# ---- csr_ram_sequencer ----
**src/rtl/csr_ram_sequencer.sv**
```systemverilog
// Phase sequencer and shared port-A arbiter for the CSR value/column/row-pointer RAMs.
// Optional host starvation guard is enabled by defining CSR_HR_STARVE_GUARD_EN.
module csr_ram_sequencer #(
  parameter int ADDR_W       = 14,
  parameter int DATA_W       = 32,
  parameter int RD_LAT       = 1,
  parameter int STARVE_LIMIT = 8
) (
  input  logic              clk,
  input  logic              reset,
  input  logic              start,
  input  logic              ld_req,
  input  logic              ld_we,
  input  logic [1:0]        ld_sel,
  input  logic [ADDR_W-1:0] ld_addr,
  input  logic [DATA_W-1:0] ld_wdata,
  input  logic              ld_done,
  output logic              ld_gnt,
  input  logic              mv_req,
  input  logic [1:0]        mv_sel,
  input  logic [ADDR_W-1:0] mv_addr,
  input  logic              mv_done,
  output logic              mv_gnt,
  output logic              mv_start,
  input  logic              hr_req,
  input  logic [1:0]        hr_sel,
  input  logic [ADDR_W-1:0] hr_addr,
  output logic              hr_gnt,
  output logic [ADDR_W-1:0] ram_addr,
  output logic [DATA_W-1:0] ram_din,
  output logic              ram_we_val,
  output logic              ram_we_col,
  output logic              ram_we_row,
  input  logic [DATA_W-1:0] dout_val,
  input  logic [DATA_W-1:0] dout_col,
  input  logic [DATA_W-1:0] dout_row,
  output logic [DATA_W-1:0] rdata,
  output logic              rvalid,
  output logic [1:0]        rtag,
  output logic [2:0]        phase,
  output logic              busy,
  output logic              done
);

  typedef enum logic [2:0] {
    S_IDLE = 3'd0, S_LOAD = 3'd1, S_COMPUTE = 3'd2, S_DRAIN = 3'd3, S_FINISH = 3'd4
  } state_e;

  state_e            state_q, state_d;
  logic              first_q;
  logic              hr_force;
  logic              drain_done;
  logic              push_vld;
  logic [1:0]        push_sel, push_tag;
  logic [RD_LAT-1:0]      vld_pipe_q, vld_pipe_d;
  logic [RD_LAT-1:0][1:0] sel_pipe_q, sel_pipe_d;
  logic [RD_LAT-1:0][1:0] tag_pipe_q, tag_pipe_d;

  always_ff @(posedge clk) begin
    if (reset) begin
      state_q <= S_IDLE;
      first_q <= 1'b0;
    end else begin
      state_q <= state_d;
      first_q <= (state_d == S_COMPUTE) && (state_q != S_COMPUTE);
    end
  end

  always_comb begin
    state_d = state_q;
    case (state_q)
      S_IDLE:    if (start)      state_d = S_LOAD;
      S_LOAD:    if (ld_done)    state_d = S_COMPUTE;
      S_COMPUTE: if (mv_done)    state_d = S_DRAIN;
      S_DRAIN:   if (drain_done) state_d = S_FINISH;
      S_FINISH:  if (start)      state_d = S_LOAD;
      default:                   state_d = S_IDLE;
    endcase
  end

  always_comb begin
    ld_gnt = 1'b0;
    mv_gnt = 1'b0;
    hr_gnt = 1'b0;
    if (!reset) begin
      case (state_q)
        S_IDLE, S_FINISH: hr_gnt = hr_req;
        S_LOAD:           ld_gnt = ld_req;
        S_COMPUTE: begin
          if (hr_force) begin
            hr_gnt = 1'b1;
          end else begin
            mv_gnt = mv_req;
            hr_gnt = hr_req & ~mv_req;
          end
        end
        default: ;
      endcase
    end
  end

  assign mv_start = (state_q == S_COMPUTE) & first_q;
  assign phase    = state_q;
  assign busy     = (state_q != S_IDLE) && (state_q != S_FINISH);
  assign done     = (state_q == S_FINISH);

`ifdef CSR_HR_STARVE_GUARD_EN
  localparam int CNT_W = $clog2(STARVE_LIMIT + 1);
  logic [CNT_W-1:0] starve_q, starve_d;

  assign hr_force = hr_req && (state_q == S_COMPUTE) && (starve_q >= CNT_W'(STARVE_LIMIT));

  always_comb begin
    starve_d = starve_q;
    if (hr_gnt)
      starve_d = '0;
    else if (hr_req && (state_q == S_COMPUTE))
      starve_d = starve_q + 1'b1;
  end

  always_ff @(posedge clk) begin
    if (reset) starve_q <= '0;
    else       starve_q <= starve_d;
  end
`else
  assign hr_force = 1'b0;
`endif

  // Shared port-A bus: only the loader ever drives write data or write enables.
  always_comb begin
    ram_addr   = '0;
    ram_din    = '0;
    ram_we_val = 1'b0;
    ram_we_col = 1'b0;
    ram_we_row = 1'b0;
    push_vld   = 1'b0;
    push_sel   = 2'd0;
    push_tag   = 2'd0;
    if (ld_gnt) begin
      ram_addr   = ld_addr;
      ram_din    = ld_wdata;
      ram_we_val = ld_we & (ld_sel == 2'd0);
      ram_we_col = ld_we & (ld_sel == 2'd1);
      ram_we_row = ld_we & (ld_sel == 2'd2);
      push_vld   = ~ld_we;
      push_sel   = ld_sel;
      push_tag   = 2'd0;
    end else if (mv_gnt) begin
      ram_addr = mv_addr;
      push_vld = 1'b1;
      push_sel = mv_sel;
      push_tag = 2'd1;
    end else if (hr_gnt) begin
      ram_addr = hr_addr;
      push_vld = 1'b1;
      push_sel = hr_sel;
      push_tag = 2'd2;
    end
  end

  always_comb begin
    vld_pipe_d    = '0;
    sel_pipe_d    = '0;
    tag_pipe_d    = '0;
    vld_pipe_d[0] = push_vld;
    sel_pipe_d[0] = push_sel;
    tag_pipe_d[0] = push_tag;
    for (int i = 1; i < RD_LAT; i++) begin
      vld_pipe_d[i] = vld_pipe_q[i-1];
      sel_pipe_d[i] = sel_pipe_q[i-1];
      tag_pipe_d[i] = tag_pipe_q[i-1];
    end
  end

  // Leave DRAIN in the cycle the last in-flight read is presented.
  assign drain_done = ~|vld_pipe_d;

  always_ff @(posedge clk) begin
    if (reset) begin
      vld_pipe_q <= '0;
      sel_pipe_q <= '0;
      tag_pipe_q <= '0;
    end else begin
      vld_pipe_q <= vld_pipe_d;
      sel_pipe_q <= sel_pipe_d;
      tag_pipe_q <= tag_pipe_d;
    end
  end

  assign rvalid = vld_pipe_q[RD_LAT-1];
  assign rtag   = rvalid ? tag_pipe_q[RD_LAT-1] : 2'd0;

  always_comb begin
    rdata = '0;
    if (rvalid) begin
      case (sel_pipe_q[RD_LAT-1])
        2'd0:    rdata = dout_val;
        2'd1:    rdata = dout_col;
        2'd2:    rdata = dout_row;
        default: rdata = '0;
      endcase
    end
  end

endmodule

```
**config.mk**
```make
export PLATFORM = sky130hd
export DESIGN_NAME = csr_ram_sequencer
export DESIGN_NICKNAME = d
export VERILOG_FILES = /design/src/rtl/csr_ram_sequencer.sv
export SDC_FILE = /design/constraint.sdc
export NUM_CORES = 1
export LEC_CHECK = 0
export CORE_AREA = 2 2 109 111
export CTS_CLUSTER_SIZE = 16
export DETAILED_ROUTE_END_ITERATION = 16
export DIE_AREA = 0 0 111 113
export GPL_ROUTABILITY_DRIVEN = 0
export PLACE_DENSITY = 0.58
export SETUP_SLACK_MARGIN = 0.15
export SLEW_MARGIN = 25
export SYNTH_ARGS = -nofsm -noshare
export SYNTH_HDL_FRONTEND = slang
export SYNTH_SLANG_ARGS = --single-unit
```
**constraint.sdc**
```tcl
create_clock -name clk -period 3 [get_ports clk]
set_input_delay 0.3 -clock clk [delete_from_list [all_inputs] [get_ports clk]]
set_output_delay 0.3 -clock clk [all_outputs]
set_load 0.02 [all_outputs]
```
==> flow_metrics.tcl <==
# place-and-route summary
set metrics [dict create \
    dr.pass1.iters 4 \
    synth_cells 263 \
    ios 278 \
    hold_path.class "reg2reg" \
    grt.met3_usage 0.0428 \
    die_y_um 113 \
    max_stage_delay_ns 0.66 \
    outcome "complete, no violations" \
    ys_sh_mux 0.173 \
    grt_max_degree 33 \
    crit_fanout 16 \
    power_clock_w 0.000228 \
    cp_num_cells 6 \
    ys_seq_share 0.0941 \
    async_flop_share 0 \
]
==> placed cells by master, fill, tap and decap left out, types with 2 or more instances in the layout <==
master	count
a21boi_1	32
and3_1	2
dfxtp_1	8
and2_1	37
a221o_1	15
a21oi_1	2
clkdlybuf4s50_1	273
nor2_1	2
nand2_1	34
nor3b_1	17
or2_1	33
clkbuf_16	3
nor2b_1	2
and4b_1	2
mux2i_1	32
buf_4	17
==> cell type report <==
type	count	area share
clock buffers	4	0.0161
multi-input cells	227	0.327
well taps	143	0.0365
repair buffers	290	0.583
flip-flops and latches	9	0.0370
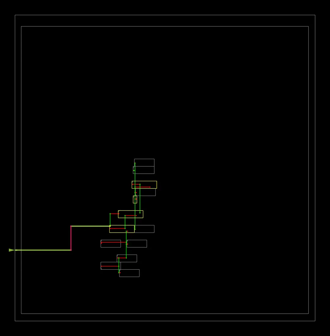
Figure 1: csr_ram_sequencer, clock routing.
num sequential: 9
clk sink count: 9

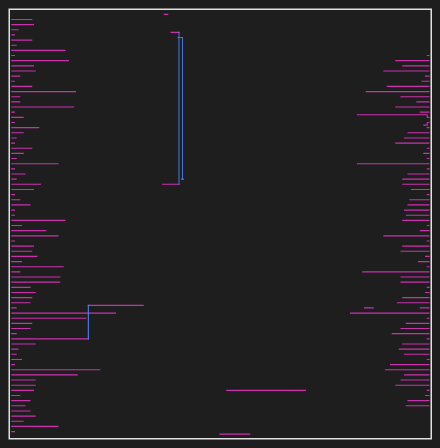
Figure 2: csr_ram_sequencer, routed metal, one colour a layer.
Two of the layers only.
Key: magenta = metal 3 [wire length 939 µm]; blue = metal 4 [wire length 86.4 µm]
Global Route Usage Sum: 0.159
DR WL/cell: 15.9 µm
WL final: 10700 µm
vias: 2952


# ---- map_table_recovery_sequencer ----
Figure 3. Routed metal, one colour a layer (map_table_recovery_sequencer).
Two of the layers only.
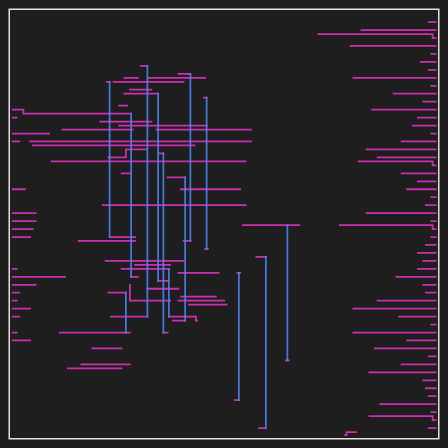
Figure 4. Met2 routing (map_table_recovery_sequencer).
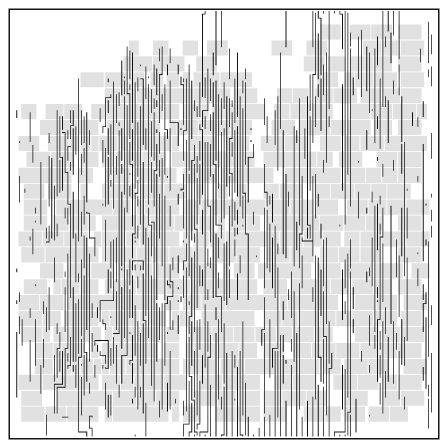
Figure 5. Cells by drive strength (map_table_recovery_sequencer).
Scale bar: 20 µm.
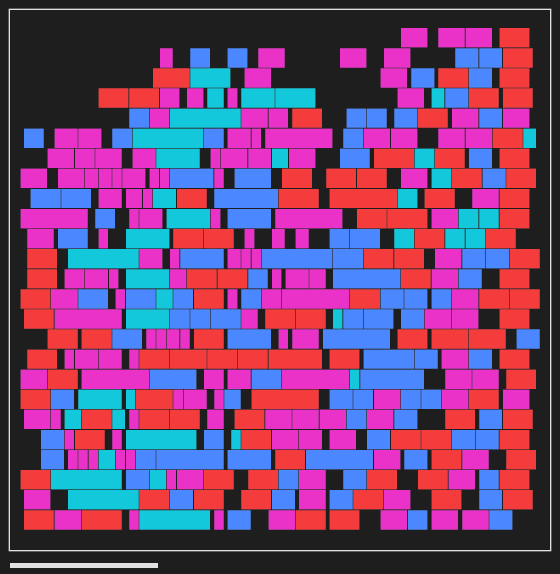
$ cat src/rtl/map_table_recovery_sequencer.sv
// Sole driver of the map table command ports: arbitrates renames, checkpoint saves and
// branch resolutions, and on a failed checkpoint restore walks the ROB issuing reverts.
module map_table_recovery_sequencer #(
  parameter int ARCH_REG_W       = 5,
  parameter int PHYS_REG_W       = 6,
  parameter int ROB_INDEX_W      = 6,
  parameter int CHECKPOINT_COL_W = 2
) (
  input  logic                        CLK,
  input  logic                        nRST,
  input  logic                        dispatch_rename_req,
  input  logic [ARCH_REG_W-1:0]       dispatch_rename_arch,
  input  logic [PHYS_REG_W-1:0]       dispatch_rename_phys,
  output logic                        dispatch_rename_ack,
  input  logic                        branch_save_req,
  input  logic [ROB_INDEX_W-1:0]      branch_save_ROB_index,
  output logic                        branch_save_ack,
  input  logic                        resolve_req,
  input  logic                        resolve_mispredict,
  input  logic [ROB_INDEX_W-1:0]      resolve_ROB_index,
  input  logic [CHECKPOINT_COL_W-1:0] resolve_safe_column,
  output logic                        resolve_ack,
  input  logic [ROB_INDEX_W-1:0]      rob_tail_index,
  output logic [ROB_INDEX_W-1:0]      rob_read_index,
  input  logic                        rob_read_writes_reg,
  input  logic [ARCH_REG_W-1:0]       rob_read_arch,
  input  logic [PHYS_REG_W-1:0]       rob_read_safe_phys,
  input  logic [PHYS_REG_W-1:0]       rob_read_spec_phys,
  output logic                        rob_set_tail_valid,
  output logic [ROB_INDEX_W-1:0]      rob_set_tail_index,
  output logic                        recovery_busy,
  output logic                        rename_valid,
  output logic [ARCH_REG_W-1:0]       rename_dest_arch_reg_tag,
  output logic [PHYS_REG_W-1:0]       rename_dest_phys_reg_tag,
  output logic                        revert_valid,
  output logic [ARCH_REG_W-1:0]       revert_dest_arch_reg_tag,
  output logic [PHYS_REG_W-1:0]       revert_safe_dest_phys_reg_tag,
  output logic [PHYS_REG_W-1:0]       revert_speculated_dest_phys_reg_tag,
  output logic                        save_checkpoint_valid,
  output logic [ROB_INDEX_W-1:0]      save_checkpoint_ROB_index,
  input  logic                        save_checkpoint_success,
  output logic                        restore_checkpoint_valid,
  output logic                        restore_checkpoint_speculate_failed,
  output logic [ROB_INDEX_W-1:0]      restore_checkpoint_ROB_index,
  output logic [CHECKPOINT_COL_W-1:0] restore_checkpoint_safe_column,
  input  logic                        restore_checkpoint_success
);

  typedef enum logic [1:0] {IDLE, WALK, FINISH} state_t;

  localparam logic [ROB_INDEX_W-1:0] ROB_ONE = ROB_INDEX_W'(1);

  state_t                 state, state_next;
  logic [ROB_INDEX_W-1:0] branch_idx, branch_idx_next;
  logic [ROB_INDEX_W-1:0] walk_ptr, walk_ptr_next;

  always_ff @(posedge CLK or negedge nRST) begin
    if (!nRST) begin
      state      <= IDLE;
      branch_idx <= '0;
      walk_ptr   <= '0;
    end else begin
      state      <= state_next;
      branch_idx <= branch_idx_next;
      walk_ptr   <= walk_ptr_next;
    end
  end

  // Outputs are gated by nRST so an asserted reset silences every command immediately.
  always_comb begin
    state_next                          = state;
    branch_idx_next                     = branch_idx;
    walk_ptr_next                       = walk_ptr;
    dispatch_rename_ack                 = 1'b0;
    branch_save_ack                     = 1'b0;
    resolve_ack                         = 1'b0;
    rob_read_index                      = '0;
    rob_set_tail_valid                  = 1'b0;
    rob_set_tail_index                  = '0;
    recovery_busy                       = 1'b0;
    rename_valid                        = 1'b0;
    rename_dest_arch_reg_tag            = '0;
    rename_dest_phys_reg_tag            = '0;
    revert_valid                        = 1'b0;
    revert_dest_arch_reg_tag            = '0;
    revert_safe_dest_phys_reg_tag       = '0;
    revert_speculated_dest_phys_reg_tag = '0;
    save_checkpoint_valid               = 1'b0;
    save_checkpoint_ROB_index           = '0;
    restore_checkpoint_valid            = 1'b0;
    restore_checkpoint_speculate_failed = 1'b0;
    restore_checkpoint_ROB_index        = '0;
    restore_checkpoint_safe_column      = '0;

    if (nRST) begin
      case (state)
        IDLE: begin
          if (resolve_req) begin
            restore_checkpoint_valid            = 1'b1;
            restore_checkpoint_speculate_failed = resolve_mispredict;
            restore_checkpoint_ROB_index        = resolve_ROB_index;
            restore_checkpoint_safe_column      = resolve_safe_column;
            if (!resolve_mispredict) begin
              resolve_ack = 1'b1;
            end else begin
              branch_idx_next = resolve_ROB_index;
              if (restore_checkpoint_success) begin
                state_next = FINISH;
              end else begin
                walk_ptr_next = rob_tail_index - ROB_ONE;
                state_next    = WALK;
              end
            end
          end else if (branch_save_req) begin
            save_checkpoint_valid     = 1'b1;
            save_checkpoint_ROB_index = branch_save_ROB_index;
            branch_save_ack           = save_checkpoint_success;
          end else if (dispatch_rename_req) begin
            rename_valid             = 1'b1;
            rename_dest_arch_reg_tag = dispatch_rename_arch;
            rename_dest_phys_reg_tag = dispatch_rename_phys;
            dispatch_rename_ack      = 1'b1;
          end
        end
        // Walk from the youngest entry down to the branch, undoing each rename.
        WALK: begin
          recovery_busy  = 1'b1;
          rob_read_index = walk_ptr;
          if (walk_ptr == branch_idx) begin
            state_next = FINISH;
          end else begin
            if (rob_read_writes_reg) begin
              revert_valid                        = 1'b1;
              revert_dest_arch_reg_tag            = rob_read_arch;
              revert_safe_dest_phys_reg_tag       = rob_read_safe_phys;
              revert_speculated_dest_phys_reg_tag = rob_read_spec_phys;
            end
            walk_ptr_next = walk_ptr - ROB_ONE;
          end
        end
        FINISH: begin
          recovery_busy      = 1'b1;
          rob_set_tail_valid = 1'b1;
          rob_set_tail_index = branch_idx + ROB_ONE;
          resolve_ack        = 1'b1;
          state_next         = IDLE;
        end
        default: state_next = IDLE;
      endcase
    end
  end

endmodule
$ cat config.mk
export PLATFORM = sky130hd
export DESIGN_NAME = map_table_recovery_sequencer
export DESIGN_NICKNAME = d
export VERILOG_FILES = /design/src/rtl/map_table_recovery_sequencer.sv
export SDC_FILE = /design/constraint.sdc
export NUM_CORES = 1
export LEC_CHECK = 0
export CAP_MARGIN = 20
export CORE_UTILIZATION = 30
export CTS_CLUSTER_SIZE = 14
export DETAILED_ROUTE_END_ITERATION = 7
export GPL_TIMING_DRIVEN = 0
export PLACE_DENSITY = 0.86
export SETUP_SLACK_MARGIN = 0.4
export SLEW_MARGIN = 20
export SYNTH_ARGS = -nofsm -noshare
export SYNTH_HDL_FRONTEND = slang
export SYNTH_SLANG_ARGS = --single-unit
$ cat constraint.sdc
create_clock -name CLK -period 1.9 [get_ports CLK]
set_input_delay 0.285 -clock CLK [delete_from_list [all_inputs] [get_ports CLK]]
set_output_delay 0.285 -clock CLK [all_outputs]
set_load 0.02 [all_outputs]
==> flow_metrics.tcl <==
# place-and-route summary
set metrics [dict create \
    outcome "finished with violations" \
    failed_checks "setup timing" \
    initCoreUtil 0.317 \
    openroad.warnings 31 \
    setup_viol 58 \
    layout_setup_ws_ns -0.508 \
    holdPathStages 1 \
    cp.required_ns 1.62 \
    cp-endpoint "revert_dest_arch_reg_tag[0]" \
    ys_cells 197 \
    syn-cell-area_mm2 0.00152 \
    ys_seq_share 0.231 \
    nFillCells 264 \
    largest_area_cell "dfrtp_1" \
    ys_sh_simple 0.443 \
]
About Figure 3:
Key: magenta = metal 3 [wire length 771 µm]; blue = metal 4 [wire length 328 µm]
WL final: 7750 µm
Global Route Usage Sum: 0.250
DR WL/cell: 17.7 µm
vias: 2240

About Figure 4:
The layer carries 4060 µm of wire. The layer holds 52% of the routed length.
met2 Resource Use GR: 0.473

About Figure 5:
Key: red = _6 and larger [cells 100]; blue = _3 and _4 cells [cells 91]; magenta = _0 and _1 cells [cells 142]; cyan = _2 cells [cells 38]
final worst slack: -0.508 ns
post-route cell area: 0.00389 mm²

-- through the flow --
stage          power, W  utilization  TNS, ns
6_report        0.00396        0.812   -14.48
5_1_grt         0.00413        0.812   -18.06
4_1_cts         0.00333        0.753   -10.21
3_5_place_dp    0.00230        0.628   -80.27
3_3_place_gp    0.00227        0.628   -76.20
2_1_floorplan   0.00171            -   -0.303
-- worst max-delay path: stages (launching register included) --
cell and delay [ns]:
dfrtp_2 0.47, xnor2_2 0.20, nand4_1 0.16, or2_1 0.25, buf_6 0.12, and4_4 0.16
buf_6 0.12, buf_8 0.12, and2_4 0.13, buf_6 0.12

# ---- key_debounce8 ----
Figure 6. Met2 routing (key_debounce8).
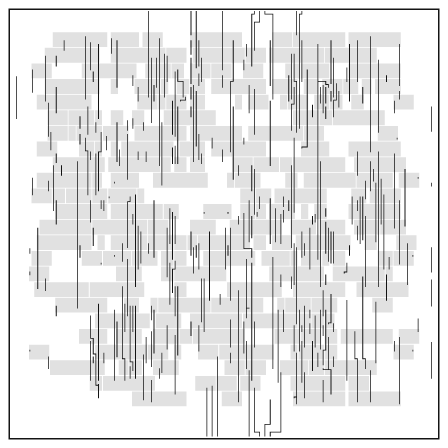
Figure 7. Clock routing (key_debounce8).
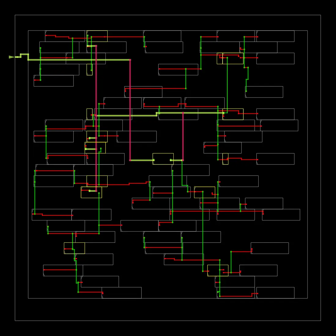
`config.mk`:
```
export PLATFORM = sky130hd
export DESIGN_NAME = key_debounce8
export DESIGN_NICKNAME = d
export VERILOG_FILES = /design/src/rtl/key_pkg.sv /design/src/rtl/key_debounce_bit.sv /design/src/rtl/key_debounce8.sv
export SDC_FILE = /design/constraint.sdc
export NUM_CORES = 1
export LEC_CHECK = 0
export CORE_MARGIN = 3
export CORE_UTILIZATION = 58
export DETAILED_ROUTE_END_ITERATION = 7
export PLACE_DENSITY_LB_ADDON = 0.2
export SYNTH_ARGS = -nofsm -noshare
export SYNTH_HDL_FRONTEND = slang
export SYNTH_SLANG_ARGS = --single-unit
```
`constraint.sdc`:
```
create_clock -name iClk -period 5.7 [get_ports iClk]
set_input_delay 1.425 -clock iClk [delete_from_list [all_inputs] [get_ports iClk]]
set_output_delay 1.425 -clock iClk [all_outputs]
set_load 0.01 [all_outputs]
```
`src/rtl/key_pkg.sv`:
```
// Shared constants and helpers for the 8-key debounce front end that feeds the
// 8-to-3 priority encoder.
package key_pkg;

    localparam int unsigned NUM_KEYS = 8;

    // Keys are active-low all the way through to the encoder's iData.
    localparam logic KEY_PRESSED  = 1'b0;
    localparam logic KEY_RELEASED = 1'b1;

    // Stability windows: short for simulation, ~10 ms at 100 MHz on the board.
    localparam int unsigned DEBOUNCE_CYCLES_SIM   = 4;
    localparam int unsigned DEBOUNCE_CYCLES_BOARD = 1000000;

    // Classify an accepted change of a debounced key level.
    function automatic logic isPressEdge(input logic prevLevel, input logic nextLevel);
        return (prevLevel == KEY_RELEASED) && (nextLevel == KEY_PRESSED);
    endfunction

    function automatic logic isReleaseEdge(input logic prevLevel, input logic nextLevel);
        return (prevLevel == KEY_PRESSED) && (nextLevel == KEY_RELEASED);
    endfunction

endpackage

```
`src/rtl/key_debounce_bit.sv`:
```
// One key: 2-FF synchronizer, stability counter, debounced level and
// registered press/release pulses.
module key_debounce_bit
    import key_pkg::*;
#(
    parameter int unsigned DEBOUNCE_CYCLES = DEBOUNCE_CYCLES_SIM,
    parameter int unsigned CNT_W           = $clog2(DEBOUNCE_CYCLES + 1)
) (
    input  logic iClk,
    input  logic iRst,
    input  logic iKey,
    input  logic iPulseEn,
    output logic oKey,
    output logic oPress,
    output logic oRelease
);

    localparam logic [CNT_W-1:0] CNT_LAST = CNT_W'(DEBOUNCE_CYCLES - 1);
    localparam logic [CNT_W-1:0] CNT_ZERO = '0;
    localparam logic [CNT_W-1:0] CNT_ONE  = CNT_W'(1);

    logic             sync1;
    logic             sync2;
    logic [CNT_W-1:0] stableCnt;
    logic             mismatch;
    logic             accept;

    // Only sync2 is used downstream; sync1 may be metastable.
    assign mismatch = (sync2 != oKey);
    assign accept   = mismatch && (stableCnt == CNT_LAST);

    always_ff @(posedge iClk or posedge iRst) begin
        if (iRst) begin
            sync1     <= KEY_RELEASED;
            sync2     <= KEY_RELEASED;
            stableCnt <= CNT_ZERO;
            oKey      <= KEY_RELEASED;
            oPress    <= 1'b0;
            oRelease  <= 1'b0;
        end else begin
            sync1    <= iKey;
            sync2    <= sync1;
            oPress   <= 1'b0;
            oRelease <= 1'b0;

            // Any matching sample restarts the window, so bounces never accumulate.
            if (!mismatch) begin
                stableCnt <= CNT_ZERO;
            end else if (!accept) begin
                stableCnt <= stableCnt + CNT_ONE;
            end else begin
                stableCnt <= CNT_ZERO;
                oKey      <= sync2;
                oPress    <= iPulseEn && isPressEdge(oKey, sync2);
                oRelease  <= iPulseEn && isReleaseEdge(oKey, sync2);
            end
        end
    end

endmodule

```
`src/rtl/key_debounce8.sv`:
```
// Eight independent debounced keys plus the active-low encoder enable,
// wired straight into the downstream priority encoder.
module key_debounce8
    import key_pkg::*;
#(
    parameter int unsigned DEBOUNCE_CYCLES = DEBOUNCE_CYCLES_SIM,
    parameter int unsigned CNT_W           = $clog2(DEBOUNCE_CYCLES + 1)
) (
    input  logic                iClk,
    input  logic                iRst,
    input  logic [NUM_KEYS-1:0] iKeys,
    input  logic                iEn,
    output logic [NUM_KEYS-1:0] oKeys,
    output logic                oEI,
    output logic [NUM_KEYS-1:0] oPress,
    output logic [NUM_KEYS-1:0] oRelease
);

    // Pulses are gated by iEn on the accepting edge; the levels always track.
    for (genvar k = 0; k < NUM_KEYS; k++) begin : genKey
        key_debounce_bit #(
            .DEBOUNCE_CYCLES (DEBOUNCE_CYCLES),
            .CNT_W           (CNT_W)
        ) uBit (
            .iClk     (iClk),
            .iRst     (iRst),
            .iKey     (iKeys[k]),
            .iPulseEn (iEn),
            .oKey     (oKeys[k]),
            .oPress   (oPress[k]),
            .oRelease (oRelease[k])
        );
    end

    always_ff @(posedge iClk or posedge iRst) begin
        if (iRst) begin
            oEI <= 1'b1;
        end else begin
            oEI <= ~iEn;
        end
    end

endmodule

```
==> flow_metrics.tcl <==
# place-and-route summary
set metrics [dict create \
    nFillCells 318 \
    ys.flops 65 \
    rows 24 \
    cp.required_ns 4.28 \
    hold-path-endpoint "genKey[7].uBit.sync2" \
    dp_worst_setup_slack_ns 2.95 \
    inv_count 19 \
    cap_violations 0 \
    openroad.warnings 34 \
    fmax_mhz 351 \
    flop_area_mm2 0.00166 \
    cts_resized 0 \
    drc_errors 0 \
    root_buffer "clkbuf_8" \
    routed.top_layer "met4" \
    cp-start-kind "flop" \
    clock_latency_ns 0.32 \
    outcome "complete, no violations" \
    syn_avg_cell_area_um2 13.6 \
    cts_htree_levels 3 \
    ys_seq_share 0.609 \
    fin_crit_sh 0.499 \
    crit_fanout 3 \
    core_area_mm2 0.00444 \
    crit_start "genKey[3].uBit.oKey" \
    die_y_um 74.5 \
    comb_share 0.257 \
    grt_pass1_wl_um 6320 \
    top_cell "dfrtp_1" \
]
Notes on Figure 6 above:
The longest straight run is 37.4 µm. The layer holds 50% of the routed length.
WL final: 3640 µm
vias: 1388
met2 Resource Use GR: 0.255

Notes on Figure 7 above:
total CTS buffers: 9
clock buf count: 15
clock network power: 0.000330 W
Clock Skew: 0.00615 ns

logic make-up after synthesis:
| kind of cell | share of synthesized area |
|---|---|
| flops | 0.609 |
| simple gates | 0.152 |
| buf+inv | 0.0965 |
| fa+ha+maj | 0.110 |
| compound gates | 0.00276 |
| mux | 0.0294 |
power by group:
group | switching [W] | internal (W)
registers | 0.0000456 | 0.000567
clock network | 0.000150 | 0.000180
logic | 0.000145 | 0.000157

# ---- fast_inv_sqrt_iter ----
Figure 8. Clock routing (fast_inv_sqrt_iter).
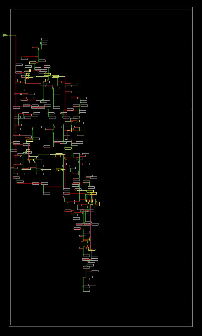
Figure 9. Metal 4 (fast_inv_sqrt_iter).
Scale bar: 100 µm.
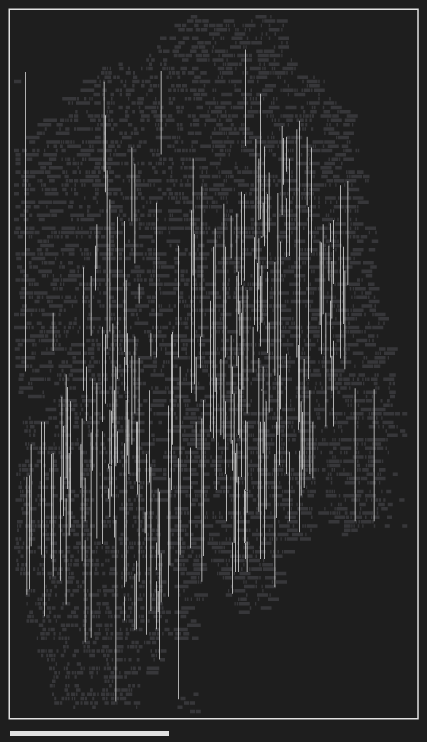
$ cat src/rtl/fast_inv_sqrt_iter.sv
// fast_inv_sqrt_iter
//   Sequential binary32 approximation of 1/sqrt(x). The seed comes from the
//   magic-constant integer trick and is then refined by NEWTON_ITERS
//   Newton-Raphson steps y = y * (1.5 - xhalf*y*y). One FP32 multiplier and
//   one FP32 subtractor are shared across the iteration by the FSM.
//   Special inputs (zero/denormal, NaN, negative, +inf) are classified at
//   accept time and override the datapath result when it is presented.
//
// Ports
//   clk, rst_n          clock, asynchronous active-low reset
//   in_valid/in_ready   operand handshake, in_data = x (binary32)
//   out_valid/out_ready result handshake, out_data = 1/sqrt(x) (binary32)
//   out_invalid         x was NaN or negative nonzero
//   out_dbz             x was +/-0 or denormal
//
// state  | meaning
// -------+-----------------------------------------------------------
// IDLE   | waiting for an operand
// SEED   | y = MAGIC - (x>>1), xhalf = x/2, k = 0
// SQ     | t = y*y
// MXY    | t = xhalf*t
// SUB    | t = 1.5 - t
// MY     | y = y*t, k++
// DONE   | result presented until out_ready
module fast_inv_sqrt_iter #(
  parameter int unsigned NEWTON_ITERS = 2,
  parameter logic [31:0] MAGIC        = 32'h5F3759DF
) (
  input  logic        clk,
  input  logic        rst_n,
  input  logic        in_valid,
  output logic        in_ready,
  input  logic [31:0] in_data,
  output logic        out_valid,
  input  logic        out_ready,
  output logic [31:0] out_data,
  output logic        out_invalid,
  output logic        out_dbz
);

  typedef enum logic [2:0] {
    S_IDLE, S_SEED, S_SQ, S_MXY, S_SUB, S_MY, S_DONE
  } state_t;

  typedef enum logic [1:0] {
    C_NORMAL, C_DBZ, C_INVALID, C_PINF
  } class_t;

  localparam logic [31:0] THREE_HALVES = 32'h3FC00000;
  localparam logic [2:0]  ITERS        = 3'(NEWTON_ITERS);

  // Truncating multiply; denormal/zero operands give +0.
  function automatic logic [31:0] fp_mul(input logic [31:0] a, input logic [31:0] b);
    logic [47:0]       prod;
    logic signed [9:0] exp_s;
    logic [22:0]       frac;
    logic              sign;
    sign = a[31] ^ b[31];
    prod = {1'b1, a[22:0]} * {1'b1, b[22:0]};
    if (prod[47]) begin
      frac  = prod[46:24];
      exp_s = $signed({2'b00, a[30:23]}) + $signed({2'b00, b[30:23]}) - 10'sd126;
    end else begin
      frac  = prod[45:23];
      exp_s = $signed({2'b00, a[30:23]}) + $signed({2'b00, b[30:23]}) - 10'sd127;
    end
    if (a[30:23] == 8'h00 || b[30:23] == 8'h00 || exp_s <= 10'sd0)
      fp_mul = 32'h0000_0000;
    else if (exp_s >= 10'sd255)
      fp_mul = {sign, 8'hFE, 23'h7FFFFF};
    else
      fp_mul = {sign, exp_s[7:0], frac};
  endfunction

  // Truncating a - b; denormal operands are treated as zero.
  function automatic logic [31:0] fp_sub(input logic [31:0] a, input logic [31:0] b);
    logic [30:0]       av, bv;
    logic [31:0]       big, sml;
    logic [23:0]       mb, ms, ms_sh, diff, norm;
    logic [24:0]       sum;
    logic [7:0]        d;
    logic [8:0]        e_add;
    logic [4:0]        lz;
    logic signed [9:0] en;
    av = (a[30:23] == 8'h00) ? 31'h0 : a[30:0];
    bv = (b[30:23] == 8'h00) ? 31'h0 : b[30:0];
    if (av >= bv) begin
      big = {a[31], av};
      sml = {~b[31], bv};
    end else begin
      big = {~b[31], bv};
      sml = {a[31], av};
    end
    mb    = (big[30:23] == 8'h00) ? 24'h0 : {1'b1, big[22:0]};
    ms    = (sml[30:23] == 8'h00) ? 24'h0 : {1'b1, sml[22:0]};
    d     = big[30:23] - sml[30:23];
    ms_sh = (d >= 8'd24) ? 24'h0 : (ms >> d);
    sum   = 25'h0;
    diff  = 24'h0;
    norm  = 24'h0;
    e_add = 9'h0;
    lz    = 5'd0;
    en    = 10'sd0;
    fp_sub = 32'h0000_0000;
    if (big[31] == sml[31]) begin
      sum = {1'b0, mb} + {1'b0, ms_sh};
      if (mb == 24'h0) begin
        fp_sub = 32'h0000_0000;
      end else if (sum[24]) begin
        e_add = {1'b0, big[30:23]} + 9'd1;
        if (e_add >= 9'd255)
          fp_sub = {big[31], 8'hFE, 23'h7FFFFF};
        else
          fp_sub = {big[31], e_add[7:0], sum[23:1]};
      end else begin
        fp_sub = {big[31], big[30:23], sum[22:0]};
      end
    end else begin
      diff = mb - ms_sh;
      if (diff != 24'h0) begin
        // Lowest-to-highest scan: the highest set bit writes last.
        for (int i = 0; i < 24; i++)
          if (diff[i]) lz = 5'(23 - i);
        norm = diff << lz;
        en   = $signed({2'b00, big[30:23]}) - $signed({5'b00000, lz});
        if (en > 10'sd0)
          fp_sub = {big[31], en[7:0], norm[22:0]};
      end
    end
  endfunction

  function automatic class_t classify(input logic [31:0] x);
    if (x[30:23] == 8'h00)                           return C_DBZ;
    else if (x[30:23] == 8'hFF && x[22:0] != 23'h0)  return C_INVALID;
    else if (x[31])                                  return C_INVALID;
    else if (x[30:23] == 8'hFF)                      return C_PINF;
    else                                             return C_NORMAL;
  endfunction

  state_t      state, state_nxt;
  class_t      cls_q;
  logic [31:0] x_q, y_q, xhalf_q, t_q;
  logic [2:0]  k_q;
  logic [31:0] mul_a, mul_b, mul_res, sub_res, seed, y_final;
  logic        accept, load_out;

  assign in_ready  = (state == S_IDLE) || (state == S_DONE && out_ready);
  assign out_valid = (state == S_DONE);
  assign accept    = in_valid && in_ready;

  always_comb begin
    mul_a = y_q;
    mul_b = y_q;
    case (state)
      S_MXY: begin mul_a = xhalf_q; mul_b = t_q; end
      S_MY:  begin mul_a = y_q;     mul_b = t_q; end
      default: ;
    endcase
  end

  assign mul_res = fp_mul(mul_a, mul_b);
  assign sub_res = fp_sub(THREE_HALVES, t_q);
  assign seed    = MAGIC - (x_q >> 1);
  // With zero iterations DONE is entered straight from SEED.
  assign y_final = (state == S_SEED) ? seed : mul_res;

  always_comb begin
    state_nxt = state;
    case (state)
      S_IDLE: if (accept) state_nxt = S_SEED;
      S_SEED: state_nxt = (ITERS == 3'd0) ? S_DONE : S_SQ;
      S_SQ:   state_nxt = S_MXY;
      S_MXY:  state_nxt = S_SUB;
      S_SUB:  state_nxt = S_MY;
      S_MY:   state_nxt = ((k_q + 3'd1) < ITERS) ? S_SQ : S_DONE;
      S_DONE: if (out_ready) state_nxt = accept ? S_SEED : S_IDLE;
      default: state_nxt = S_IDLE;
    endcase
  end

  assign load_out = (state != S_DONE) && (state_nxt == S_DONE);

  always_ff @(posedge clk or negedge rst_n) begin
    if (!rst_n) begin
      state       <= S_IDLE;
      cls_q       <= C_NORMAL;
      x_q         <= '0;
      y_q         <= '0;
      xhalf_q     <= '0;
      t_q         <= '0;
      k_q         <= '0;
      out_data    <= '0;
      out_invalid <= 1'b0;
      out_dbz     <= 1'b0;
    end else begin
      state <= state_nxt;
      if (accept) begin
        x_q   <= in_data;
        cls_q <= classify(in_data);
      end
      case (state)
        S_SEED: begin
          y_q     <= seed;
          xhalf_q <= {x_q[31], x_q[30:23] - 8'd1, x_q[22:0]};
          k_q     <= 3'd0;
        end
        S_SQ:  t_q <= mul_res;
        S_MXY: t_q <= mul_res;
        S_SUB: t_q <= sub_res;
        S_MY: begin
          y_q <= mul_res;
          k_q <= k_q + 3'd1;
        end
        default: ;
      endcase
      if (load_out) begin
        case (cls_q)
          C_DBZ: begin
            out_data    <= {x_q[31], 8'hFF, 23'h0};
            out_invalid <= 1'b0;
            out_dbz     <= 1'b1;
          end
          C_INVALID: begin
            out_data    <= 32'h7FC0_0000;
            out_invalid <= 1'b1;
            out_dbz     <= 1'b0;
          end
          C_PINF: begin
            out_data    <= 32'h0000_0000;
            out_invalid <= 1'b0;
            out_dbz     <= 1'b0;
          end
          default: begin
            out_data    <= y_final;
            out_invalid <= 1'b0;
            out_dbz     <= 1'b0;
          end
        endcase
      end
    end
  end

endmodule
$ cat config.mk
export PLATFORM = sky130hd
export DESIGN_NAME = fast_inv_sqrt_iter
export DESIGN_NICKNAME = d
export VERILOG_FILES = /design/src/rtl/fast_inv_sqrt_iter.sv
export SDC_FILE = /design/constraint.sdc
export NUM_CORES = 2
export LEC_CHECK = 0
export CAP_MARGIN = 20
export CORE_ASPECT_RATIO = 1.75
export CORE_MARGIN = 2
export CORE_UTILIZATION = 30
export DETAILED_ROUTE_END_ITERATION = 16
export MAX_ROUTING_LAYER = met4
export PLACE_DENSITY = 0.45
export SETUP_SLACK_MARGIN = 0.05
export SYNTH_ARGS = -nofsm -noshare
export SYNTH_HDL_FRONTEND = slang
export SYNTH_SLANG_ARGS = --single-unit
$ cat constraint.sdc
create_clock -name clk -period 10.46 [get_ports clk]
set_input_delay 2.092 -clock clk [delete_from_list [all_inputs] [get_ports clk]]
set_output_delay 2.092 -clock clk [all_outputs]
set_load 0.03 [all_outputs]
==> flow_metrics.tcl <==
# place-and-route summary
set metrics [dict create \
    avgRoutedWirePerCell_um 25.2 \
    whs_ns 0.475 \
    final_cell_mix "634 x nand2_1, 591 x inv_1, 485 x fa_1" \
    min_period_ns 10.08 \
    vias_per_cell 5.29 \
    ys.flops 170 \
    outcome "complete, no violations" \
    path_buffers 6 \
    holdPathStages 2 \
    top_area_frac 0.290 \
    yosys_most_used_dff "dfrtp_1" \
    clk_pin_slew_ns 0.07 \
    max_stage_delay_ns 0.71 \
    gp_congestion 0.948 \
]
About Figure 8:
total CTS buffers: 17
Clock Skew: 0.0184 ns
Late-Pin Clk Latency: 0.47 ns

About Figure 9:
154 nets have wire on it. The layer holds 8.4% of the routed length. The layer carries 11900 µm of wire.
WL final: 141000 µm
vias: 29500

==> cell type report <==
type	count	area share
multi-input combinational	3047	0.703
sequential	170	0.114
inverter	604	0.0606
timing repair buffer	252	0.0578
tap	1476	0.0493
clock buffer	19	0.0121
clock inverter	13	0.00411
==> metal layers <==
metal	global-route usage	vias up	routed length, µm
li1	-	13200	-
met1	0.247	14900	47700
met2	0.483	936	76700
met3	0.0190	436	4610
met4	0.171	0	11900
met5	-	-	0
==> timing repair <==
action / in CTS / in global routing
setup buffers: 0 / 2
gates resized: 0 / 18
setup endpoints to repair: 0 / 85

# ---- mem_arbiter_flat ----
Figure 10. Metal 4 (mem_arbiter_flat).
Scale bar: 50 µm.
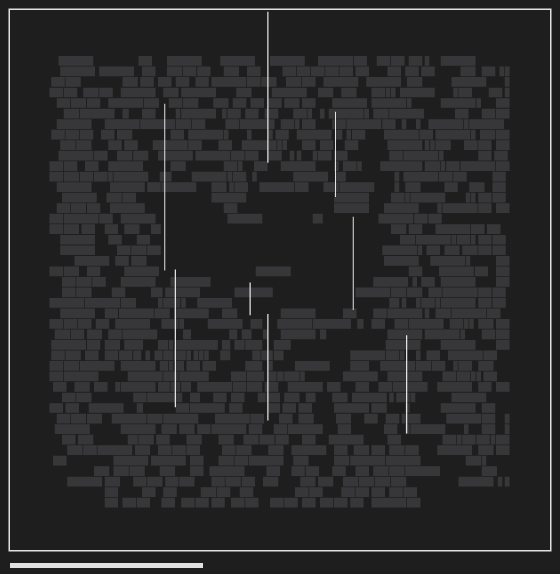
Figure 11. Cells by drive strength (mem_arbiter_flat).
Scale bar: 50 µm.
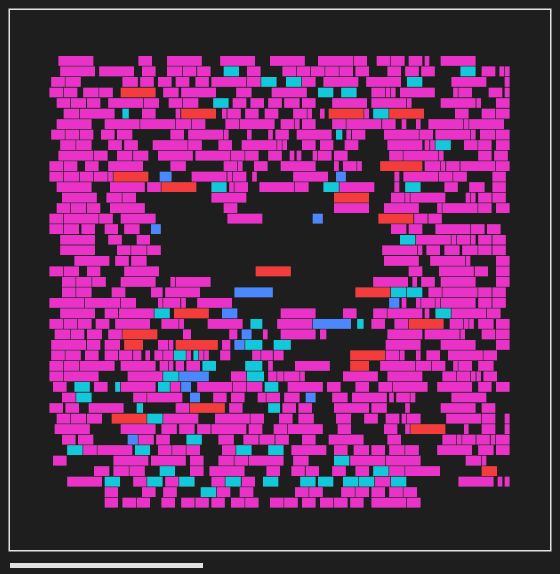
===== config.mk =====
export PLATFORM = sky130hd
export DESIGN_NAME = mem_arbiter_flat
export DESIGN_NICKNAME = d
export VERILOG_FILES = /design/src/rtl/mem_arbiter_pkg.sv /design/src/rtl/mem_arbiter_if.sv /design/src/rtl/mem_arbiter_align_check.sv /design/src/rtl/mem_arbiter.sv /design/src/flat_wrapper.sv
export SDC_FILE = /design/constraint.sdc
export NUM_CORES = 1
export LEC_CHECK = 0
export CORE_MARGIN = 10
export CORE_UTILIZATION = 40
export DETAILED_ROUTE_END_ITERATION = 12
export PLACE_DENSITY_LB_ADDON = 0.3
export SLEW_MARGIN = 20
export SYNTH_ARGS = -nofsm -noshare
export SYNTH_HDL_FRONTEND = slang
export SYNTH_SLANG_ARGS = --single-unit

===== constraint.sdc =====
create_clock -name clk -period 3.75 [get_ports clk]
set_input_delay 0.5625 -clock clk [delete_from_list [all_inputs] [get_ports clk]]
set_output_delay 0.5625 -clock clk [all_outputs]
set_load 0.05 [all_outputs]

===== src/rtl/mem_arbiter_pkg.sv =====
// Shared definitions for the fetch/data RAM arbiter: access mode codes,
// FSM state encoding and mode classification helpers.
package mem_arbiter_pkg;

  localparam logic [3:0] IO_NOP = 4'd0;
  localparam logic [3:0] IO_LW  = 4'd1;
  localparam logic [3:0] IO_LH  = 4'd2;
  localparam logic [3:0] IO_LHU = 4'd3;
  localparam logic [3:0] IO_LB  = 4'd4;
  localparam logic [3:0] IO_LBU = 4'd5;
  localparam logic [3:0] IO_SW  = 4'd6;
  localparam logic [3:0] IO_SH  = 4'd7;
  localparam logic [3:0] IO_SB  = 4'd8;

  typedef enum logic [1:0] {
    ARB_IDLE   = 2'd0,
    ARB_ACCESS = 2'd1,
    ARB_RESP   = 2'd2
  } arb_state_e;

  typedef enum logic {
    OWN_FETCH = 1'b0,
    OWN_DATA  = 1'b1
  } arb_owner_e;

  function automatic logic mode_is_load(input logic [3:0] mode);
    logic res;
    case (mode)
      IO_LW, IO_LH, IO_LHU, IO_LB, IO_LBU: res = 1'b1;
      default:                             res = 1'b0;
    endcase
    return res;
  endfunction

  function automatic logic mode_is_store(input logic [3:0] mode);
    logic res;
    case (mode)
      IO_SW, IO_SH, IO_SB: res = 1'b1;
      default:             res = 1'b0;
    endcase
    return res;
  endfunction

  function automatic logic mode_is_known(input logic [3:0] mode);
    return mode_is_load(mode) | mode_is_store(mode);
  endfunction

endpackage


===== src/rtl/mem_arbiter_if.sv =====
// Request/response bundle between the fetch and data ports, the arbiter and the RAM.
// The arbiter uses the slave view; the CPU-side requesters plus RAM use the master view.
interface mem_arbiter_if;

  logic        if_req;
  logic [31:0] if_addr;
  logic        if_ready;
  logic        if_rvalid;
  logic [31:0] if_rdata;

  logic        d_req;
  logic [3:0]  d_mode;
  logic [31:0] d_addr;
  logic [31:0] d_wdata;
  logic        d_ready;
  logic        d_rvalid;
  logic [31:0] d_rdata;
  logic        d_err;

  logic [3:0]  ram_mode;
  logic [31:0] ram_addr;
  logic [31:0] ram_wdata;
  logic [31:0] ram_rdata;

  modport slave (
    input  if_req, if_addr, d_req, d_mode, d_addr, d_wdata, ram_rdata,
    output if_ready, if_rvalid, if_rdata, d_ready, d_rvalid, d_rdata, d_err,
           ram_mode, ram_addr, ram_wdata
  );

  modport master (
    output if_req, if_addr, d_req, d_mode, d_addr, d_wdata, ram_rdata,
    input  if_ready, if_rvalid, if_rdata, d_ready, d_rvalid, d_rdata, d_err,
           ram_mode, ram_addr, ram_wdata
  );

endinterface


===== src/rtl/mem_arbiter_align_check.sv =====
// Flags data accesses whose address is not a multiple of the access size.
// Byte accesses and unknown modes are always considered aligned.
module mem_align_check
  import mem_arbiter_pkg::*;
(
  input  logic [3:0] mode,
  input  logic [1:0] addr_lo,
  output logic       misaligned
);

  logic misaligned_s;

  // Size-dependent alignment rule
  always_comb begin
    misaligned_s = 1'b0;
    case (mode)
      IO_LW, IO_SW:         misaligned_s = (addr_lo != 2'b00);
      IO_LH, IO_LHU, IO_SH: misaligned_s = addr_lo[0];
      default:              misaligned_s = 1'b0;
    endcase
  end

  assign misaligned = misaligned_s;

endmodule


===== src/rtl/mem_arbiter.sv =====
// Merges the fetch and data ports onto one single-port RAM: data has priority,
// fetch is guaranteed a win after STARVE_MAX consecutive losses.
module mem_arbiter
  import mem_arbiter_pkg::*;
#(
  parameter int unsigned STARVE_MAX = 4,
  parameter int unsigned ADDR_W     = 23
)
(
  input logic            clk,
  input logic            rst_n,
  mem_arbiter_if.slave   bus
);

  localparam logic [3:0]  STARVE_LIM = 4'(STARVE_MAX);
  localparam logic [31:0] ADDR_MASK  = (ADDR_W >= 32) ? 32'hFFFF_FFFF
                                                      : ((32'd1 << ADDR_W) - 32'd1);

  arb_state_e  state_r, state_nxt_s;
  arb_owner_e  owner_r, owner_nxt_s;
  logic [3:0]  starve_cnt_r, starve_cnt_nxt_s;
  logic [3:0]  ram_mode_r, ram_mode_nxt_s;
  logic [31:0] ram_addr_r, ram_addr_nxt_s;
  logic [31:0] ram_wdata_r, ram_wdata_nxt_s;
  logic        if_rvalid_r, if_rvalid_nxt_s;
  logic [31:0] if_rdata_r, if_rdata_nxt_s;
  logic        d_rvalid_r, d_rvalid_nxt_s;
  logic        d_err_r, d_err_nxt_s;
  logic [31:0] d_rdata_r, d_rdata_nxt_s;

  logic        can_accept_s;
  logic        fetch_win_s;
  logic        data_win_s;
  logic        misaligned_s;
  logic [3:0]  d_mode_eff_s;

  mem_align_check u_align_check (
    .mode       (bus.d_mode),
    .addr_lo    (bus.d_addr[1:0]),
    .misaligned (misaligned_s)
  );

  // Arbitration: data wins unless fetch has lost STARVE_MAX times in a row
  always_comb begin
    can_accept_s = (state_r == ARB_IDLE) || (state_r == ARB_RESP);
    fetch_win_s  = bus.if_req && (!bus.d_req || (starve_cnt_r == STARVE_LIM));
    data_win_s   = bus.d_req && !fetch_win_s;
    d_mode_eff_s = mode_is_known(bus.d_mode) ? bus.d_mode : IO_NOP;
  end

  assign bus.if_ready = can_accept_s & fetch_win_s;
  assign bus.d_ready  = can_accept_s & data_win_s;

  // FSM state register
  always_ff @(posedge clk or negedge rst_n) begin
    if (!rst_n) begin
      state_r <= ARB_IDLE;
    end else begin
      state_r <= state_nxt_s;
    end
  end

  // FSM next state: misaligned data skips the RAM cycle
  always_comb begin
    state_nxt_s = ARB_IDLE;
    case (state_r)
      ARB_IDLE, ARB_RESP: begin
        if (fetch_win_s) begin
          state_nxt_s = ARB_ACCESS;
        end else if (data_win_s) begin
          state_nxt_s = misaligned_s ? ARB_RESP : ARB_ACCESS;
        end else begin
          state_nxt_s = ARB_IDLE;
        end
      end
      ARB_ACCESS: state_nxt_s = ARB_RESP;
      default:    state_nxt_s = ARB_IDLE;
    endcase
  end

  // FSM outputs: next values for the registered RAM drive and response regs
  always_comb begin
    owner_nxt_s      = owner_r;
    starve_cnt_nxt_s = starve_cnt_r;
    ram_mode_nxt_s   = IO_NOP;
    ram_addr_nxt_s   = ram_addr_r;
    ram_wdata_nxt_s  = ram_wdata_r;
    if_rvalid_nxt_s  = 1'b0;
    if_rdata_nxt_s   = if_rdata_r;
    d_rvalid_nxt_s   = 1'b0;
    d_err_nxt_s      = 1'b0;
    d_rdata_nxt_s    = d_rdata_r;
    case (state_r)
      ARB_IDLE, ARB_RESP: begin
        if (fetch_win_s) begin
          owner_nxt_s      = OWN_FETCH;
          starve_cnt_nxt_s = 4'd0;
          ram_mode_nxt_s   = IO_LW;
          ram_addr_nxt_s   = bus.if_addr & ADDR_MASK;
        end else if (data_win_s) begin
          owner_nxt_s = OWN_DATA;
          if (bus.if_req && (starve_cnt_r < STARVE_LIM)) begin
            starve_cnt_nxt_s = starve_cnt_r + 4'd1;
          end else begin
            starve_cnt_nxt_s = starve_cnt_r;
          end
          if (misaligned_s) begin
            d_rvalid_nxt_s = 1'b1;
            d_err_nxt_s    = 1'b1;
            d_rdata_nxt_s  = 32'd0;
          end else begin
            ram_mode_nxt_s  = d_mode_eff_s;
            ram_addr_nxt_s  = bus.d_addr & ADDR_MASK;
            ram_wdata_nxt_s = bus.d_wdata;
          end
        end else begin
          owner_nxt_s = owner_r;
        end
      end
      ARB_ACCESS: begin
        // RAM data is sampled at the same edge that commits a store
        if (owner_r == OWN_FETCH) begin
          if_rvalid_nxt_s = 1'b1;
          if_rdata_nxt_s  = bus.ram_rdata;
        end else begin
          d_rvalid_nxt_s = 1'b1;
          d_rdata_nxt_s  = mode_is_load(ram_mode_r) ? bus.ram_rdata : 32'd0;
        end
      end
      default: begin
        owner_nxt_s = owner_r;
      end
    endcase
  end

  // Datapath and response registers
  always_ff @(posedge clk or negedge rst_n) begin
    if (!rst_n) begin
      owner_r      <= OWN_FETCH;
      starve_cnt_r <= 4'd0;
      ram_mode_r   <= IO_NOP;
      ram_addr_r   <= 32'd0;
      ram_wdata_r  <= 32'd0;
      if_rvalid_r  <= 1'b0;
      if_rdata_r   <= 32'd0;
      d_rvalid_r   <= 1'b0;
      d_err_r      <= 1'b0;
      d_rdata_r    <= 32'd0;
    end else begin
      owner_r      <= owner_nxt_s;
      starve_cnt_r <= starve_cnt_nxt_s;
      ram_mode_r   <= ram_mode_nxt_s;
      ram_addr_r   <= ram_addr_nxt_s;
      ram_wdata_r  <= ram_wdata_nxt_s;
      if_rvalid_r  <= if_rvalid_nxt_s;
      if_rdata_r   <= if_rdata_nxt_s;
      d_rvalid_r   <= d_rvalid_nxt_s;
      d_err_r      <= d_err_nxt_s;
      d_rdata_r    <= d_rdata_nxt_s;
    end
  end

  assign bus.ram_mode  = ram_mode_r;
  assign bus.ram_addr  = ram_addr_r;
  assign bus.ram_wdata = ram_wdata_r;
  assign bus.if_rvalid = if_rvalid_r;
  assign bus.if_rdata  = if_rdata_r;
  assign bus.d_rvalid  = d_rvalid_r;
  assign bus.d_rdata   = d_rdata_r;
  assign bus.d_err     = d_err_r;

endmodule

===== src/flat_wrapper.sv =====
// flat-port wrapper written by rule: the top's interface ports become plain ports
module mem_arbiter_flat import mem_arbiter_pkg::*;
#(
  parameter int unsigned STARVE_MAX = 4,
  parameter int unsigned ADDR_W     = 23
)
  (clk, rst_n, bus_if_req, bus_if_addr, bus_d_req, bus_d_mode, bus_d_addr, bus_d_wdata, bus_ram_rdata, bus_if_ready, bus_if_rvalid, bus_if_rdata, bus_d_ready, bus_d_rvalid, bus_d_rdata, bus_d_err, bus_ram_mode, bus_ram_addr, bus_ram_wdata);
  mem_arbiter_if bus_i ();
  input logic clk;
  input logic rst_n;
  input wire logic [$bits(bus_i.if_req)-1:0] bus_if_req;
  input wire logic [$bits(bus_i.if_addr)-1:0] bus_if_addr;
  input wire logic [$bits(bus_i.d_req)-1:0] bus_d_req;
  input wire logic [$bits(bus_i.d_mode)-1:0] bus_d_mode;
  input wire logic [$bits(bus_i.d_addr)-1:0] bus_d_addr;
  input wire logic [$bits(bus_i.d_wdata)-1:0] bus_d_wdata;
  input wire logic [$bits(bus_i.ram_rdata)-1:0] bus_ram_rdata;
  output wire logic [$bits(bus_i.if_ready)-1:0] bus_if_ready;
  output wire logic [$bits(bus_i.if_rvalid)-1:0] bus_if_rvalid;
  output wire logic [$bits(bus_i.if_rdata)-1:0] bus_if_rdata;
  output wire logic [$bits(bus_i.d_ready)-1:0] bus_d_ready;
  output wire logic [$bits(bus_i.d_rvalid)-1:0] bus_d_rvalid;
  output wire logic [$bits(bus_i.d_rdata)-1:0] bus_d_rdata;
  output wire logic [$bits(bus_i.d_err)-1:0] bus_d_err;
  output wire logic [$bits(bus_i.ram_mode)-1:0] bus_ram_mode;
  output wire logic [$bits(bus_i.ram_addr)-1:0] bus_ram_addr;
  output wire logic [$bits(bus_i.ram_wdata)-1:0] bus_ram_wdata;
  assign bus_i.if_req = bus_if_req;
  assign bus_i.if_addr = bus_if_addr;
  assign bus_i.d_req = bus_d_req;
  assign bus_i.d_mode = bus_d_mode;
  assign bus_i.d_addr = bus_d_addr;
  assign bus_i.d_wdata = bus_d_wdata;
  assign bus_i.ram_rdata = bus_ram_rdata;
  assign bus_if_ready = bus_i.if_ready;
  assign bus_if_rvalid = bus_i.if_rvalid;
  assign bus_if_rdata = bus_i.if_rdata;
  assign bus_d_ready = bus_i.d_ready;
  assign bus_d_rvalid = bus_i.d_rvalid;
  assign bus_d_rdata = bus_i.d_rdata;
  assign bus_d_err = bus_i.d_err;
  assign bus_ram_mode = bus_i.ram_mode;
  assign bus_ram_addr = bus_i.ram_addr;
  assign bus_ram_wdata = bus_i.ram_wdata;
  mem_arbiter #(.STARVE_MAX(STARVE_MAX), .ADDR_W(ADDR_W)) u_core (.clk(clk), .rst_n(rst_n), .bus(bus_i));
endmodule

==> flow_metrics.tcl <==
# place-and-route summary
set metrics [dict create \
    outcome "complete, no violations" \
    arrival_ns 2.42 \
    synthDistinctLibCells 35 \
    reg2reg_from "u_core.starve_cnt_r[0]" \
    top_cell "dfrtp_1" \
    edf_count 0 \
    top_cells_by_area "dfrtp_1 58%, mux2_1 14%, mux2_2 7.9%" \
    clockBufferDepth 2 \
    endpoint_kind "output pin" \
    crit_fanout 5 \
    antenna_cells 0 \
    antenna_found_initial 0 \
    grt_pass1_wl_um 25700 \
    netlist_top_cells_count "133 x dfrtp_1, 71 x mux2_1, 40 x mux2_2" \
    yosys_most_used_dff "dfrtp_1" \
    grt_pass1_vias 4669 \
    die_area_mm2 0.0195 \
    clock_latency_ns 0.41 \
    largestClassByArea "flip-flops and latches" \
    maxSlewHeadroom 0.309 \
    flop_area_mm2 0.00333 \
    fp.dieW_um 140 \
    drc_errors 0 \
    drv_slew 0 \
    fin_crit_sh 0.794 \
]
Notes on Figure 10 above:
The wires run mostly vertical. The layer holds 1.4% of the routed length.
WL final: 15900 µm
vias: 4092

Notes on Figure 11 above:
Key: blue = _3 and _4 cells [cells 15]; red = _6 and larger [cells 22]; cyan = _2 cells [cells 57]; magenta = _0 and _1 cells [cells 590]
post-route cell area: 0.00889 mm²
Buffers excl. clock: 253
Area Growth Syn to Fin: 55.3%
final worst slack: 0.771 ns

-- state kept, by name, indices dropped and copies added (netlist names) --
register,flops
u_core.bus.d_err,1
u_core.bus.d_rdata,32
u_core.bus.d_rvalid,1
u_core.bus.if_rdata,32
u_core.bus.if_rvalid,1
u_core.bus.ram_addr,23
u_core.bus.ram_mode,4
u_core.bus.ram_wdata,32
u_core.owner_r,1
u_core.starve_cnt_r,4
u_core.state_r,2
-- where the power goes --
group	total, W	switching (W)	internal, W
clock	0.00159	0.000584	0.00100
combinational	0.00383	0.00247	0.00136
sequential	0.00222	0.000274	0.00194
total	0.00764	0.00333	0.00431

# ---- box_frame_ctrl ----
<file path="config.mk">
export PLATFORM = sky130hd
export DESIGN_NAME = box_frame_ctrl
export DESIGN_NICKNAME = d
export VERILOG_FILES = /design/src/rtl/box_pkg.sv /design/src/rtl/box_slot.sv /design/src/rtl/box_frame_ctrl.sv
export SDC_FILE = /design/constraint.sdc
export NUM_CORES = 1
export LEC_CHECK = 0
export CAP_MARGIN = 20
export CORE_MARGIN = 5
export CORE_UTILIZATION = 30
export DETAILED_ROUTE_END_ITERATION = 10
export PLACE_DENSITY = 0.53
export SLEW_MARGIN = 20
export SYNTH_ARGS = -nofsm -noshare
export SYNTH_HDL_FRONTEND = slang
export SYNTH_SLANG_ARGS = --single-unit
</file>
<file path="constraint.sdc">
create_clock -name clk -period 2.1 [get_ports clk]
set_input_delay 0.42 -clock clk [delete_from_list [all_inputs] [get_ports clk]]
set_output_delay 0.42 -clock clk [all_outputs]
set_load 0.01 [all_outputs]
</file>
<file path="src/rtl/box_pkg.sv">
// Shared types and helpers for the per-frame bounding-box table (box_frame_ctrl).
package box_pkg;

  localparam int COORD_W = 16;

  typedef struct packed {
    logic [COORD_W-1:0] sx;
    logic [COORD_W-1:0] sy;
    logic [COORD_W-1:0] ex;
    logic [COORD_W-1:0] ey;
    logic [23:0]        color;
  } box_t;

  typedef enum logic [1:0] {
    S_RUN,
    S_COMMIT,
    S_CLEAR
  } state_t;

  function automatic int coord_width(input int act);
    return $clog2(act);
  endfunction

  function automatic int idx_width(input int n);
    return (n > 1) ? $clog2(n) : 1;
  endfunction

  // Order the corners first so the clamp can never invert a box.
  function automatic box_t normalise_box(input box_t b, input int h_act, input int v_act);
    box_t               r;
    logic [COORD_W-1:0] x_max;
    logic [COORD_W-1:0] y_max;
    x_max = COORD_W'(h_act - 1);
    y_max = COORD_W'(v_act - 1);
    r = b;
    if (b.sx > b.ex) begin
      r.sx = b.ex;
      r.ex = b.sx;
    end
    if (b.sy > b.ey) begin
      r.sy = b.ey;
      r.ey = b.sy;
    end
    if (r.sx > x_max) r.sx = x_max;
    if (r.ex > x_max) r.ex = x_max;
    if (r.sy > y_max) r.sy = y_max;
    if (r.ey > y_max) r.ey = y_max;
    return r;
  endfunction

endpackage

</file>
<file path="src/rtl/box_slot.sv">
// One bounding-box slot: shadow copy written by detection, live copy seen by overlay.
// Ageing is compiled in only when BOX_FRAME_CTRL_TTL_EN is defined.
module box_slot
  import box_pkg::*;
#(
  parameter int TTL_FRAMES = 8
) (
  input  logic clk,
  input  logic rstn,
  input  logic wr_en,
  input  box_t wr_box,
  input  logic commit,
  input  logic clear,
  output box_t live_box,
  output logic live
);

  box_t shadow;

`ifdef BOX_FRAME_CTRL_TTL_EN
  logic [7:0] ttl;
  logic [7:0] ttl_dec;

  assign ttl_dec = (ttl != 8'd0) ? ttl - 8'd1 : 8'd0;

  // An expired slot is published as an all-zero box so overlay treats it as invalid.
  always_ff @(posedge clk or negedge rstn) begin
    if (!rstn) begin
      shadow   <= '0;
      live_box <= '0;
      ttl      <= '0;
      live     <= 1'b0;
    end else if (clear) begin
      shadow   <= '0;
      live_box <= '0;
      ttl      <= '0;
      live     <= 1'b0;
    end else if (commit) begin
      ttl      <= ttl_dec;
      live     <= (ttl_dec != 8'd0);
      live_box <= (ttl_dec != 8'd0) ? shadow : '0;
    end else if (wr_en) begin
      shadow <= wr_box;
      ttl    <= 8'(TTL_FRAMES);
    end
  end
`else
  logic written;

  always_ff @(posedge clk or negedge rstn) begin
    if (!rstn) begin
      shadow   <= '0;
      live_box <= '0;
      written  <= 1'b0;
      live     <= 1'b0;
    end else if (clear) begin
      shadow   <= '0;
      live_box <= '0;
      written  <= 1'b0;
      live     <= 1'b0;
    end else if (commit) begin
      live_box <= shadow;
      live     <= written;
    end else if (wr_en) begin
      shadow  <= wr_box;
      written <= 1'b1;
    end
  end
`endif

endmodule

</file>
<file path="src/rtl/box_frame_ctrl.sv">
// Per-frame bounding-box table: shadow writes, vsync-aligned commit, clear sweep.
// Optional box ageing is enabled by defining BOX_FRAME_CTRL_TTL_EN.
module box_frame_ctrl
  import box_pkg::*;
#(
  parameter  int N_BOX      = 4,
  parameter  int H_ACT      = 1280,
  parameter  int V_ACT      = 720,
  parameter  int TTL_FRAMES = 8,
  localparam int HW         = coord_width(H_ACT),
  localparam int VW         = coord_width(V_ACT),
  localparam int IW         = idx_width(N_BOX)
) (
  input  logic              clk,
  input  logic              rstn,
  input  logic              i_vsync,
  input  logic              wr_valid,
  output logic              wr_ready,
  input  logic [IW-1:0]     wr_idx,
  input  logic [HW-1:0]     wr_sx,
  input  logic [HW-1:0]     wr_ex,
  input  logic [VW-1:0]     wr_sy,
  input  logic [VW-1:0]     wr_ey,
  input  logic [23:0]       wr_color,
  input  logic              clr_req,
  output logic [N_BOX*HW-1:0] start_xs,
  output logic [N_BOX*HW-1:0] end_xs,
  output logic [N_BOX*VW-1:0] start_ys,
  output logic [N_BOX*VW-1:0] end_ys,
  output logic [N_BOX*24-1:0] colors,
  output logic [N_BOX-1:0]  box_live,
  output logic              busy
);

  state_t        state;
  state_t        state_nx;
  logic [IW-1:0] cnt;
  logic          vs_d;
  logic          vs_rise;
  logic          wr_accept;
  box_t          wr_box;
  box_t          live_box [N_BOX];

  always_ff @(posedge clk or negedge rstn) begin
    if (!rstn) begin
      state   <= S_RUN;
      cnt     <= '0;
      vs_d    <= 1'b0;
      vs_rise <= 1'b0;
    end else begin
      state   <= state_nx;
      vs_d    <= i_vsync;
      vs_rise <= i_vsync & ~vs_d;
      cnt     <= (state == S_CLEAR) ? cnt + 1'b1 : '0;
    end
  end

  // A clear request outranks a frame edge; edges seen while clearing are dropped.
  always_comb begin
    state_nx = state;
    case (state)
      S_RUN: begin
        if (clr_req)      state_nx = S_CLEAR;
        else if (vs_rise) state_nx = S_COMMIT;
      end
      S_COMMIT: state_nx = S_RUN;
      S_CLEAR: begin
        if (cnt == IW'(N_BOX - 1)) state_nx = S_RUN;
      end
      default: state_nx = S_RUN;
    endcase
  end

  assign wr_ready  = rstn & (state == S_RUN);
  assign busy      = (state != S_RUN);
  assign wr_accept = wr_valid & wr_ready;

  always_comb begin
    wr_box = normalise_box('{sx:    COORD_W'(wr_sx),
                             sy:    COORD_W'(wr_sy),
                             ex:    COORD_W'(wr_ex),
                             ey:    COORD_W'(wr_ey),
                             color: wr_color}, H_ACT, V_ACT);
  end

  for (genvar i = 0; i < N_BOX; i++) begin : g_slot
    box_slot #(
      .TTL_FRAMES(TTL_FRAMES)
    ) u_slot (
      .clk      (clk),
      .rstn     (rstn),
      .wr_en    (wr_accept && (wr_idx == IW'(i))),
      .wr_box   (wr_box),
      .commit   (state == S_COMMIT),
      .clear    ((state == S_CLEAR) && (cnt == IW'(i))),
      .live_box (live_box[i]),
      .live     (box_live[i])
    );

    // Clamped coordinates always fit the narrow port fields.
    assign start_xs[i*HW +: HW] = HW'(live_box[i].sx);
    assign end_xs[i*HW +: HW]   = HW'(live_box[i].ex);
    assign start_ys[i*VW +: VW] = VW'(live_box[i].sy);
    assign end_ys[i*VW +: VW]   = VW'(live_box[i].ey);
    assign colors[i*24 +: 24]   = live_box[i].color;
  end

endmodule

</file>
==> flow_metrics.tcl <==
# place-and-route summary
set metrics [dict create \
    holdPathStages 1 \
    vias 18000 \
    clockBufferDepth 3 \
    p_sw_w 0.00908 \
    openroad.warnings 43 \
    tns_ns 0 \
    pg_comb_w 0.00623 \
    die_area_mm2 0.0786 \
    flop_area_mm2 0.0136 \
    dp_worst_setup_slack_ns -1.03 \
    wl_um 77000 \
    ys_sh_mux 0.0116 \
    fin_crit_sh 0.988 \
    cp-start-kind "input port" \
    syn_avg_cell_area_um2 10.0 \
    outcome "complete, no violations" \
    vias_per_cell 4.98 \
    die_y_um 280 \
    r2r_cells 7 \
    top_cells_by_area "dfrtp_1 62%, nand2_1 10%, o21ai_0 6.8%" \
    port_buffers 342 \
    finalHoldViolCount 0 \
    nClkBuffers 86 \
    initCoreUtil 0.302 \
    top_usage_layer "met2" \
    cp-endpoint "g_slot[2].u_slot.shadow[40]" \
    drt_iter0_drc 1349 \
]
-- critical path, cell delays in order --
cell and delay (ns):
dlygate4sd2_1 0.29, ha_4 0.29, nand3b_1 0.16, a21oi_4 0.23, o31ai_2 0.09, a32o_2 0.27
or3_4 0.48, buf_12 0.19, a31oi_1 0.17
-- per-stage QoR --
step                hold slack, ns  instance area (µm²)  std cells  total power (W)
floorplan                    0.124                22200       2190           0.0155
global placement             0.393                28100       3489           0.0186
detailed placement           0.401                28100       3489           0.0187
CTS                          0.255                30600       3609           0.0301
global route                 0.271                30800       3612           0.0312
finish                       0.309                30800       3613           0.0298
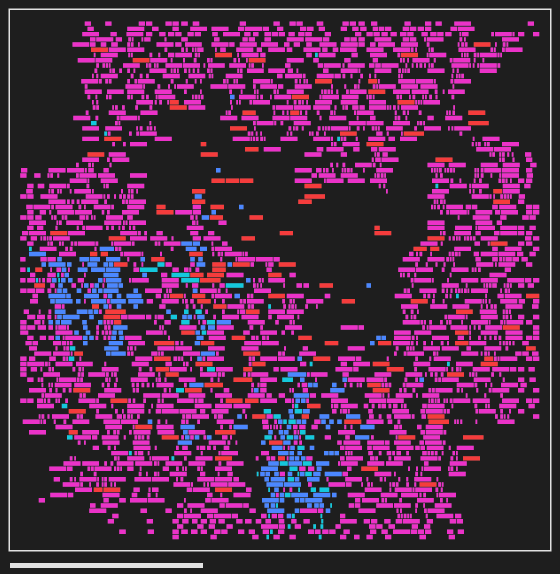
Figure 12: box_frame_ctrl, cells by drive strength.
Scale bar: 100 µm.
Key: blue = _3 and _4 cells [cells 208]; cyan = _2 cells [cells 69]; red = _6 and larger [cells 138]; magenta = _0 and _1 cells [cells 2238]
Buffers excl. clock: 530
Area Growth Syn to Fin: 40.2%


# ---- intersection_ctrl ----
Figure 13. Met2 routing (intersection_ctrl).
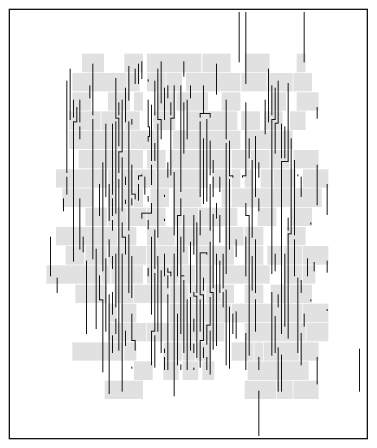
Figure 14. Routed metal, one colour a layer (intersection_ctrl).
Two of the layers only.
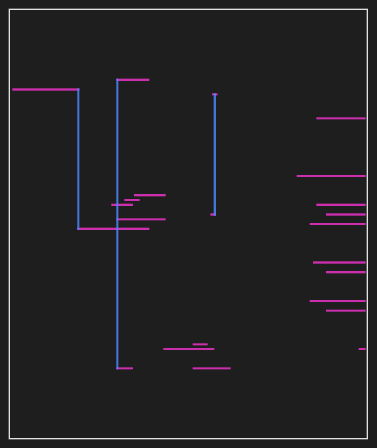
[src/rtl/intersection_ctrl.sv]
// rtl/intersection_ctrl.sv - two-approach intersection controller with demand-driven green
// Pedestrian walk phase is built only when INTERSECTION_PED_EN is defined.
module intersection_ctrl #(
  parameter int unsigned T_GREEN_MIN  = 4,
  parameter int unsigned T_GREEN_MAX  = 12,
  parameter int unsigned T_YELLOW     = 3,
  parameter int unsigned T_ALL_RED    = 2,
  parameter int unsigned T_RED_YELLOW = 2,
  parameter int unsigned T_WALK       = 6
) (
  input  logic       i_clk,
  input  logic       i_reset,
  input  logic       i_req_a,
  input  logic       i_req_b,
  input  logic       i_ped_req,
  output logic       o_red_a,
  output logic       o_yellow_a,
  output logic       o_green_a,
  output logic       o_red_b,
  output logic       o_yellow_b,
  output logic       o_green_b,
  output logic       o_walk,
  output logic       o_ped_ack,
  output logic [2:0] o_phase
);

  typedef enum logic [2:0] {
    S_ALL_RED    = 3'd0,
    S_RED_YELLOW = 3'd1,
    S_GREEN      = 3'd2,
    S_YELLOW     = 3'd3,
    S_WALK       = 3'd4
  } state_t;

  localparam logic [7:0] C_GMIN = 8'(T_GREEN_MIN - 1);
  localparam logic [7:0] C_GMAX = 8'(T_GREEN_MAX - 1);
  localparam logic [7:0] C_YEL  = 8'(T_YELLOW - 1);
  localparam logic [7:0] C_AR   = 8'(T_ALL_RED - 1);
  localparam logic [7:0] C_RY   = 8'(T_RED_YELLOW - 1);
  localparam logic [7:0] C_WALK = 8'(T_WALK - 1);

  state_t     r_state;
  state_t     w_state_nxt;
  logic       r_dir;
  logic [7:0] r_cnt;
  logic       r_ped_pending;
  logic       r_from_walk;
  logic       r_ped_ack;
  logic       w_own_req;
  logic       w_demand;
  logic       w_ped_set;
  logic       w_enter_walk;
  logic       w_state_chg;

  assign w_own_req = r_dir ? i_req_b : i_req_a;

`ifdef INTERSECTION_PED_EN
  assign w_demand  = (r_dir ? i_req_a : i_req_b) | r_ped_pending;
  assign w_ped_set = i_ped_req && !r_ped_pending && !w_enter_walk;
`else
  logic w_unused_ped_req;
  assign w_unused_ped_req = i_ped_req;
  assign w_demand  = r_dir ? i_req_a : i_req_b;
  assign w_ped_set = 1'b0;
`endif

  always_ff @(posedge i_clk) begin
    if (i_reset) r_state <= S_ALL_RED;
    else         r_state <= w_state_nxt;
  end

  always_comb begin
    w_state_nxt = r_state;
    case (r_state)
      S_ALL_RED:
        if (r_cnt == C_AR)
          w_state_nxt = (r_ped_pending && !r_from_walk) ? S_WALK : S_RED_YELLOW;
      S_RED_YELLOW:
        if (r_cnt == C_RY) w_state_nxt = S_GREEN;
      // Green with no competing demand is held indefinitely.
      S_GREEN:
        if (r_cnt >= C_GMIN && w_demand && (!w_own_req || r_cnt >= C_GMAX))
          w_state_nxt = S_YELLOW;
      S_YELLOW:
        if (r_cnt == C_YEL) w_state_nxt = S_ALL_RED;
      S_WALK:
        if (r_cnt == C_WALK) w_state_nxt = S_ALL_RED;
      default:
        w_state_nxt = S_ALL_RED;
    endcase
  end

  assign w_state_chg  = (w_state_nxt != r_state);
  assign w_enter_walk = (r_state == S_ALL_RED) && (w_state_nxt == S_WALK);

  always_ff @(posedge i_clk) begin
    if (i_reset) begin
      r_dir         <= 1'b0;
      r_cnt         <= 8'd0;
      r_ped_pending <= 1'b0;
      r_from_walk   <= 1'b0;
      r_ped_ack     <= 1'b0;
    end else begin
      if (w_state_chg)
        r_cnt <= 8'd0;
      else if (!(r_state == S_GREEN && r_cnt >= C_GMAX))
        r_cnt <= r_cnt + 8'd1;

      if (r_state == S_YELLOW && w_state_chg)
        r_dir <= ~r_dir;

      if (r_state == S_WALK && w_state_chg)
        r_from_walk <= 1'b1;
      else if (r_state == S_ALL_RED && w_state_chg)
        r_from_walk <= 1'b0;

      // Walk entry clears the latch; a still-held request re-latches a cycle later.
      if (w_enter_walk)
        r_ped_pending <= 1'b0;
      else if (w_ped_set)
        r_ped_pending <= 1'b1;

      r_ped_ack <= w_ped_set;
    end
  end

  assign o_green_a  = !r_dir && (r_state == S_GREEN);
  assign o_yellow_a = !r_dir && (r_state == S_YELLOW || r_state == S_RED_YELLOW);
  assign o_red_a    = !(!r_dir && (r_state == S_GREEN || r_state == S_YELLOW));
  assign o_green_b  = r_dir && (r_state == S_GREEN);
  assign o_yellow_b = r_dir && (r_state == S_YELLOW || r_state == S_RED_YELLOW);
  assign o_red_b    = !(r_dir && (r_state == S_GREEN || r_state == S_YELLOW));
  assign o_walk     = (r_state == S_WALK);
  assign o_ped_ack  = r_ped_ack;
  assign o_phase    = r_state;

endmodule

[config.mk]
export PLATFORM = sky130hd
export DESIGN_NAME = intersection_ctrl
export DESIGN_NICKNAME = d
export VERILOG_FILES = /design/src/rtl/intersection_ctrl.sv
export SDC_FILE = /design/constraint.sdc
export NUM_CORES = 1
export LEC_CHECK = 0
export ABC_CLOCK_PERIOD_IN_PS = 2100
export CORE_ASPECT_RATIO = 1.25
export CORE_MARGIN = 5
export CORE_UTILIZATION = 45
export DETAILED_ROUTE_END_ITERATION = 10
export PLACE_DENSITY_LB_ADDON = 0.05
export SETUP_SLACK_MARGIN = 0.4
export SYNTH_ARGS = -nofsm -noshare
export SYNTH_HDL_FRONTEND = slang
export SYNTH_SLANG_ARGS = --single-unit
[constraint.sdc]
create_clock -name i_clk -period 2.1 [get_ports i_clk]
set_clock_uncertainty 0.1 [all_clocks]
set_input_delay 0.21 -clock i_clk [delete_from_list [all_inputs] [get_ports i_clk]]
set_output_delay 0.21 -clock i_clk [all_outputs]
set_load 0.005 [all_outputs]
==> flow_metrics.tcl <==
# place-and-route summary
set metrics [dict create \
    outcome "complete, no violations" \
    cp-start-kind "flop" \
    layout_setup_ws_ns 0.289 \
    rsz0062_at_grt "yes" \
    hold-path-endpoint "r_cnt[7]" \
    drt_iter0_drc 28 \
    final_cell_mix "23 x buf_4, 6 x clkdlybuf4s50_1, 6 x dfxtp_4" \
    port_buffers 13 \
    numCtsBuffers 3 \
    dp.cells 136 \
    drt-met1-wl_um 983 \
    finalHoldViolCount 0 \
    tap_cells 20 \
    endpoint_kind "flop" \
    fp.dieW_um 50.4 \
    fin_crit_sh 0.862 \
    flop_area_um2 267 \
    antenna_found_initial 0 \
    seq_share 0.189 \
    nClkBuffers 4 \
    arrival_ns 1.92 \
    path_cells "or4_4, a211oi_4, o221ai_4, a221oi_2" \
    largest_register_ffs 8 \
    critical_path_class "reg2reg" \
    layout-drive-gt1-share 0.461 \
    grt_max_degree 10 \
    final_nets 150 \
    cp_num_cells 4 \
    stdcell_area_mm2 0.00141 \
]
About Figure 13:
133 nets have wire on it. The longest straight run is 24.3 µm. The layer carries 1280 µm of wire.
WL final: 2460 µm
met2 Resource Use GR: 0.309
vias: 959

About Figure 14:
Key: magenta = metal 3 [wire length 117 µm]; blue = metal 4 [wire length 77.5 µm]
DR WL/cell: 15.3 µm
Global Route Usage Sum: 0.177

## logic make-up after synthesis
| logic type | Yosys count | share of synthesized area |
|---|---|---|
| AND-OR/OR-AND | 26 | 0.258 |
| XOR/XNOR | 6 | 0.0571 |
| adder cells (fa/ha/maj) | 3 | 0.0408 |
| buffers and inverters | 11 | 0.0503 |
| flip-flops | 12 | 0.261 |
| multiplexers | 2 | 0.0272 |
| other | 1 | 0.00408 |
| AND/OR/NAND/NOR | 43 | 0.301 |

# ---- fifo_dpram ----
Figure 15. Met2 routing (fifo_dpram).
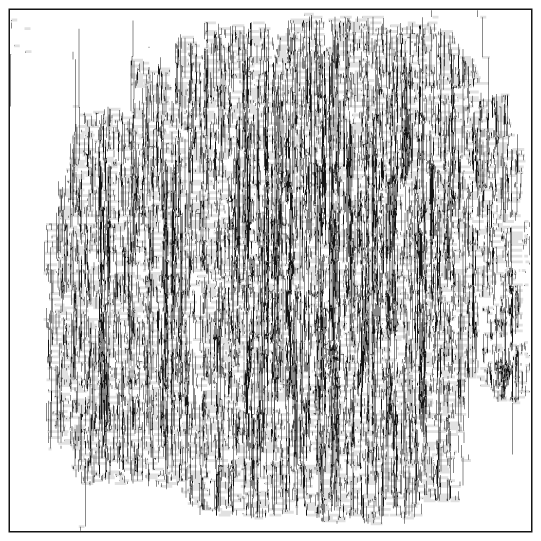
Figure 16. Metal 4 (fifo_dpram).
Scale bar: 100 µm.
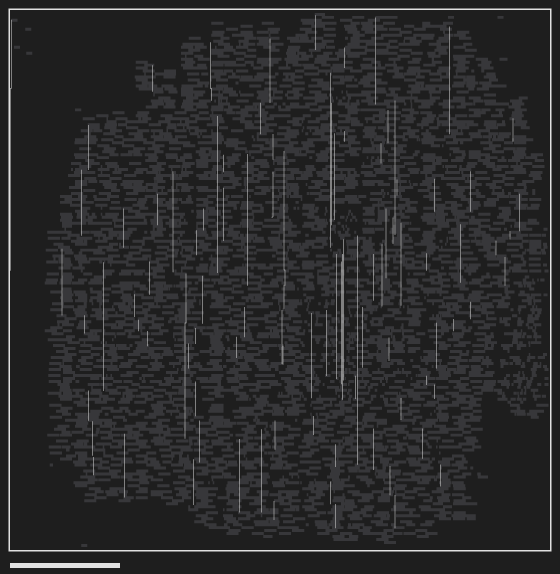
File: src/rtl/fifo_dpram.sv
// First-word-fall-through stream FIFO backed by a registered-read dual-port RAM.
// Latency: push at edge E -> out_valid after edge E+2 (RAM read plus prefetch capture, no bypass).
// Backpressure: in_ready drops only at count==DATA_DEPTH; out_data/out_valid hold while out_ready is low.

// Simple dual-port RAM: one write port, one registered read port.
// A read of the address being written in the same cycle returns the previous contents.
module dpram_rw #(
  parameter int DATA_WIDTH = 8,
  parameter int DATA_DEPTH = 256
) (
  input  logic                          clk,
  input  logic                          rd_en,
  input  logic [$clog2(DATA_DEPTH)-1:0] rd_addr,
  output logic [DATA_WIDTH-1:0]         rd_data,
  input  logic                          wr_en,
  input  logic [$clog2(DATA_DEPTH)-1:0] wr_addr,
  input  logic [DATA_WIDTH-1:0]         wr_data
);

  logic [DATA_WIDTH-1:0] mem [DATA_DEPTH];

  // Write port: store the word on the enabling edge.
  always_ff @(posedge clk) begin
    if (wr_en) begin
      mem[wr_addr] <= wr_data;
    end
  end

  // Read port: output register only moves when a read is requested.
  always_ff @(posedge clk) begin
    if (rd_en) begin
      rd_data <= mem[rd_addr];
    end
  end

endmodule

module fifo_dpram #(
  parameter int DATA_WIDTH = 8,
  parameter int DATA_DEPTH = 256
) (
  input  logic                          clk,
  input  logic                          rst_n,
  input  logic                          in_valid,
  output logic                          in_ready,
  input  logic [DATA_WIDTH-1:0]         in_data,
  output logic                          out_valid,
  input  logic                          out_ready,
  output logic [DATA_WIDTH-1:0]         out_data,
  output logic [$clog2(DATA_DEPTH):0]   count
);

  localparam int AW = $clog2(DATA_DEPTH);
  localparam int CW = AW + 1;
  localparam logic [CW-1:0] FULL_CNT = CW'(DATA_DEPTH);

  // Pointers and occupancy.
  logic [AW-1:0]         wr_ptr_q, wr_ptr_d;
  logic [AW-1:0]         rd_ptr_q, rd_ptr_d;
  logic [CW-1:0]         count_q, count_d;
  // Words written into the RAM whose read has not yet been issued.
  logic [CW-1:0]         ram_cnt_q, ram_cnt_d;
  // A read was issued last cycle; rd_data carries it this cycle.
  logic                  rd_pend_q, rd_pend_d;

  // Two-entry prefetch buffer; buf0 is the head presented on out_data.
  logic [DATA_WIDTH-1:0] buf0_q, buf0_d;
  logic [DATA_WIDTH-1:0] buf1_q, buf1_d;
  logic [1:0]            buf_cnt_q, buf_cnt_d;

  // RAM interface.
  logic                  rd_en;
  logic                  wr_en;
  logic [DATA_WIDTH-1:0] rd_data;

  logic                  push;
  logic                  pop;
  logic [1:0]            buf_after;

  assign in_ready  = rst_n && (count_q != FULL_CNT);
  assign out_valid = (buf_cnt_q != 2'd0);
  assign out_data  = buf0_q;
  assign count     = count_q;

  assign push = in_valid && in_ready;
  assign pop  = out_valid && out_ready;

  // Buffer slots committed once this cycle's pop leaves and the pending read lands.
  // Counting the pop here is what allows one read per cycle in steady streaming.
  assign buf_after = buf_cnt_q - {1'b0, pop} + {1'b0, rd_pend_q};

  // Only words written on an earlier edge are read, so the read never aliases
  // the address being written in the same cycle.
  assign rd_en = rst_n && (ram_cnt_q != '0) && (buf_after < 2'd2);
  assign wr_en = push;

  dpram_rw #(
    .DATA_WIDTH (DATA_WIDTH),
    .DATA_DEPTH (DATA_DEPTH)
  ) u_ram (
    .clk     (clk),
    .rd_en   (rd_en),
    .rd_addr (rd_ptr_q),
    .rd_data (rd_data),
    .wr_en   (wr_en),
    .wr_addr (wr_ptr_q),
    .wr_data (in_data)
  );

  // Pointer, occupancy and read-tracking next state.
  always_comb begin
    wr_ptr_d  = wr_ptr_q;
    rd_ptr_d  = rd_ptr_q;
    count_d   = count_q;
    ram_cnt_d = ram_cnt_q;
    rd_pend_d = rd_en;

    if (push) begin
      wr_ptr_d = wr_ptr_q + AW'(1);
    end
    if (rd_en) begin
      rd_ptr_d = rd_ptr_q + AW'(1);
    end

    case ({push, pop})
      2'b10:   count_d = count_q + CW'(1);
      2'b01:   count_d = count_q - CW'(1);
      default: count_d = count_q;
    endcase

    case ({push, rd_en})
      2'b10:   ram_cnt_d = ram_cnt_q + CW'(1);
      2'b01:   ram_cnt_d = ram_cnt_q - CW'(1);
      default: ram_cnt_d = ram_cnt_q;
    endcase
  end

  // Prefetch buffer next state: pop shifts the head out, the landing read fills the tail.
  always_comb begin
    buf0_d    = buf0_q;
    buf1_d    = buf1_q;
    buf_cnt_d = buf_cnt_q;

    case ({rd_pend_q, pop})
      2'b01: begin
        buf0_d    = buf1_q;
        buf_cnt_d = buf_cnt_q - 2'd1;
      end
      2'b10: begin
        if (buf_cnt_q == 2'd0) begin
          buf0_d = rd_data;
        end else begin
          buf1_d = rd_data;
        end
        buf_cnt_d = buf_cnt_q + 2'd1;
      end
      2'b11: begin
        if (buf_cnt_q == 2'd2) begin
          buf0_d = buf1_q;
          buf1_d = rd_data;
        end else begin
          buf0_d = rd_data;
        end
      end
      default: begin
        buf_cnt_d = buf_cnt_q;
      end
    endcase
  end

  // Control state; reset drops everything in flight but leaves RAM contents alone.
  always_ff @(posedge clk) begin
    if (!rst_n) begin
      wr_ptr_q  <= '0;
      rd_ptr_q  <= '0;
      count_q   <= '0;
      ram_cnt_q <= '0;
      rd_pend_q <= 1'b0;
      buf_cnt_q <= 2'd0;
    end else begin
      wr_ptr_q  <= wr_ptr_d;
      rd_ptr_q  <= rd_ptr_d;
      count_q   <= count_d;
      ram_cnt_q <= ram_cnt_d;
      rd_pend_q <= rd_pend_d;
      buf_cnt_q <= buf_cnt_d;
    end
  end

  // Buffer data words; their validity is tracked by buf_cnt_q alone.
  always_ff @(posedge clk) begin
    buf0_q <= buf0_d;
    buf1_q <= buf1_d;
  end

endmodule

File: config.mk
export PLATFORM = sky130hd
export DESIGN_NAME = fifo_dpram
export DESIGN_NICKNAME = d
export VERILOG_FILES = /design/src/rtl/fifo_dpram.sv
export SDC_FILE = /design/constraint.sdc
export NUM_CORES = 2
export LEC_CHECK = 0
export CAP_MARGIN = 10
export CELL_PAD_IN_SITES_DETAIL_PLACEMENT = 0
export CELL_PAD_IN_SITES_GLOBAL_PLACEMENT = 1
export CORE_UTILIZATION = 34
export DETAILED_ROUTE_END_ITERATION = 16
export PLACE_DENSITY = 0.51
export SYNTH_ARGS = -nofsm -noshare
export SYNTH_HDL_FRONTEND = slang
export SYNTH_SLANG_ARGS = --single-unit
File: constraint.sdc
create_clock -name clk -period 4.8 [get_ports clk]
set_input_delay 0.48 -clock clk [delete_from_list [all_inputs] [get_ports clk]]
set_output_delay 0.48 -clock clk [all_outputs]
set_load 0.02 [all_outputs]
==> flow_metrics.tcl <==
# place-and-route summary
set metrics [dict create \
    arrival_ns 4.36 \
    top_cells_by_area "edfxtp_1 76%, mux4_2 15%, nor2_1 1.4%" \
    layout_setup_ws_ns 1.05 \
    outcome "finished with violations" \
    dp_worst_setup_slack_ns 0.684 \
    drc_errors 3 \
    syn2layout_area_growth_pct 14.3 \
    clock_latency_ns 0.86 \
    critical_path_class "reg2reg" \
    fmax_mhz 267 \
    grt_max_degree 137 \
    power_w 0.0432 \
    initCoreUtil 0.343 \
    xor_share 0.00268 \
    failed_checks "DRC" \
    p_seq_w 0.0207 \
    crit_start "rd_ptr_q[0]" \
    leakagePower_nw 27.9 \
    clockPowerShare 0.385 \
    tns_ns 0 \
    yosys.area_share.aoi 0.0307 \
    powerDensity_mw_per_mm2 462 \
    top_logic_kind "multiplexers" \
    dp.cells 6903 \
]
Notes on Figure 15 above:
The layer carries 109 mm of wire. The longest straight run is 137 µm. The wires run mostly vertical.
WL final: 223000 µm
met2 Resource Use GR: 0.300
vias: 38800

Notes on Figure 16 above:
The layer carries 4800 µm of wire. The layer holds 2.2% of the routed length. The wires run mostly vertical. 35 nets have wire on it.

==> critical path, stage by stage, from the launching register on <==
cell and delay [ns]:
dfxtp_4 0.65, buf_12 0.28, mux4_2 0.55, a22o_1 0.32
a221oi_1 0.29, o22ai_1 0.33, nor4_1 0.42, buf_4 0.21
a21oi_1 0.05, a211o_1 0.33
==> flip-flops by register name (all words and copies together), names as in the netlist, 8 cells and up <==
name           flops
ram_cnt_q          9
count              9
u_ram.mem       2048
rd_ptr_q           8
buf1_q             8
wr_ptr_q           8
u_ram.rd_data      8
out_data           8

# ---- serial_comparator ----
**config.mk**
```make
export PLATFORM = sky130hd
export DESIGN_NAME = serial_comparator
export DESIGN_NICKNAME = d
export VERILOG_FILES = /design/src/rtl/serial_comparator_pkg.sv /design/src/rtl/serial_comparator_digit_compare.sv /design/src/rtl/serial_comparator.sv
export SDC_FILE = /design/constraint.sdc
export NUM_CORES = 1
export LEC_CHECK = 0
export CORE_ASPECT_RATIO = 0.8
export CORE_MARGIN = 5
export CORE_UTILIZATION = 53
export DETAILED_ROUTE_END_ITERATION = 8
export GPL_TIMING_DRIVEN = 1
export PLACE_DENSITY = 0.94
export SYNTH_ARGS = -nofsm -noshare
export SYNTH_HDL_FRONTEND = slang
export SYNTH_SLANG_ARGS = --single-unit
export TNS_END_PERCENT = 20
```
**constraint.sdc**
```tcl
create_clock -name clk -period 3 [get_ports clk]
set_input_delay 0.3 -clock clk [delete_from_list [all_inputs] [get_ports clk]]
set_output_delay 0.3 -clock clk [all_outputs]
set_load 0.005 [all_outputs]
```
**src/rtl/serial_comparator_pkg.sv**
```systemverilog
// Shared types for the digit-serial magnitude comparator.
package serial_comparator_pkg;

  typedef enum logic [1:0] {
    IDLE = 2'd0,
    RUN  = 2'd1,
    DONE = 2'd2
  } state_t;

  typedef struct packed {
    logic gt;
    logic eq;
    logic lt;
  } result_t;

  localparam result_t RES_CLR = '0;

endpackage

```
**src/rtl/serial_comparator_digit_compare.sv**
```systemverilog
// Combinational magnitude compare of one DIGIT-wide slice.
// Zero latency; no flow control.
module digit_compare #(
  parameter int DIGIT = 1
) (
  input  logic [DIGIT-1:0] x,
  input  logic [DIGIT-1:0] y,
  output logic             gt,
  output logic             lt
);

  assign gt = (x > y);
  assign lt = (x < y);

endmodule

```
**src/rtl/serial_comparator.sv**
```systemverilog
// Digit-serial a-vs-b compare, MSB slice first with early exit on the first difference.
// Latency 1..WIDTH/DIGIT cycles from capture; start is ignored while busy.
module serial_comparator
  import serial_comparator_pkg::*;
#(
  parameter int WIDTH = 8,
  parameter int DIGIT = 1
) (
  input  logic             clk,
  input  logic             rst,
  input  logic             start,
  input  logic [WIDTH-1:0] a,
  input  logic [WIDTH-1:0] b,
  input  logic             signed_mode,
  output logic             busy,
  output logic             done,
  output logic             gt,
  output logic             eq,
  output logic             lt
);

  localparam int NDIG = WIDTH / DIGIT;
  localparam int CW   = $clog2(NDIG + 1);
  localparam logic [WIDTH-1:0] MSB = {1'b1, {(WIDTH-1){1'b0}}};

  state_t           state;
  logic [WIDTH-1:0] a_q;
  logic [WIDTH-1:0] b_q;
  logic [CW-1:0]    cnt;
  result_t          res;
  logic             dgt;
  logic             dlt;
  logic [WIDTH-1:0] flip;

  // Biasing the sign bit maps two's-complement order onto unsigned order.
  assign flip = signed_mode ? MSB : '0;

  // Operands shift left each RUN cycle so the slice under test is always the top one.
  digit_compare #(.DIGIT(DIGIT)) u_digit (
    .x  (a_q[WIDTH-1 -: DIGIT]),
    .y  (b_q[WIDTH-1 -: DIGIT]),
    .gt (dgt),
    .lt (dlt)
  );

  always_ff @(posedge clk or posedge rst) begin
    if (rst) begin
      state <= IDLE;
      a_q   <= '0;
      b_q   <= '0;
      cnt   <= '0;
      res   <= RES_CLR;
      busy  <= 1'b0;
      done  <= 1'b0;
    end else begin
      case (state)
        RUN: begin
          if (dgt || dlt) begin
            res.gt <= dgt;
            res.eq <= 1'b0;
            res.lt <= dlt;
            cnt    <= '0;
            state  <= DONE;
            busy   <= 1'b0;
            done   <= 1'b1;
          end else if (cnt == CW'(1)) begin
            res.gt <= 1'b0;
            res.eq <= 1'b1;
            res.lt <= 1'b0;
            cnt    <= '0;
            state  <= DONE;
            busy   <= 1'b0;
            done   <= 1'b1;
          end else begin
            cnt <= cnt - CW'(1);
            a_q <= a_q << DIGIT;
            b_q <= b_q << DIGIT;
          end
        end
        default: begin
          done <= 1'b0;
          if (start) begin
            a_q   <= a ^ flip;
            b_q   <= b ^ flip;
            cnt   <= CW'(NDIG);
            state <= RUN;
            busy  <= 1'b1;
          end else begin
            state <= IDLE;
            busy  <= 1'b0;
          end
        end
      endcase
    end
  end

  assign gt = res.gt;
  assign eq = res.eq;
  assign lt = res.lt;

endmodule

```
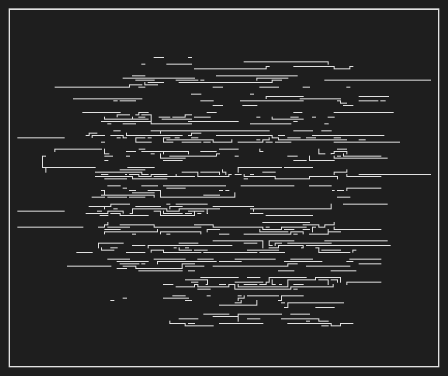
Figure 17: serial_comparator, metal 1.
The longest straight run is 17.5 µm. The layer carries 1270 µm of wire. The layer holds 45% of the routed length. The wires run mostly horizontal. 134 nets have wire on it.
vias: 922
routing usage on met1: 0.238
WL final: 2840 µm

==> flow_metrics.tcl <==
# place-and-route summary
set metrics [dict create \
    route.met2.wl_um 1380 \
    yosys.area_share.aoi 0.198 \
    syn_avg_cell_area_um2 11.9 \
    r2r_cells 5 \
    arrival_ns 2.32 \
    cp_slowest_cell "o22ai_2" \
    clockPowerShare 0.111 \
    openroad.warnings 28 \
    powerDensity_mw_per_mm2 974 \
    outcome "complete, no violations" \
    layout-drive-gt1-share 0.216 \
    power_frac_seq 0.418 \
    cp.required_ns 3.28 \
    clock_latency_ns 0.33 \
    ys_area_mm2 0.00121 \
    yosys_warnings 0 \
    top_usage_layer "met2" \
    edf_count 0 \
    top_cell "dfrtp_1" \
]
-- through the flow --
| step | area, µm² | cells |
|---|---|---|
| 5_1_grt | 1490 | 150 |
| 3_3_place_gp | 1460 | 146 |
| 3_5_place_dp | 1460 | 146 |
| 4_1_cts | 1490 | 150 |
| 2_1_floorplan | 1210 | 102 |
| 6_report | 1490 | 150 |
-- layout make-up --
cell class / count / area share
Sequential cell: 25 / 0.420
Multi-Input combinational cell: 64 / 0.355
Timing Repair Buffer: 25 / 0.166
Tap cell: 25 / 0.0210
Inverter: 7 / 0.0176
Clock buffer: 3 / 0.0151
Clock inverter: 1 / 0.00504

# ---- reg_wb_ctrl ----
Figure 18. Clock routing (reg_wb_ctrl).
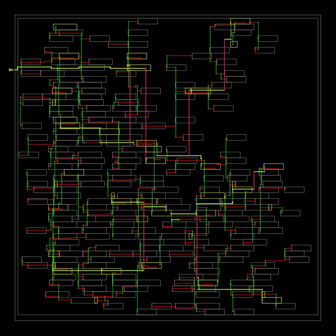
Figure 19. Routed metal, one colour a layer (reg_wb_ctrl).
Two of the layers only.
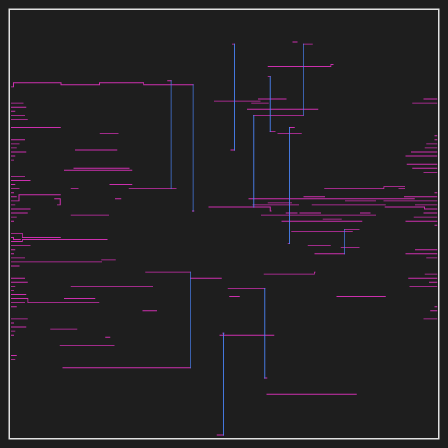
Figure 20. Metal 4 (reg_wb_ctrl).
Scale bar: 50 µm.
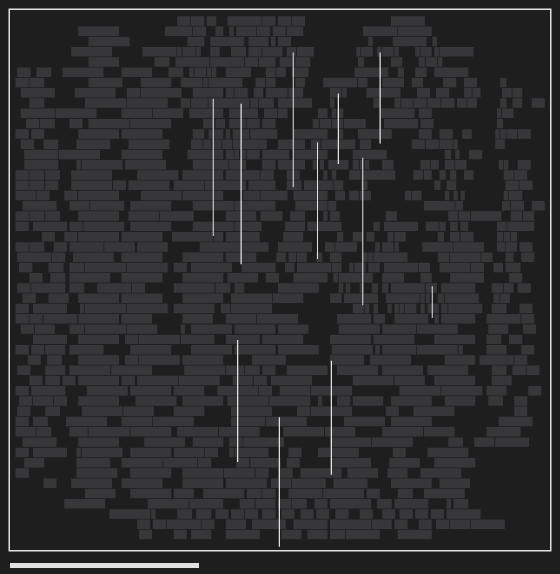
==> config.mk <==
export PLATFORM = sky130hd
export DESIGN_NAME = reg_wb_ctrl
export DESIGN_NICKNAME = d
export VERILOG_FILES = /design/src/rtl/reg_wb_pkg.sv /design/src/rtl/wb_fifo.sv /design/src/rtl/reg_wb_ctrl.sv
export SDC_FILE = /design/constraint.sdc
export NUM_CORES = 1
export LEC_CHECK = 0
export CORE_MARGIN = 1
export CORE_UTILIZATION = 50
export CTS_CLUSTER_SIZE = 20
export DETAILED_ROUTE_END_ITERATION = 6
export MAX_ROUTING_LAYER = met4
export PLACE_DENSITY = 0.77
export SLEW_MARGIN = 30
export SYNTH_ARGS = -nofsm -noshare
export SYNTH_HDL_FRONTEND = slang
export SYNTH_HIERARCHICAL = 1
export SYNTH_SLANG_ARGS = --single-unit
==> constraint.sdc <==
create_clock -name clk -period 2.9 [get_ports clk]
set_clock_uncertainty 0.1 [all_clocks]
set_input_delay 0.58 -clock clk [delete_from_list [all_inputs] [get_ports clk]]
set_output_delay 0.58 -clock clk [all_outputs]
set_load 0.01 [all_outputs]
==> src/rtl/reg_wb_pkg.sv <==
// Shared types for the register-file write-back controller: entry format, source tags
// and a helper that turns a register number into a pending-mask bit.
package reg_wb_pkg;

    localparam int unsigned REG_ADDR_W = 5;
    localparam int unsigned DATA_W     = 32;
    localparam int unsigned NUM_REGS   = 1 << REG_ADDR_W;

    typedef struct packed {
        logic [REG_ADDR_W-1:0] wn;
        logic [DATA_W-1:0]     wd;
    } wb_entry_t;

    typedef enum logic [1:0] {
        WB_NONE,
        WB_ALU,
        WB_LOAD
    } wb_src_t;

    // r0 is hard-wired, so it never gets a scoreboard bit.
    function automatic logic [NUM_REGS-1:0] reg_onehot(input logic [REG_ADDR_W-1:0] r);
        logic [NUM_REGS-1:0] m;
        m = '0;
        if (r != '0) begin
            m[r] = 1'b1;
        end
        return m;
    endfunction

endpackage

==> src/rtl/wb_fifo.sv <==
// Load-return FIFO holding wb_entry_t. Head is read combinationally; DEPTH must be a
// power of two so the pointers wrap naturally.
module wb_fifo
    import reg_wb_pkg::*;
#(
    parameter int unsigned DEPTH = 4
) (
    input  logic      clk,
    input  logic      reset,
    input  logic      push_i,
    input  wb_entry_t push_data_i,
    input  logic      pop_i,
    output logic      full_o,
    output logic      empty_o,
    output wb_entry_t head_o
);

    localparam int unsigned PtrW = (DEPTH > 1) ? $clog2(DEPTH) : 1;
    localparam int unsigned CntW = $clog2(DEPTH + 1);

    wb_entry_t         mem_q [DEPTH];
    logic [PtrW-1:0]   wr_ptr_q, wr_ptr_d;
    logic [PtrW-1:0]   rd_ptr_q, rd_ptr_d;
    logic [CntW-1:0]   count_q, count_d;
    logic              do_push, do_pop;

    assign full_o  = (count_q == CntW'(DEPTH));
    assign empty_o = (count_q == '0);
    assign head_o  = mem_q[rd_ptr_q];

    assign do_push = push_i && !full_o;
    assign do_pop  = pop_i && !empty_o;

    always_comb begin
        wr_ptr_d = wr_ptr_q;
        rd_ptr_d = rd_ptr_q;
        count_d  = count_q;
        if (do_push) begin
            wr_ptr_d = wr_ptr_q + 1'b1;
        end
        if (do_pop) begin
            rd_ptr_d = rd_ptr_q + 1'b1;
        end
        count_d = count_q + CntW'(do_push) - CntW'(do_pop);
    end

    always_ff @(posedge clk or posedge reset) begin
        if (reset) begin
            wr_ptr_q <= '0;
            rd_ptr_q <= '0;
            count_q  <= '0;
        end else begin
            wr_ptr_q <= wr_ptr_d;
            rd_ptr_q <= rd_ptr_d;
            count_q  <= count_d;
        end
    end

    // Storage needs no reset: occupancy alone decides what is valid.
    always_ff @(posedge clk) begin
        if (do_push) begin
            mem_q[wr_ptr_q] <= push_data_i;
        end
    end

endmodule

==> src/rtl/reg_wb_ctrl.sv <==
// Register-file write-port initiator: ALU results win, buffered load returns fill idle
// slots, and a pending-load scoreboard feeds decode. Define WB_TRACE_EN for write/push trace.
module reg_wb_ctrl
    import reg_wb_pkg::*;
#(
    parameter int unsigned DEPTH   = 4,
    parameter int unsigned CORE_ID = 0
) (
    input  logic                  clk,
    input  logic                  reset,
    input  logic                  alu_valid,
    input  logic [REG_ADDR_W-1:0] alu_wn,
    input  logic [DATA_W-1:0]     alu_wd,
    input  logic                  ld_valid,
    output logic                  ld_ready,
    input  logic [REG_ADDR_W-1:0] ld_wn,
    input  logic [DATA_W-1:0]     ld_wd,
    input  logic                  ld_issue,
    input  logic [REG_ADDR_W-1:0] ld_issue_wn,
    input  logic [REG_ADDR_W-1:0] rs,
    input  logic [REG_ADDR_W-1:0] rt,
    output logic                  rs_pending,
    output logic                  rt_pending,
    output logic                  wb_stall,
    output logic                  RegWrite,
    output logic [REG_ADDR_W-1:0] WN,
    output logic [DATA_W-1:0]     WD
);

    wb_entry_t             push_entry, head;
    logic                  full, empty;
    logic                  do_push, do_pop, alu_take;
    logic                  regwrite_q, regwrite_d;
    logic [REG_ADDR_W-1:0] wn_q, wn_d;
    logic [DATA_W-1:0]     wd_q, wd_d;
    logic [NUM_REGS-1:0]   pending_q, pending_d;

    assign ld_ready = !full;
    assign wb_stall = full;

    assign push_entry.wn = ld_wn;
    assign push_entry.wd = ld_wd;

    assign do_push  = ld_valid && !full;
    assign alu_take = alu_valid && (alu_wn != '0);
    assign do_pop   = !alu_take && !empty;

    wb_fifo #(
        .DEPTH(DEPTH)
    ) u_fifo (
        .clk        (clk),
        .reset      (reset),
        .push_i     (do_push),
        .push_data_i(push_entry),
        .pop_i      (do_pop),
        .full_o     (full),
        .empty_o    (empty),
        .head_o     (head)
    );

    // WN/WD only move on a real write; r0 load pops leave them untouched.
    always_comb begin
        regwrite_d = 1'b0;
        wn_d       = wn_q;
        wd_d       = wd_q;
        if (alu_take) begin
            regwrite_d = 1'b1;
            wn_d       = alu_wn;
            wd_d       = alu_wd;
        end else if (do_pop && (head.wn != '0)) begin
            regwrite_d = 1'b1;
            wn_d       = head.wn;
            wd_d       = head.wd;
        end
    end

    // Clear before set so a same-edge issue to the retiring register keeps it pending.
    always_comb begin
        pending_d = pending_q;
        if (do_pop) begin
            pending_d = pending_d & ~reg_onehot(head.wn);
        end
        if (ld_issue) begin
            pending_d = pending_d | reg_onehot(ld_issue_wn);
        end
        pending_d[0] = 1'b0;
    end

    always_ff @(posedge clk or posedge reset) begin
        if (reset) begin
            regwrite_q <= 1'b0;
            wn_q       <= '0;
            wd_q       <= '0;
            pending_q  <= '0;
        end else begin
            regwrite_q <= regwrite_d;
            wn_q       <= wn_d;
            wd_q       <= wd_d;
            pending_q  <= pending_d;
        end
    end

    assign RegWrite   = regwrite_q;
    assign WN         = wn_q;
    assign WD         = wd_q;
    assign rs_pending = pending_q[rs];
    assign rt_pending = pending_q[rt];

`ifdef WB_TRACE_EN
    wb_src_t trace_src;

    always_comb begin
        trace_src = WB_NONE;
        if (alu_take) begin
            trace_src = WB_ALU;
        end else if (regwrite_d) begin
            trace_src = WB_LOAD;
        end
    end

    always @(posedge clk) begin
        if (!reset) begin
            if (regwrite_d) begin
                $display("[%0t] core%0d WB %s wn=%0d wd=%08h", $time, CORE_ID,
                         trace_src.name(), wn_d, wd_d);
            end
            if (do_push) begin
                $display("[%0t] core%0d PUSH wn=%0d wd=%08h", $time, CORE_ID, ld_wn, ld_wd);
            end
        end
    end
`else
    logic unused_core_id;
    assign unused_core_id = ^CORE_ID;
`endif

endmodule

==> flow_metrics.tcl <==
# place-and-route summary
set metrics [dict create \
    largest_area_cell "edfxtp_1" \
    endpoint_kind "output pin" \
    port_buffers 135 \
    clk_pin_slew_ns 0.06 \
    ys_sh_mux 0.206 \
    openroad.warnings 30 \
    rows 51 \
    cp-start-kind "flop" \
    top_logic_kind "multiplexers" \
    clockBufferDepth 3 \
    inv_count 27 \
    fp_nets 680 \
    core_area_mm2 0.0195 \
    seq_share 0.499 \
    synth_cells 579 \
    top_cells_by_area "edfxtp_1 45%, dfrtp_1 19%, mux4_2 9.7%" \
    critical_path_class "reg2out" \
    cts_tree "yes" \
    outcome "complete, no violations" \
    tap_cells 265 \
    edf_count 148 \
]
Notes on Figure 18 above:
clock buf count: 33
total CTS buffers: 23
Late-Pin Clk Latency: 0.51 ns
clock network power: 0.00308 W

Notes on Figure 19 above:
Key: blue = metal 4 [wire length 329 µm]; magenta = metal 3 [wire length 1290 µm]
vias: 5892
WL final: 22300 µm
DR WL/cell: 21.5 µm
Global Route Usage Sum: 0.231

Notes on Figure 20 above:
The wires run mostly vertical. 7 nets have wire on it. The layer carries 329 µm of wire. The layer holds 1.5% of the routed length.

==> repair_timing <==
item | in CTS | in global routing
buffers inserted | 0 | 2
pin swaps | 0 | 5
resized | 6 | 11
endpoints found under the hold margin | 0 | 0
endpoints found under the setup margin | 2 | 6
==> state kept, by name, indices dropped and copies added, names as in the netlist <==
name and count:
pending_q 31, u_fifo/mem_q 148, RegWrite 1, u_fifo/wr_ptr_q 2, WN 5, u_fifo/rd_ptr_q 2
u_fifo/count_q 3, WD 32
==> power breakdown <==
group	leakage, nW	switching, W	internal [W]
clock	0.381	0.00119	0.00189
sequential	2.20	0.000539	0.00435
combinational	2.27	0.00195	0.00236

# ---- tape_pulse_generator ----
$ cat src/rtl/tape_pkg.sv
`default_nettype none
// ============================================================================
//  Module      : tape_pkg
//  Description : Shared types and default timing for the tape pulse generator.
//                Holds the FSM state enum, the default half-pulse / pause
//                lengths (in CLK cycles) and the counter width.
//  Revision    : 1.0  initial release
// ============================================================================
package tape_pkg;

    // Counter width; must hold every timing length below.
    localparam int CNT_W = 22;

    localparam int c_pilot_half   = 2168;
    localparam int c_pilot_count  = 8063;
    localparam int c_sync1_half   = 667;
    localparam int c_sync2_half   = 735;
    localparam int c_zero_half    = 855;
    localparam int c_one_half     = 1710;
    localparam int c_pause_cycles = 3500000;

    typedef enum logic [2:0] {
        ST_IDLE  = 3'd0,
        ST_PILOT = 3'd1,
        ST_SYNC1 = 3'd2,
        ST_SYNC2 = 3'd3,
        ST_DATA  = 3'd4,
        ST_PAUSE = 3'd5
    } tape_state_t;

endpackage
`default_nettype wire

$ cat src/rtl/tape_half_timer.sv
`default_nettype none
// ============================================================================
//  Module      : tape_half_timer
//  Description : Loadable down-counter used for both half-pulse and pause
//                timing. A load of N-1 followed by N-1 enabled decrements
//                reaches zero; o_done is high while the count is zero.
//  Ports       : clk, rst       - clock, synchronous active-high reset
//                i_en           - count enable (motor on)
//                i_load         - load i_load_val (wins over counting)
//                i_load_val     - value to load
//                o_done         - count is zero
//  Revision    : 1.0  initial release
// ============================================================================
module tape_half_timer
    import tape_pkg::*;
#(
    parameter int CNT_W = tape_pkg::CNT_W
) (
    input  logic             clk,
    input  logic             rst,
    input  logic             i_en,
    input  logic             i_load,
    input  logic [CNT_W-1:0] i_load_val,
    output logic             o_done
);

    logic [CNT_W-1:0] r_cnt;

    always_ff @(posedge clk) begin
        if (rst) begin
            r_cnt <= '0;
        end else if (i_load) begin
            r_cnt <= i_load_val;
        end else if (i_en && (r_cnt != '0)) begin
            r_cnt <= r_cnt - 1'b1;
        end
    end

    assign o_done = (r_cnt == '0);

endmodule
`default_nettype wire

$ cat src/rtl/tape_pulse_generator.sv
`default_nettype none
// ============================================================================
//  Module      : tape_pulse_generator
//  Description : Tape playback source. Accepts block bytes on a valid/ready
//                stream and produces the tape square wave: pilot tone, two
//                sync half-pulses, data bits (MSB first, two equal halves per
//                bit) and a trailing pause forced low.
//  Ports       : CLK, RESET          - clock, synchronous active-high reset
//                ENABLE              - motor on; low freezes all timing
//                S_VALID/S_READY     - byte handshake
//                S_DATA, S_LAST      - byte and end-of-block flag
//                TAPE_LEVEL          - generated tape signal
//                BUSY                - not idle
//                UNDERRUN            - sticky: byte missing at a boundary
//  Revision    : 1.0  initial release
// ============================================================================
module tape_pulse_generator
    import tape_pkg::*;
#(
    parameter int PILOT_HALF   = c_pilot_half,
    parameter int PILOT_COUNT  = c_pilot_count,
    parameter int SYNC1_HALF   = c_sync1_half,
    parameter int SYNC2_HALF   = c_sync2_half,
    parameter int ZERO_HALF    = c_zero_half,
    parameter int ONE_HALF     = c_one_half,
    parameter int PAUSE_CYCLES = c_pause_cycles,
    parameter int CNT_W        = tape_pkg::CNT_W
) (
    input  logic       CLK,
    input  logic       RESET,
    input  logic       ENABLE,
    input  logic       S_VALID,
    output logic       S_READY,
    input  logic [7:0] S_DATA,
    input  logic       S_LAST,
    output logic       TAPE_LEVEL,
    output logic       BUSY,
    output logic       UNDERRUN
);

    // Counters load N-1 so that the level holds for exactly N cycles.
    localparam logic [CNT_W-1:0] c_pilot_ld = CNT_W'(PILOT_HALF - 1);
    localparam logic [CNT_W-1:0] c_pcnt_ld  = CNT_W'(PILOT_COUNT - 1);
    localparam logic [CNT_W-1:0] c_sync1_ld = CNT_W'(SYNC1_HALF - 1);
    localparam logic [CNT_W-1:0] c_sync2_ld = CNT_W'(SYNC2_HALF - 1);
    localparam logic [CNT_W-1:0] c_zero_ld  = CNT_W'(ZERO_HALF - 1);
    localparam logic [CNT_W-1:0] c_one_ld   = CNT_W'(ONE_HALF - 1);
    localparam logic [CNT_W-1:0] c_pause_ld = CNT_W'(PAUSE_CYCLES - 1);

    tape_state_t      r_state, w_next_state;
    logic             r_level;
    logic             r_underrun;
    logic [7:0]       r_hold_byte;
    logic             r_hold_last;
    logic             r_hold_full;
    logic             r_last_seen;
    logic [7:0]       r_shift;       // bit in flight is r_shift[7]
    logic             r_cur_last;
    logic [2:0]       r_bits_left;   // bits still to send after the current one
    logic             r_second_half;
    logic [CNT_W-1:0] r_pilot_cnt;

    logic             w_accept;
    logic             w_timer_done;
    logic             w_toggle;
    logic             w_force_low;
    logic             w_load;
    logic [CNT_W-1:0] w_load_val;
    logic             w_pilot_load;
    logic             w_pilot_dec;
    logic             w_boundary;
    logic             w_consume;
    logic             w_bit_next;
    logic             w_half2;
    logic             w_set_ur;
    logic             w_clr_ur;

    assign S_READY    = !r_hold_full && !r_last_seen;
    assign w_accept   = S_VALID && S_READY;
    assign TAPE_LEVEL = r_level;
    assign BUSY       = (r_state != ST_IDLE);
    assign UNDERRUN   = r_underrun;

    tape_half_timer #(
        .CNT_W      (CNT_W)
    ) u_timer (
        .clk        (CLK),
        .rst        (RESET),
        .i_en       (ENABLE),
        .i_load     (w_load),
        .i_load_val (w_load_val),
        .o_done     (w_timer_done)
    );

    always_ff @(posedge CLK) begin
        if (RESET) begin
            r_state <= ST_IDLE;
        end else begin
            r_state <= w_next_state;
        end
    end

    always_comb begin
        w_next_state = r_state;
        w_toggle     = 1'b0;
        w_force_low  = 1'b0;
        w_load       = 1'b0;
        w_load_val   = '0;
        w_pilot_load = 1'b0;
        w_pilot_dec  = 1'b0;
        w_boundary   = 1'b0;
        w_consume    = 1'b0;
        w_bit_next   = 1'b0;
        w_half2      = 1'b0;
        w_set_ur     = 1'b0;
        w_clr_ur     = 1'b0;
        if (ENABLE) begin
            case (r_state)
                ST_IDLE: begin
                    if (r_hold_full) begin
                        w_next_state = ST_PILOT;
                        w_toggle     = 1'b1;
                        w_load       = 1'b1;
                        w_load_val   = c_pilot_ld;
                        w_pilot_load = 1'b1;
                        w_clr_ur     = 1'b1;
                    end
                end
                ST_PILOT: begin
                    if (w_timer_done) begin
                        w_toggle = 1'b1;
                        w_load   = 1'b1;
                        if (r_pilot_cnt == '0) begin
                            w_next_state = ST_SYNC1;
                            w_load_val   = c_sync1_ld;
                        end else begin
                            w_pilot_dec = 1'b1;
                            w_load_val  = c_pilot_ld;
                        end
                    end
                end
                ST_SYNC1: begin
                    if (w_timer_done) begin
                        w_next_state = ST_SYNC2;
                        w_toggle     = 1'b1;
                        w_load       = 1'b1;
                        w_load_val   = c_sync2_ld;
                    end
                end
                ST_SYNC2: begin
                    w_boundary = w_timer_done;
                end
                ST_DATA: begin
                    if (w_timer_done) begin
                        if (!r_second_half) begin
                            w_half2    = 1'b1;
                            w_toggle   = 1'b1;
                            w_load     = 1'b1;
                            w_load_val = r_shift[7] ? c_one_ld : c_zero_ld;
                        end else if (r_bits_left != 3'd0) begin
                            w_bit_next = 1'b1;
                            w_toggle   = 1'b1;
                            w_load     = 1'b1;
                            w_load_val = r_shift[6] ? c_one_ld : c_zero_ld;
                        end else if (r_cur_last) begin
                            w_next_state = ST_PAUSE;
                            w_force_low  = 1'b1;
                            w_load       = 1'b1;
                            w_load_val   = c_pause_ld;
                        end else begin
                            w_boundary = 1'b1;
                        end
                    end
                end
                ST_PAUSE: begin
                    if (w_timer_done) begin
                        w_next_state = ST_IDLE;
                    end
                end
                default: begin
                    w_next_state = ST_IDLE;
                end
            endcase
            // A boundary with an empty hold register stalls in place: the
            // state and the expired timer are kept, so it is retried each
            // cycle and resumes the cycle after the hold register fills.
            if (w_boundary) begin
                if (r_hold_full) begin
                    w_consume    = 1'b1;
                    w_next_state = ST_DATA;
                    w_toggle     = 1'b1;
                    w_load       = 1'b1;
                    w_load_val   = r_hold_byte[7] ? c_one_ld : c_zero_ld;
                end else begin
                    w_set_ur = 1'b1;
                end
            end
        end
    end

    always_ff @(posedge CLK) begin
        if (RESET) begin
            r_level       <= 1'b0;
            r_underrun    <= 1'b0;
            r_hold_byte   <= 8'd0;
            r_hold_last   <= 1'b0;
            r_hold_full   <= 1'b0;
            r_last_seen   <= 1'b0;
            r_shift       <= 8'd0;
            r_cur_last    <= 1'b0;
            r_bits_left   <= 3'd0;
            r_second_half <= 1'b0;
            r_pilot_cnt   <= '0;
        end else begin
            if (w_force_low) begin
                r_level <= 1'b0;
            end else if (w_toggle) begin
                r_level <= ~r_level;
            end

            if (w_clr_ur) begin
                r_underrun <= 1'b0;
            end else if (w_set_ur) begin
                r_underrun <= 1'b1;
            end

            // Consume and accept are exclusive: accept needs an empty hold.
            if (w_consume) begin
                r_hold_full <= 1'b0;
            end else if (w_accept) begin
                r_hold_byte <= S_DATA;
                r_hold_last <= S_LAST;
                r_hold_full <= 1'b1;
            end

            // Cleared only once idle with nothing pending, so the byte that
            // starts a block never re-opens the stream behind itself.
            if (w_accept && S_LAST) begin
                r_last_seen <= 1'b1;
            end else if ((r_state == ST_IDLE) && !r_hold_full) begin
                r_last_seen <= 1'b0;
            end

            if (w_consume) begin
                r_shift       <= r_hold_byte;
                r_cur_last    <= r_hold_last;
                r_bits_left   <= 3'd7;
                r_second_half <= 1'b0;
            end else if (w_bit_next) begin
                r_shift       <= {r_shift[6:0], 1'b0};
                r_bits_left   <= r_bits_left - 3'd1;
                r_second_half <= 1'b0;
            end else if (w_half2) begin
                r_second_half <= 1'b1;
            end

            if (w_pilot_load) begin
                r_pilot_cnt <= c_pcnt_ld;
            end else if (w_pilot_dec) begin
                r_pilot_cnt <= r_pilot_cnt - 1'b1;
            end
        end
    end

endmodule
`default_nettype wire

$ cat config.mk
export PLATFORM = sky130hd
export DESIGN_NAME = tape_pulse_generator
export DESIGN_NICKNAME = d
export VERILOG_FILES = /design/src/rtl/tape_pkg.sv /design/src/rtl/tape_half_timer.sv /design/src/rtl/tape_pulse_generator.sv
export SDC_FILE = /design/constraint.sdc
export NUM_CORES = 1
export LEC_CHECK = 0
export CORE_ASPECT_RATIO = 1.5
export CORE_MARGIN = 2
export CORE_UTILIZATION = 61
export DETAILED_ROUTE_END_ITERATION = 10
export PLACE_DENSITY = 0.8
export SETUP_SLACK_MARGIN = 0.02
export SKIP_CTS_REPAIR_TIMING = 1
export SLEW_MARGIN = 20
export SYNTH_ARGS = -nofsm -noshare
export SYNTH_HDL_FRONTEND = slang
export SYNTH_HIERARCHICAL = 1
export SYNTH_SLANG_ARGS = --single-unit
$ cat constraint.sdc
create_clock -name CLK -period 4.5 [get_ports CLK]
set_input_delay 0.9 -clock CLK [delete_from_list [all_inputs] [get_ports CLK]]
set_output_delay 0.9 -clock CLK [all_outputs]
set_load 0.02 [all_outputs]
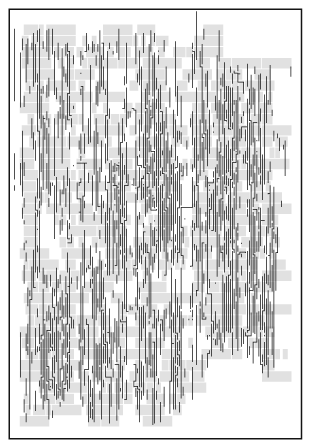
Figure 21: tape_pulse_generator, met2 routing.
The layer carries 4930 µm of wire. 458 nets have wire on it.
vias: 3888
WL final: 9650 µm
met2 Resource Use GR: 0.461

==> flow_metrics.tcl <==
# place-and-route summary
set metrics [dict create \
    outcome "complete, no violations" \
    grt.met3_usage 0.0514 \
    grt_usage 0.270 \
    path_buffers 3 \
    xor_share 0.0516 \
    worstMarginPinSlew_ns 1.07 \
    clock_latency_ns 0.36 \
    top_usage_layer "met2" \
    hold_path.class "reg2reg" \
    critical_path_class "reg2reg" \
    powerDensity_mw_per_mm2 401 \
    synth_cells 503 \
    ys_cells 503 \
    p_int_w 0.00116 \
    cts_htree_levels 3 \
    clockBufferDepth 2 \
    placed_area_mm2 0.00427 \
    ys_sh_mux 0.00737 \
    openroad.warnings 28 \
    endpoint_kind "flop" \
    drt_iter0_drc 168 \
    port_buffers 16 \
    stdcell_area_mm2 0.00447 \
]
[cell type report]
type,instances,area [µm²]
multi-input combinational,393,2440
fill,583,2020
sequential,73,1460
timing repair buffer,25,223
clock buffer,9,124
tap,76,95.1
clock inverter,7,71.3
inverter,13,48.8
[path summary, 6_finish.rpt]
| check | from | endpoint | cells after the start |
|---|---|---|---|
| max | u_timer/r_cnt[9] | u_timer/r_cnt[14] | 11 |
| min reg2reg | r_hold_byte[0] | r_shift[0] | 2 |
| min | r_hold_byte[0] | r_shift[0] | 2 |
| max reg2reg | u_timer/r_cnt[9] | u_timer/r_cnt[14] | 11 |

# ---- imem_access_ctrl ----
### src/rtl/imem_access_ctrl.sv
// Instruction-memory access arbiter: shares one memory port between pipeline fetch and program loader.
// Define IMEM_BOUNDS_CHECK_EN to turn out-of-range fetches into NOPs that also set a sticky err flag.
module imem_access_ctrl #(
  parameter int DEPTH = 8,
  parameter int AW    = 3
) (
  input  logic          clk,
  input  logic          reset,
  input  logic          fetch_req,
  input  logic [31:0]   fetch_addr,
  output logic [31:0]   fetch_instr,
  output logic          fetch_valid,
  output logic          stall,
  input  logic          load_req,
  input  logic [AW-1:0] load_addr,
  input  logic [31:0]   load_data,
  output logic          load_ack,
  output logic [AW-1:0] mem_addr,
  output logic [31:0]   mem_wdata,
  output logic          mem_we,
  input  logic [31:0]   mem_rdata,
  output logic          err
);

  localparam logic [1:0] IDLE  = 2'd0;
  localparam logic [1:0] FETCH = 2'd1;
  localparam logic [1:0] LOAD  = 2'd2;

  if ((1 << AW) != DEPTH) begin : g_bad_depth
    $error("imem_access_ctrl: DEPTH must equal 2**AW");
  end

  logic [1:0] state, state_nxt;
  logic [1:0] streak, streak_nxt;
  logic       grant_load, grant_fetch;
  logic       fetch_oob;

`ifdef IMEM_BOUNDS_CHECK_EN
  assign fetch_oob = (fetch_addr >= 32'(DEPTH));
`else
  // Upper address bits are deliberately ignored: fetches wrap modulo DEPTH.
  logic unused_fetch_hi;
  assign unused_fetch_hi = ^fetch_addr[31:AW];
  assign fetch_oob       = 1'b0;
`endif

  // Load normally wins; after three back-to-back load wins against a waiting
  // fetch, the fetch gets one turn. No access is granted while in reset.
  assign grant_load  = reset && load_req && !(fetch_req && (streak == 2'd3));
  assign grant_fetch = reset && fetch_req && !grant_load;
  assign stall       = fetch_req && !grant_fetch;

  // The state holds last cycle's grant, so the response pulses are a plain decode.
  assign fetch_valid = (state == FETCH);
  assign load_ack    = (state == LOAD);

  always_comb begin
    // NOTE: every output of this block gets a default first so no latch is inferred.
    mem_addr   = '0;
    mem_wdata  = '0;
    mem_we     = 1'b0;
    state_nxt  = IDLE;
    streak_nxt = 2'd0;
    if (grant_load) begin
      mem_addr  = load_addr;
      mem_wdata = load_data;
      mem_we    = 1'b1;
      state_nxt = LOAD;
    end else if (grant_fetch) begin
      if (!fetch_oob) mem_addr = fetch_addr[AW-1:0];
      state_nxt = FETCH;
    end
    if (grant_load && fetch_req)
      streak_nxt = (streak == 2'd3) ? 2'd3 : streak + 2'd1;
  end

  // NOTE: sequential state uses non-blocking assignments so every flop samples pre-edge values.
  always_ff @(posedge clk or negedge reset) begin
    if (!reset) begin
      state       <= IDLE;
      streak      <= 2'd0;
      fetch_instr <= 32'h0000_0000;
    end else begin
      state  <= state_nxt;
      streak <= streak_nxt;
      if (grant_fetch)
        fetch_instr <= fetch_oob ? 32'h0000_0000 : mem_rdata;
    end
  end

`ifdef IMEM_BOUNDS_CHECK_EN
  always_ff @(posedge clk or negedge reset) begin
    if (!reset)                        err <= 1'b0;
    else if (grant_fetch && fetch_oob) err <= 1'b1;
  end
`else
  assign err = 1'b0;
`endif

endmodule

### config.mk
export PLATFORM = sky130hd
export DESIGN_NAME = imem_access_ctrl
export DESIGN_NICKNAME = d
export VERILOG_FILES = /design/src/rtl/imem_access_ctrl.sv
export SDC_FILE = /design/constraint.sdc
export NUM_CORES = 1
export LEC_CHECK = 0
export ABC_CLOCK_PERIOD_IN_PS = 2460
export CAP_MARGIN = 40
export CORE_UTILIZATION = 30
export DETAILED_ROUTE_END_ITERATION = 12
export GPL_TIMING_DRIVEN = 0
export PLACE_DENSITY_LB_ADDON = 0.12
export SLEW_MARGIN = 5
export SYNTH_ARGS = -nofsm -noshare
export SYNTH_HDL_FRONTEND = slang
export SYNTH_SLANG_ARGS = --single-unit
export TNS_END_PERCENT = 10
### constraint.sdc
create_clock -name clk -period 2.46 [get_ports clk]
set_input_delay 0.492 -clock clk [delete_from_list [all_inputs] [get_ports clk]]
set_output_delay 0.492 -clock clk [all_outputs]
set_load 0.005 [all_outputs]
==> flow_metrics.tcl <==
# place-and-route summary
set metrics [dict create \
    outcome "complete, no violations" \
    final_cell_mix "141 x clkdlybuf4s50_1, 36 x dfrtp_1, 32 x and2_1" \
    finalHoldViolCount 0 \
    ys_cells 121 \
    clockPowerShare 0.276 \
    top_logic_kind "multiplexers" \
    grt_max_degree 20 \
    xor_share 0 \
    fp_nets 224 \
    inv_count 0 \
    syn-cell-area_mm2 0.00164 \
    cp_slowest_cell "clkdlybuf4s50_1" \
    arrival_ns 1.88 \
    initCoreUtil 0.316 \
    fmax_mhz 422 \
    cts_htree_levels 2 \
    cp-start-kind "input port" \
    ir_drop_uv 456 \
]
stage by stage:
step	area, µm²	setup slack (ns)	utilization
finish	3440	0.0915	0.666
global route	3440	0.00875	0.666
CTS	3450	0.0127	0.667
detailed placement	3180	-0.573	0.615
global placement	3160	-1.93	0.612
floorplan	1640	0.744	-
registers in the layout, summed over array words and instances (netlist names):
signal	count
fetch_instr	32
state	2
streak	2
cells in the mapped netlist (all sizes together):
cell / count
dfrtp: 36
buf: 5
nor2b: 3
a21oi: 1
a22o: 3
a31oi: 1
conb: 1
clkbuf: 2
mux2: 32
nand2: 3
o211a: 1
nor3b: 1
and2: 32
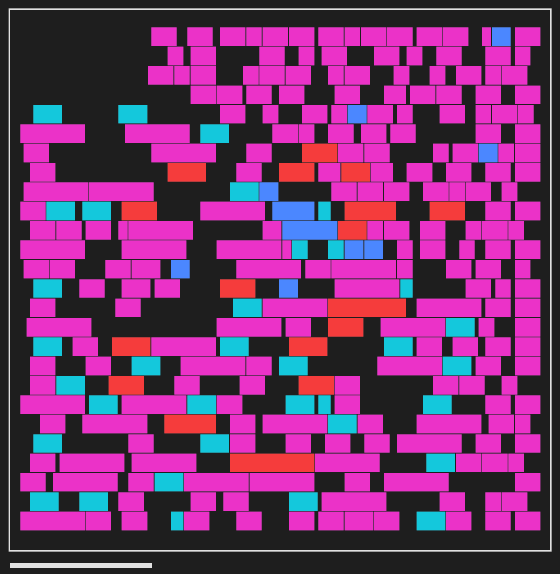
Figure 22: imem_access_ctrl, cells by drive strength.
Scale bar: 20 µm.
Key: red = _6 and larger [cells 17]; cyan = _2 cells [cells 35]; blue = _3 and _4 cells [cells 10]; magenta = _0 and _1 cells [cells 223]
Area Growth Syn to Fin: 111%
post-route cell area: 0.00344 mm²

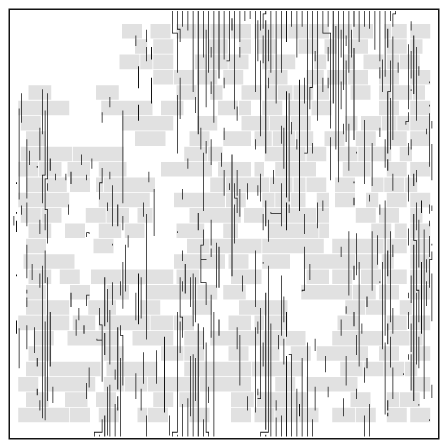
Figure 23: imem_access_ctrl, met2 routing.
The longest straight run is 30.2 µm. The layer carries 2420 µm of wire. 312 nets have wire on it. The wires run mostly vertical. The layer holds 49% of the routed length.
vias: 1513
met2 Resource Use GR: 0.282

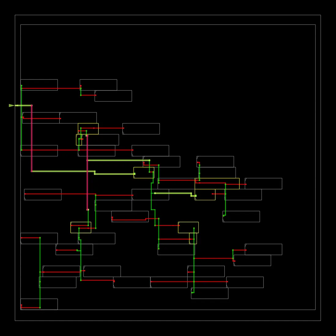
Figure 24: imem_access_ctrl, clock routing.
Late-Pin Clk Latency: 0.28 ns
Clock Skew: 0.0104 ns
num sequential: 36


# ---- prog_loader ----
Figure 25. Cells by drive strength (prog_loader).
Scale bar: 20 µm.
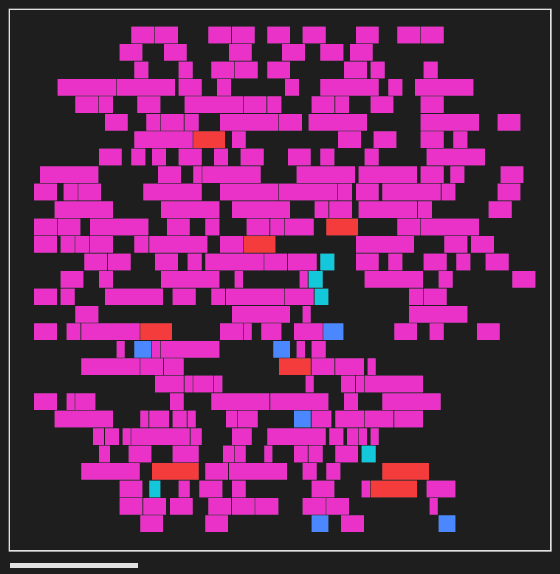
Figure 26. Met2 routing (prog_loader).
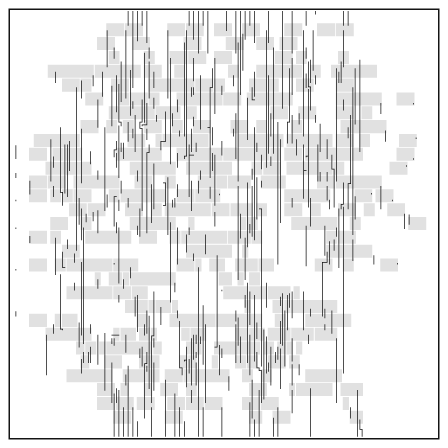
==> src/rtl/prog_loader_pkg.sv <==
// Shared definitions for the program loader: FSM state encoding and memory sizing defaults.
package prog_loader_pkg;

   localparam int DEPTH_DEF  = 64;
   localparam int ADDR_W_DEF = 6;

   typedef enum logic [1:0] {
      ST_IDLE  = 2'd0,
      ST_LOAD  = 2'd1,
      ST_WRITE = 2'd2,
      ST_DONE  = 2'd3
   } state_t;

endpackage

==> src/rtl/byte_packer.sv <==
// Assembles little-endian bytes into a 32-bit word: a 2-bit byte index
// selects which lane of the assembly register the incoming byte lands in.
module byte_packer (
   input  logic        clk,
   input  logic        i_rst_n,
   input  logic        i_clear,
   input  logic        i_load,
   input  logic [7:0]  i_byte,
   output logic [31:0] o_word,
   output logic [1:0]  o_idx
);

   logic [1:0]  r_idx;
   logic [31:0] r_word;
   logic [3:0]  w_lane_we;

   genvar gi;
   generate
      for (gi = 0; gi < 4; gi++) begin : g_lane
         assign w_lane_we[gi] = i_load && (r_idx == 2'(gi));
      end
   endgenerate

   always_ff @(posedge clk or negedge i_rst_n) begin
      if (!i_rst_n) begin
         r_idx <= 2'd0;
      end else if (i_clear) begin
         r_idx <= 2'd0;
      end else if (i_load) begin
         r_idx <= r_idx + 2'd1;
      end
   end

   // Lanes of the previous word are left stale; they are always overwritten before the next write.
   always_ff @(posedge clk or negedge i_rst_n) begin
      if (!i_rst_n) begin
         r_word <= 32'd0;
      end else if (i_clear) begin
         r_word <= 32'd0;
      end else begin
         for (int k = 0; k < 4; k++) begin
            if (w_lane_we[k]) r_word[8*k +: 8] <= i_byte;
         end
      end
   end

   assign o_word = r_word;
   assign o_idx  = r_idx;

endmodule

==> src/rtl/prog_loader.sv <==
// Streams a byte program into instruction memory one word at a time while
// holding the core in reset; releases the core once the load finishes.
module prog_loader
   import prog_loader_pkg::*;
#(
   parameter int DEPTH  = DEPTH_DEF,
   parameter int ADDR_W = ADDR_W_DEF
) (
   input  logic              clk,
   input  logic              reset,
   input  logic              start,
   input  logic              in_valid,
   input  logic [7:0]        in_data,
   input  logic              in_last,
   output logic              in_ready,
   output logic              imem_we,
   output logic [ADDR_W-1:0] imem_addr,
   output logic [31:0]       imem_wdata,
   output logic              core_hold,
   output logic              done,
   output logic              err,
   output logic [ADDR_W:0]   word_count
);

   localparam logic [ADDR_W:0] DEPTH_C = (ADDR_W+1)'(DEPTH);

   state_t           r_state;
   state_t           w_state_next;
   logic [ADDR_W:0]  r_word_count;
   logic             r_err;
   logic             r_last;
   logic             w_accept;
   logic             w_byte3;
   logic             w_start_load;
   logic [ADDR_W:0]  w_count_inc;
   logic [31:0]      w_word;
   logic [1:0]       w_idx;

   assign w_accept     = in_valid && in_ready;
   assign w_byte3      = w_accept && (w_idx == 2'd3);
   assign w_start_load = start && ((r_state == ST_IDLE) || (r_state == ST_DONE));
   assign w_count_inc  = r_word_count + 1'b1;

   byte_packer u_packer (
      .clk     (clk),
      .i_rst_n (reset),
      .i_clear (w_start_load),
      .i_load  (w_accept),
      .i_byte  (in_data),
      .o_word  (w_word),
      .o_idx   (w_idx)
   );

   always_ff @(posedge clk or negedge reset) begin
      if (!reset) r_state <= ST_IDLE;
      else        r_state <= w_state_next;
   end

   always_comb begin
      w_state_next = r_state;
      case (r_state)
         ST_IDLE:  if (start) w_state_next = ST_LOAD;
         ST_LOAD: begin
            if (w_byte3)                     w_state_next = ST_WRITE;
            else if (w_accept && in_last)    w_state_next = ST_DONE;
         end
         ST_WRITE: begin
            if (r_last || (w_count_inc == DEPTH_C)) w_state_next = ST_DONE;
            else                                    w_state_next = ST_LOAD;
         end
         ST_DONE:  if (start) w_state_next = ST_LOAD;
         default:  w_state_next = ST_IDLE;
      endcase
   end

   always_comb begin
      in_ready  = 1'b0;
      imem_we   = 1'b0;
      core_hold = 1'b1;
      done      = 1'b0;
      case (r_state)
         ST_LOAD:  in_ready  = (r_word_count < DEPTH_C);
         ST_WRITE: imem_we   = 1'b1;
         ST_DONE: begin
            core_hold = 1'b0;
            done      = 1'b1;
         end
         default: ;
      endcase
   end

   // r_last remembers whether the word now being written closed the program.
   always_ff @(posedge clk or negedge reset) begin
      if (!reset) begin
         r_word_count <= '0;
         r_err        <= 1'b0;
         r_last       <= 1'b0;
      end else if (w_start_load) begin
         r_word_count <= '0;
         r_err        <= 1'b0;
         r_last       <= 1'b0;
      end else begin
         if (r_state == ST_WRITE)                     r_word_count <= w_count_inc;
         if (w_accept && in_last && (w_idx != 2'd3))  r_err        <= 1'b1;
         if (w_byte3)                                 r_last       <= in_last;
      end
   end

   assign imem_addr  = r_word_count[ADDR_W-1:0];
   assign imem_wdata = w_word;
   assign err        = r_err;
   assign word_count = r_word_count;

endmodule

==> config.mk <==
export PLATFORM = sky130hd
export DESIGN_NAME = prog_loader
export DESIGN_NICKNAME = d
export VERILOG_FILES = /design/src/rtl/prog_loader_pkg.sv /design/src/rtl/byte_packer.sv /design/src/rtl/prog_loader.sv
export SDC_FILE = /design/constraint.sdc
export NUM_CORES = 1
export LEC_CHECK = 0
export CORE_MARGIN = 2
export CORE_UTILIZATION = 35
export DETAILED_ROUTE_END_ITERATION = 10
export GPL_ROUTABILITY_DRIVEN = 1
export PLACE_DENSITY = 0.63
export SLEW_MARGIN = 10
export SYNTH_ARGS = -nofsm -noshare
export SYNTH_HDL_FRONTEND = slang
export SYNTH_HIERARCHICAL = 1
export SYNTH_SLANG_ARGS = --single-unit
export TNS_END_PERCENT = 30
==> constraint.sdc <==
create_clock -name clk -period 2.2 [get_ports clk]
set_input_delay 0.44 -clock clk [delete_from_list [all_inputs] [get_ports clk]]
set_output_delay 0.44 -clock clk [all_outputs]
set_load 0.05 [all_outputs]
==> flow_metrics.tcl <==
# place-and-route summary
set metrics [dict create \
    edf_count 0 \
    core_area_mm2 0.00628 \
    path_cells "clkdlybuf4s50_1" \
    final_cell_mix "57 x clkdlybuf4s50_1, 45 x dfrtp_1, 42 x nand2b_1" \
    ir_drop_uv 543 \
    port_buffers 62 \
    nClkBuffers 6 \
    outcome "complete, no violations" \
    syn-cell-area_mm2 0.00225 \
    clockPowerShare 0.130 \
    path_buffers 1 \
    crit_fanout 7 \
    p_sw_w 0.00181 \
    netlist_top_cells_count "45 x dfrtp_1, 42 x nand2b_1, 35 x mux2i_1" \
    critical_path_class "reg2out" \
    p_int_w 0.00205 \
    min_period_ns 2.07 \
]
About Figure 25:
Key: red = _6 and larger [cells 8]; cyan = _2 cells [cells 5]; magenta = _0 and _1 cells [cells 239]; blue = _3 and _4 cells [cells 6]
post-route cell area: 0.00301 mm²
Buffers excl. clock: 65

About Figure 26:
The layer holds 48% of the routed length. The longest straight run is 33.1 µm. The wires run mostly vertical. The layer carries 2200 µm of wire. 231 nets have wire on it.
WL final: 4610 µm
met2 Resource Use GR: 0.217
vias: 1556

[metrics by stage]
stage          std cells  instance area, µm²  total power, W
3_3_place_gp         327                2920         0.00339
6_report             335                3010         0.00387
4_1_cts              335                3010         0.00392
2_1_floorplan        198                2250         0.00272
3_5_place_dp         327                2920         0.00340
5_1_grt              335                3010         0.00409
[per-layer routing]
| layer | wire length [µm] | vias to the layer above |
|---|---|---|
| met2 | 2200 | 26 |
| met4 | 69 | 0 |
| met1 | 2200 | 754 |
| met5 | 0 | - |
| li1 | - | 770 |
| met3 | 146 | 6 |

# ---- button_event_unit ----
Figure 27. Metal 4 (button_event_unit).
Scale bar: 50 µm.
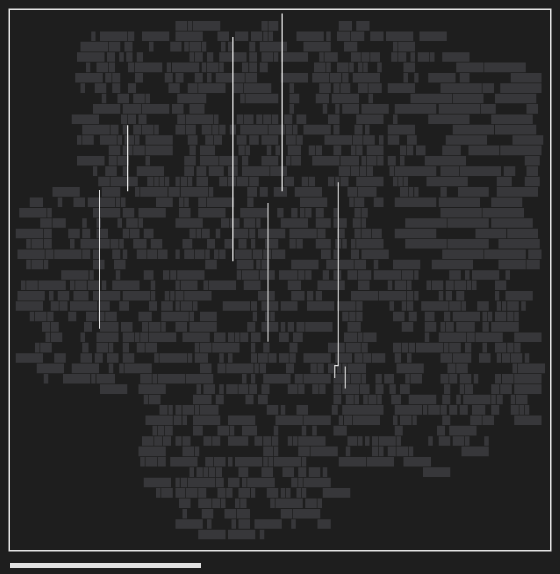
**src/rtl/button_event_unit_pkg.sv**
```systemverilog
// Shared event-type codes, channel state encoding and parameter helpers
// for the button event unit.
package button_event_unit_pkg;

  localparam logic [1:0] EVT_PRESS   = 2'b00;
  localparam logic [1:0] EVT_RELEASE = 2'b01;
  localparam logic [1:0] EVT_LONG    = 2'b10;
  localparam logic [1:0] EVT_REPEAT  = 2'b11;

  typedef enum logic [1:0] {
    IDLE    = 2'b00,
    PRESSED = 2'b01,
    HELD    = 2'b10
  } chan_state_t;

  function automatic int max_int(input int a, input int b);
    return (a > b) ? a : b;
  endfunction

endpackage

```
**src/rtl/button_event_channel.sv**
```systemverilog
// Per-button press/release/long/repeat FSM with a one-deep pending event slot.
// Auto-repeat in HELD is built only when BUTTON_EVENT_AUTO_REPEAT_EN is defined.
module button_event_channel
  import button_event_unit_pkg::*;
#(
  parameter int LONG_CYCLES   = 100_000_000,
  parameter int REPEAT_CYCLES = 20_000_000
) (
  input  logic       clk_in,
  input  logic       reset,
  input  logic       level,
  input  logic       drain,
  output logic       pend_valid,
  output logic [1:0] pend_type,
  output logic       held,
  output logic       drop
);

  localparam int CNT_W = $clog2(max_int(LONG_CYCLES, REPEAT_CYCLES));
  localparam logic [CNT_W-1:0] LONG_LAST = CNT_W'(LONG_CYCLES - 1);
`ifdef BUTTON_EVENT_AUTO_REPEAT_EN
  localparam logic [CNT_W-1:0] REPEAT_LAST = CNT_W'(REPEAT_CYCLES - 1);
`endif

  chan_state_t      state_r;
  logic [CNT_W-1:0] cnt_r;
  logic             prev_r;
  logic             pend_valid_r;
  logic [1:0]       pend_type_r;
  logic             held_r;
  logic             evt_s;
  logic [1:0]       evt_type_s;

  // Event decode; release is checked first so it beats LONG/REPEAT
  always_comb begin
    evt_s      = 1'b0;
    evt_type_s = EVT_PRESS;
    case (state_r)
      IDLE: begin
        if (level && !prev_r) begin
          evt_s      = 1'b1;
          evt_type_s = EVT_PRESS;
        end else begin
          evt_s = 1'b0;
        end
      end
      PRESSED: begin
        if (!level) begin
          evt_s      = 1'b1;
          evt_type_s = EVT_RELEASE;
        end else if (cnt_r == LONG_LAST) begin
          evt_s      = 1'b1;
          evt_type_s = EVT_LONG;
        end else begin
          evt_s = 1'b0;
        end
      end
      HELD: begin
        if (!level) begin
          evt_s      = 1'b1;
          evt_type_s = EVT_RELEASE;
`ifdef BUTTON_EVENT_AUTO_REPEAT_EN
        end else if (cnt_r == REPEAT_LAST) begin
          evt_s      = 1'b1;
          evt_type_s = EVT_REPEAT;
`endif
        end else begin
          evt_s = 1'b0;
        end
      end
      default: evt_s = 1'b0;
    endcase
  end

  assign drop = evt_s & pend_valid_r & ~drain;

  // Channel FSM, counter, held flag and pending slot
  always_ff @(posedge clk_in) begin
    if (reset) begin
      state_r      <= IDLE;
      cnt_r        <= '0;
      prev_r       <= 1'b0;
      pend_valid_r <= 1'b0;
      pend_type_r  <= EVT_PRESS;
      held_r       <= 1'b0;
    end else begin
      prev_r <= level;
      case (state_r)
        IDLE: begin
          held_r <= 1'b0;
          if (level && !prev_r) begin
            state_r <= PRESSED;
            cnt_r   <= '0;
          end
        end
        PRESSED: begin
          if (!level) begin
            state_r <= IDLE;
            cnt_r   <= '0;
          end else if (cnt_r == LONG_LAST) begin
            state_r <= HELD;
            held_r  <= 1'b1;
            cnt_r   <= '0;
          end else begin
            cnt_r <= cnt_r + CNT_W'(1);
          end
        end
        HELD: begin
          if (!level) begin
            state_r <= IDLE;
            held_r  <= 1'b0;
            cnt_r   <= '0;
`ifdef BUTTON_EVENT_AUTO_REPEAT_EN
          end else if (cnt_r == REPEAT_LAST) begin
            cnt_r <= '0;
          end else begin
            cnt_r <= cnt_r + CNT_W'(1);
          end
`else
          end else begin
            cnt_r <= '0;
          end
`endif
        end
        default: begin
          state_r <= IDLE;
          held_r  <= 1'b0;
          cnt_r   <= '0;
        end
      endcase

      // a drain in this cycle frees the slot for a simultaneous new event
      if (evt_s && (!pend_valid_r || drain)) begin
        pend_valid_r <= 1'b1;
        pend_type_r  <= evt_type_s;
      end else if (drain) begin
        pend_valid_r <= 1'b0;
      end
    end
  end

  assign pend_valid = pend_valid_r;
  assign pend_type  = pend_type_r;
  assign held       = held_r;

endmodule

```
**src/rtl/button_event_unit.sv**
```systemverilog
// Four button channels feeding a fixed-priority arbiter and show-ahead event FIFO.
// Optional macro BUTTON_EVENT_AUTO_REPEAT_EN enables REPEAT events while held.
module button_event_unit
  import button_event_unit_pkg::*;
#(
  parameter int LONG_CYCLES   = 100_000_000,
  parameter int REPEAT_CYCLES = 20_000_000,
  parameter int FIFO_DEPTH    = 8
) (
  input  logic                          clk_in,
  input  logic                          reset,
  input  logic [3:0]                    button_in_debounced,
  output logic                          event_valid,
  output logic [3:0]                    event_code,
  input  logic                          event_ready,
  output logic [$clog2(FIFO_DEPTH):0]   event_count,
  output logic [3:0]                    button_held,
  output logic                          overflow,
  input  logic                          overflow_clear
);

  localparam int AW = $clog2(FIFO_DEPTH);
  localparam int CW = AW + 1;

  logic [3:0]    pend_valid_s;
  logic [1:0]    pend_type_s [4];
  logic [3:0]    held_s;
  logic [3:0]    drop_s;
  logic [3:0]    grant_s;
  logic [1:0]    win_idx_s;
  logic          any_s;
  logic          push_s;
  logic          pop_s;
  logic [CW-1:0] count_nxt_s;

  logic [3:0]    fifo_mem_r [FIFO_DEPTH];
  logic [AW-1:0] wr_ptr_r;
  logic [AW-1:0] rd_ptr_r;
  logic [CW-1:0] count_r;
  logic          valid_r;
  logic          overflow_r;

  for (genvar i = 0; i < 4; i++) begin : g_chan
    button_event_channel #(
      .LONG_CYCLES  (LONG_CYCLES),
      .REPEAT_CYCLES(REPEAT_CYCLES)
    ) u_chan (
      .clk_in    (clk_in),
      .reset     (reset),
      .level     (button_in_debounced[i]),
      .drain     (grant_s[i]),
      .pend_valid(pend_valid_s[i]),
      .pend_type (pend_type_s[i]),
      .held      (held_s[i]),
      .drop      (drop_s[i])
    );
  end

  // Lowest-index pending channel wins; a full FIFO accepts only alongside a pop
  always_comb begin
    any_s     = 1'b1;
    win_idx_s = 2'd0;
    casez (pend_valid_s)
      4'b???1: win_idx_s = 2'd0;
      4'b??10: win_idx_s = 2'd1;
      4'b?100: win_idx_s = 2'd2;
      4'b1000: win_idx_s = 2'd3;
      default: any_s     = 1'b0;
    endcase
    pop_s   = valid_r & event_ready;
    push_s  = any_s & ((count_r != CW'(FIFO_DEPTH)) | pop_s);
    grant_s = push_s ? (4'b0001 << win_idx_s) : 4'b0000;
  end

  // Occupancy next-state
  always_comb begin
    case ({push_s, pop_s})
      2'b10:   count_nxt_s = count_r + CW'(1);
      2'b01:   count_nxt_s = count_r - CW'(1);
      default: count_nxt_s = count_r;
    endcase
  end

  // FIFO storage, written without reset since occupancy guards reads
  always_ff @(posedge clk_in) begin
    if (push_s && !reset) begin
      fifo_mem_r[wr_ptr_r] <= {pend_type_s[win_idx_s], win_idx_s};
    end
  end

  // FIFO pointers, occupancy and valid flag
  always_ff @(posedge clk_in) begin
    if (reset) begin
      wr_ptr_r <= '0;
      rd_ptr_r <= '0;
      count_r  <= '0;
      valid_r  <= 1'b0;
    end else begin
      if (push_s) begin
        wr_ptr_r <= wr_ptr_r + AW'(1);
      end
      if (pop_s) begin
        rd_ptr_r <= rd_ptr_r + AW'(1);
      end
      count_r <= count_nxt_s;
      valid_r <= (count_nxt_s != CW'(0));
    end
  end

  // Sticky overflow; a drop in the same cycle beats the clear
  always_ff @(posedge clk_in) begin
    if (reset) begin
      overflow_r <= 1'b0;
    end else if (|drop_s) begin
      overflow_r <= 1'b1;
    end else if (overflow_clear) begin
      overflow_r <= 1'b0;
    end
  end

  assign event_valid = valid_r;
  assign event_code  = fifo_mem_r[rd_ptr_r];
  assign event_count = count_r;
  assign button_held = held_s;
  assign overflow    = overflow_r;

endmodule

```
**config.mk**
```make
export PLATFORM = sky130hd
export DESIGN_NAME = button_event_unit
export DESIGN_NICKNAME = d
export VERILOG_FILES = /design/src/rtl/button_event_unit_pkg.sv /design/src/rtl/button_event_channel.sv /design/src/rtl/button_event_unit.sv
export SDC_FILE = /design/constraint.sdc
export NUM_CORES = 1
export LEC_CHECK = 0
export CAP_MARGIN = 20
export CORE_MARGIN = 1
export CORE_UTILIZATION = 45
export CTS_BUF_LIST = sky130_fd_sc_hd__clkbuf_8
export DETAILED_ROUTE_END_ITERATION = 12
export PLACE_DENSITY = 0.65
export SYNTH_ARGS = -nofsm -noshare
export SYNTH_HDL_FRONTEND = slang
export SYNTH_SLANG_ARGS = --single-unit
```
**constraint.sdc**
```tcl
create_clock -name clk_in -period 2.9 [get_ports clk_in]
set_input_delay 0.58 -clock clk_in [delete_from_list [all_inputs] [get_ports clk_in]]
set_output_delay 0.58 -clock clk_in [all_outputs]
set_load 0.02 [all_outputs]
```
==> flow_metrics.tcl <==
# place-and-route summary
set metrics [dict create \
    hp-start "g_chan[2].u_chan.cnt_r[1]" \
    fmax_mhz 372 \
    largest_area_cell "dfxtp_1" \
    reg2reg_from "g_chan[0].u_chan.pend_valid" \
    root_buffer "clkbuf_8" \
    xor_share 0.107 \
    hold_path.class "reg2reg" \
    synthDistinctLibCells 68 \
    outcome "complete, no violations" \
    fin_crit_sh 0.927 \
    top_cells_by_area "dfxtp_1 35%, edfxtp_1 11%, xnor2_1 6.3%" \
    largest_register_ffs 108 \
    finalHoldViolCount 0 \
    cts_tree "yes" \
    r2r-end "event_valid" \
    endpoint_kind "output pin" \
    syn-cell-area_mm2 0.00876 \
    ys_sh_mux 0.0329 \
    arrival_ns 2.11 \
    fin_util 0.514 \
    route.met3.wl_um 423 \
    power_w 0.00549 \
]
About Figure 27:
The layer holds 1.5% of the routed length. 5 nets have wire on it. The wires run mostly vertical. The longest straight run is 58.5 µm.
vias: 6540
WL final: 16500 µm

==> power breakdown <==
group	total (W)	switching [W]	internal (W)
clock network	0.00171	0.000991	0.000714
registers	0.00281	0.0000917	0.00272
logic	0.000973	0.000555	0.000418
==> synth_stat cells (8+ instances only) <==
cell type,instances
xor2_1,44
clkbuf_1,24
ha_1,24
dfxtp_1,151
mux4_2,8
inv_1,32
nor2_1,140
a21oi_1,45
nor4_1,21
edfxtp_1,32
nand4_1,36
nor2b_1,10
nand2b_1,12
nand3_1,32
or3_1,8
o21ai_0,18
and3_1,20
nand2_1,71
xnor2_1,63
a211oi_1,8
nor3_1,19

# ---- sdram_port_arbiter ----
Figure 28. Routed metal, one colour a layer (sdram_port_arbiter).
Two of the layers only.
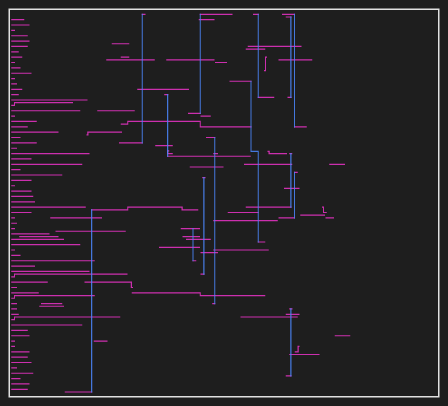
Figure 29. Metal 4 (sdram_port_arbiter).
Scale bar: 20 µm.
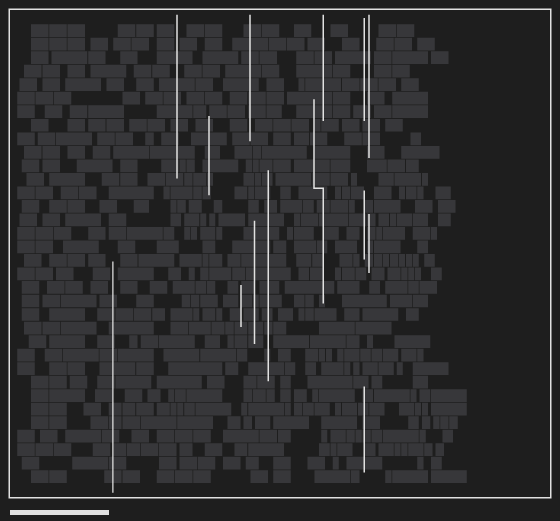
===== src/rtl/sdram_port_arbiter.sv =====
// NUM_CH-way arbiter in front of the single-port sdram controller: one transaction
// in flight, round-robin or fixed priority, exclusive channel 0, completion timeout.
module sdram_port_arbiter #(
    parameter int NUM_CH    = 3,
    parameter int ADDR_W    = 23,
    parameter int DATA_W    = 8,
    parameter int PRIO_MODE = 0,
    parameter int TIMEOUT   = 255
) (
    input  logic                     clk_sys,
    input  logic                     reset_n,
    input  logic                     excl,
    input  logic [NUM_CH-1:0]        ch_req,
    input  logic [NUM_CH-1:0]        ch_we,
    input  logic [NUM_CH*ADDR_W-1:0] ch_addr,
    input  logic [NUM_CH*DATA_W-1:0] ch_din,
    output logic [NUM_CH-1:0]        ch_ack,
    output logic [DATA_W-1:0]        ch_dout,
    output logic [ADDR_W-1:0]        mem_addr,
    output logic [DATA_W-1:0]        mem_din,
    output logic                     mem_we,
    output logic                     mem_rd,
    input  logic                     mem_ready,
    input  logic                     mem_ack,
    input  logic [DATA_W-1:0]        mem_dout,
    output logic [2:0]               grant,
    output logic                     busy,
    output logic                     timeout_flag
);

    // Requester handshake: a channel holds ch_req/ch_we/ch_addr/ch_din until it sees
    // its one-cycle ch_ack; once granted the transaction always completes, and a
    // request still high in the cycle after ch_ack is arbitrated as a new one.

    typedef enum logic [1:0] {
        IDLE  = 2'd0,
        ISSUE = 2'd1,
        WAIT  = 2'd2
    } state_t;

    state_t              state;
    logic [2:0]          rr_ptr;
    logic                we_q;
    logic [15:0]         wait_cnt;

    logic [NUM_CH-1:0]   eligible;
    logic [2:0]          winner;
    logic [ADDR_W-1:0]   win_addr;
    logic [DATA_W-1:0]   win_din;
    logic                win_we;
    logic [NUM_CH-1:0]   ack_vec;
    logic [2:0]          next_ptr;
    logic                done_now;

    assign eligible = excl ? (ch_req & {{(NUM_CH-1){1'b0}}, 1'b1}) : ch_req;
    assign next_ptr = (grant == 3'(NUM_CH - 1)) ? 3'd0 : grant + 3'd1;
    assign done_now = mem_ack || (wait_cnt == 16'(TIMEOUT));

    // Scanning offsets from the far end keeps the last hit, i.e. the closest one.
    always_comb begin
        winner   = 3'd0;
        win_addr = '0;
        win_din  = '0;
        win_we   = 1'b0;
        ack_vec  = '0;
        for (int off = NUM_CH - 1; off >= 0; off--) begin
            for (int j = 0; j < NUM_CH; j++) begin
                if (eligible[j] && ((PRIO_MODE == 1) ? (j == off)
                                    : (j == (int'(rr_ptr) + off) % NUM_CH))) begin
                    winner = 3'(j);
                end
            end
        end
        for (int j = 0; j < NUM_CH; j++) begin
            if (winner == 3'(j)) begin
                win_addr = ch_addr[j*ADDR_W +: ADDR_W];
                win_din  = ch_din[j*DATA_W +: DATA_W];
                win_we   = ch_we[j];
            end
            ack_vec[j] = (grant == 3'(j));
        end
    end

    always_ff @(posedge clk_sys) begin
        if (!reset_n) begin
            state        <= IDLE;
            rr_ptr       <= 3'd0;
            we_q         <= 1'b0;
            wait_cnt     <= 16'd0;
            ch_ack       <= '0;
            ch_dout      <= '0;
            mem_addr     <= '0;
            mem_din      <= '0;
            mem_we       <= 1'b0;
            mem_rd       <= 1'b0;
            grant        <= 3'd0;
            busy         <= 1'b0;
            timeout_flag <= 1'b0;
        end else begin
            mem_we <= 1'b0;
            mem_rd <= 1'b0;
            ch_ack <= '0;
            case (state)
                IDLE: begin
                    if (|eligible) begin
                        mem_addr <= win_addr;
                        mem_din  <= win_din;
                        we_q     <= win_we;
                        grant    <= winner;
                        busy     <= 1'b1;
                        state    <= ISSUE;
                    end
                end
                ISSUE: begin
                    if (mem_ready) begin
                        mem_we   <= we_q;
                        mem_rd   <= !we_q;
                        wait_cnt <= 16'd0;
                        state    <= WAIT;
                    end
                end
                WAIT: begin
                    if (done_now) begin
                        // A missing mem_ack completes a read with all-ones data.
                        if (!we_q) begin
                            ch_dout <= mem_ack ? mem_dout : '1;
                        end
                        if (!mem_ack) begin
                            timeout_flag <= 1'b1;
                        end
                        ch_ack <= ack_vec;
                        rr_ptr <= next_ptr;
                        busy   <= 1'b0;
                        state  <= IDLE;
                    end else begin
                        wait_cnt <= wait_cnt + 16'd1;
                    end
                end
                default: state <= IDLE;
            endcase
        end
    end

endmodule


===== config.mk =====
export PLATFORM = sky130hd
export DESIGN_NAME = sdram_port_arbiter
export DESIGN_NICKNAME = d
export VERILOG_FILES = /design/src/rtl/sdram_port_arbiter.sv
export SDC_FILE = /design/constraint.sdc
export NUM_CORES = 1
export LEC_CHECK = 0
export CORE_ASPECT_RATIO = 0.9
export CORE_MARGIN = 1
export CORE_UTILIZATION = 40
export CTS_CLUSTER_DIAMETER = 80
export DETAILED_ROUTE_END_ITERATION = 12
export GPL_ROUTABILITY_DRIVEN = 1
export PLACE_DENSITY = 0.83
export SYNTH_ARGS = -nofsm -noshare
export SYNTH_HDL_FRONTEND = slang
export SYNTH_SLANG_ARGS = --single-unit
export TNS_END_PERCENT = 20

===== constraint.sdc =====
create_clock -name clk_sys -period 4.55 [get_ports clk_sys]
set_input_delay 0.6825 -clock clk_sys [delete_from_list [all_inputs] [get_ports clk_sys]]
set_output_delay 0.6825 -clock clk_sys [all_outputs]
set_load 0.03 [all_outputs]

==> flow_metrics.tcl <==
# place-and-route summary
set metrics [dict create \
    outcome "complete, no violations" \
    openroad.warnings 35 \
    stdcell_area_mm2 0.00619 \
    yosys_warnings 0 \
    ys_sh_simple 0.190 \
    edf_count 0 \
    crit_start "rr_ptr[1]" \
    met2_usage 0.416 \
    maxSlewHeadroom 0.412 \
    cp_slowest_cell "or4bb_1" \
    syn_avg_cell_area_um2 9.35 \
    final_cell_mix "159 x clkdlybuf4s50_1, 69 x dfxtp_1, 35 x nor2_1" \
    num-multi-input-gates 324 \
    combinationalPowerShare 0.220 \
    critical-path-top-delay-family "AND-OR/OR-AND gates" \
    path_cells "inv_1, ha_1, or4bb_1, o211ai_1, ha_1, o2bb2ai_1, a2111oi_4, xnor2_1, nor4_1, o31ai_1, a221o_1, and4b_1, buf_6, a221o_1" \
    flop_area_mm2 0.00140 \
    postCtsSetupBuffers 0 \
    clockPowerShare 0.397 \
    adder_share 0.0581 \
    postCtsHoldBufs 0 \
    tns_ns 0 \
    p_sw_w 0.000486 \
]
## Picture notes: Figure 28
Key: magenta = metal 3 [wire length 972 µm]; blue = metal 4 [wire length 349 µm]
vias: 4276
WL final: 12700 µm
DR WL/cell: 17.5 µm
Global Route Usage Sum: 0.240

## Picture notes: Figure 29
The longest straight run is 46.2 µm. The wires run mostly vertical. The layer holds 2.7% of the routed length.

final timing paths:
check,slack (ns),cells after the start,to
max,0.19,14,mem_addr[17]
min,0.48,1,mem_rd
max reg2reg,0.19,14,mem_addr[17]
min reg2reg,0.48,1,mem_rd
synthesized netlist by cell type, types with 6 or more instances:
library cell / number
nor2b_1: 7
or3_1: 6
a21oi_1: 9
a32o_1: 33
inv_1: 13
buf_2: 7
nand3b_1: 11
dfxtp_1: 70
o21ai_0: 11
a221o_1: 34
o211a_1: 10
nor3_1: 8
ha_1: 19
clkbuf_1: 16
nor2_1: 35
xor2_1: 11
and3_1: 10
nand2b_1: 7
nand2_1: 22

# ---- pipe_stage_buf ----
[src/rtl/pipe_stage_buf_pkg.sv]
// ============================================================================
// pipe_stage_buf_pkg : shared state encoding, NOP constant and entry type
// Rev 1.0
// ============================================================================
`default_nettype none

package pipe_stage_buf_pkg;

  typedef enum logic [1:0] {
    ST_EMPTY = 2'd0,
    ST_ONE   = 2'd1,
    ST_TWO   = 2'd2
  } pipe_state_e;

  localparam int unsigned c_PC_W   = 32;
  localparam int unsigned c_DATA_W = 32;

  // Payload written into the main entry on reset and flush.
  localparam logic [31:0] c_NOP = 32'h0000_0000;

  typedef struct packed {
    logic [c_PC_W-1:0]   pc;
    logic [c_DATA_W-1:0] data;
  } pipe_entry_t;

endpackage

`default_nettype wire

[src/rtl/pipe_entry_reg.sv]
// ============================================================================
// pipe_entry_reg : valid + {pc, data} holding register with load/drop/flush
// Rev 1.0
// ============================================================================
`default_nettype none

module pipe_entry_reg #(
  parameter int unsigned      PC_W      = 32,
  parameter int unsigned      DATA_W    = 32,
  parameter logic [DATA_W-1:0] FLUSH_VAL = '0
) (
  input  logic              clk_i,
  input  logic              rst_i,
  input  logic              flush_i,
  input  logic              load_i,
  input  logic              drop_i,
  input  logic [PC_W-1:0]   pc_i,
  input  logic [DATA_W-1:0] data_i,
  output logic              valid_o,
  output logic [PC_W-1:0]   pc_o,
  output logic [DATA_W-1:0] data_o
);

  logic              r_valid;
  logic [PC_W-1:0]   r_pc;
  logic [DATA_W-1:0] r_data;

  // Flush keeps the PC so a debugger still sees where the bubble came from.
  always_ff @(posedge clk_i) begin
    if (rst_i) begin
      r_valid <= 1'b0;
      r_pc    <= '0;
      r_data  <= FLUSH_VAL;
    end else if (flush_i) begin
      r_valid <= 1'b0;
      r_data  <= FLUSH_VAL;
    end else if (load_i) begin
      r_valid <= 1'b1;
      r_pc    <= pc_i;
      r_data  <= data_i;
    end else if (drop_i) begin
      r_valid <= 1'b0;
    end
  end

  assign valid_o = r_valid;
  assign pc_o    = r_pc;
  assign data_o  = r_data;

endmodule

`default_nettype wire

[src/rtl/pipe_stage_buf.sv]
// ============================================================================
// pipe_stage_buf : valid/ready pipeline stage register with optional skid entry
// Rev 1.0
// ============================================================================
`default_nettype none

module pipe_stage_buf
  import pipe_stage_buf_pkg::*;
#(
  parameter int unsigned       PC_W      = 32,
  parameter int unsigned       DATA_W    = 32,
  parameter int unsigned       SKID      = 1,
  parameter logic [DATA_W-1:0] FLUSH_VAL = DATA_W'(c_NOP),
  parameter int unsigned       CNT_W     = 16
) (
  input  logic              clk_i,
  input  logic              rst_i,
  input  logic              flush_i,
  input  logic              stall_i,
  input  logic              in_valid_i,
  output logic              in_ready_o,
  input  logic [PC_W-1:0]   pc_i,
  input  logic [DATA_W-1:0] data_i,
  output logic              out_valid_o,
  input  logic              out_ready_i,
  output logic [PC_W-1:0]   pc_o,
  output logic [DATA_W-1:0] data_o,
  output logic [CNT_W-1:0]  flush_cnt_o
);

  localparam logic [CNT_W-1:0] c_CNT_MAX = '1;

  pipe_state_e       r_state;
  pipe_state_e       w_state_nxt;
  logic [CNT_W-1:0]  r_flush_cnt;

  logic              w_in_ready;
  logic              w_accept;
  logic              w_emit;
  logic              w_main_load;
  logic              w_main_from_skid;
  logic              w_main_drop;
  logic              w_skid_load;
  logic              w_skid_drop;

  logic              w_main_valid;
  logic              w_skid_valid;
  logic [PC_W-1:0]   w_skid_pc;
  logic [DATA_W-1:0] w_skid_data;
  logic [PC_W-1:0]   w_main_pc_d;
  logic [DATA_W-1:0] w_main_data_d;

  always_comb begin
    w_accept         = in_valid_i & w_in_ready & ~stall_i & ~flush_i;
    w_emit           = w_main_valid & out_ready_i & ~stall_i;
    w_main_load      = 1'b0;
    w_main_from_skid = 1'b0;
    w_main_drop      = 1'b0;
    w_skid_load      = 1'b0;
    w_skid_drop      = 1'b0;
    w_state_nxt      = r_state;

    case (r_state)
      ST_EMPTY: begin
        if (w_accept) begin
          w_main_load = 1'b1;
          w_state_nxt = ST_ONE;
        end
      end
      ST_ONE: begin
        if (w_accept && w_emit) begin
          w_main_load = 1'b1;
        end else if (w_accept && (SKID != 0)) begin
          w_skid_load = 1'b1;
          w_state_nxt = ST_TWO;
        end else if (w_emit) begin
          w_main_drop = 1'b1;
          w_state_nxt = ST_EMPTY;
        end
      end
      ST_TWO: begin
        // Skid entry is always older than anything still upstream.
        if (w_emit) begin
          w_main_load      = 1'b1;
          w_main_from_skid = 1'b1;
          w_skid_drop      = 1'b1;
          w_state_nxt      = ST_ONE;
        end
      end
      default: w_state_nxt = ST_EMPTY;
    endcase

    if (flush_i) begin
      w_state_nxt = ST_EMPTY;
    end
  end

  always_ff @(posedge clk_i) begin
    if (rst_i) begin
      r_state     <= ST_EMPTY;
      r_flush_cnt <= '0;
    end else begin
      r_state <= w_state_nxt;
      if (flush_i && (w_main_valid || w_skid_valid) && (r_flush_cnt != c_CNT_MAX)) begin
        r_flush_cnt <= r_flush_cnt + 1'b1;
      end
    end
  end

  assign w_main_pc_d   = w_main_from_skid ? w_skid_pc   : pc_i;
  assign w_main_data_d = w_main_from_skid ? w_skid_data : data_i;

  pipe_entry_reg #(
    .PC_W      (PC_W),
    .DATA_W    (DATA_W),
    .FLUSH_VAL (FLUSH_VAL)
  ) u_main (
    .clk_i   (clk_i),
    .rst_i   (rst_i),
    .flush_i (flush_i),
    .load_i  (w_main_load),
    .drop_i  (w_main_drop),
    .pc_i    (w_main_pc_d),
    .data_i  (w_main_data_d),
    .valid_o (w_main_valid),
    .pc_o    (pc_o),
    .data_o  (data_o)
  );

  generate
    if (SKID != 0) begin : g_skid
      logic r_in_ready;

      pipe_entry_reg #(
        .PC_W      (PC_W),
        .DATA_W    (DATA_W),
        .FLUSH_VAL (FLUSH_VAL)
      ) u_skid (
        .clk_i   (clk_i),
        .rst_i   (rst_i),
        .flush_i (flush_i),
        .load_i  (w_skid_load),
        .drop_i  (w_skid_drop),
        .pc_i    (pc_i),
        .data_i  (data_i),
        .valid_o (w_skid_valid),
        .pc_o    (w_skid_pc),
        .data_o  (w_skid_data)
      );

      // Ready looks at the next state so it never waits on stall_i combinationally.
      always_ff @(posedge clk_i) begin
        if (rst_i) begin
          r_in_ready <= 1'b0;
        end else begin
          r_in_ready <= (w_state_nxt != ST_TWO);
        end
      end

      assign w_in_ready = r_in_ready;
    end else begin : g_no_skid
      assign w_skid_valid = 1'b0;
      assign w_skid_pc    = '0;
      assign w_skid_data  = '0;
      assign w_in_ready   = ~w_main_valid | out_ready_i;
    end
  endgenerate

  assign in_ready_o  = w_in_ready;
  assign out_valid_o = w_main_valid;
  assign flush_cnt_o = r_flush_cnt;

endmodule

`default_nettype wire

[config.mk]
export PLATFORM = sky130hd
export DESIGN_NAME = pipe_stage_buf
export DESIGN_NICKNAME = d
export VERILOG_FILES = /design/src/rtl/pipe_stage_buf_pkg.sv /design/src/rtl/pipe_entry_reg.sv /design/src/rtl/pipe_stage_buf.sv
export SDC_FILE = /design/constraint.sdc
export NUM_CORES = 1
export LEC_CHECK = 0
export CORE_MARGIN = 2
export CORE_UTILIZATION = 30
export CTS_BUF_LIST = sky130_fd_sc_hd__clkbuf_4 sky130_fd_sc_hd__clkbuf_8 sky130_fd_sc_hd__clkbuf_16
export DETAILED_ROUTE_END_ITERATION = 8
export SLEW_MARGIN = 20
export SYNTH_ARGS = -nofsm -noshare
export SYNTH_HDL_FRONTEND = slang
export SYNTH_HIERARCHICAL = 1
export SYNTH_SLANG_ARGS = --single-unit
export TNS_END_PERCENT = 1
[constraint.sdc]
create_clock -name clk_i -period 1.8 [get_ports clk_i]
set_input_delay 0.18 -clock clk_i [delete_from_list [all_inputs] [get_ports clk_i]]
set_output_delay 0.18 -clock clk_i [all_outputs]
set_load 0.02 [all_outputs]
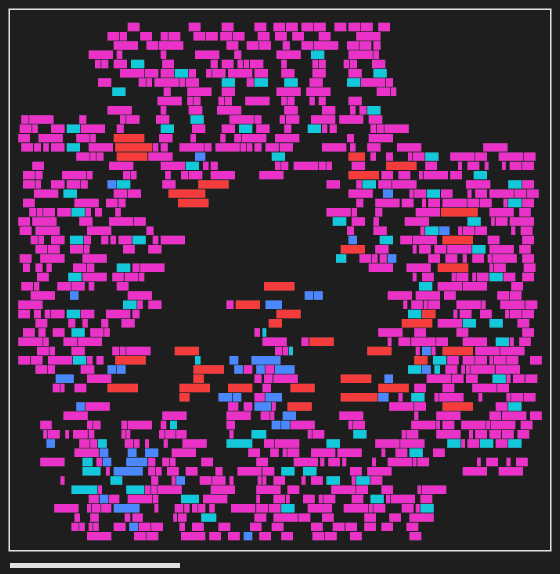
Figure 30: pipe_stage_buf, cells by drive strength.
Scale bar: 50 µm.
Key: cyan = _2 cells [cells 80]; red = _6 and larger [cells 37]; magenta = _0 and _1 cells [cells 696]; blue = _3 and _4 cells [cells 42]
final worst slack: 0.0801 ns
Area Growth Syn to Fin: 35.9%
Buffers excl. clock: 186

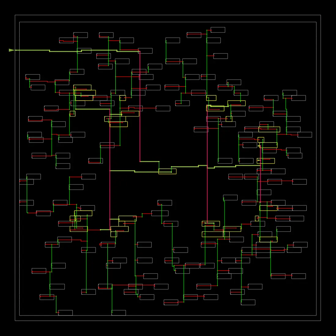
Figure 31: pipe_stage_buf, clock routing.
total CTS buffers: 17
clock network power: 0.00387 W
clock buf count: 18

==> flow_metrics.tcl <==
# place-and-route summary
set metrics [dict create \
    port_buffers 151 \
    top_area_frac 0.416 \
    fp.dieW_um 159 \
    flop_area_mm2 0.00299 \
    grt_max_degree 72 \
    powerDensity_mw_per_mm2 794 \
    ys_seq_share 0.416 \
    lay_top_count "clkdlybuf4s50_1" \
    drt-met1-wl_um 8930 \
    netlist_top_cells_count "149 x dfxtp_1, 72 x nor2_1, 68 x nand2b_1" \
    final_nets 913 \
    cap_violations 0 \
    worstMarginPinSlew_ns 0.659 \
    leakagePower_nw 3.18 \
    drv_slew 0 \
    ir_drop_uv 498 \
    syn-cell-area_mm2 0.00718 \
    ys_sh_mux 0.195 \
    ys.flops 149 \
    fp_nets 766 \
    ys_cells 695 \
    holdPathStages 2 \
    vias 5573 \
    outcome "complete, no violations" \
    min_period_ns 1.72 \
    num-multi-input-gates 483 \
    swShare 0.224 \
    vias_per_cell 4.75 \
]
==> per-stage QoR <==
| step | util | total power [W] | setup TNS, ns |
|---|---|---|---|
| final | 0.416 | 0.00775 | 0 |
| after CTS | 0.413 | 0.00789 | -0.0167 |
| after global routing | 0.416 | 0.00804 | 0 |
| after floorplan | - | 0.00369 | 0 |
| after detailed placement | 0.385 | 0.00396 | -33.49 |
| after global placement | 0.385 | 0.00395 | -30.14 |
==> worst reg2reg max path, delay by kind of cell, from the launching register on <==
family                 cells  cell delay [ns]
buffers and inverters      1             0.21
AND-OR/OR-AND              3             0.43
flip-flops                 1             0.32
AND/OR/NAND/NOR            3             0.62

# ---- alu_issue_stage ----
Figure 32. Cells by drive strength (alu_issue_stage).
Scale bar: 20 µm.
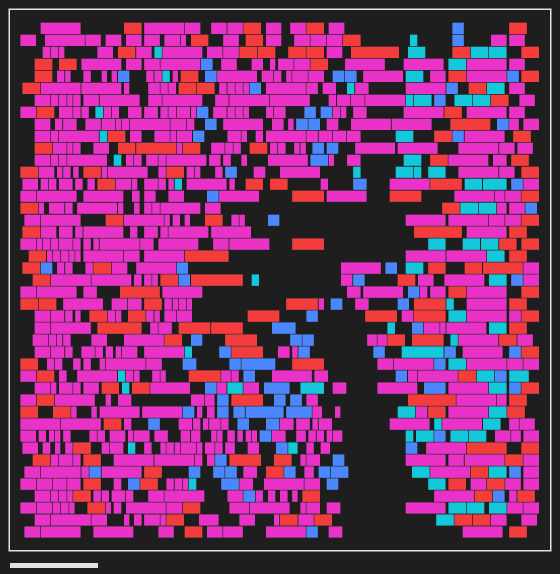
Figure 33. Clock routing (alu_issue_stage).
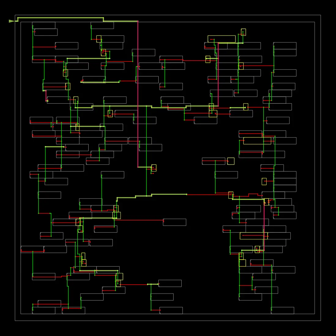
Figure 34. Routed metal, one colour a layer (alu_issue_stage).
Two of the layers only.
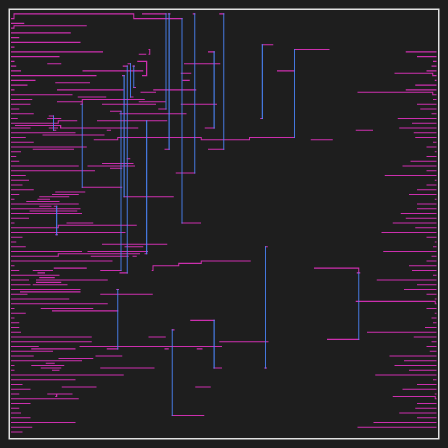
File: config.mk
export PLATFORM = sky130hd
export DESIGN_NAME = alu_issue_stage
export DESIGN_NICKNAME = d
export VERILOG_FILES = /design/src/rtl/alu_issue_stage.sv
export SDC_FILE = /design/constraint.sdc
export NUM_CORES = 1
export LEC_CHECK = 0
export CORE_MARGIN = 2
export CORE_UTILIZATION = 40
export CTS_BUF_LIST = sky130_fd_sc_hd__clkbuf_2
export CTS_CLUSTER_SIZE = 25
export DETAILED_ROUTE_END_ITERATION = 10
export PLACE_DENSITY = 0.8
export SKIP_LAST_GASP = 1
export SYNTH_ARGS = -nofsm -noshare
export SYNTH_HDL_FRONTEND = slang
export SYNTH_SLANG_ARGS = --single-unit
File: constraint.sdc
create_clock -name clk -period 1.3 [get_ports clk]
set_input_delay 0.195 -clock clk [delete_from_list [all_inputs] [get_ports clk]]
set_output_delay 0.195 -clock clk [all_outputs]
set_load 0.02 [all_outputs]
File: src/rtl/alu_issue_stage.sv
// Execute-stage front end: decodes an instruction into the ALU's In1/In2/OP,
// then captures the ALU result and branch outcome as a registered record.
module alu_issue_stage #(
   parameter int unsigned XLEN = 32,
   parameter int unsigned OPW  = 4
) (
   input  logic              clk,
   input  logic              rst_n,
   input  logic              in_valid,
   output logic              in_ready,
   input  logic [31:0]       in_instr,
   input  logic [XLEN-1:0]   in_rs,
   input  logic [XLEN-1:0]   in_rt,
   output logic [XLEN-1:0]   alu_in1,
   output logic [XLEN-1:0]   alu_in2,
   output logic [OPW-1:0]    alu_op,
   input  logic [XLEN-1:0]   alu_result,
   input  logic              alu_zero,
   output logic              out_valid,
   input  logic              out_ready,
   output logic [XLEN-1:0]   out_result,
   output logic [4:0]        out_rd,
   output logic              out_wen,
   output logic              out_branch,
   output logic              out_taken,
   output logic              out_illegal
);

   localparam int unsigned RW  = 5;
   localparam int unsigned FW  = 6;
   localparam int unsigned IMW = 16;

   localparam logic [OPW-1:0] OP_AND  = OPW'(4'b0000);
   localparam logic [OPW-1:0] OP_OR   = OPW'(4'b0001);
   localparam logic [OPW-1:0] OP_ADD  = OPW'(4'b0010);
   localparam logic [OPW-1:0] OP_SLL  = OPW'(4'b0011);
   localparam logic [OPW-1:0] OP_SRL  = OPW'(4'b0100);
   localparam logic [OPW-1:0] OP_SUB  = OPW'(4'b0110);
   localparam logic [OPW-1:0] OP_SLT  = OPW'(4'b0111);
   localparam logic [OPW-1:0] OP_BNE  = OPW'(4'b1000);
   localparam logic [OPW-1:0] OP_XOR  = OPW'(4'b1011);
   localparam logic [OPW-1:0] OP_NOR  = OPW'(4'b1100);
   localparam logic [OPW-1:0] OP_SLTU = OPW'(4'b1111);

   localparam logic [FW-1:0] OPC_RTYPE = 6'h00;
   localparam logic [FW-1:0] OPC_BEQ   = 6'h04;
   localparam logic [FW-1:0] OPC_BNE   = 6'h05;
   localparam logic [FW-1:0] OPC_ADDI  = 6'h08;
   localparam logic [FW-1:0] OPC_SLTI  = 6'h0A;
   localparam logic [FW-1:0] OPC_SLTIU = 6'h0B;
   localparam logic [FW-1:0] OPC_ANDI  = 6'h0C;
   localparam logic [FW-1:0] OPC_ORI   = 6'h0D;
   localparam logic [FW-1:0] OPC_XORI  = 6'h0E;

   localparam logic [FW-1:0] FN_SLL  = 6'h00;
   localparam logic [FW-1:0] FN_SRL  = 6'h02;
   localparam logic [FW-1:0] FN_ADD  = 6'h20;
   localparam logic [FW-1:0] FN_ADDU = 6'h21;
   localparam logic [FW-1:0] FN_SUB  = 6'h22;
   localparam logic [FW-1:0] FN_SUBU = 6'h23;
   localparam logic [FW-1:0] FN_AND  = 6'h24;
   localparam logic [FW-1:0] FN_OR   = 6'h25;
   localparam logic [FW-1:0] FN_XOR  = 6'h26;
   localparam logic [FW-1:0] FN_NOR  = 6'h27;
   localparam logic [FW-1:0] FN_SLT  = 6'h2A;
   localparam logic [FW-1:0] FN_SLTU = 6'h2B;

   // Instruction fields
   logic [FW-1:0]   opcode;
   logic [FW-1:0]   funct;
   logic [RW-1:0]   f_rt;
   logic [RW-1:0]   f_rd;
   logic [RW-1:0]   shamt;
   logic [IMW-1:0]  imm;
   logic [XLEN-1:0] imm_sext;
   logic [XLEN-1:0] imm_zext;
   logic            unused_rs_field;

   assign opcode          = in_instr[31:26];
   assign f_rt            = in_instr[20:16];
   assign f_rd            = in_instr[15:11];
   assign shamt           = in_instr[10:6];
   assign funct           = in_instr[5:0];
   assign imm             = in_instr[15:0];
   assign imm_sext        = {{(XLEN-IMW){imm[IMW-1]}}, imm};
   assign imm_zext        = XLEN'(imm);
   assign unused_rs_field = ^in_instr[25:21];

   // Decoded issue payload
   logic [OPW-1:0]  d_op;
   logic [XLEN-1:0] d_in1;
   logic [XLEN-1:0] d_in2;
   logic [RW-1:0]   d_rd;
   logic            d_wen;
   logic            d_branch;
   logic            d_bne;
   logic            d_illegal;

   // Issue register (alu_in1/alu_in2/alu_op are its operand fields)
   logic            s0_valid;
   logic [RW-1:0]   s0_rd;
   logic            s0_wen;
   logic            s0_branch;
   logic            s0_bne;
   logic            s0_illegal;

   logic            adv;
   logic            accept;
   logic            branch_taken;

   assign adv          = !out_valid || out_ready;
   assign in_ready     = !s0_valid || adv;
   assign accept       = in_valid && in_ready;
   assign branch_taken = s0_bne ? (alu_result != '0) : alu_zero;

   // Decode opcode/funct into OP code, operand selection and writeback intent
   always_comb begin
      d_op      = OP_AND;
      d_in1     = '0;
      d_in2     = '0;
      d_rd      = '0;
      d_wen     = 1'b0;
      d_branch  = 1'b0;
      d_bne     = 1'b0;
      d_illegal = 1'b0;
      case (opcode)
         OPC_RTYPE: begin
            d_in1 = in_rs;
            d_in2 = in_rt;
            d_rd  = f_rd;
            d_wen = 1'b1;
            case (funct)
               FN_ADD, FN_ADDU: d_op = OP_ADD;
               FN_SUB, FN_SUBU: d_op = OP_SUB;
               FN_AND:          d_op = OP_AND;
               FN_OR:           d_op = OP_OR;
               FN_XOR:          d_op = OP_XOR;
               FN_NOR:          d_op = OP_NOR;
               FN_SLT:          d_op = OP_SLT;
               FN_SLTU:         d_op = OP_SLTU;
               FN_SLL: begin
                  d_op  = OP_SLL;
                  d_in1 = in_rt;
                  d_in2 = XLEN'(shamt);
               end
               FN_SRL: begin
                  d_op  = OP_SRL;
                  d_in1 = in_rt;
                  d_in2 = XLEN'(shamt);
               end
               default: d_illegal = 1'b1;
            endcase
         end
         OPC_ADDI, OPC_SLTI, OPC_SLTIU, OPC_ANDI, OPC_ORI, OPC_XORI: begin
            d_in1 = in_rs;
            d_rd  = f_rt;
            d_wen = 1'b1;
            case (opcode)
               OPC_ADDI:  begin d_op = OP_ADD;  d_in2 = imm_sext; end
               OPC_SLTI:  begin d_op = OP_SLT;  d_in2 = imm_sext; end
               OPC_SLTIU: begin d_op = OP_SLTU; d_in2 = imm_sext; end
               OPC_ANDI:  begin d_op = OP_AND;  d_in2 = imm_zext; end
               OPC_ORI:   begin d_op = OP_OR;   d_in2 = imm_zext; end
               default:   begin d_op = OP_XOR;  d_in2 = imm_zext; end
            endcase
         end
         OPC_BEQ: begin
            d_op     = OP_SUB;
            d_in1    = in_rs;
            d_in2    = in_rt;
            d_branch = 1'b1;
         end
         OPC_BNE: begin
            d_op     = OP_BNE;
            d_in1    = in_rs;
            d_in2    = in_rt;
            d_branch = 1'b1;
            d_bne    = 1'b1;
         end
         default: d_illegal = 1'b1;
      endcase
      // Unsupported encodings still flow through, but as an inert record
      if (d_illegal) begin
         d_op     = OP_AND;
         d_in1    = '0;
         d_in2    = '0;
         d_rd     = '0;
         d_wen    = 1'b0;
         d_branch = 1'b0;
         d_bne    = 1'b0;
      end
      if (d_rd == '0) begin
         d_wen = 1'b0;
      end
   end

   // Issue register: loads on accept, empties when its record moves on
   always_ff @(posedge clk or negedge rst_n) begin
      if (!rst_n) begin
         s0_valid   <= 1'b0;
         alu_in1    <= '0;
         alu_in2    <= '0;
         alu_op     <= '0;
         s0_rd      <= '0;
         s0_wen     <= 1'b0;
         s0_branch  <= 1'b0;
         s0_bne     <= 1'b0;
         s0_illegal <= 1'b0;
      end else if (accept) begin
         s0_valid   <= 1'b1;
         alu_in1    <= d_in1;
         alu_in2    <= d_in2;
         alu_op     <= d_op;
         s0_rd      <= d_rd;
         s0_wen     <= d_wen;
         s0_branch  <= d_branch;
         s0_bne     <= d_bne;
         s0_illegal <= d_illegal;
      end else if (adv) begin
         s0_valid <= 1'b0;
      end
   end

   // Result register: captures the ALU output and resolves the branch
   always_ff @(posedge clk or negedge rst_n) begin
      if (!rst_n) begin
         out_valid   <= 1'b0;
         out_result  <= '0;
         out_rd      <= '0;
         out_wen     <= 1'b0;
         out_branch  <= 1'b0;
         out_taken   <= 1'b0;
         out_illegal <= 1'b0;
      end else if (s0_valid && adv) begin
         out_valid   <= 1'b1;
         out_result  <= alu_result;
         out_rd      <= s0_rd;
         out_wen     <= s0_wen;
         out_branch  <= s0_branch;
         out_taken   <= s0_branch && branch_taken;
         out_illegal <= s0_illegal;
      end else if (out_ready) begin
         out_valid <= 1'b0;
      end
   end

endmodule

==> flow_metrics.tcl <==
# place-and-route summary
set metrics [dict create \
    outcome "finished with violations" \
    failed_checks "setup timing" \
    layout_setup_ws_ns -0.366 \
    drt-met1-wl_um 7370 \
    adder_share 0 \
    clk_share 0.0255 \
    ios 244 \
    dp.cells 972 \
    cts_sinks 120 \
    synthDistinctLibCells 51 \
    tap_cells 180 \
    setup_viol 220 \
    yosys_warnings 0 \
    powerDensity_mw_per_mm2 929 \
    r2r_setup_slack_ns -0.21 \
    route.met3.wl_um 2360 \
    top_cells_by_area "dfrtp_1 53%, mux2_2 8.0%, a22o_1 6.6%" \
    core_area_mm2 0.0138 \
    dr.pass1.iters 6 \
    largest_area_cell "dfrtp_1" \
    root_buffer "clkbuf_2" \
    clockBufferDepth 2 \
]
Notes on Figure 32 above:
Key: cyan = _2 cells [cells 68]; magenta = _0 and _1 cells [cells 571]; blue = _3 and _4 cells [cells 91]; red = _6 and larger [cells 145]
Buffers excl. clock: 346
final worst slack: -0.366 ns
Area Growth Syn to Fin: 72.8%
post-route cell area: 0.00970 mm²

Notes on Figure 33 above:
Clock Skew: 0.0408 ns
total CTS buffers: 17
clock buf count: 18
Late-Pin Clk Latency: 0.73 ns

Notes on Figure 34 above:
Key: magenta = metal 3 [wire length 2360 µm]; blue = metal 4 [wire length 615 µm]
DR WL/cell: 19.4 µm
Global Route Usage Sum: 0.264
vias: 5813
WL final: 20500 µm

## cell usage in the layout (no fill, tap or decap), types with 3 or more instances in the layout
master and instances:
dfrtp_1 119, clkdlybuf4s50_1 119, buf_6 116, nand2_1 77, buf_4 76, a21oi_1 53
a22o_1 42, mux2_2 40, o21ai_0 38, o21ai_1 37, clkbuf_2 18, buf_12 16
a22oi_1 13, nand2b_1 8, nor2_1 6, a222oi_1 5, nor4_1 5, clkbuf_16 5
clkinv_2 4, dlygate4sd3_1 4, dlygate4sd2_1 4, or4_1 3, clkinvlp_4 3, bufinv_16 3
dlymetal6s2s_1 3

# ---- accel_bus_ctrl_flat ----
Figure 35. Met2 routing (accel_bus_ctrl_flat).
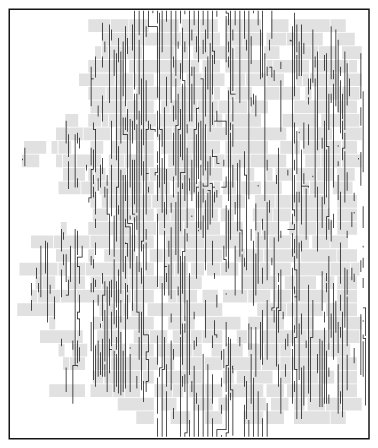
Figure 36. Cells by drive strength (accel_bus_ctrl_flat).
Scale bar: 20 µm.
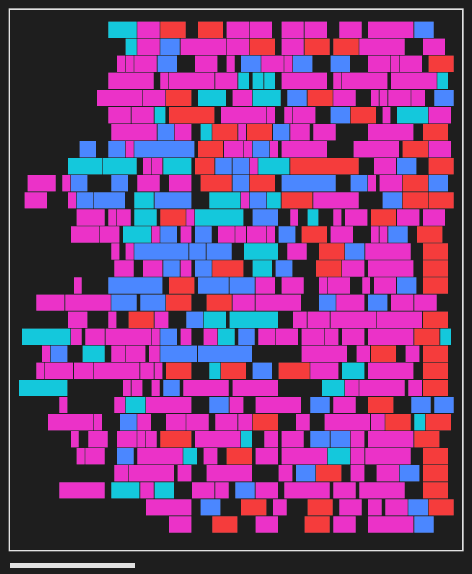
===== config.mk =====
export PLATFORM = sky130hd
export DESIGN_NAME = accel_bus_ctrl_flat
export DESIGN_NICKNAME = d
export VERILOG_FILES = /design/src/rtl/accel_bus_ctrl_if.sv /design/src/rtl/accel_bus_ctrl.sv /design/src/flat_wrapper.sv
export SDC_FILE = /design/constraint.sdc
export NUM_CORES = 1
export LEC_CHECK = 0
export CORE_ASPECT_RATIO = 1.2
export CORE_MARGIN = 1
export CORE_UTILIZATION = 41
export CTS_BUF_LIST = sky130_fd_sc_hd__clkbuf_4 sky130_fd_sc_hd__clkbuf_8
export DETAILED_ROUTE_END_ITERATION = 10
export PLACE_DENSITY = 0.78
export SLEW_MARGIN = 20
export SYNTH_ARGS = -nofsm -noshare
export SYNTH_HDL_FRONTEND = slang
export SYNTH_SLANG_ARGS = --single-unit

===== constraint.sdc =====
create_clock -name clk -period 1.55 [get_ports clk]
set_clock_uncertainty 0.2 [all_clocks]
set_input_delay 0.155 -clock clk [delete_from_list [all_inputs] [get_ports clk]]
set_output_delay 0.155 -clock clk [all_outputs]
set_load 0.01 [all_outputs]

===== src/rtl/accel_bus_ctrl_if.sv =====
// accel_bus_ctrl_if: CPU request/response port and shared accelerator bus of accel_bus_ctrl
interface accel_bus_ctrl_if #(
  parameter int DATA_W = 16,
  parameter int REG_ADDR_W = 3,
  parameter int NUM_ACC = 2,
  parameter int SEL_W = NUM_ACC > 1 ? $clog2(NUM_ACC) : 1
);
  logic req_valid, req_ready;
  logic [1:0] req_op;
  logic [SEL_W-1:0] req_acc;
  logic [REG_ADDR_W-1:0] req_addr;
  logic [DATA_W-1:0] req_wdata;
  logic rsp_valid, rsp_err;
  logic [DATA_W-1:0] rsp_data;
  logic [NUM_ACC-1:0] acc_en, acc_start, acc_done, acc_busy;
  logic [1:0] bus_rdwr;
  logic [REG_ADDR_W-1:0] bus_regaddr;
  logic [DATA_W-1:0] bus_wdata, bus_rdata;
  logic bus_oe, timeout_flag, flag_clr;
  modport master (
    input req_valid, req_op, req_acc, req_addr, req_wdata, acc_done, bus_rdata, flag_clr,
    output req_ready, rsp_valid, rsp_data, rsp_err, acc_en, acc_start, bus_rdwr,
           bus_regaddr, bus_wdata, bus_oe, acc_busy, timeout_flag
  );
  modport slave (
    output req_valid, req_op, req_acc, req_addr, req_wdata, acc_done, bus_rdata, flag_clr,
    input req_ready, rsp_valid, rsp_data, rsp_err, acc_en, acc_start, bus_rdwr,
          bus_regaddr, bus_wdata, bus_oe, acc_busy, timeout_flag
  );
endinterface


===== src/rtl/accel_bus_ctrl.sv =====
// accel_bus_ctrl: CPU-side master for the multi-channel accelerator register bus
module accel_bus_ctrl #(
  parameter int DATA_W = 16,
  parameter int REG_ADDR_W = 3,
  parameter int NUM_ACC = 2,
  parameter int TIMEOUT = 1023
) (
  input logic clk,
  input logic rst,
  accel_bus_ctrl_if.master io
);
  localparam int SEL_W = NUM_ACC > 1 ? $clog2(NUM_ACC) : 1;
  localparam int NS = 1 << SEL_W;
  localparam int CW = $clog2(TIMEOUT + 1);
  typedef enum logic [2:0] {IDLE, WR, RD, RD_CAP, START, WAIT, RSP} state_t;
  state_t state, state_nxt;
  logic [SEL_W-1:0] sel;
  logic [REG_ADDR_W-1:0] addr;
  logic [DATA_W-1:0] wdata, rdata;
  logic [NUM_ACC-1:0] busy, onehot;
  logic [NS-1:0] busy_x, done_x;
  logic [CW-1:0] cnt;
  logic err, tflag, valid_ch, accept, done_sel, tmo;
  assign busy_x = NS'(busy);
  assign done_x = NS'(io.acc_done);
  assign valid_ch = 32'(io.req_acc) < NUM_ACC;
  assign io.req_ready = !rst && state == IDLE && (io.req_op == 2'b00 || !valid_ch || !busy_x[io.req_acc]);
  assign accept = io.req_valid && io.req_ready;
  assign onehot = NUM_ACC'(1) << sel;
  assign done_sel = done_x[sel];
  assign tmo = state == WAIT && !done_sel && cnt == CW'(TIMEOUT - 1);
  assign io.acc_busy = busy;
  assign io.timeout_flag = tflag;
  always_ff @(posedge clk)
    if (rst) state <= IDLE;
    else state <= state_nxt;
  always_ff @(posedge clk) begin
    if (rst) begin
      sel <= '0;
      addr <= '0;
      wdata <= '0;
      rdata <= '0;
      err <= 1'b0;
      cnt <= '0;
      busy <= '0;
      tflag <= 1'b0;
    end else begin
      if (accept) begin
        sel <= io.req_acc;
        addr <= io.req_addr;
        wdata <= io.req_wdata;
      end
      rdata <= state == RD_CAP ? io.bus_rdata : '0;
      err <= (accept && !valid_ch) || tmo;
      cnt <= state == WAIT ? cnt + 1'b1 : '0;
      busy <= (busy & ~io.acc_done & ~(tmo ? onehot : '0)) | (state == START ? onehot : '0);
      tflag <= tmo || (tflag && !io.flag_clr);
    end
  end
  always_comb begin
    state_nxt = state;
    case (state)
      IDLE: if (accept) state_nxt = !valid_ch ? RSP :
                                    io.req_op == 2'b01 ? WR :
                                    io.req_op == 2'b10 ? RD :
                                    io.req_op == 2'b11 ? START :
                                    (busy_x[io.req_acc] && !done_x[io.req_acc]) ? WAIT : RSP;
      RD: state_nxt = RD_CAP;
      RD_CAP: state_nxt = RSP;
      WAIT: if (done_sel || tmo) state_nxt = RSP;
      default: state_nxt = IDLE;
    endcase
  end
  always_comb begin
    io.acc_en = state inside {WR, RD, RD_CAP, START} ? onehot : '0;
    io.acc_start = state == START ? onehot : '0;
    io.bus_rdwr = state == WR ? 2'b01 : state inside {RD, RD_CAP} ? 2'b10 : 2'b00;
    io.bus_regaddr = state inside {WR, RD, RD_CAP} ? addr : '0;
    io.bus_wdata = state == WR ? wdata : '0;
    io.bus_oe = state == WR;
    io.rsp_valid = state == RSP;
    io.rsp_data = state == RSP ? rdata : '0;
    io.rsp_err = state == RSP && err;
  end
endmodule


===== src/flat_wrapper.sv =====
// flat-port wrapper written by rule: the top's interface ports become plain ports
module accel_bus_ctrl_flat 
#(
  parameter int DATA_W = 16,
  parameter int REG_ADDR_W = 3,
  parameter int NUM_ACC = 2,
  parameter int TIMEOUT = 1023
)
  (clk, rst, io_req_valid, io_req_op, io_req_acc, io_req_addr, io_req_wdata, io_acc_done, io_bus_rdata, io_flag_clr, io_req_ready, io_rsp_valid, io_rsp_data, io_rsp_err, io_acc_en, io_acc_start, io_bus_rdwr, io_bus_regaddr, io_bus_wdata, io_bus_oe, io_acc_busy, io_timeout_flag);
  accel_bus_ctrl_if #(.DATA_W(DATA_W), .REG_ADDR_W(REG_ADDR_W), .NUM_ACC(NUM_ACC)) io_i ();
  input logic clk;
  input logic rst;
  input wire logic [$bits(io_i.req_valid)-1:0] io_req_valid;
  input wire logic [$bits(io_i.req_op)-1:0] io_req_op;
  input wire logic [$bits(io_i.req_acc)-1:0] io_req_acc;
  input wire logic [$bits(io_i.req_addr)-1:0] io_req_addr;
  input wire logic [$bits(io_i.req_wdata)-1:0] io_req_wdata;
  input wire logic [$bits(io_i.acc_done)-1:0] io_acc_done;
  input wire logic [$bits(io_i.bus_rdata)-1:0] io_bus_rdata;
  input wire logic [$bits(io_i.flag_clr)-1:0] io_flag_clr;
  output wire logic [$bits(io_i.req_ready)-1:0] io_req_ready;
  output wire logic [$bits(io_i.rsp_valid)-1:0] io_rsp_valid;
  output wire logic [$bits(io_i.rsp_data)-1:0] io_rsp_data;
  output wire logic [$bits(io_i.rsp_err)-1:0] io_rsp_err;
  output wire logic [$bits(io_i.acc_en)-1:0] io_acc_en;
  output wire logic [$bits(io_i.acc_start)-1:0] io_acc_start;
  output wire logic [$bits(io_i.bus_rdwr)-1:0] io_bus_rdwr;
  output wire logic [$bits(io_i.bus_regaddr)-1:0] io_bus_regaddr;
  output wire logic [$bits(io_i.bus_wdata)-1:0] io_bus_wdata;
  output wire logic [$bits(io_i.bus_oe)-1:0] io_bus_oe;
  output wire logic [$bits(io_i.acc_busy)-1:0] io_acc_busy;
  output wire logic [$bits(io_i.timeout_flag)-1:0] io_timeout_flag;
  assign io_i.req_valid = io_req_valid;
  assign io_i.req_op = io_req_op;
  assign io_i.req_acc = io_req_acc;
  assign io_i.req_addr = io_req_addr;
  assign io_i.req_wdata = io_req_wdata;
  assign io_i.acc_done = io_acc_done;
  assign io_i.bus_rdata = io_bus_rdata;
  assign io_i.flag_clr = io_flag_clr;
  assign io_req_ready = io_i.req_ready;
  assign io_rsp_valid = io_i.rsp_valid;
  assign io_rsp_data = io_i.rsp_data;
  assign io_rsp_err = io_i.rsp_err;
  assign io_acc_en = io_i.acc_en;
  assign io_acc_start = io_i.acc_start;
  assign io_bus_rdwr = io_i.bus_rdwr;
  assign io_bus_regaddr = io_i.bus_regaddr;
  assign io_bus_wdata = io_i.bus_wdata;
  assign io_bus_oe = io_i.bus_oe;
  assign io_acc_busy = io_i.acc_busy;
  assign io_timeout_flag = io_i.timeout_flag;
  accel_bus_ctrl #(.DATA_W(DATA_W), .REG_ADDR_W(REG_ADDR_W), .NUM_ACC(NUM_ACC), .TIMEOUT(TIMEOUT)) u_core (.clk(clk), .rst(rst), .io(io_i));
endmodule

==> flow_metrics.tcl <==
# place-and-route summary
set metrics [dict create \
    avgRoutedWirePerCell_um 14.6 \
    stdcell_area_mm2 0.00413 \
    outcome "finished with violations" \
    yosys_warnings 0 \
    layout_setup_ws_ns -0.223 \
    failed_checks "setup timing" \
    hp-start "io_bus_rdata[5]" \
    ff_count 53 \
    grt_pass1_vias 2142 \
    cts_tree "yes" \
    lay_top_count "buf_6" \
    maxSlewHeadroom 0.770 \
    setup_viol 71 \
    endpoint_kind "output pin" \
    ys_seq_share 0.439 \
    tap_cells 80 \
    fp_nets 304 \
    grt_max_degree 21 \
    reg2reg_from "u_core.state[0]" \
    syn2layout_area_growth_pct 70.8 \
]
Notes on Figure 35 above:
The layer holds 55% of the routed length. The wires run mostly vertical. 395 nets have wire on it.
met2 Resource Use GR: 0.376
vias: 2282
WL final: 6910 µm

Notes on Figure 36 above:
Key: red = _6 and larger [cells 63]; magenta = _0 and _1 cells [cells 217]; blue = _3 and _4 cells [cells 71]; cyan = _2 cells [cells 41]
final worst slack: -0.223 ns
Buffers excl. clock: 142

==> final timing paths <==
kind	end	cells after the start
setup / recovery	io_rsp_data[11]	5
hold / removal	u_core.rdata[5]	2
setup reg to reg	u_core.state[1]	6
hold reg to reg	u_core.addr[2]	2
==> cells by family (layout without fill, tap and decap cells) <==
logic type	after synthesis	in the layout	synth area share
simple gates	126	130	0.300
flops	53	53	0.439
mux	22	22	0.0911
buf+inv	22	156	0.0585
compound gates	18	18	0.0554
xor+xnor	7	7	0.0254
fa+ha+maj	6	6	0.0311

# ---- imem_fetch_ctrl_flat ----
Figure 37. Metal 4 (imem_fetch_ctrl_flat).
Scale bar: 50 µm.
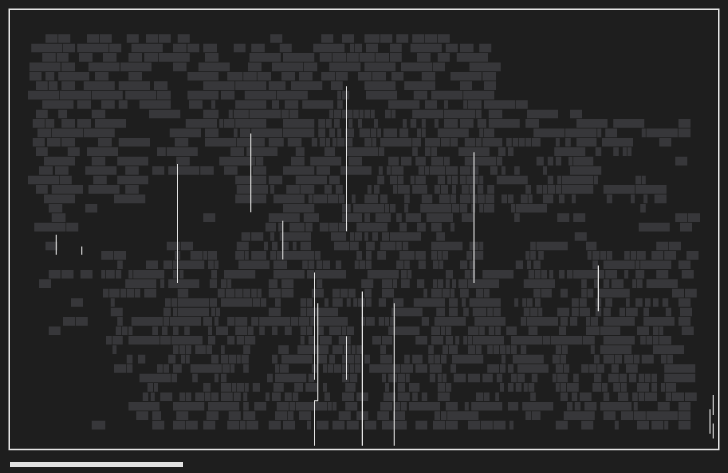
Figure 38. Met2 routing (imem_fetch_ctrl_flat).
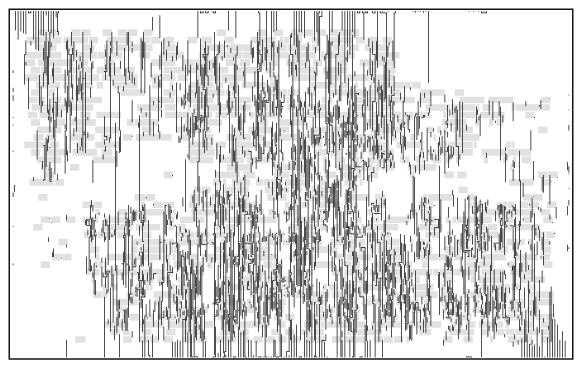
<file path="src/rtl/imem_fetch_ctrl_if.sv">
// ---------------------------------------------------------------------------
// imem_fetch_ctrl_if
// Groups every bus-level signal of the instruction-memory fetch controller.
//   load port : ld_valid, ld_data, ld_ready, load_start
//   IM port   : im_we, im_waddr, im_wdata, im_instr
//   core port : busPc, cpu_stall, br_taken, br_target, instr_out,
//               instr_valid, loading, load_done, load_err, pc_oob
// The master modport is the controller; the slave modport is the surrounding
// system (byte source, instruction memory and core).
// ---------------------------------------------------------------------------
interface imem_fetch_ctrl_if;
    logic        ld_valid;
    logic [7:0]  ld_data;
    logic        ld_ready;
    logic        load_start;

    logic        im_we;
    logic [8:0]  im_waddr;
    logic [31:0] im_wdata;
    logic [31:0] im_instr;

    logic [63:0] busPc;
    logic        cpu_stall;
    logic        br_taken;
    logic [63:0] br_target;
    logic [31:0] instr_out;
    logic        instr_valid;
    logic        loading;
    logic        load_done;
    logic        load_err;
    logic        pc_oob;

    modport master (
        input  ld_valid, ld_data, load_start, im_instr,
               cpu_stall, br_taken, br_target,
        output ld_ready, im_we, im_waddr, im_wdata, busPc, instr_out,
               instr_valid, loading, load_done, load_err, pc_oob
    );

    modport slave (
        output ld_valid, ld_data, load_start, im_instr,
               cpu_stall, br_taken, br_target,
        input  ld_ready, im_we, im_waddr, im_wdata, busPc, instr_out,
               instr_valid, loading, load_done, load_err, pc_oob
    );
endinterface

</file>
<file path="src/rtl/imem_fetch_ctrl.sv">
// ---------------------------------------------------------------------------
// imem_fetch_ctrl
// Owns the instruction memory. After reset a boot loader takes a byte stream
// (16-bit little-endian word count, then little-endian 32-bit words) and
// writes one word per im_we pulse. It then releases the core and sequences
// the PC: sequential +4, stall hold, branch redirect, or reload request.
// Ports:
//   clk     : rising-edge clock
//   reset_n : asynchronous active-low reset
//   bus     : imem_fetch_ctrl_if.master (load port, IM port, core port)
// ---------------------------------------------------------------------------
module imem_fetch_ctrl #(
    parameter int unsigned WORDS = 512
) (
    input  logic              clk,
    input  logic              reset_n,
    imem_fetch_ctrl_if.master bus
);

    typedef enum logic [2:0] {
        S_HDR_LO,
        S_HDR_HI,
        S_LOAD,
        S_WRITE,
        S_RUN
    } state_t;

    state_t      r_state;
    logic [15:0] r_count;
    logic [8:0]  r_idx;
    logic [1:0]  r_bcnt;
    logic [23:0] r_asm;
    logic [63:0] r_pc;
    logic        r_ld_ready;
    logic        r_im_we;
    logic [8:0]  r_im_waddr;
    logic [31:0] r_im_wdata;
    logic        r_load_done;
    logic        r_load_err;

    logic        w_accept;
    logic [15:0] w_hdr_count;
    logic [15:0] w_idx_next;
    logic        w_hdr_bad;
    logic        w_run;
    logic        w_pc_oob;

    assign w_accept    = r_ld_ready & bus.ld_valid;
    assign w_hdr_count = {bus.ld_data, r_count[7:0]};
    assign w_idx_next  = {7'd0, r_idx} + 16'd1;
    assign w_hdr_bad   = (w_hdr_count == 16'd0) || (w_hdr_count > 16'(WORDS));

    always_ff @(posedge clk or negedge reset_n) begin
        if (!reset_n) begin
            r_state     <= S_HDR_LO;
            r_count     <= '0;
            r_idx       <= '0;
            r_bcnt      <= '0;
            r_asm       <= '0;
            r_pc        <= '0;
            r_ld_ready  <= 1'b0;
            r_im_we     <= 1'b0;
            r_im_waddr  <= '0;
            r_im_wdata  <= '0;
            r_load_done <= 1'b0;
            r_load_err  <= 1'b0;
        end else begin
            r_im_we     <= 1'b0;
            r_load_done <= 1'b0;
            case (r_state)
                S_HDR_LO: begin
                    r_ld_ready <= 1'b1;
                    if (w_accept) begin
                        r_count[7:0] <= bus.ld_data;
                        r_state      <= S_HDR_HI;
                    end
                end

                S_HDR_HI: begin
                    r_ld_ready <= 1'b1;
                    if (w_accept) begin
                        r_count <= w_hdr_count;
                        if (w_hdr_bad) begin
                            r_load_err <= 1'b1;
                            r_state    <= S_HDR_LO;
                        end else begin
                            r_load_err <= 1'b0;
                            r_idx      <= '0;
                            r_bcnt     <= '0;
                            r_state    <= S_LOAD;
                        end
                    end
                end

                S_LOAD: begin
                    if (w_accept) begin
                        if (r_bcnt == 2'd3) begin
                            // Write strobe, address and data are registered here
                            // so they appear exactly during the WRITE cycle.
                            r_im_we     <= 1'b1;
                            r_im_waddr  <= r_idx;
                            r_im_wdata  <= {bus.ld_data, r_asm};
                            r_load_done <= (w_idx_next == r_count);
                            r_ld_ready  <= 1'b0;
                            r_bcnt      <= '0;
                            r_state     <= S_WRITE;
                        end else begin
                            case (r_bcnt)
                                2'd0:    r_asm[7:0]   <= bus.ld_data;
                                2'd1:    r_asm[15:8]  <= bus.ld_data;
                                default: r_asm[23:16] <= bus.ld_data;
                            endcase
                            r_bcnt <= r_bcnt + 2'd1;
                        end
                    end
                end

                S_WRITE: begin
                    if (w_idx_next == r_count) begin
                        r_pc    <= '0;
                        r_state <= S_RUN;
                    end else begin
                        r_idx      <= r_idx + 9'd1;
                        r_ld_ready <= 1'b1;
                        r_state    <= S_LOAD;
                    end
                end

                S_RUN: begin
                    if (bus.load_start) begin
                        r_pc       <= '0;
                        r_ld_ready <= 1'b1;
                        r_state    <= S_HDR_LO;
                    end else if (bus.br_taken) begin
                        r_pc <= {bus.br_target[63:2], 2'b00};
                    end else if (!bus.cpu_stall) begin
                        r_pc <= r_pc + 64'd4;
                    end
                end

                default: begin
                    r_ld_ready <= 1'b0;
                    r_state    <= S_HDR_LO;
                end
            endcase
        end
    end

    // Bounds and validity follow the registered PC combinationally, giving
    // zero-cycle fetch latency against the IM's combinational read port.
    assign w_run    = (r_state == S_RUN);
    assign w_pc_oob = w_run && ((r_pc[63:11] != '0) || ({7'd0, r_pc[10:2]} >= r_count));

    assign bus.ld_ready    = r_ld_ready;
    assign bus.im_we       = r_im_we;
    assign bus.im_waddr    = r_im_waddr;
    assign bus.im_wdata    = r_im_wdata;
    assign bus.busPc       = r_pc;
    assign bus.instr_out   = bus.im_instr;
    assign bus.instr_valid = w_run && !w_pc_oob;
    assign bus.pc_oob      = w_pc_oob;
    assign bus.loading     = !w_run;
    assign bus.load_done   = r_load_done;
    assign bus.load_err    = r_load_err;

endmodule

</file>
<file path="src/flat_wrapper.sv">
// flat-port wrapper written by rule: the top's interface ports become plain ports
module imem_fetch_ctrl_flat 
#(
    parameter int unsigned WORDS = 512
)
  (clk, reset_n, bus_ld_valid, bus_ld_data, bus_load_start, bus_im_instr, bus_cpu_stall, bus_br_taken, bus_br_target, bus_ld_ready, bus_im_we, bus_im_waddr, bus_im_wdata, bus_busPc, bus_instr_out, bus_instr_valid, bus_loading, bus_load_done, bus_load_err, bus_pc_oob);
  imem_fetch_ctrl_if bus_i ();
  input  logic clk;
  input  logic reset_n;
  input wire logic [$bits(bus_i.ld_valid)-1:0] bus_ld_valid;
  input wire logic [$bits(bus_i.ld_data)-1:0] bus_ld_data;
  input wire logic [$bits(bus_i.load_start)-1:0] bus_load_start;
  input wire logic [$bits(bus_i.im_instr)-1:0] bus_im_instr;
  input wire logic [$bits(bus_i.cpu_stall)-1:0] bus_cpu_stall;
  input wire logic [$bits(bus_i.br_taken)-1:0] bus_br_taken;
  input wire logic [$bits(bus_i.br_target)-1:0] bus_br_target;
  output wire logic [$bits(bus_i.ld_ready)-1:0] bus_ld_ready;
  output wire logic [$bits(bus_i.im_we)-1:0] bus_im_we;
  output wire logic [$bits(bus_i.im_waddr)-1:0] bus_im_waddr;
  output wire logic [$bits(bus_i.im_wdata)-1:0] bus_im_wdata;
  output wire logic [$bits(bus_i.busPc)-1:0] bus_busPc;
  output wire logic [$bits(bus_i.instr_out)-1:0] bus_instr_out;
  output wire logic [$bits(bus_i.instr_valid)-1:0] bus_instr_valid;
  output wire logic [$bits(bus_i.loading)-1:0] bus_loading;
  output wire logic [$bits(bus_i.load_done)-1:0] bus_load_done;
  output wire logic [$bits(bus_i.load_err)-1:0] bus_load_err;
  output wire logic [$bits(bus_i.pc_oob)-1:0] bus_pc_oob;
  assign bus_i.ld_valid = bus_ld_valid;
  assign bus_i.ld_data = bus_ld_data;
  assign bus_i.load_start = bus_load_start;
  assign bus_i.im_instr = bus_im_instr;
  assign bus_i.cpu_stall = bus_cpu_stall;
  assign bus_i.br_taken = bus_br_taken;
  assign bus_i.br_target = bus_br_target;
  assign bus_ld_ready = bus_i.ld_ready;
  assign bus_im_we = bus_i.im_we;
  assign bus_im_waddr = bus_i.im_waddr;
  assign bus_im_wdata = bus_i.im_wdata;
  assign bus_busPc = bus_i.busPc;
  assign bus_instr_out = bus_i.instr_out;
  assign bus_instr_valid = bus_i.instr_valid;
  assign bus_loading = bus_i.loading;
  assign bus_load_done = bus_i.load_done;
  assign bus_load_err = bus_i.load_err;
  assign bus_pc_oob = bus_i.pc_oob;
  imem_fetch_ctrl #(.WORDS(WORDS)) u_core (.clk(clk), .reset_n(reset_n), .bus(bus_i));
endmodule
</file>
<file path="config.mk">
export PLATFORM = sky130hd
export DESIGN_NAME = imem_fetch_ctrl_flat
export DESIGN_NICKNAME = d
export VERILOG_FILES = /design/src/rtl/imem_fetch_ctrl_if.sv /design/src/rtl/imem_fetch_ctrl.sv /design/src/flat_wrapper.sv
export SDC_FILE = /design/constraint.sdc
export NUM_CORES = 1
export LEC_CHECK = 0
export CORE_ASPECT_RATIO = 0.6
export CORE_MARGIN = 5
export CORE_UTILIZATION = 40
export DETAILED_ROUTE_END_ITERATION = 10
export PLACE_DENSITY = 0.69
export SYNTH_ARGS = -nofsm -noshare
export SYNTH_HDL_FRONTEND = slang
export SYNTH_SLANG_ARGS = --single-unit
</file>
<file path="constraint.sdc">
create_clock -name clk -period 4.1 [get_ports clk]
set_clock_uncertainty 0.05 [all_clocks]
set_input_delay 0.82 -clock clk [delete_from_list [all_inputs] [get_ports clk]]
set_output_delay 0.82 -clock clk [all_outputs]
set_load 0.05 [all_outputs]
</file>
==> flow_metrics.tcl <==
# place-and-route summary
set metrics [dict create \
    outcome "complete, no violations" \
    syn_avg_cell_area_um2 9.29 \
    endpoint_kind "output pin" \
    cts_tree "yes" \
    xor_share 0.00967 \
    core_area_mm2 0.0222 \
    cpMostUsedCell "a21o_1" \
    nClkBuffers 18 \
    tns_ns 0 \
    bufAreaShareNonClock 0.175 \
    drt-met1-wl_um 14600 \
    top_cell "dfrtp_1" \
    fmax_mhz 274 \
    ys_seq_share 0.445 \
    max_stage_delay_ns 0.43 \
    dr.pass1.iters 5 \
    clk_pin_slew_ns 0.07 \
    reg2reg_from "u_core.r_idx[0]" \
    placed_area_mm2 0.0110 \
    top_logic_kind "simple AND/OR/NAND/NOR gates" \
    layout.cells.non_filler 1436 \
    final_nets 1240 \
    cts_htree_levels 4 \
    arrival_ns 2.78 \
    cts_sinks 161 \
    netlist_top_cells_count "161 x dfrtp_1, 123 x o21ai_0, 76 x mux2_2" \
    routed.top_layer "met5" \
    grt_pass1_vias 7855 \
    tap_cells 308 \
]
## Picture notes: Figure 37
The layer carries 353 µm of wire. The longest straight run is 44.2 µm. The wires run mostly vertical. The layer holds 1.2% of the routed length. 12 nets have wire on it.
vias: 8281
WL final: 29600 µm

## Picture notes: Figure 38
The wires run mostly vertical. 1033 nets have wire on it. The layer holds 41% of the routed length.
met2 Resource Use GR: 0.303

## cell usage in the layout, fill, tap and decap left out, drive strengths merged, types with 25 or more instances in the layout
cell type	n
nand2	59
clkdlybuf4s50	181
nor2	71
mux2	76
dfrtp	161
nor3	26
buf	25
nor4	35
o21ai	125
nand3	28
inv	41
a21oi	72
## where the power goes
| group | internal [W] | switching [W] | leakage (nW) |
|---|---|---|---|
| Clock | 0.000837 | 0.000781 | 0.291 |
| Combinational | 0.000338 | 0.000495 | 2.53 |
| Sequential | 0.00170 | 0.000174 | 2.14 |
| Total | 0.00287 | 0.00145 | 4.96 |

# ---- bitscan_encoder ----
Figure 39. Routed metal, one colour a layer (bitscan_encoder).
Two of the layers only.
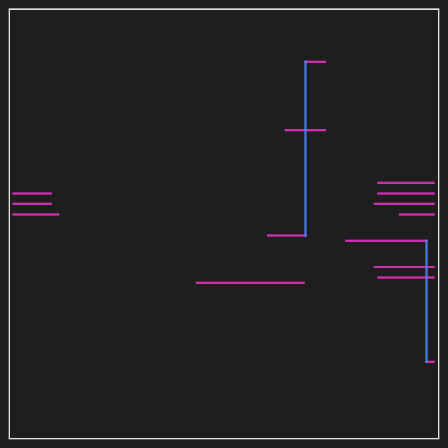
Figure 40. Clock routing (bitscan_encoder).
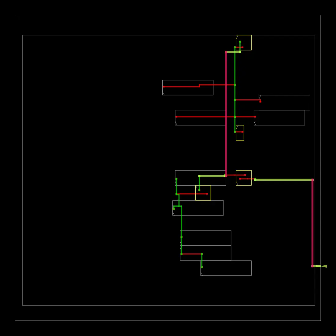
Figure 41. Met2 routing (bitscan_encoder).
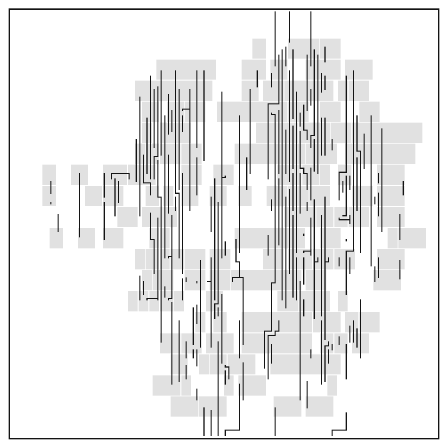
## src/rtl/bitscan_pkg.sv

```systemverilog
// Shared definitions for the bitscan encoder: FSM state encodings and default request width.
package bitscan_pkg;

    localparam int DIN_WIDTH_DEF = 8;

    typedef enum logic {
        ST_IDLE = 1'b0,
        ST_SCAN = 1'b1
    } state_t;

endpackage

```

## src/rtl/first_set_find.sv

```systemverilog
// Combinational first-set-bit search. Scan order follows BITSCAN_ENCODER_MSB_FIRST_EN:
// defined -> highest set index wins, undefined -> lowest set index wins.
module first_set_find #(
    parameter int  DIN_WIDTH = bitscan_pkg::DIN_WIDTH_DEF,
    localparam int IDX_W     = $clog2(DIN_WIDTH)
) (
    input  logic [DIN_WIDTH-1:0] vec,
    output logic [IDX_W-1:0]     index,
    output logic                 any_set
);

    // The last matching assignment in the loop wins, so loop direction sets priority.
    always_comb begin
        index   = '0;
        any_set = |vec;
`ifdef BITSCAN_ENCODER_MSB_FIRST_EN
        for (int i = 0; i < DIN_WIDTH; i++) begin
            if (vec[i]) index = IDX_W'(i);
        end
`else
        for (int i = DIN_WIDTH - 1; i >= 0; i--) begin
            if (vec[i]) index = IDX_W'(i);
        end
`endif
    end

endmodule

```

## src/rtl/bitscan_encoder.sv

```systemverilog
// Captures a multi-hot request vector and emits one binary index per handshake beat.
// Scan order selected by BITSCAN_ENCODER_MSB_FIRST_EN (see first_set_find).
//
//   state   | meaning
//   --------+---------------------------------------------------------------
//   ST_IDLE | din_rdy=1, waiting for din_v to capture a vector
//   ST_SCAN | emitting indices of the pending vector, din ignored
module bitscan_encoder
    import bitscan_pkg::*;
#(
    parameter int  DIN_WIDTH = DIN_WIDTH_DEF,
    localparam int IDX_W     = $clog2(DIN_WIDTH)
) (
    input  logic                 clk,
    input  logic                 rst,
    input  logic [DIN_WIDTH-1:0] din,
    input  logic                 din_v,
    output logic                 din_rdy,
    output logic [IDX_W-1:0]     dout,
    output logic                 dout_v,
    input  logic                 dout_rdy,
    output logic                 dout_last,
    output logic                 dout_zero
);

    state_t               state;
    state_t               state_nxt;
    logic [DIN_WIDTH-1:0] pending;
    logic [DIN_WIDTH-1:0] pending_nxt;
    logic [IDX_W-1:0]     idx;
    logic                 any_set;
    logic                 one_left;
    logic                 scan;
    logic                 accept;

    first_set_find #(
        .DIN_WIDTH(DIN_WIDTH)
    ) u_find (
        .vec    (pending),
        .index  (idx),
        .any_set(any_set)
    );

    // pending can only be zero in SCAN when an all-zero vector was captured.
    assign scan      = (state == ST_SCAN);
    assign one_left  = any_set && ((pending & (pending - DIN_WIDTH'(1))) == '0);
    assign din_rdy   = !scan;
    assign dout_v    = scan;
    assign dout      = scan ? idx : '0;
    assign dout_last = scan && (one_left || !any_set);
    assign dout_zero = scan && !any_set;
    assign accept    = dout_v && dout_rdy;

    always_comb begin
        state_nxt   = state;
        pending_nxt = pending;
        case (state)
            ST_IDLE: begin
                if (din_v) begin
                    pending_nxt = din;
                    state_nxt   = ST_SCAN;
                end
            end
            ST_SCAN: begin
                if (accept) begin
                    if (dout_last) begin
                        pending_nxt = '0;
                        state_nxt   = ST_IDLE;
                    end else begin
                        pending_nxt = pending & ~(DIN_WIDTH'(1) << idx);
                    end
                end
            end
            default: begin
                pending_nxt = '0;
                state_nxt   = ST_IDLE;
            end
        endcase
    end

    always_ff @(posedge clk or posedge rst) begin
        if (rst) begin
            state   <= ST_IDLE;
            pending <= '0;
        end else begin
            state   <= state_nxt;
            pending <= pending_nxt;
        end
    end

endmodule

```

## config.mk

```make
export PLATFORM = sky130hd
export DESIGN_NAME = bitscan_encoder
export DESIGN_NICKNAME = d
export VERILOG_FILES = /design/src/rtl/bitscan_pkg.sv /design/src/rtl/first_set_find.sv /design/src/rtl/bitscan_encoder.sv
export SDC_FILE = /design/constraint.sdc
export NUM_CORES = 1
export LEC_CHECK = 0
export CELL_PAD_IN_SITES_DETAIL_PLACEMENT = 0
export CELL_PAD_IN_SITES_GLOBAL_PLACEMENT = 1
export CORE_MARGIN = 1
export CORE_UTILIZATION = 25
export CTS_CLUSTER_DIAMETER = 80
export DETAILED_ROUTE_END_ITERATION = 6
export HOLD_SLACK_MARGIN = 0.05
export PLACE_DENSITY = 0.67
export SLEW_MARGIN = 20
export SYNTH_ARGS = -nofsm -noshare
export SYNTH_HDL_FRONTEND = slang
export SYNTH_HIERARCHICAL = 1
export SYNTH_SLANG_ARGS = --single-unit
```

## constraint.sdc

```tcl
create_clock -name clk -period 2.3 [get_ports clk]
set_input_delay 0.575 -clock clk [delete_from_list [all_inputs] [get_ports clk]]
set_output_delay 0.575 -clock clk [all_outputs]
set_load 0.005 [all_outputs]
```

==> flow_metrics.tcl <==
# place-and-route summary
set metrics [dict create \
    use_met1 0.212 \
    reg2reg_from "pending[2]" \
    rsz0062_at_grt "yes" \
    layout_setup_ws_ns -0.0331 \
    setup_viol 1 \
    path_buffers 1 \
    adder_share 0 \
    r2r-end "pending[3]" \
    ys_sh_mux 0.0423 \
    leakagePower_nw 0.557 \
    cp_slowest_cell "or4_4" \
    clk_share 0.0229 \
    signal_buffers 42 \
    dp_worst_setup_slack_ns -0.179 \
    endpoint_kind "output pin" \
    layout.cells.non_filler 160 \
    placed_area_mm2 0.00105 \
    stdcell_area_mm2 0.00115 \
    outcome "finished with violations" \
    failed_checks "setup timing" \
    tap_cells 30 \
    maxPowerGroup "combinational logic" \
]
About Figure 39:
Key: blue = metal 4 [wire length 38.1 µm]; magenta = metal 3 [wire length 93.8 µm]
DR WL/cell: 14.9 µm
vias: 810
WL final: 2380 µm
Global Route Usage Sum: 0.160

About Figure 40:
clk sink count: 9
Late-Pin Clk Latency: 0.27 ns
num sequential: 9
total CTS buffers: 3
Clock Skew: 0.0109 ns

About Figure 41:
108 nets have wire on it. The layer carries 1110 µm of wire. The wires run mostly vertical. The longest straight run is 32.3 µm.
met2 Resource Use GR: 0.253

what timing repair did:
| action | 4_1_cts | 5_1_grt |
|---|---|---|
| pin swaps | 8 | 6 |
| hold buffers | 0 | 0 |
| gates resized | 17 | 9 |
| endpoints found under the setup margin | 5 | 4 |
| setup buffers | 1 | 4 |
sequential cells by signal, indices dropped and copies added (netlist names):
name	flops
pending	8
dout_v	1
metal layers:
layer  wire (µm)  vias to the layer above
met5           0                        -
met4          38                        0
met3          93                        4
met2        1110                       17
met1        1140                      372
li1            -                      417

# ---- count_arbiter ----
File: src/rtl/count_arbiter.sv
// Two-requester round-robin arbiter that owns one shared down-counter.
// A grant loads the requester's length and the counter runs down to a one-cycle done pulse.
module count_arbiter #(
  parameter int WIDTH = 8
) (
  input  logic             clk,
  input  logic             res,
  input  logic             req0,
  input  logic [WIDTH-1:0] len0,
  input  logic             req1,
  input  logic [WIDTH-1:0] len1,
  output logic             gnt0,
  output logic             gnt1,
  output logic             done0,
  output logic             done1,
  output logic             busy,
  output logic [WIDTH-1:0] cnt
);

  typedef enum logic [1:0] {IDLE, RUN, DONE} state_t;

  state_t           state_q, state_d;
  logic [WIDTH-1:0] cnt_q, cnt_d;
  logic             owner_q, owner_d;
  logic             last_q, last_d;

  logic             pick;
  logic [WIDTH-1:0] pick_len;
  logic             owner_req;

  // On a tie, the requester that did not win last time gets the counter.
  assign pick      = (req0 && req1) ? ~last_q : req1;
  assign pick_len  = pick ? len1 : len0;
  assign owner_req = owner_q ? req1 : req0;

  always_ff @(posedge clk or posedge res) begin
    if (res) begin
      state_q <= IDLE;
      cnt_q   <= '0;
      owner_q <= 1'b0;
      last_q  <= 1'b1;
    end else begin
      state_q <= state_d;
      cnt_q   <= cnt_d;
      owner_q <= owner_d;
      last_q  <= last_d;
    end
  end

  always_comb begin
    state_d = state_q;
    cnt_d   = cnt_q;
    owner_d = owner_q;
    last_d  = last_q;
    case (state_q)
      IDLE: begin
        cnt_d = '0;
        if (req0 || req1) begin
          owner_d = pick;
          last_d  = pick;
          cnt_d   = pick_len;
          state_d = (pick_len == '0) ? DONE : RUN;
        end
      end
      RUN: begin
        // A dropped request wins over expiry: aborted intervals never pulse done.
        if (!owner_req) begin
          state_d = IDLE;
          cnt_d   = '0;
        end else if (cnt_q <= WIDTH'(1)) begin
          state_d = DONE;
          cnt_d   = '0;
        end else begin
          cnt_d = cnt_q - WIDTH'(1);
        end
      end
      DONE: begin
        state_d = IDLE;
        cnt_d   = '0;
      end
      default: begin
        state_d = IDLE;
        cnt_d   = '0;
      end
    endcase
  end

  assign gnt0  = (state_q == RUN)  && !owner_q;
  assign gnt1  = (state_q == RUN)  &&  owner_q;
  assign done0 = (state_q == DONE) && !owner_q;
  assign done1 = (state_q == DONE) &&  owner_q;
  assign busy  = (state_q != IDLE);
  assign cnt   = cnt_q;

endmodule

File: config.mk
export PLATFORM = sky130hd
export DESIGN_NAME = count_arbiter
export DESIGN_NICKNAME = d
export VERILOG_FILES = /design/src/rtl/count_arbiter.sv
export SDC_FILE = /design/constraint.sdc
export NUM_CORES = 1
export LEC_CHECK = 0
export ABC_AREA = 1
export CELL_PAD_IN_SITES_DETAIL_PLACEMENT = 1
export CELL_PAD_IN_SITES_GLOBAL_PLACEMENT = 1
export CORE_UTILIZATION = 26
export CTS_BUF_LIST = sky130_fd_sc_hd__clkbuf_8 sky130_fd_sc_hd__clkbuf_16
export CTS_CLUSTER_SIZE = 25
export DETAILED_ROUTE_END_ITERATION = 12
export GPL_ROUTABILITY_DRIVEN = 0
export GPL_TIMING_DRIVEN = 0
export MAX_ROUTING_LAYER = met4
export PLACE_DENSITY = 0.7
export SETUP_SLACK_MARGIN = 0.15
export SKIP_LAST_GASP = 1
export SYNTH_ARGS = -nofsm -noshare
export SYNTH_HDL_FRONTEND = slang
export SYNTH_SLANG_ARGS = --single-unit
File: constraint.sdc
create_clock -name clk -period 1.4 [get_ports clk]
set_input_delay 0.14 -clock clk [delete_from_list [all_inputs] [get_ports clk]]
set_output_delay 0.14 -clock clk [all_outputs]
set_load 0.005 [all_outputs]
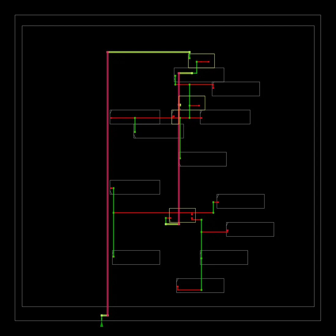
Figure 42: count_arbiter, clock routing.
Clock Skew: 0.000780 ns
Late-Pin Clk Latency: 0.24 ns
clk sink count: 12

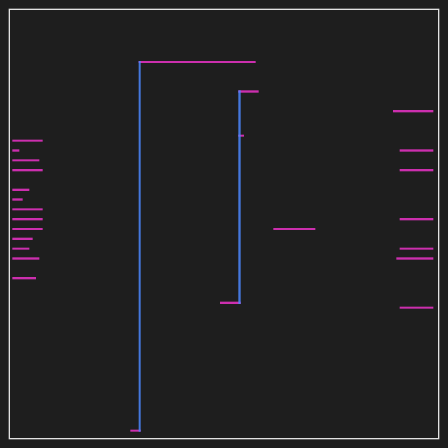
Figure 43: count_arbiter, routed metal, one colour a layer.
Two of the layers only.
Key: blue = metal 4 [wire length 80.2 µm]; magenta = metal 3 [wire length 97.8 µm]
DR WL/cell: 13.6 µm
WL final: 3080 µm
Global Route Usage Sum: 0.195
vias: 996

==> flow_metrics.tcl <==
# place-and-route summary
set metrics [dict create \
    outcome "complete, no violations" \
    fin_util 0.518 \
    tns_ns 0 \
    drt-met1-wl_um 1340 \
    yosys_warnings 0 \
    whs_ns 0.216 \
    maxSlewHeadroom 0.675 \
    final-comb-area_um2 598 \
    bufAreaShareNonClock 0.322 \
    rows 20 \
    root_buffer "clkbuf_8" \
    power_frac_seq 0.220 \
    core_area_mm2 0.00308 \
    cpMostUsedCell "nand2_1" \
    ys_sh_mux 0 \
    met2_usage 0.329 \
    antenna_cells 0 \
    fp.dieW_um 59.2 \
    syn2layout_area_growth_pct 87.5 \
    clockPowerShare 0.105 \
    endpoint_kind "flop" \
]
==> registers in the layout, summed over array words and instances, names as in the netlist <==
signal	count
cnt	8
owner_q	1
state_q	2
last_q	1
==> final timing paths <==
| check | slack (ns) | start | to |
|---|---|---|---|
| setup / recovery | 0.02 | last_q | state_q[1] |
| hold / removal | 0.22 | res | state_q[1] |
| setup reg to reg | 0.02 | last_q | state_q[1] |
| hold reg to reg | 0.49 | last_q | last_q |
| max in group asynchronous | 0.83 | res | cnt[2] |
| min in group clk | 0.42 | req1 | last_q |

# ---- fft_sample_loader ----
Figure 44. Clock routing (fft_sample_loader).
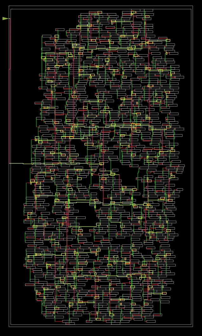
Figure 45. Metal 4 (fft_sample_loader).
Scale bar: 50 µm.
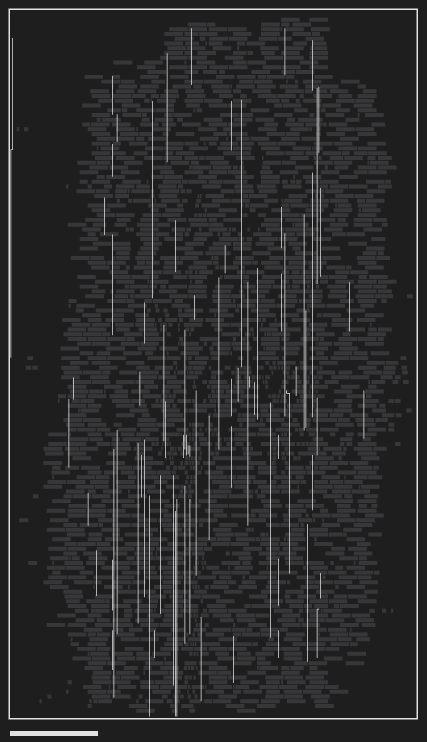
Figure 46. Met2 routing (fft_sample_loader).
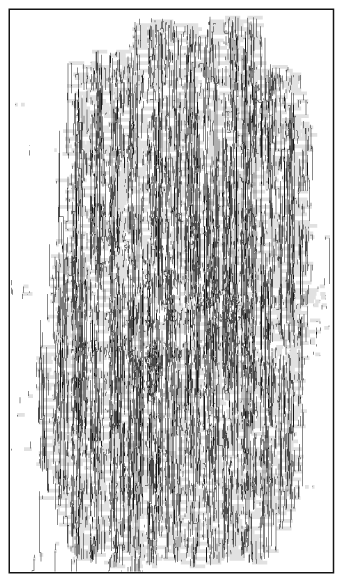
**src/rtl/fft_pkg.sv**
```systemverilog
// Shared types for the FFT sample loader: sample width, loader FSM states, byte phase.
package fft_pkg;
   localparam int BYTE_W   = 8;
   localparam int SAMPLE_W = 16;

   typedef logic signed [SAMPLE_W-1:0] sample_t;

   typedef enum logic {
      FILL = 1'b0,
      FULL = 1'b1
   } loader_state_e;

   typedef enum logic {
      HI = 1'b0,
      LO = 1'b1
   } byte_phase_e;
endpackage

```
**src/rtl/fft_sample_ram.sv**
```systemverilog
// Simple dual-port sample RAM: one write port, one registered read port with reset.
module fft_sample_ram
   import fft_pkg::*;
#(
   parameter int DEPTH  = 64,
   parameter int ADDR_W = $clog2(DEPTH)
) (
   input  logic              clk_i,
   input  logic              reset_i,
   input  logic              we_i,
   input  logic [ADDR_W-1:0] wr_addr_i,
   input  sample_t           wr_data_i,
   input  logic [ADDR_W-1:0] rd_addr_i,
   output sample_t           rd_data_o
);

   sample_t mem_q [DEPTH];
   sample_t rd_data_q;

   always_ff @(posedge clk_i) begin
      if (we_i) begin
         mem_q[wr_addr_i] <= wr_data_i;
      end
   end

   // Only the read register is reset; array contents are left undefined.
   always_ff @(posedge clk_i) begin
      if (reset_i) begin
         rd_data_q <= '0;
      end else begin
         rd_data_q <= mem_q[rd_addr_i];
      end
   end

   assign rd_data_o = rd_data_q;

endmodule

```
**src/rtl/fft_sample_loader.sv**
```systemverilog
// Packs SPI byte pairs (MSB first) into 16-bit samples and fills an FFT frame buffer.
// Optional FFT_LOADER_PINGPONG_EN: two banks so filling continues while the FFT reads.
//
// state | meaning
// FILL  | no complete frame pending; bytes are packed into the fill bank
// FULL  | a complete frame is held for the FFT (frame_ready=1) until frame_ack
module fft_sample_loader
   import fft_pkg::*;
#(
   parameter  int N_POINTS = 64,
   localparam int ADDR_W   = $clog2(N_POINTS)
) (
   input  logic              clk,
   input  logic              reset,
   input  logic [7:0]        byte_in,
   input  logic              send_complete,
   input  logic              slave_sel,
   input  logic [ADDR_W-1:0] rd_addr,
   output logic [15:0]       rd_data,
   output logic              frame_ready,
   input  logic              frame_ack,
   output logic [ADDR_W:0]   fill_count,
   output logic              overrun
);

   localparam logic [ADDR_W:0] FULL_CNT = (ADDR_W+1)'(N_POINTS);

   logic          sc_q;
   logic          ss_q;
   logic [7:0]    hi_q;
   byte_phase_e   phase_q;
   loader_state_e state_q;
   logic [ADDR_W:0] fill_count_q;
   logic          frame_ready_q;
   logic          overrun_q;

   logic            accept_d;
   logic            ss_rise_d;
   logic [ADDR_W:0] fill_inc_d;
   logic            wr_en_d;
   sample_t         wr_data_d;

   assign accept_d   = send_complete & ~sc_q;
   assign ss_rise_d  = slave_sel & ~ss_q;
   assign fill_inc_d = fill_count_q + 1'b1;
   assign wr_data_d  = {hi_q, byte_in};

`ifdef FFT_LOADER_PINGPONG_EN

   logic    fill_bank_q;
   logic    rd_bank_q;
   logic    rd_sel_q;
   logic    bank_done_d;
   sample_t rd_a_d;
   sample_t rd_b_d;

   // The fill bank only stalls when it is full and the other bank is still owned by the FFT.
   assign wr_en_d     = accept_d && (phase_q == LO) && (fill_count_q != FULL_CNT);
   assign bank_done_d = wr_en_d && (fill_inc_d == FULL_CNT);

   always_ff @(posedge clk) begin
      if (reset) begin
         sc_q          <= 1'b0;
         ss_q          <= 1'b1;
         hi_q          <= '0;
         phase_q       <= HI;
         state_q       <= FILL;
         fill_count_q  <= '0;
         frame_ready_q <= 1'b0;
         overrun_q     <= 1'b0;
         fill_bank_q   <= 1'b0;
         rd_bank_q     <= 1'b0;
         rd_sel_q      <= 1'b0;
      end else begin
         sc_q     <= send_complete;
         ss_q     <= slave_sel;
         rd_sel_q <= rd_bank_q;

         if (accept_d) begin
            if (fill_count_q == FULL_CNT) begin
               overrun_q <= 1'b1;
            end else if (phase_q == HI) begin
               hi_q    <= byte_in;
               phase_q <= LO;
            end else begin
               phase_q      <= HI;
               fill_count_q <= fill_inc_d;
            end
         end

         case (state_q)
            FILL: begin
               if (bank_done_d) begin
                  state_q       <= FULL;
                  frame_ready_q <= 1'b1;
                  rd_bank_q     <= fill_bank_q;
                  fill_bank_q   <= ~fill_bank_q;
                  fill_count_q  <= '0;
               end
            end
            FULL: begin
               if (frame_ack) begin
                  // A second full bank is handed over without dropping frame_ready.
                  if (bank_done_d || (fill_count_q == FULL_CNT)) begin
                     rd_bank_q    <= fill_bank_q;
                     fill_bank_q  <= ~fill_bank_q;
                     fill_count_q <= '0;
                  end else begin
                     state_q       <= FILL;
                     frame_ready_q <= 1'b0;
                  end
               end
            end
            default: state_q <= FILL;
         endcase

         if (ss_rise_d) begin
            phase_q <= HI;
         end
      end
   end

   fft_sample_ram #(.DEPTH(N_POINTS), .ADDR_W(ADDR_W)) u_ram_a (
      .clk_i     (clk),
      .reset_i   (reset),
      .we_i      (wr_en_d & ~fill_bank_q),
      .wr_addr_i (fill_count_q[ADDR_W-1:0]),
      .wr_data_i (wr_data_d),
      .rd_addr_i (rd_addr),
      .rd_data_o (rd_a_d)
   );

   fft_sample_ram #(.DEPTH(N_POINTS), .ADDR_W(ADDR_W)) u_ram_b (
      .clk_i     (clk),
      .reset_i   (reset),
      .we_i      (wr_en_d & fill_bank_q),
      .wr_addr_i (fill_count_q[ADDR_W-1:0]),
      .wr_data_i (wr_data_d),
      .rd_addr_i (rd_addr),
      .rd_data_o (rd_b_d)
   );

   assign rd_data = rd_sel_q ? rd_b_d : rd_a_d;

`else

   sample_t rd_d;

   assign wr_en_d = accept_d && (state_q == FILL) && (phase_q == LO);

   always_ff @(posedge clk) begin
      if (reset) begin
         sc_q          <= 1'b0;
         ss_q          <= 1'b1;
         hi_q          <= '0;
         phase_q       <= HI;
         state_q       <= FILL;
         fill_count_q  <= '0;
         frame_ready_q <= 1'b0;
         overrun_q     <= 1'b0;
      end else begin
         sc_q <= send_complete;
         ss_q <= slave_sel;

         case (state_q)
            FILL: begin
               if (accept_d) begin
                  if (phase_q == HI) begin
                     hi_q    <= byte_in;
                     phase_q <= LO;
                  end else begin
                     phase_q      <= HI;
                     fill_count_q <= fill_inc_d;
                     if (fill_inc_d == FULL_CNT) begin
                        state_q       <= FULL;
                        frame_ready_q <= 1'b1;
                     end
                  end
               end
            end
            FULL: begin
               if (accept_d) begin
                  overrun_q <= 1'b1;
               end
               if (frame_ack) begin
                  state_q       <= FILL;
                  frame_ready_q <= 1'b0;
                  fill_count_q  <= '0;
                  phase_q       <= HI;
               end
            end
            default: state_q <= FILL;
         endcase

         // End of SPI transaction: a lone high byte is discarded, a completing write still lands.
         if (ss_rise_d) begin
            phase_q <= HI;
         end
      end
   end

   fft_sample_ram #(.DEPTH(N_POINTS), .ADDR_W(ADDR_W)) u_ram (
      .clk_i     (clk),
      .reset_i   (reset),
      .we_i      (wr_en_d),
      .wr_addr_i (fill_count_q[ADDR_W-1:0]),
      .wr_data_i (wr_data_d),
      .rd_addr_i (rd_addr),
      .rd_data_o (rd_d)
   );

   assign rd_data = rd_d;

`endif

   assign frame_ready = frame_ready_q;
   assign fill_count  = fill_count_q;
   assign overrun     = overrun_q;

endmodule

```
**config.mk**
```make
export PLATFORM = sky130hd
export DESIGN_NAME = fft_sample_loader
export DESIGN_NICKNAME = d
export VERILOG_FILES = /design/src/rtl/fft_pkg.sv /design/src/rtl/fft_sample_ram.sv /design/src/rtl/fft_sample_loader.sv
export SDC_FILE = /design/constraint.sdc
export NUM_CORES = 1
export LEC_CHECK = 0
export CORE_AREA = 2 2 230 402
export CTS_BUF_LIST = sky130_fd_sc_hd__clkbuf_8
export DETAILED_ROUTE_END_ITERATION = 10
export DIE_AREA = 0 0 232 404
export GPL_TIMING_DRIVEN = 1
export PLACE_DENSITY = 0.61
export SYNTH_ARGS = -nofsm -noshare
export SYNTH_HDL_FRONTEND = slang
export SYNTH_SLANG_ARGS = --single-unit
```
**constraint.sdc**
```tcl
create_clock -name clk -period 5.6 [get_ports clk]
set_clock_uncertainty 0.1 [all_clocks]
set_input_delay 0.56 -clock clk [delete_from_list [all_inputs] [get_ports clk]]
set_output_delay 0.56 -clock clk [all_outputs]
set_load 0.02 [all_outputs]
```
==> flow_metrics.tcl <==
# place-and-route summary
set metrics [dict create \
    outcome "complete, no violations" \
    yosys_most_used_dff "edfxtp_1" \
    clock_latency_ns 0.79 \
    num-multi-input-gates 666 \
    endpoint_kind "flop" \
    crit_fanout 16 \
    top_usage_layer "met2" \
    signal_buffers 135 \
    grt_overflow 0 \
    r2r-end "u_ram.mem_q[28][5]" \
    async_flop_share 0 \
    synth_cells 1827 \
    finalHoldViolCount 0 \
    cts_sinks 1061 \
    dr.pass1.iters 7 \
    maxPowerGroup "registers" \
    flop_area_mm2 0.0315 \
    syn_avg_cell_area_um2 22.2 \
    grt.met3_usage 0.0376 \
    edf_count 1024 \
    p_seq_w 0.00875 \
    cp-start-kind "flop" \
    p_int_w 0.0118 \
    hp-start "slave_sel" \
    antenna_found_initial 2 \
    yosys_warnings 0 \
    use_met1 0.258 \
    power_frac_seq 0.577 \
]
Notes on Figure 44 above:
clock buf count: 153
total CTS buffers: 144

Notes on Figure 45 above:
The longest straight run is 152 µm. The layer carries 4340 µm of wire.
WL final: 100000 µm
vias: 19300

Notes on Figure 46 above:
The layer holds 54% of the routed length. The layer carries 54.1 mm of wire. 1851 nets have wire on it. The wires run mostly vertical.
met2 Resource Use GR: 0.389

[per-stage QoR]
step | utilization | power [W] | cell area, µm² | instances | setup WS, ns
6_report | 0.501 | 0.0151 | 45300 | 3300 | 1.71
5_1_grt | 0.501 | 0.0156 | 45300 | 3300 | 1.65
4_1_cts | 0.501 | 0.0153 | 45300 | 3299 | 1.88
3_5_place_dp | 0.471 | 0.00969 | 42600 | 3046 | 1.30
3_3_place_gp | 0.471 | 0.00967 | 42600 | 3046 | 1.33
2_1_floorplan | - | 0.00934 | 40500 | 1827 | 2.84

# ---- kernel_result_reader ----
Figure 47. Met2 routing (kernel_result_reader).
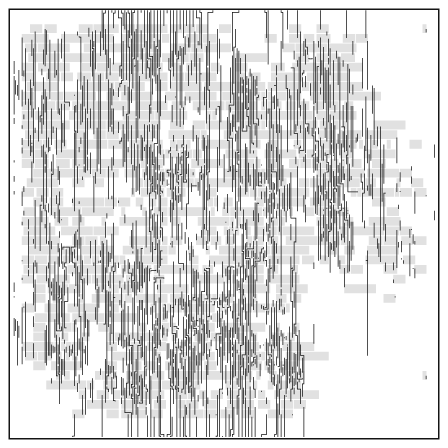
Figure 48. Clock routing (kernel_result_reader).
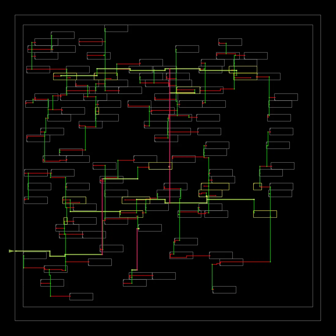
**config.mk**
```make
export PLATFORM = sky130hd
export DESIGN_NAME = kernel_result_reader
export DESIGN_NICKNAME = d
export VERILOG_FILES = /design/src/rtl/kernel_result_reader.sv
export SDC_FILE = /design/constraint.sdc
export NUM_CORES = 1
export LEC_CHECK = 0
export CORE_MARGIN = 3
export CORE_UTILIZATION = 45
export CTS_CLUSTER_DIAMETER = 30
export DETAILED_ROUTE_END_ITERATION = 7
export PLACE_DENSITY = 0.82
export SLEW_MARGIN = 20
export SYNTH_ARGS = -nofsm -noshare
export SYNTH_HDL_FRONTEND = slang
export SYNTH_SLANG_ARGS = --single-unit
```
**constraint.sdc**
```tcl
create_clock -name clk_i -period 7.55 [get_ports clk_i]
set_input_delay 1.1325 -clock clk_i [delete_from_list [all_inputs] [get_ports clk_i]]
set_output_delay 1.1325 -clock clk_i [all_outputs]
set_load 0.01 [all_outputs]
```
**src/rtl/kernel_result_reader.sv**
```systemverilog
`default_nettype none
// ============================================================================
//  Module      : kernel_result_reader
//  Description : Host-side result reader. After a start pulse it polls the
//                kernel-done word in the data scratchpad until it reads 1,
//                then reads a programmed window of data memory and streams
//                it out as 32-bit words over a valid/ready interface.
//  Revision    : 1.0 - initial release
// ============================================================================
module kernel_result_reader #(
  parameter int                    ADDR_WIDTH         = 32,
  parameter int                    DATA_MEM_NUM_BANKS = 4,
  parameter logic [ADDR_WIDTH-1:0] DONE_ADDR          = 32'h0001_FC00,
  parameter int                    POLL_INTERVAL      = 16,
  parameter int                    MAX_WORDS_W        = 16,
  localparam int BANK_W = (DATA_MEM_NUM_BANKS > 1) ? $clog2(DATA_MEM_NUM_BANKS) : 1
) (
  input  logic                   clk_i,
  input  logic                   rst_i,
  input  logic                   start_i,
  input  logic [ADDR_WIDTH-1:0]  base_addr_i,
  input  logic [MAX_WORDS_W-1:0] num_words_i,
  output logic                   busy_o,
  output logic                   done_o,
  output logic                   mem_req_o,
  output logic [ADDR_WIDTH-1:0]  mem_addr_o,
  input  logic                   mem_gnt_i,
  input  logic                   mem_rvalid_i,
  input  logic [31:0]            mem_rdata_i,
  output logic                   out_valid_o,
  output logic [31:0]            out_data_o,
  output logic [BANK_W-1:0]      out_bank_o,
  output logic                   out_last_o,
  input  logic                   out_ready_i
);

  localparam int GAP_W = $clog2(POLL_INTERVAL + 1);

  typedef enum logic [2:0] {
    ST_IDLE      = 3'd0,
    ST_POLL_REQ  = 3'd1,
    ST_POLL_WAIT = 3'd2,
    ST_POLL_GAP  = 3'd3,
    ST_DUMP_REQ  = 3'd4,
    ST_DUMP_WAIT = 3'd5,
    ST_DRAIN     = 3'd6
  } state_t;

  state_t                 state_q, state_d;
  logic [ADDR_WIDTH-1:0]  addr_q, addr_d;       // byte address of the next dump word
  logic [MAX_WORDS_W-1:0] num_q, num_d;
  logic [MAX_WORDS_W-1:0] idx_q, idx_d;
  logic [GAP_W-1:0]       gap_q, gap_d;
  logic                   out_valid_q, out_valid_d;
  logic [31:0]            out_data_q, out_data_d;
  logic [BANK_W-1:0]      out_bank_q, out_bank_d;
  logic                   out_last_q, out_last_d;

  // State and datapath registers; reset drops everything, including a full output buffer.
  always_ff @(posedge clk_i or posedge rst_i) begin
    if (rst_i) begin
      state_q     <= ST_IDLE;
      addr_q      <= '0;
      num_q       <= '0;
      idx_q       <= '0;
      gap_q       <= '0;
      out_valid_q <= 1'b0;
      out_data_q  <= '0;
      out_bank_q  <= '0;
      out_last_q  <= 1'b0;
    end else begin
      state_q     <= state_d;
      addr_q      <= addr_d;
      num_q       <= num_d;
      idx_q       <= idx_d;
      gap_q       <= gap_d;
      out_valid_q <= out_valid_d;
      out_data_q  <= out_data_d;
      out_bank_q  <= out_bank_d;
      out_last_q  <= out_last_d;
    end
  end

  // Next-state logic, memory request generation and output-buffer management.
  always_comb begin
    state_d     = state_q;
    addr_d      = addr_q;
    num_d       = num_q;
    idx_d       = idx_q;
    gap_d       = gap_q;
    out_valid_d = out_valid_q;
    out_data_d  = out_data_q;
    out_bank_d  = out_bank_q;
    out_last_d  = out_last_q;
    busy_o      = (state_q != ST_IDLE);
    done_o      = 1'b0;
    mem_req_o   = 1'b0;
    mem_addr_o  = '0;

    // The sink drains the buffer independently of the request sequencing.
    if (out_valid_q && out_ready_i) begin
      out_valid_d = 1'b0;
    end

    case (state_q)
      ST_IDLE: begin
        if (start_i) begin
          addr_d  = base_addr_i & ~ADDR_WIDTH'(3);
          num_d   = num_words_i;
          idx_d   = '0;
          state_d = ST_POLL_REQ;
        end
      end

      ST_POLL_REQ: begin
        mem_req_o  = 1'b1;
        mem_addr_o = DONE_ADDR;
        if (mem_gnt_i) begin
          state_d = ST_POLL_WAIT;
        end
      end

      ST_POLL_WAIT: begin
        if (mem_rvalid_i) begin
          if (mem_rdata_i == 32'h1) begin
            if (num_q == '0) begin
              done_o  = 1'b1;
              state_d = ST_IDLE;
            end else begin
              state_d = ST_DUMP_REQ;
            end
          end else begin
            gap_d   = '0;
            state_d = ST_POLL_GAP;
          end
        end
      end

      ST_POLL_GAP: begin
        if (gap_q == GAP_W'(POLL_INTERVAL - 1)) begin
          state_d = ST_POLL_REQ;
        end else begin
          gap_d = gap_q + GAP_W'(1);
        end
      end

      ST_DUMP_REQ: begin
        mem_addr_o = addr_q;
        // Only request when the response is guaranteed a free buffer slot.
        // Once raised, the buffer is empty, so the request stays up until granted.
        if (!out_valid_q || out_ready_i) begin
          mem_req_o = 1'b1;
          if (mem_gnt_i) begin
            state_d = ST_DUMP_WAIT;
          end
        end
      end

      ST_DUMP_WAIT: begin
        if (mem_rvalid_i) begin
          out_valid_d = 1'b1;
          out_data_d  = mem_rdata_i;
          // Word interleave across a power-of-two bank count.
          out_bank_d  = addr_q[BANK_W+1:2];
          out_last_d  = (idx_q == num_q - MAX_WORDS_W'(1));
          idx_d       = idx_q + MAX_WORDS_W'(1);
          addr_d      = addr_q + ADDR_WIDTH'(4);
          state_d     = (idx_q == num_q - MAX_WORDS_W'(1)) ? ST_DRAIN : ST_DUMP_REQ;
        end
      end

      ST_DRAIN: begin
        if (out_valid_q && out_ready_i) begin
          done_o  = 1'b1;
          state_d = ST_IDLE;
        end
      end

      default: begin
        state_d = ST_IDLE;
      end
    endcase
  end

  assign out_valid_o = out_valid_q;
  assign out_data_o  = out_data_q;
  assign out_bank_o  = out_bank_q;
  assign out_last_o  = out_last_q;

endmodule
`default_nettype wire

```
==> flow_metrics.tcl <==
# place-and-route summary
set metrics [dict create \
    syn-cell-area_mm2 0.00594 \
    placed_area_mm2 0.00760 \
    cp-start-kind "input port" \
    r2r_setup_slack_ns 4.58 \
    hold_path.class "reg2reg" \
    holdPathStages 1 \
    pg_comb_w 0.000656 \
    ios 157 \
    routed.top_layer "met4" \
    ff_count 106 \
    grt_usage 0.234 \
    drv_slew 0 \
    outcome "complete, no violations" \
    layout-drive-gt1-share 0.102 \
    gp_congestion 0.893 \
    yosys_warnings 0 \
    antenna_found_initial 0 \
    grt_pass1_wl_um 27700 \
    crit_fanout 5 \
]
Notes on Figure 47 above:
The longest straight run is 38.1 µm. The layer holds 50% of the routed length. The layer carries 8440 µm of wire. 758 nets have wire on it. The wires run mostly vertical.
vias: 5460
met2 Resource Use GR: 0.390
WL final: 16900 µm

Notes on Figure 48 above:
total CTS buffers: 9
clk sink count: 106
clock network power: 0.000535 W
Late-Pin Clk Latency: 0.35 ns

-- through the flow --
step	worst slack, ns	util
2_1_floorplan	3.63	-
3_3_place_gp	3.23	0.595
3_5_place_dp	3.20	0.595
4_1_cts	3.19	0.621
5_1_grt	3.04	0.621
6_report	3.22	0.621
-- kinds of logic after synthesis --
kind of cell             share of synthesized area
multiplexers                                0.0980
buffers and inverters                       0.0354
XOR/XNOR                                    0.0510
AND-OR/OR-AND                                0.149
other                                     0.000632
flip-flops                                   0.447
AND/OR/NAND/NOR                              0.206
adder cells (fa/ha/maj)                     0.0126

# ---- wb_interconnect_n ----
Figure 49. Routed metal, one colour a layer (wb_interconnect_n).
Two of the layers only.
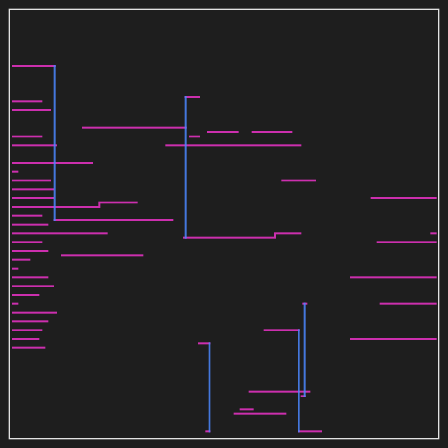
Figure 50. Met2 routing (wb_interconnect_n).
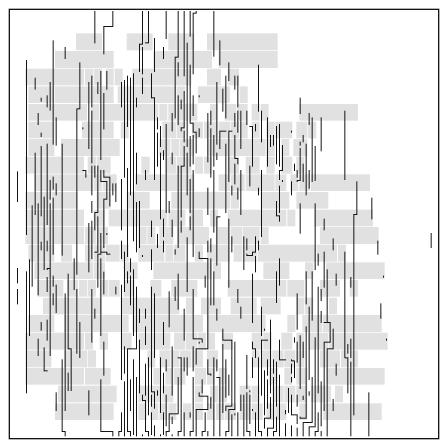
**config.mk**
```make
export PLATFORM = sky130hd
export DESIGN_NAME = wb_interconnect_n
export DESIGN_NICKNAME = d
export VERILOG_FILES = /design/src/rtl/wishbone_pkg.sv /design/src/rtl/wb_watchdog.sv /design/src/rtl/wb_interconnect_n.sv
export SDC_FILE = /design/constraint.sdc
export NUM_CORES = 1
export LEC_CHECK = 0
export ABC_AREA = 1
export CAP_MARGIN = 20
export CORE_MARGIN = 2
export CORE_UTILIZATION = 52
export CTS_BUF_LIST = sky130_fd_sc_hd__clkbuf_4 sky130_fd_sc_hd__clkbuf_8
export DETAILED_ROUTE_END_ITERATION = 16
export DONT_BUFFER_PORTS = 1
export GPL_TIMING_DRIVEN = 0
export PLACE_DENSITY = 0.77
export SETUP_SLACK_MARGIN = 0.1
export SKIP_CTS_REPAIR_TIMING = 1
export SLEW_MARGIN = 30
export SYNTH_ARGS = -nofsm -noshare
export SYNTH_HDL_FRONTEND = slang
export SYNTH_SLANG_ARGS = --single-unit
```
**constraint.sdc**
```tcl
create_clock -name clk -period 1.8 [get_ports clk]
set_input_delay 0.18 -clock clk [delete_from_list [all_inputs] [get_ports clk]]
set_output_delay 0.18 -clock clk [all_outputs]
set_load 0.01 [all_outputs]
```
**src/rtl/wishbone_pkg.sv**
```systemverilog
// Shared types and defaults for the Wishbone N-way peripheral interconnect.
// Latency: n/a (types and constants only).
// Backpressure: n/a.
package wishbone_pkg;

    localparam int DEF_ADR_W  = 8;
    localparam int DEF_PADR_W = 4;
    localparam int DEF_DAT_W  = 8;

    typedef enum logic [1:0] {
        ST_IDLE = 2'd0,   // waiting for a master request
        ST_BUSY = 2'd1,   // request forwarded to one peripheral
        ST_RESP = 2'd2    // single-cycle ack/err termination
    } wb_state_e;

    // Width needed to hold a peripheral index; never narrower than one bit.
    function automatic int idx_width(input int peri);
        return (peri > 1) ? $clog2(peri) : 1;
    endfunction

endpackage

```
**src/rtl/wb_watchdog.sv**
```systemverilog
// Busy-cycle watchdog: counts cycles while run is high, flags the last allowed one.
// Latency: expired is combinational from the registered count (no extra cycle).
// Backpressure: none; clear has priority over run.
//
// Ports: clk, rst_n (async, active-low), clear (restart count at 0),
//        run (count this cycle), expired (count reached TIMEOUT-1 while running).
module wb_watchdog #(
    parameter int TIMEOUT = 15
) (
    input  logic clk,
    input  logic rst_n,
    input  logic clear,
    input  logic run,
    output logic expired
);

    localparam logic [7:0] LAST = 8'(TIMEOUT - 1);

    logic [7:0] count;

    always_ff @(posedge clk or negedge rst_n) begin
        if (!rst_n) begin
            count <= '0;
        end else if (clear) begin
            count <= '0;
        end else if (run) begin
            count <= count + 8'd1;
        end
    end

    // The count equals (busy cycle number - 1), so this fires on the TIMEOUT-th busy cycle.
    assign expired = run && (count == LAST);

endmodule

```
**src/rtl/wb_interconnect_n.sv**
```systemverilog
// Single-master to PERI-peripheral Wishbone decoder with unmapped-address and timeout errors.
// Latency: p_stb one cycle after m_stb; m_ack/m_err one cycle after p_ack/timeout (unmapped: cycle 1).
// Backpressure: one transaction in flight; master holds m_stb until termination, dropping it aborts.
//
// Ports: clk, rst_n (async, active-low); master side m_stb/m_we/m_adr/m_dat_w in,
//        m_dat_r/m_ack/m_err out; peripheral side p_stb (one-hot), p_we/p_adr/p_dat_w
//        broadcast out, p_dat_r (slice per peripheral) and p_ack in.
module wb_interconnect_n
    import wishbone_pkg::*;
#(
    parameter int PERI    = 4,
    parameter int ADR_W   = DEF_ADR_W,
    parameter int PADR_W  = DEF_PADR_W,
    parameter int DAT_W   = DEF_DAT_W,
    parameter int TIMEOUT = 15
) (
    input  logic                  clk,
    input  logic                  rst_n,
    input  logic                  m_stb,
    input  logic                  m_we,
    input  logic [ADR_W-1:0]      m_adr,
    input  logic [DAT_W-1:0]      m_dat_w,
    output logic [DAT_W-1:0]      m_dat_r,
    output logic                  m_ack,
    output logic                  m_err,
    output logic [PERI-1:0]       p_stb,
    output logic                  p_we,
    output logic [PADR_W-1:0]     p_adr,
    output logic [DAT_W-1:0]      p_dat_w,
    input  logic [PERI*DAT_W-1:0] p_dat_r,
    input  logic [PERI-1:0]       p_ack
);

    localparam int IDX_W = idx_width(PERI);
    localparam int FLD_W = ADR_W - PADR_W;
    localparam logic [FLD_W:0] PERI_LIM = (FLD_W + 1)'(PERI);

    wb_state_e        state;
    logic [IDX_W-1:0] idx_q;

    // Decode of the incoming request; the extra MSB lets PERI=2**FLD_W compare cleanly.
    logic [FLD_W-1:0] req_fld;
    logic [IDX_W-1:0] req_idx;
    logic             req_mapped;

    assign req_fld    = m_adr[ADR_W-1:PADR_W];
    assign req_idx    = IDX_W'(req_fld);
    assign req_mapped = ({1'b0, req_fld} < PERI_LIM);

    // Only the selected peripheral's ack and data lane are ever looked at.
    logic             sel_ack;
    logic [DAT_W-1:0] sel_dat;

    assign sel_ack = p_ack[idx_q];
    assign sel_dat = p_dat_r[int'(idx_q)*DAT_W +: DAT_W];

    logic wd_clear;
    logic wd_run;
    logic wd_expired;

    assign wd_clear = (state == ST_IDLE) && m_stb && req_mapped;
    assign wd_run   = (state == ST_BUSY);

    wb_watchdog #(
        .TIMEOUT (TIMEOUT)
    ) u_watchdog (
        .clk     (clk),
        .rst_n   (rst_n),
        .clear   (wd_clear),
        .run     (wd_run),
        .expired (wd_expired)
    );

    always_ff @(posedge clk or negedge rst_n) begin
        if (!rst_n) begin
            state   <= ST_IDLE;
            idx_q   <= '0;
            p_stb   <= '0;
            p_we    <= 1'b0;
            p_adr   <= '0;
            p_dat_w <= '0;
            m_ack   <= 1'b0;
            m_err   <= 1'b0;
            m_dat_r <= '0;
        end else begin
            // Terminations are single-cycle pulses owned by RESP.
            m_ack <= 1'b0;
            m_err <= 1'b0;

            case (state)
                ST_IDLE: begin
                    if (m_stb) begin
                        idx_q   <= req_idx;
                        p_we    <= m_we;
                        p_adr   <= m_adr[PADR_W-1:0];
                        p_dat_w <= m_dat_w;
                        if (req_mapped) begin
                            p_stb <= PERI'(1) << req_idx;
                            state <= ST_BUSY;
                        end else begin
                            m_err   <= 1'b1;
                            m_dat_r <= '0;
                            state   <= ST_RESP;
                        end
                    end
                end

                ST_BUSY: begin
                    // Abort beats ack; ack beats a simultaneous timeout.
                    if (!m_stb) begin
                        p_stb <= '0;
                        state <= ST_IDLE;
                    end else if (sel_ack) begin
                        p_stb   <= '0;
                        m_ack   <= 1'b1;
                        m_dat_r <= sel_dat;
                        state   <= ST_RESP;
                    end else if (wd_expired) begin
                        p_stb   <= '0;
                        m_err   <= 1'b1;
                        m_dat_r <= '0;
                        state   <= ST_RESP;
                    end
                end

                ST_RESP: begin
                    state <= ST_IDLE;
                end

                default: begin
                    p_stb <= '0;
                    state <= ST_IDLE;
                end
            endcase
        end
    end

endmodule

```
==> flow_metrics.tcl <==
# place-and-route summary
set metrics [dict create \
    outcome "complete, no violations" \
    cp_slowest_cell "dfrtp_1" \
    synthDistinctLibCells 28 \
    pg_comb_w 0.000513 \
    ys_area_mm2 0.00201 \
    max_stage_delay_ns 0.38 \
    routed.top_layer "met4" \
    rows 22 \
    edf_count 0 \
    maxPowerGroup "registers" \
    yosys.area_share.aoi 0.136 \
    largestClassByArea "flip-flops and latches" \
    maxSlewHeadroom 0.712 \
    dp_hpwl_um 3110 \
    ys_sh_mux 0.0729 \
    drt-met1-wl_um 1760 \
    min_period_ns 1.54 \
]
Notes on Figure 49 above:
Key: blue = metal 4 [wire length 89.1 µm]; magenta = metal 3 [wire length 345 µm]
Global Route Usage Sum: 0.209
WL final: 4280 µm
vias: 1604
DR WL/cell: 14.9 µm

Notes on Figure 50 above:
The layer carries 2090 µm of wire. 234 nets have wire on it. The layer holds 49% of the routed length. The wires run mostly vertical.
met2 Resource Use GR: 0.314

[final timing paths]
| path | endpoint | startpoint | cells past startpoint | slack (ns) |
|---|---|---|---|---|
| worst max-delay path | p_stb[0] | u_watchdog.count[0] | 9 | 0.26 |
| worst min-delay path | p_dat_w[2] | m_dat_w[2] | 1 | 0.03 |
| worst max register to register | p_stb[0] | u_watchdog.count[0] | 9 | 0.26 |
| worst min register to register | u_watchdog.count[4] | u_watchdog.count[4] | 2 | 0.55 |
| max in group asynchronous | u_watchdog.count[3] | rst_n | 2 | 1.25 |
| min in group asynchronous | state[1] | rst_n | 2 | 0.37 |

# ---- seg7_scan_ctrl ----
### config.mk
export PLATFORM = sky130hd
export DESIGN_NAME = seg7_scan_ctrl
export DESIGN_NICKNAME = d
export VERILOG_FILES = /design/src/rtl/seg7_scan_ctrl.sv
export SDC_FILE = /design/constraint.sdc
export NUM_CORES = 1
export LEC_CHECK = 0
export CORE_MARGIN = 2
export CORE_UTILIZATION = 55
export CTS_BUF_LIST = sky130_fd_sc_hd__clkbuf_8
export DETAILED_ROUTE_END_ITERATION = 10
export GPL_ROUTABILITY_DRIVEN = 0
export PLACE_DENSITY = 0.81
export SETUP_SLACK_MARGIN = 0.1
export SLEW_MARGIN = 20
export SYNTH_ARGS = -nofsm -noshare
export SYNTH_HDL_FRONTEND = slang
export SYNTH_SLANG_ARGS = --single-unit
### constraint.sdc
create_clock -name clk -period 3.1 [get_ports clk]
set_clock_uncertainty 0.1 [all_clocks]
set_input_delay 0.465 -clock clk [delete_from_list [all_inputs] [get_ports clk]]
set_output_delay 0.465 -clock clk [all_outputs]
set_load 0.005 [all_outputs]
### src/rtl/seg7_scan_ctrl.sv
// seg7_scan_ctrl: multiplexed common-anode 7-segment scanner with leading-zero blanking,
// PWM dimming, a one-cycle ghost guard per slot and a per-frame snapshot of the value.
module seg7_scan_ctrl #(
  parameter int DIGITS      = 4,
  parameter int SCAN_CYCLES = 25000,
  parameter int BRIGHT_W    = 4
) (
  input  logic                  clk,
  input  logic                  rst,
  input  logic [4*DIGITS-1:0]   disp_val,
  input  logic [DIGITS-1:0]     dp_in,
  input  logic                  blank_lz,
  input  logic [BRIGHT_W-1:0]   brightness,
  input  logic                  enable,
  output logic [6:0]            cathodes,
  output logic                  dp,
  output logic [DIGITS-1:0]     an,
  output logic                  frame_done
);
  localparam int SC_W = $clog2(SCAN_CYCLES);
  localparam int DI_W = DIGITS > 1 ? $clog2(DIGITS) : 1;
  localparam logic [6:0] FONT [16] = '{
    7'b1000000, 7'b1111001, 7'b0100100, 7'b0110000,
    7'b0011001, 7'b0010010, 7'b0000010, 7'b1111000,
    7'b0000000, 7'b0010000, 7'b0001000, 7'b0000011,
    7'b1000110, 7'b0100001, 7'b0000110, 7'b0001110
  };
  logic [SC_W-1:0]     r_sc;
  logic [DI_W-1:0]     r_di;
  logic [BRIGHT_W-1:0] r_pc;
  logic [4*DIGITS-1:0] r_snap_val;
  logic [DIGITS-1:0]   r_snap_dp;
  logic [DIGITS-1:0]   w_nz, w_live;
  logic [3:0]          w_nib;
  logic                w_sc_wrap, w_di_last, w_sup, w_on;
  // w_live[i]: some digit at or above i carries a nonzero nibble or a lit dp
  always_comb begin
    for (int i = 0; i < DIGITS; i++) w_nz[i] = (|r_snap_val[4*i +: 4]) | r_snap_dp[i];
    for (int i = 0; i < DIGITS; i++) w_live[i] = |(w_nz >> i);
  end
  assign w_sc_wrap = r_sc == SC_W'(SCAN_CYCLES - 1);
  assign w_di_last = r_di == DI_W'(DIGITS - 1);
  assign w_nib     = r_snap_val[{r_di, 2'b00} +: 4];
  assign w_sup     = blank_lz && r_di != '0 && !w_live[r_di];
  assign w_on      = enable && r_sc != '0 && !w_sup && (&brightness || r_pc < brightness);
  always_ff @(posedge clk) begin
    if (rst) begin
      r_sc       <= '0;
      r_di       <= '0;
      r_pc       <= '0;
      r_snap_val <= '0;
      r_snap_dp  <= '0;
      an         <= '1;
      cathodes   <= '1;
      dp         <= 1'b1;
      frame_done <= 1'b0;
    end else begin
      r_sc <= w_sc_wrap ? '0 : r_sc + SC_W'(1);
      if (w_sc_wrap) r_di <= w_di_last ? '0 : r_di + DI_W'(1);
      r_pc <= r_pc + BRIGHT_W'(1);
      if (r_sc == '0 && r_di == '0) begin
        r_snap_val <= disp_val;
        r_snap_dp  <= dp_in;
      end
      an         <= w_on ? ~(DIGITS'(1) << r_di) : '1;
      cathodes   <= w_on ? FONT[w_nib] : '1;
      dp         <= w_on ? ~r_snap_dp[r_di] : 1'b1;
      frame_done <= w_sc_wrap && w_di_last;
    end
  end
endmodule

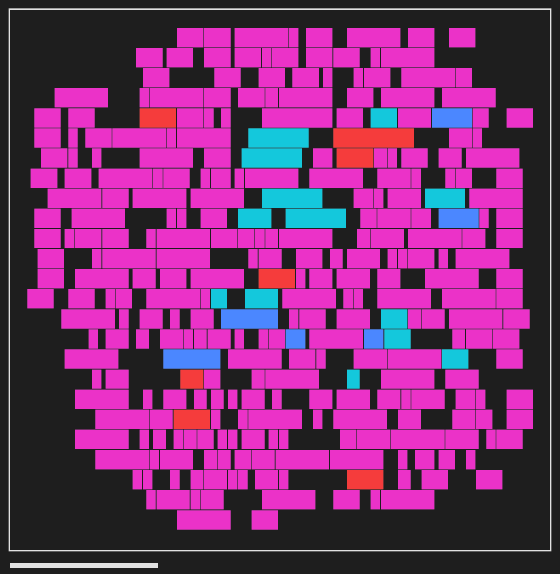
Figure 51: seg7_scan_ctrl, cells by drive strength.
Scale bar: 20 µm.
Key: blue = _3 and _4 cells [cells 6]; magenta = _0 and _1 cells [cells 271]; cyan = _2 cells [cells 13]; red = _6 and larger [cells 7]
Area Growth Syn to Fin: 18.7%
final worst slack: 0.629 ns
Buffers excl. clock: 42
post-route cell area: 0.00312 mm²

state kept, by name (all words and copies together), names as in the netlist, 2 cells and up:
signal / count
r_snap_val: 16
r_sc: 15
cathodes: 7
an: 4
r_pc: 4
r_snap_dp: 4
r_di: 2
routing by layer:
metal / track usage / routed length, µm / vias up
met5: 0 / 0 / -
li1: - / - / 966
met4: 0.0782 / 88 / 0
met2: 0.306 / 2320 / 40
met1: 0.271 / 2390 / 942
met3: 0.0483 / 170 / 7
==> flow_metrics.tcl <==
# place-and-route summary
set metrics [dict create \
    outcome "complete, no violations" \
    power_clock_w 0.000482 \
    vias 1955 \
    grt_overflow 0 \
    top_area_frac 0.412 \
    pg_comb_w 0.000248 \
    wl_um 4970 \
    fmax_mhz 405 \
    flop_area_mm2 0.00108 \
    ios 41 \
    hold-path-endpoint "r_pc[0]" \
    nClkBuffers 5 \
    arrival_ns 2.62 \
    whs_ns 0.371 \
    maxSlewHeadroom 0.293 \
    combinationalPowerShare 0.166 \
    r2r_setup_slack_ns 0.63 \
    dp_hpwl_um 3620 \
    cts_htree_levels 2 \
    ys_area_mm2 0.00263 \
    dp.cells 343 \
    xor_share 0.0500 \
    hp-start "r_pc[0]" \
    fp.dieW_um 73.1 \
    synthDistinctLibCells 42 \
    reg2reg_from "r_di[0]" \
    postCtsSetupBuffers 0 \
]


==> layout pictures side by side <==
Routed metal, one colour a layer.
Two of the layers only.
panel A
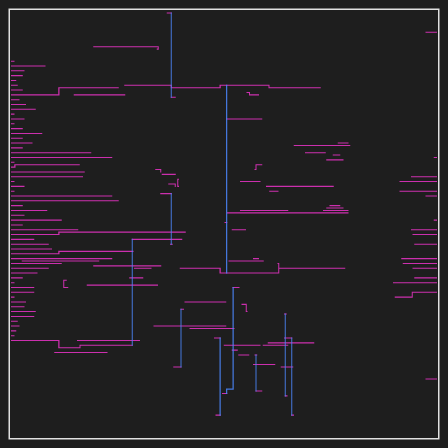
panel B
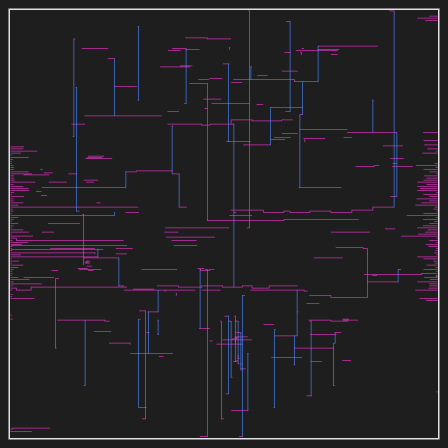
panel C
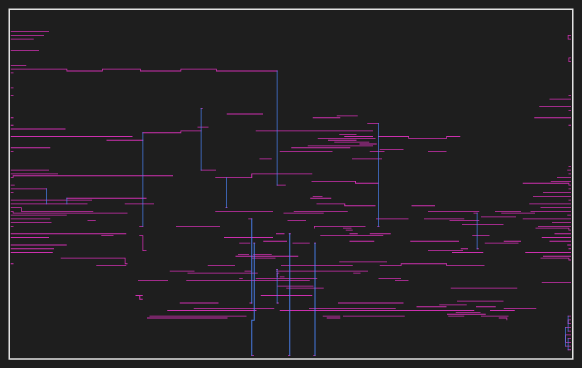
panel D
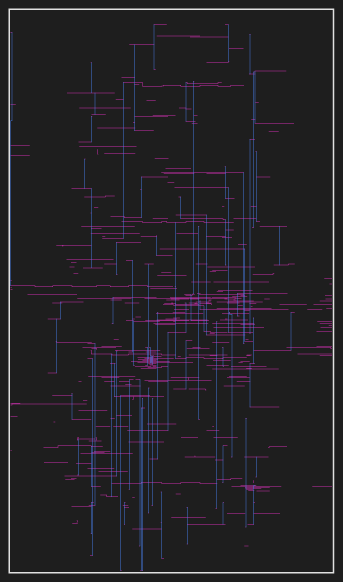
panel E
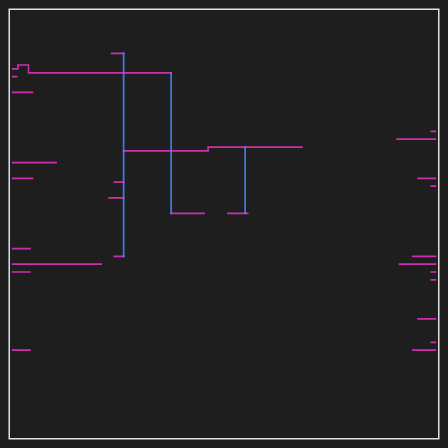
panel F
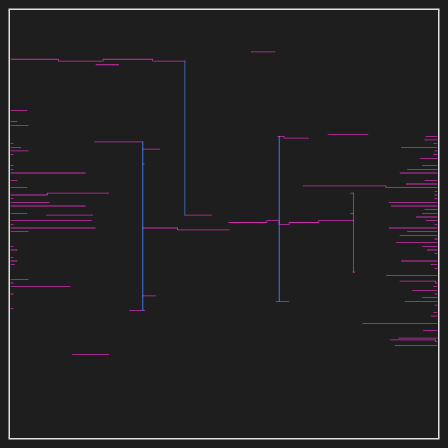
Panel A is kernel_result_reader.
Panel B is box_frame_ctrl.
Panel D is fft_sample_loader.
Panel C is imem_fetch_ctrl_flat.
Panel F is pipe_stage_buf.
Panel E is key_debounce8.
- most wire: panel D
- least wire: panel E


==> screenshots <==
Metal 1.
picture 1
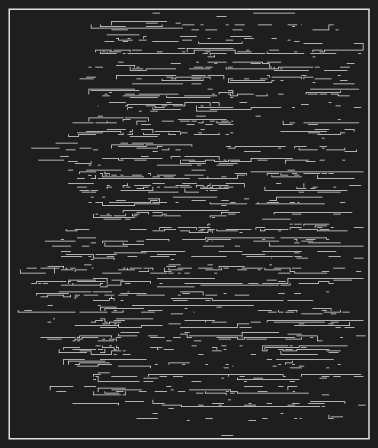
picture 2
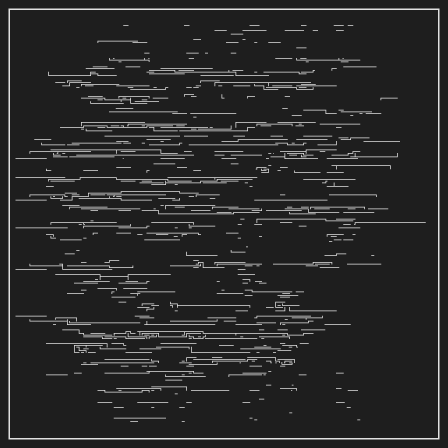
picture 3
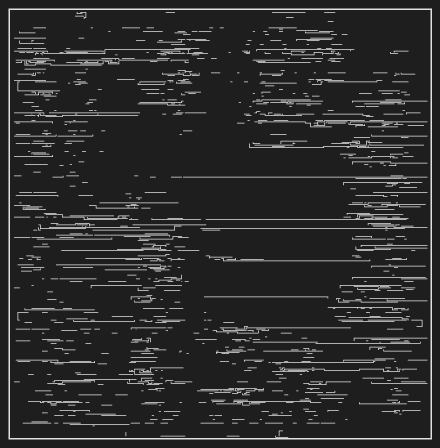
picture 4
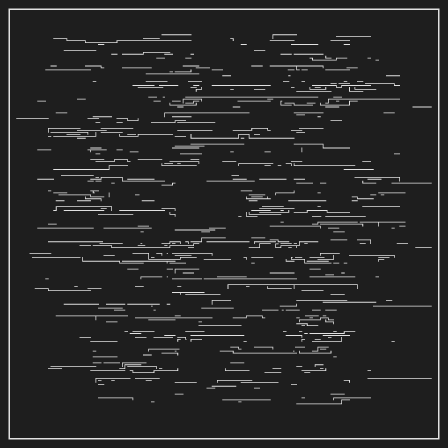
picture 5
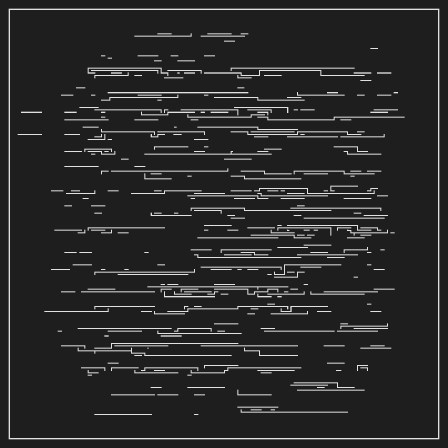
picture 6
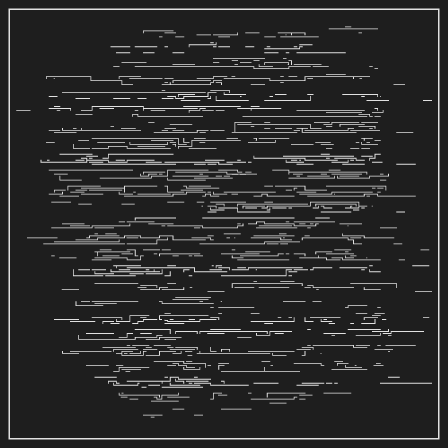
prog_loader is picture 2.
accel_bus_ctrl_flat is picture 1.
key_debounce8 is picture 4.
count_arbiter is picture 5.
csr_ram_sequencer is picture 3.
seg7_scan_ctrl is picture 6.

Key to picture 2:
The layer carries 2200 µm of wire. 237 nets have wire on it.

Power figures rest on the tool's default switching activity, not on a simulated workload.
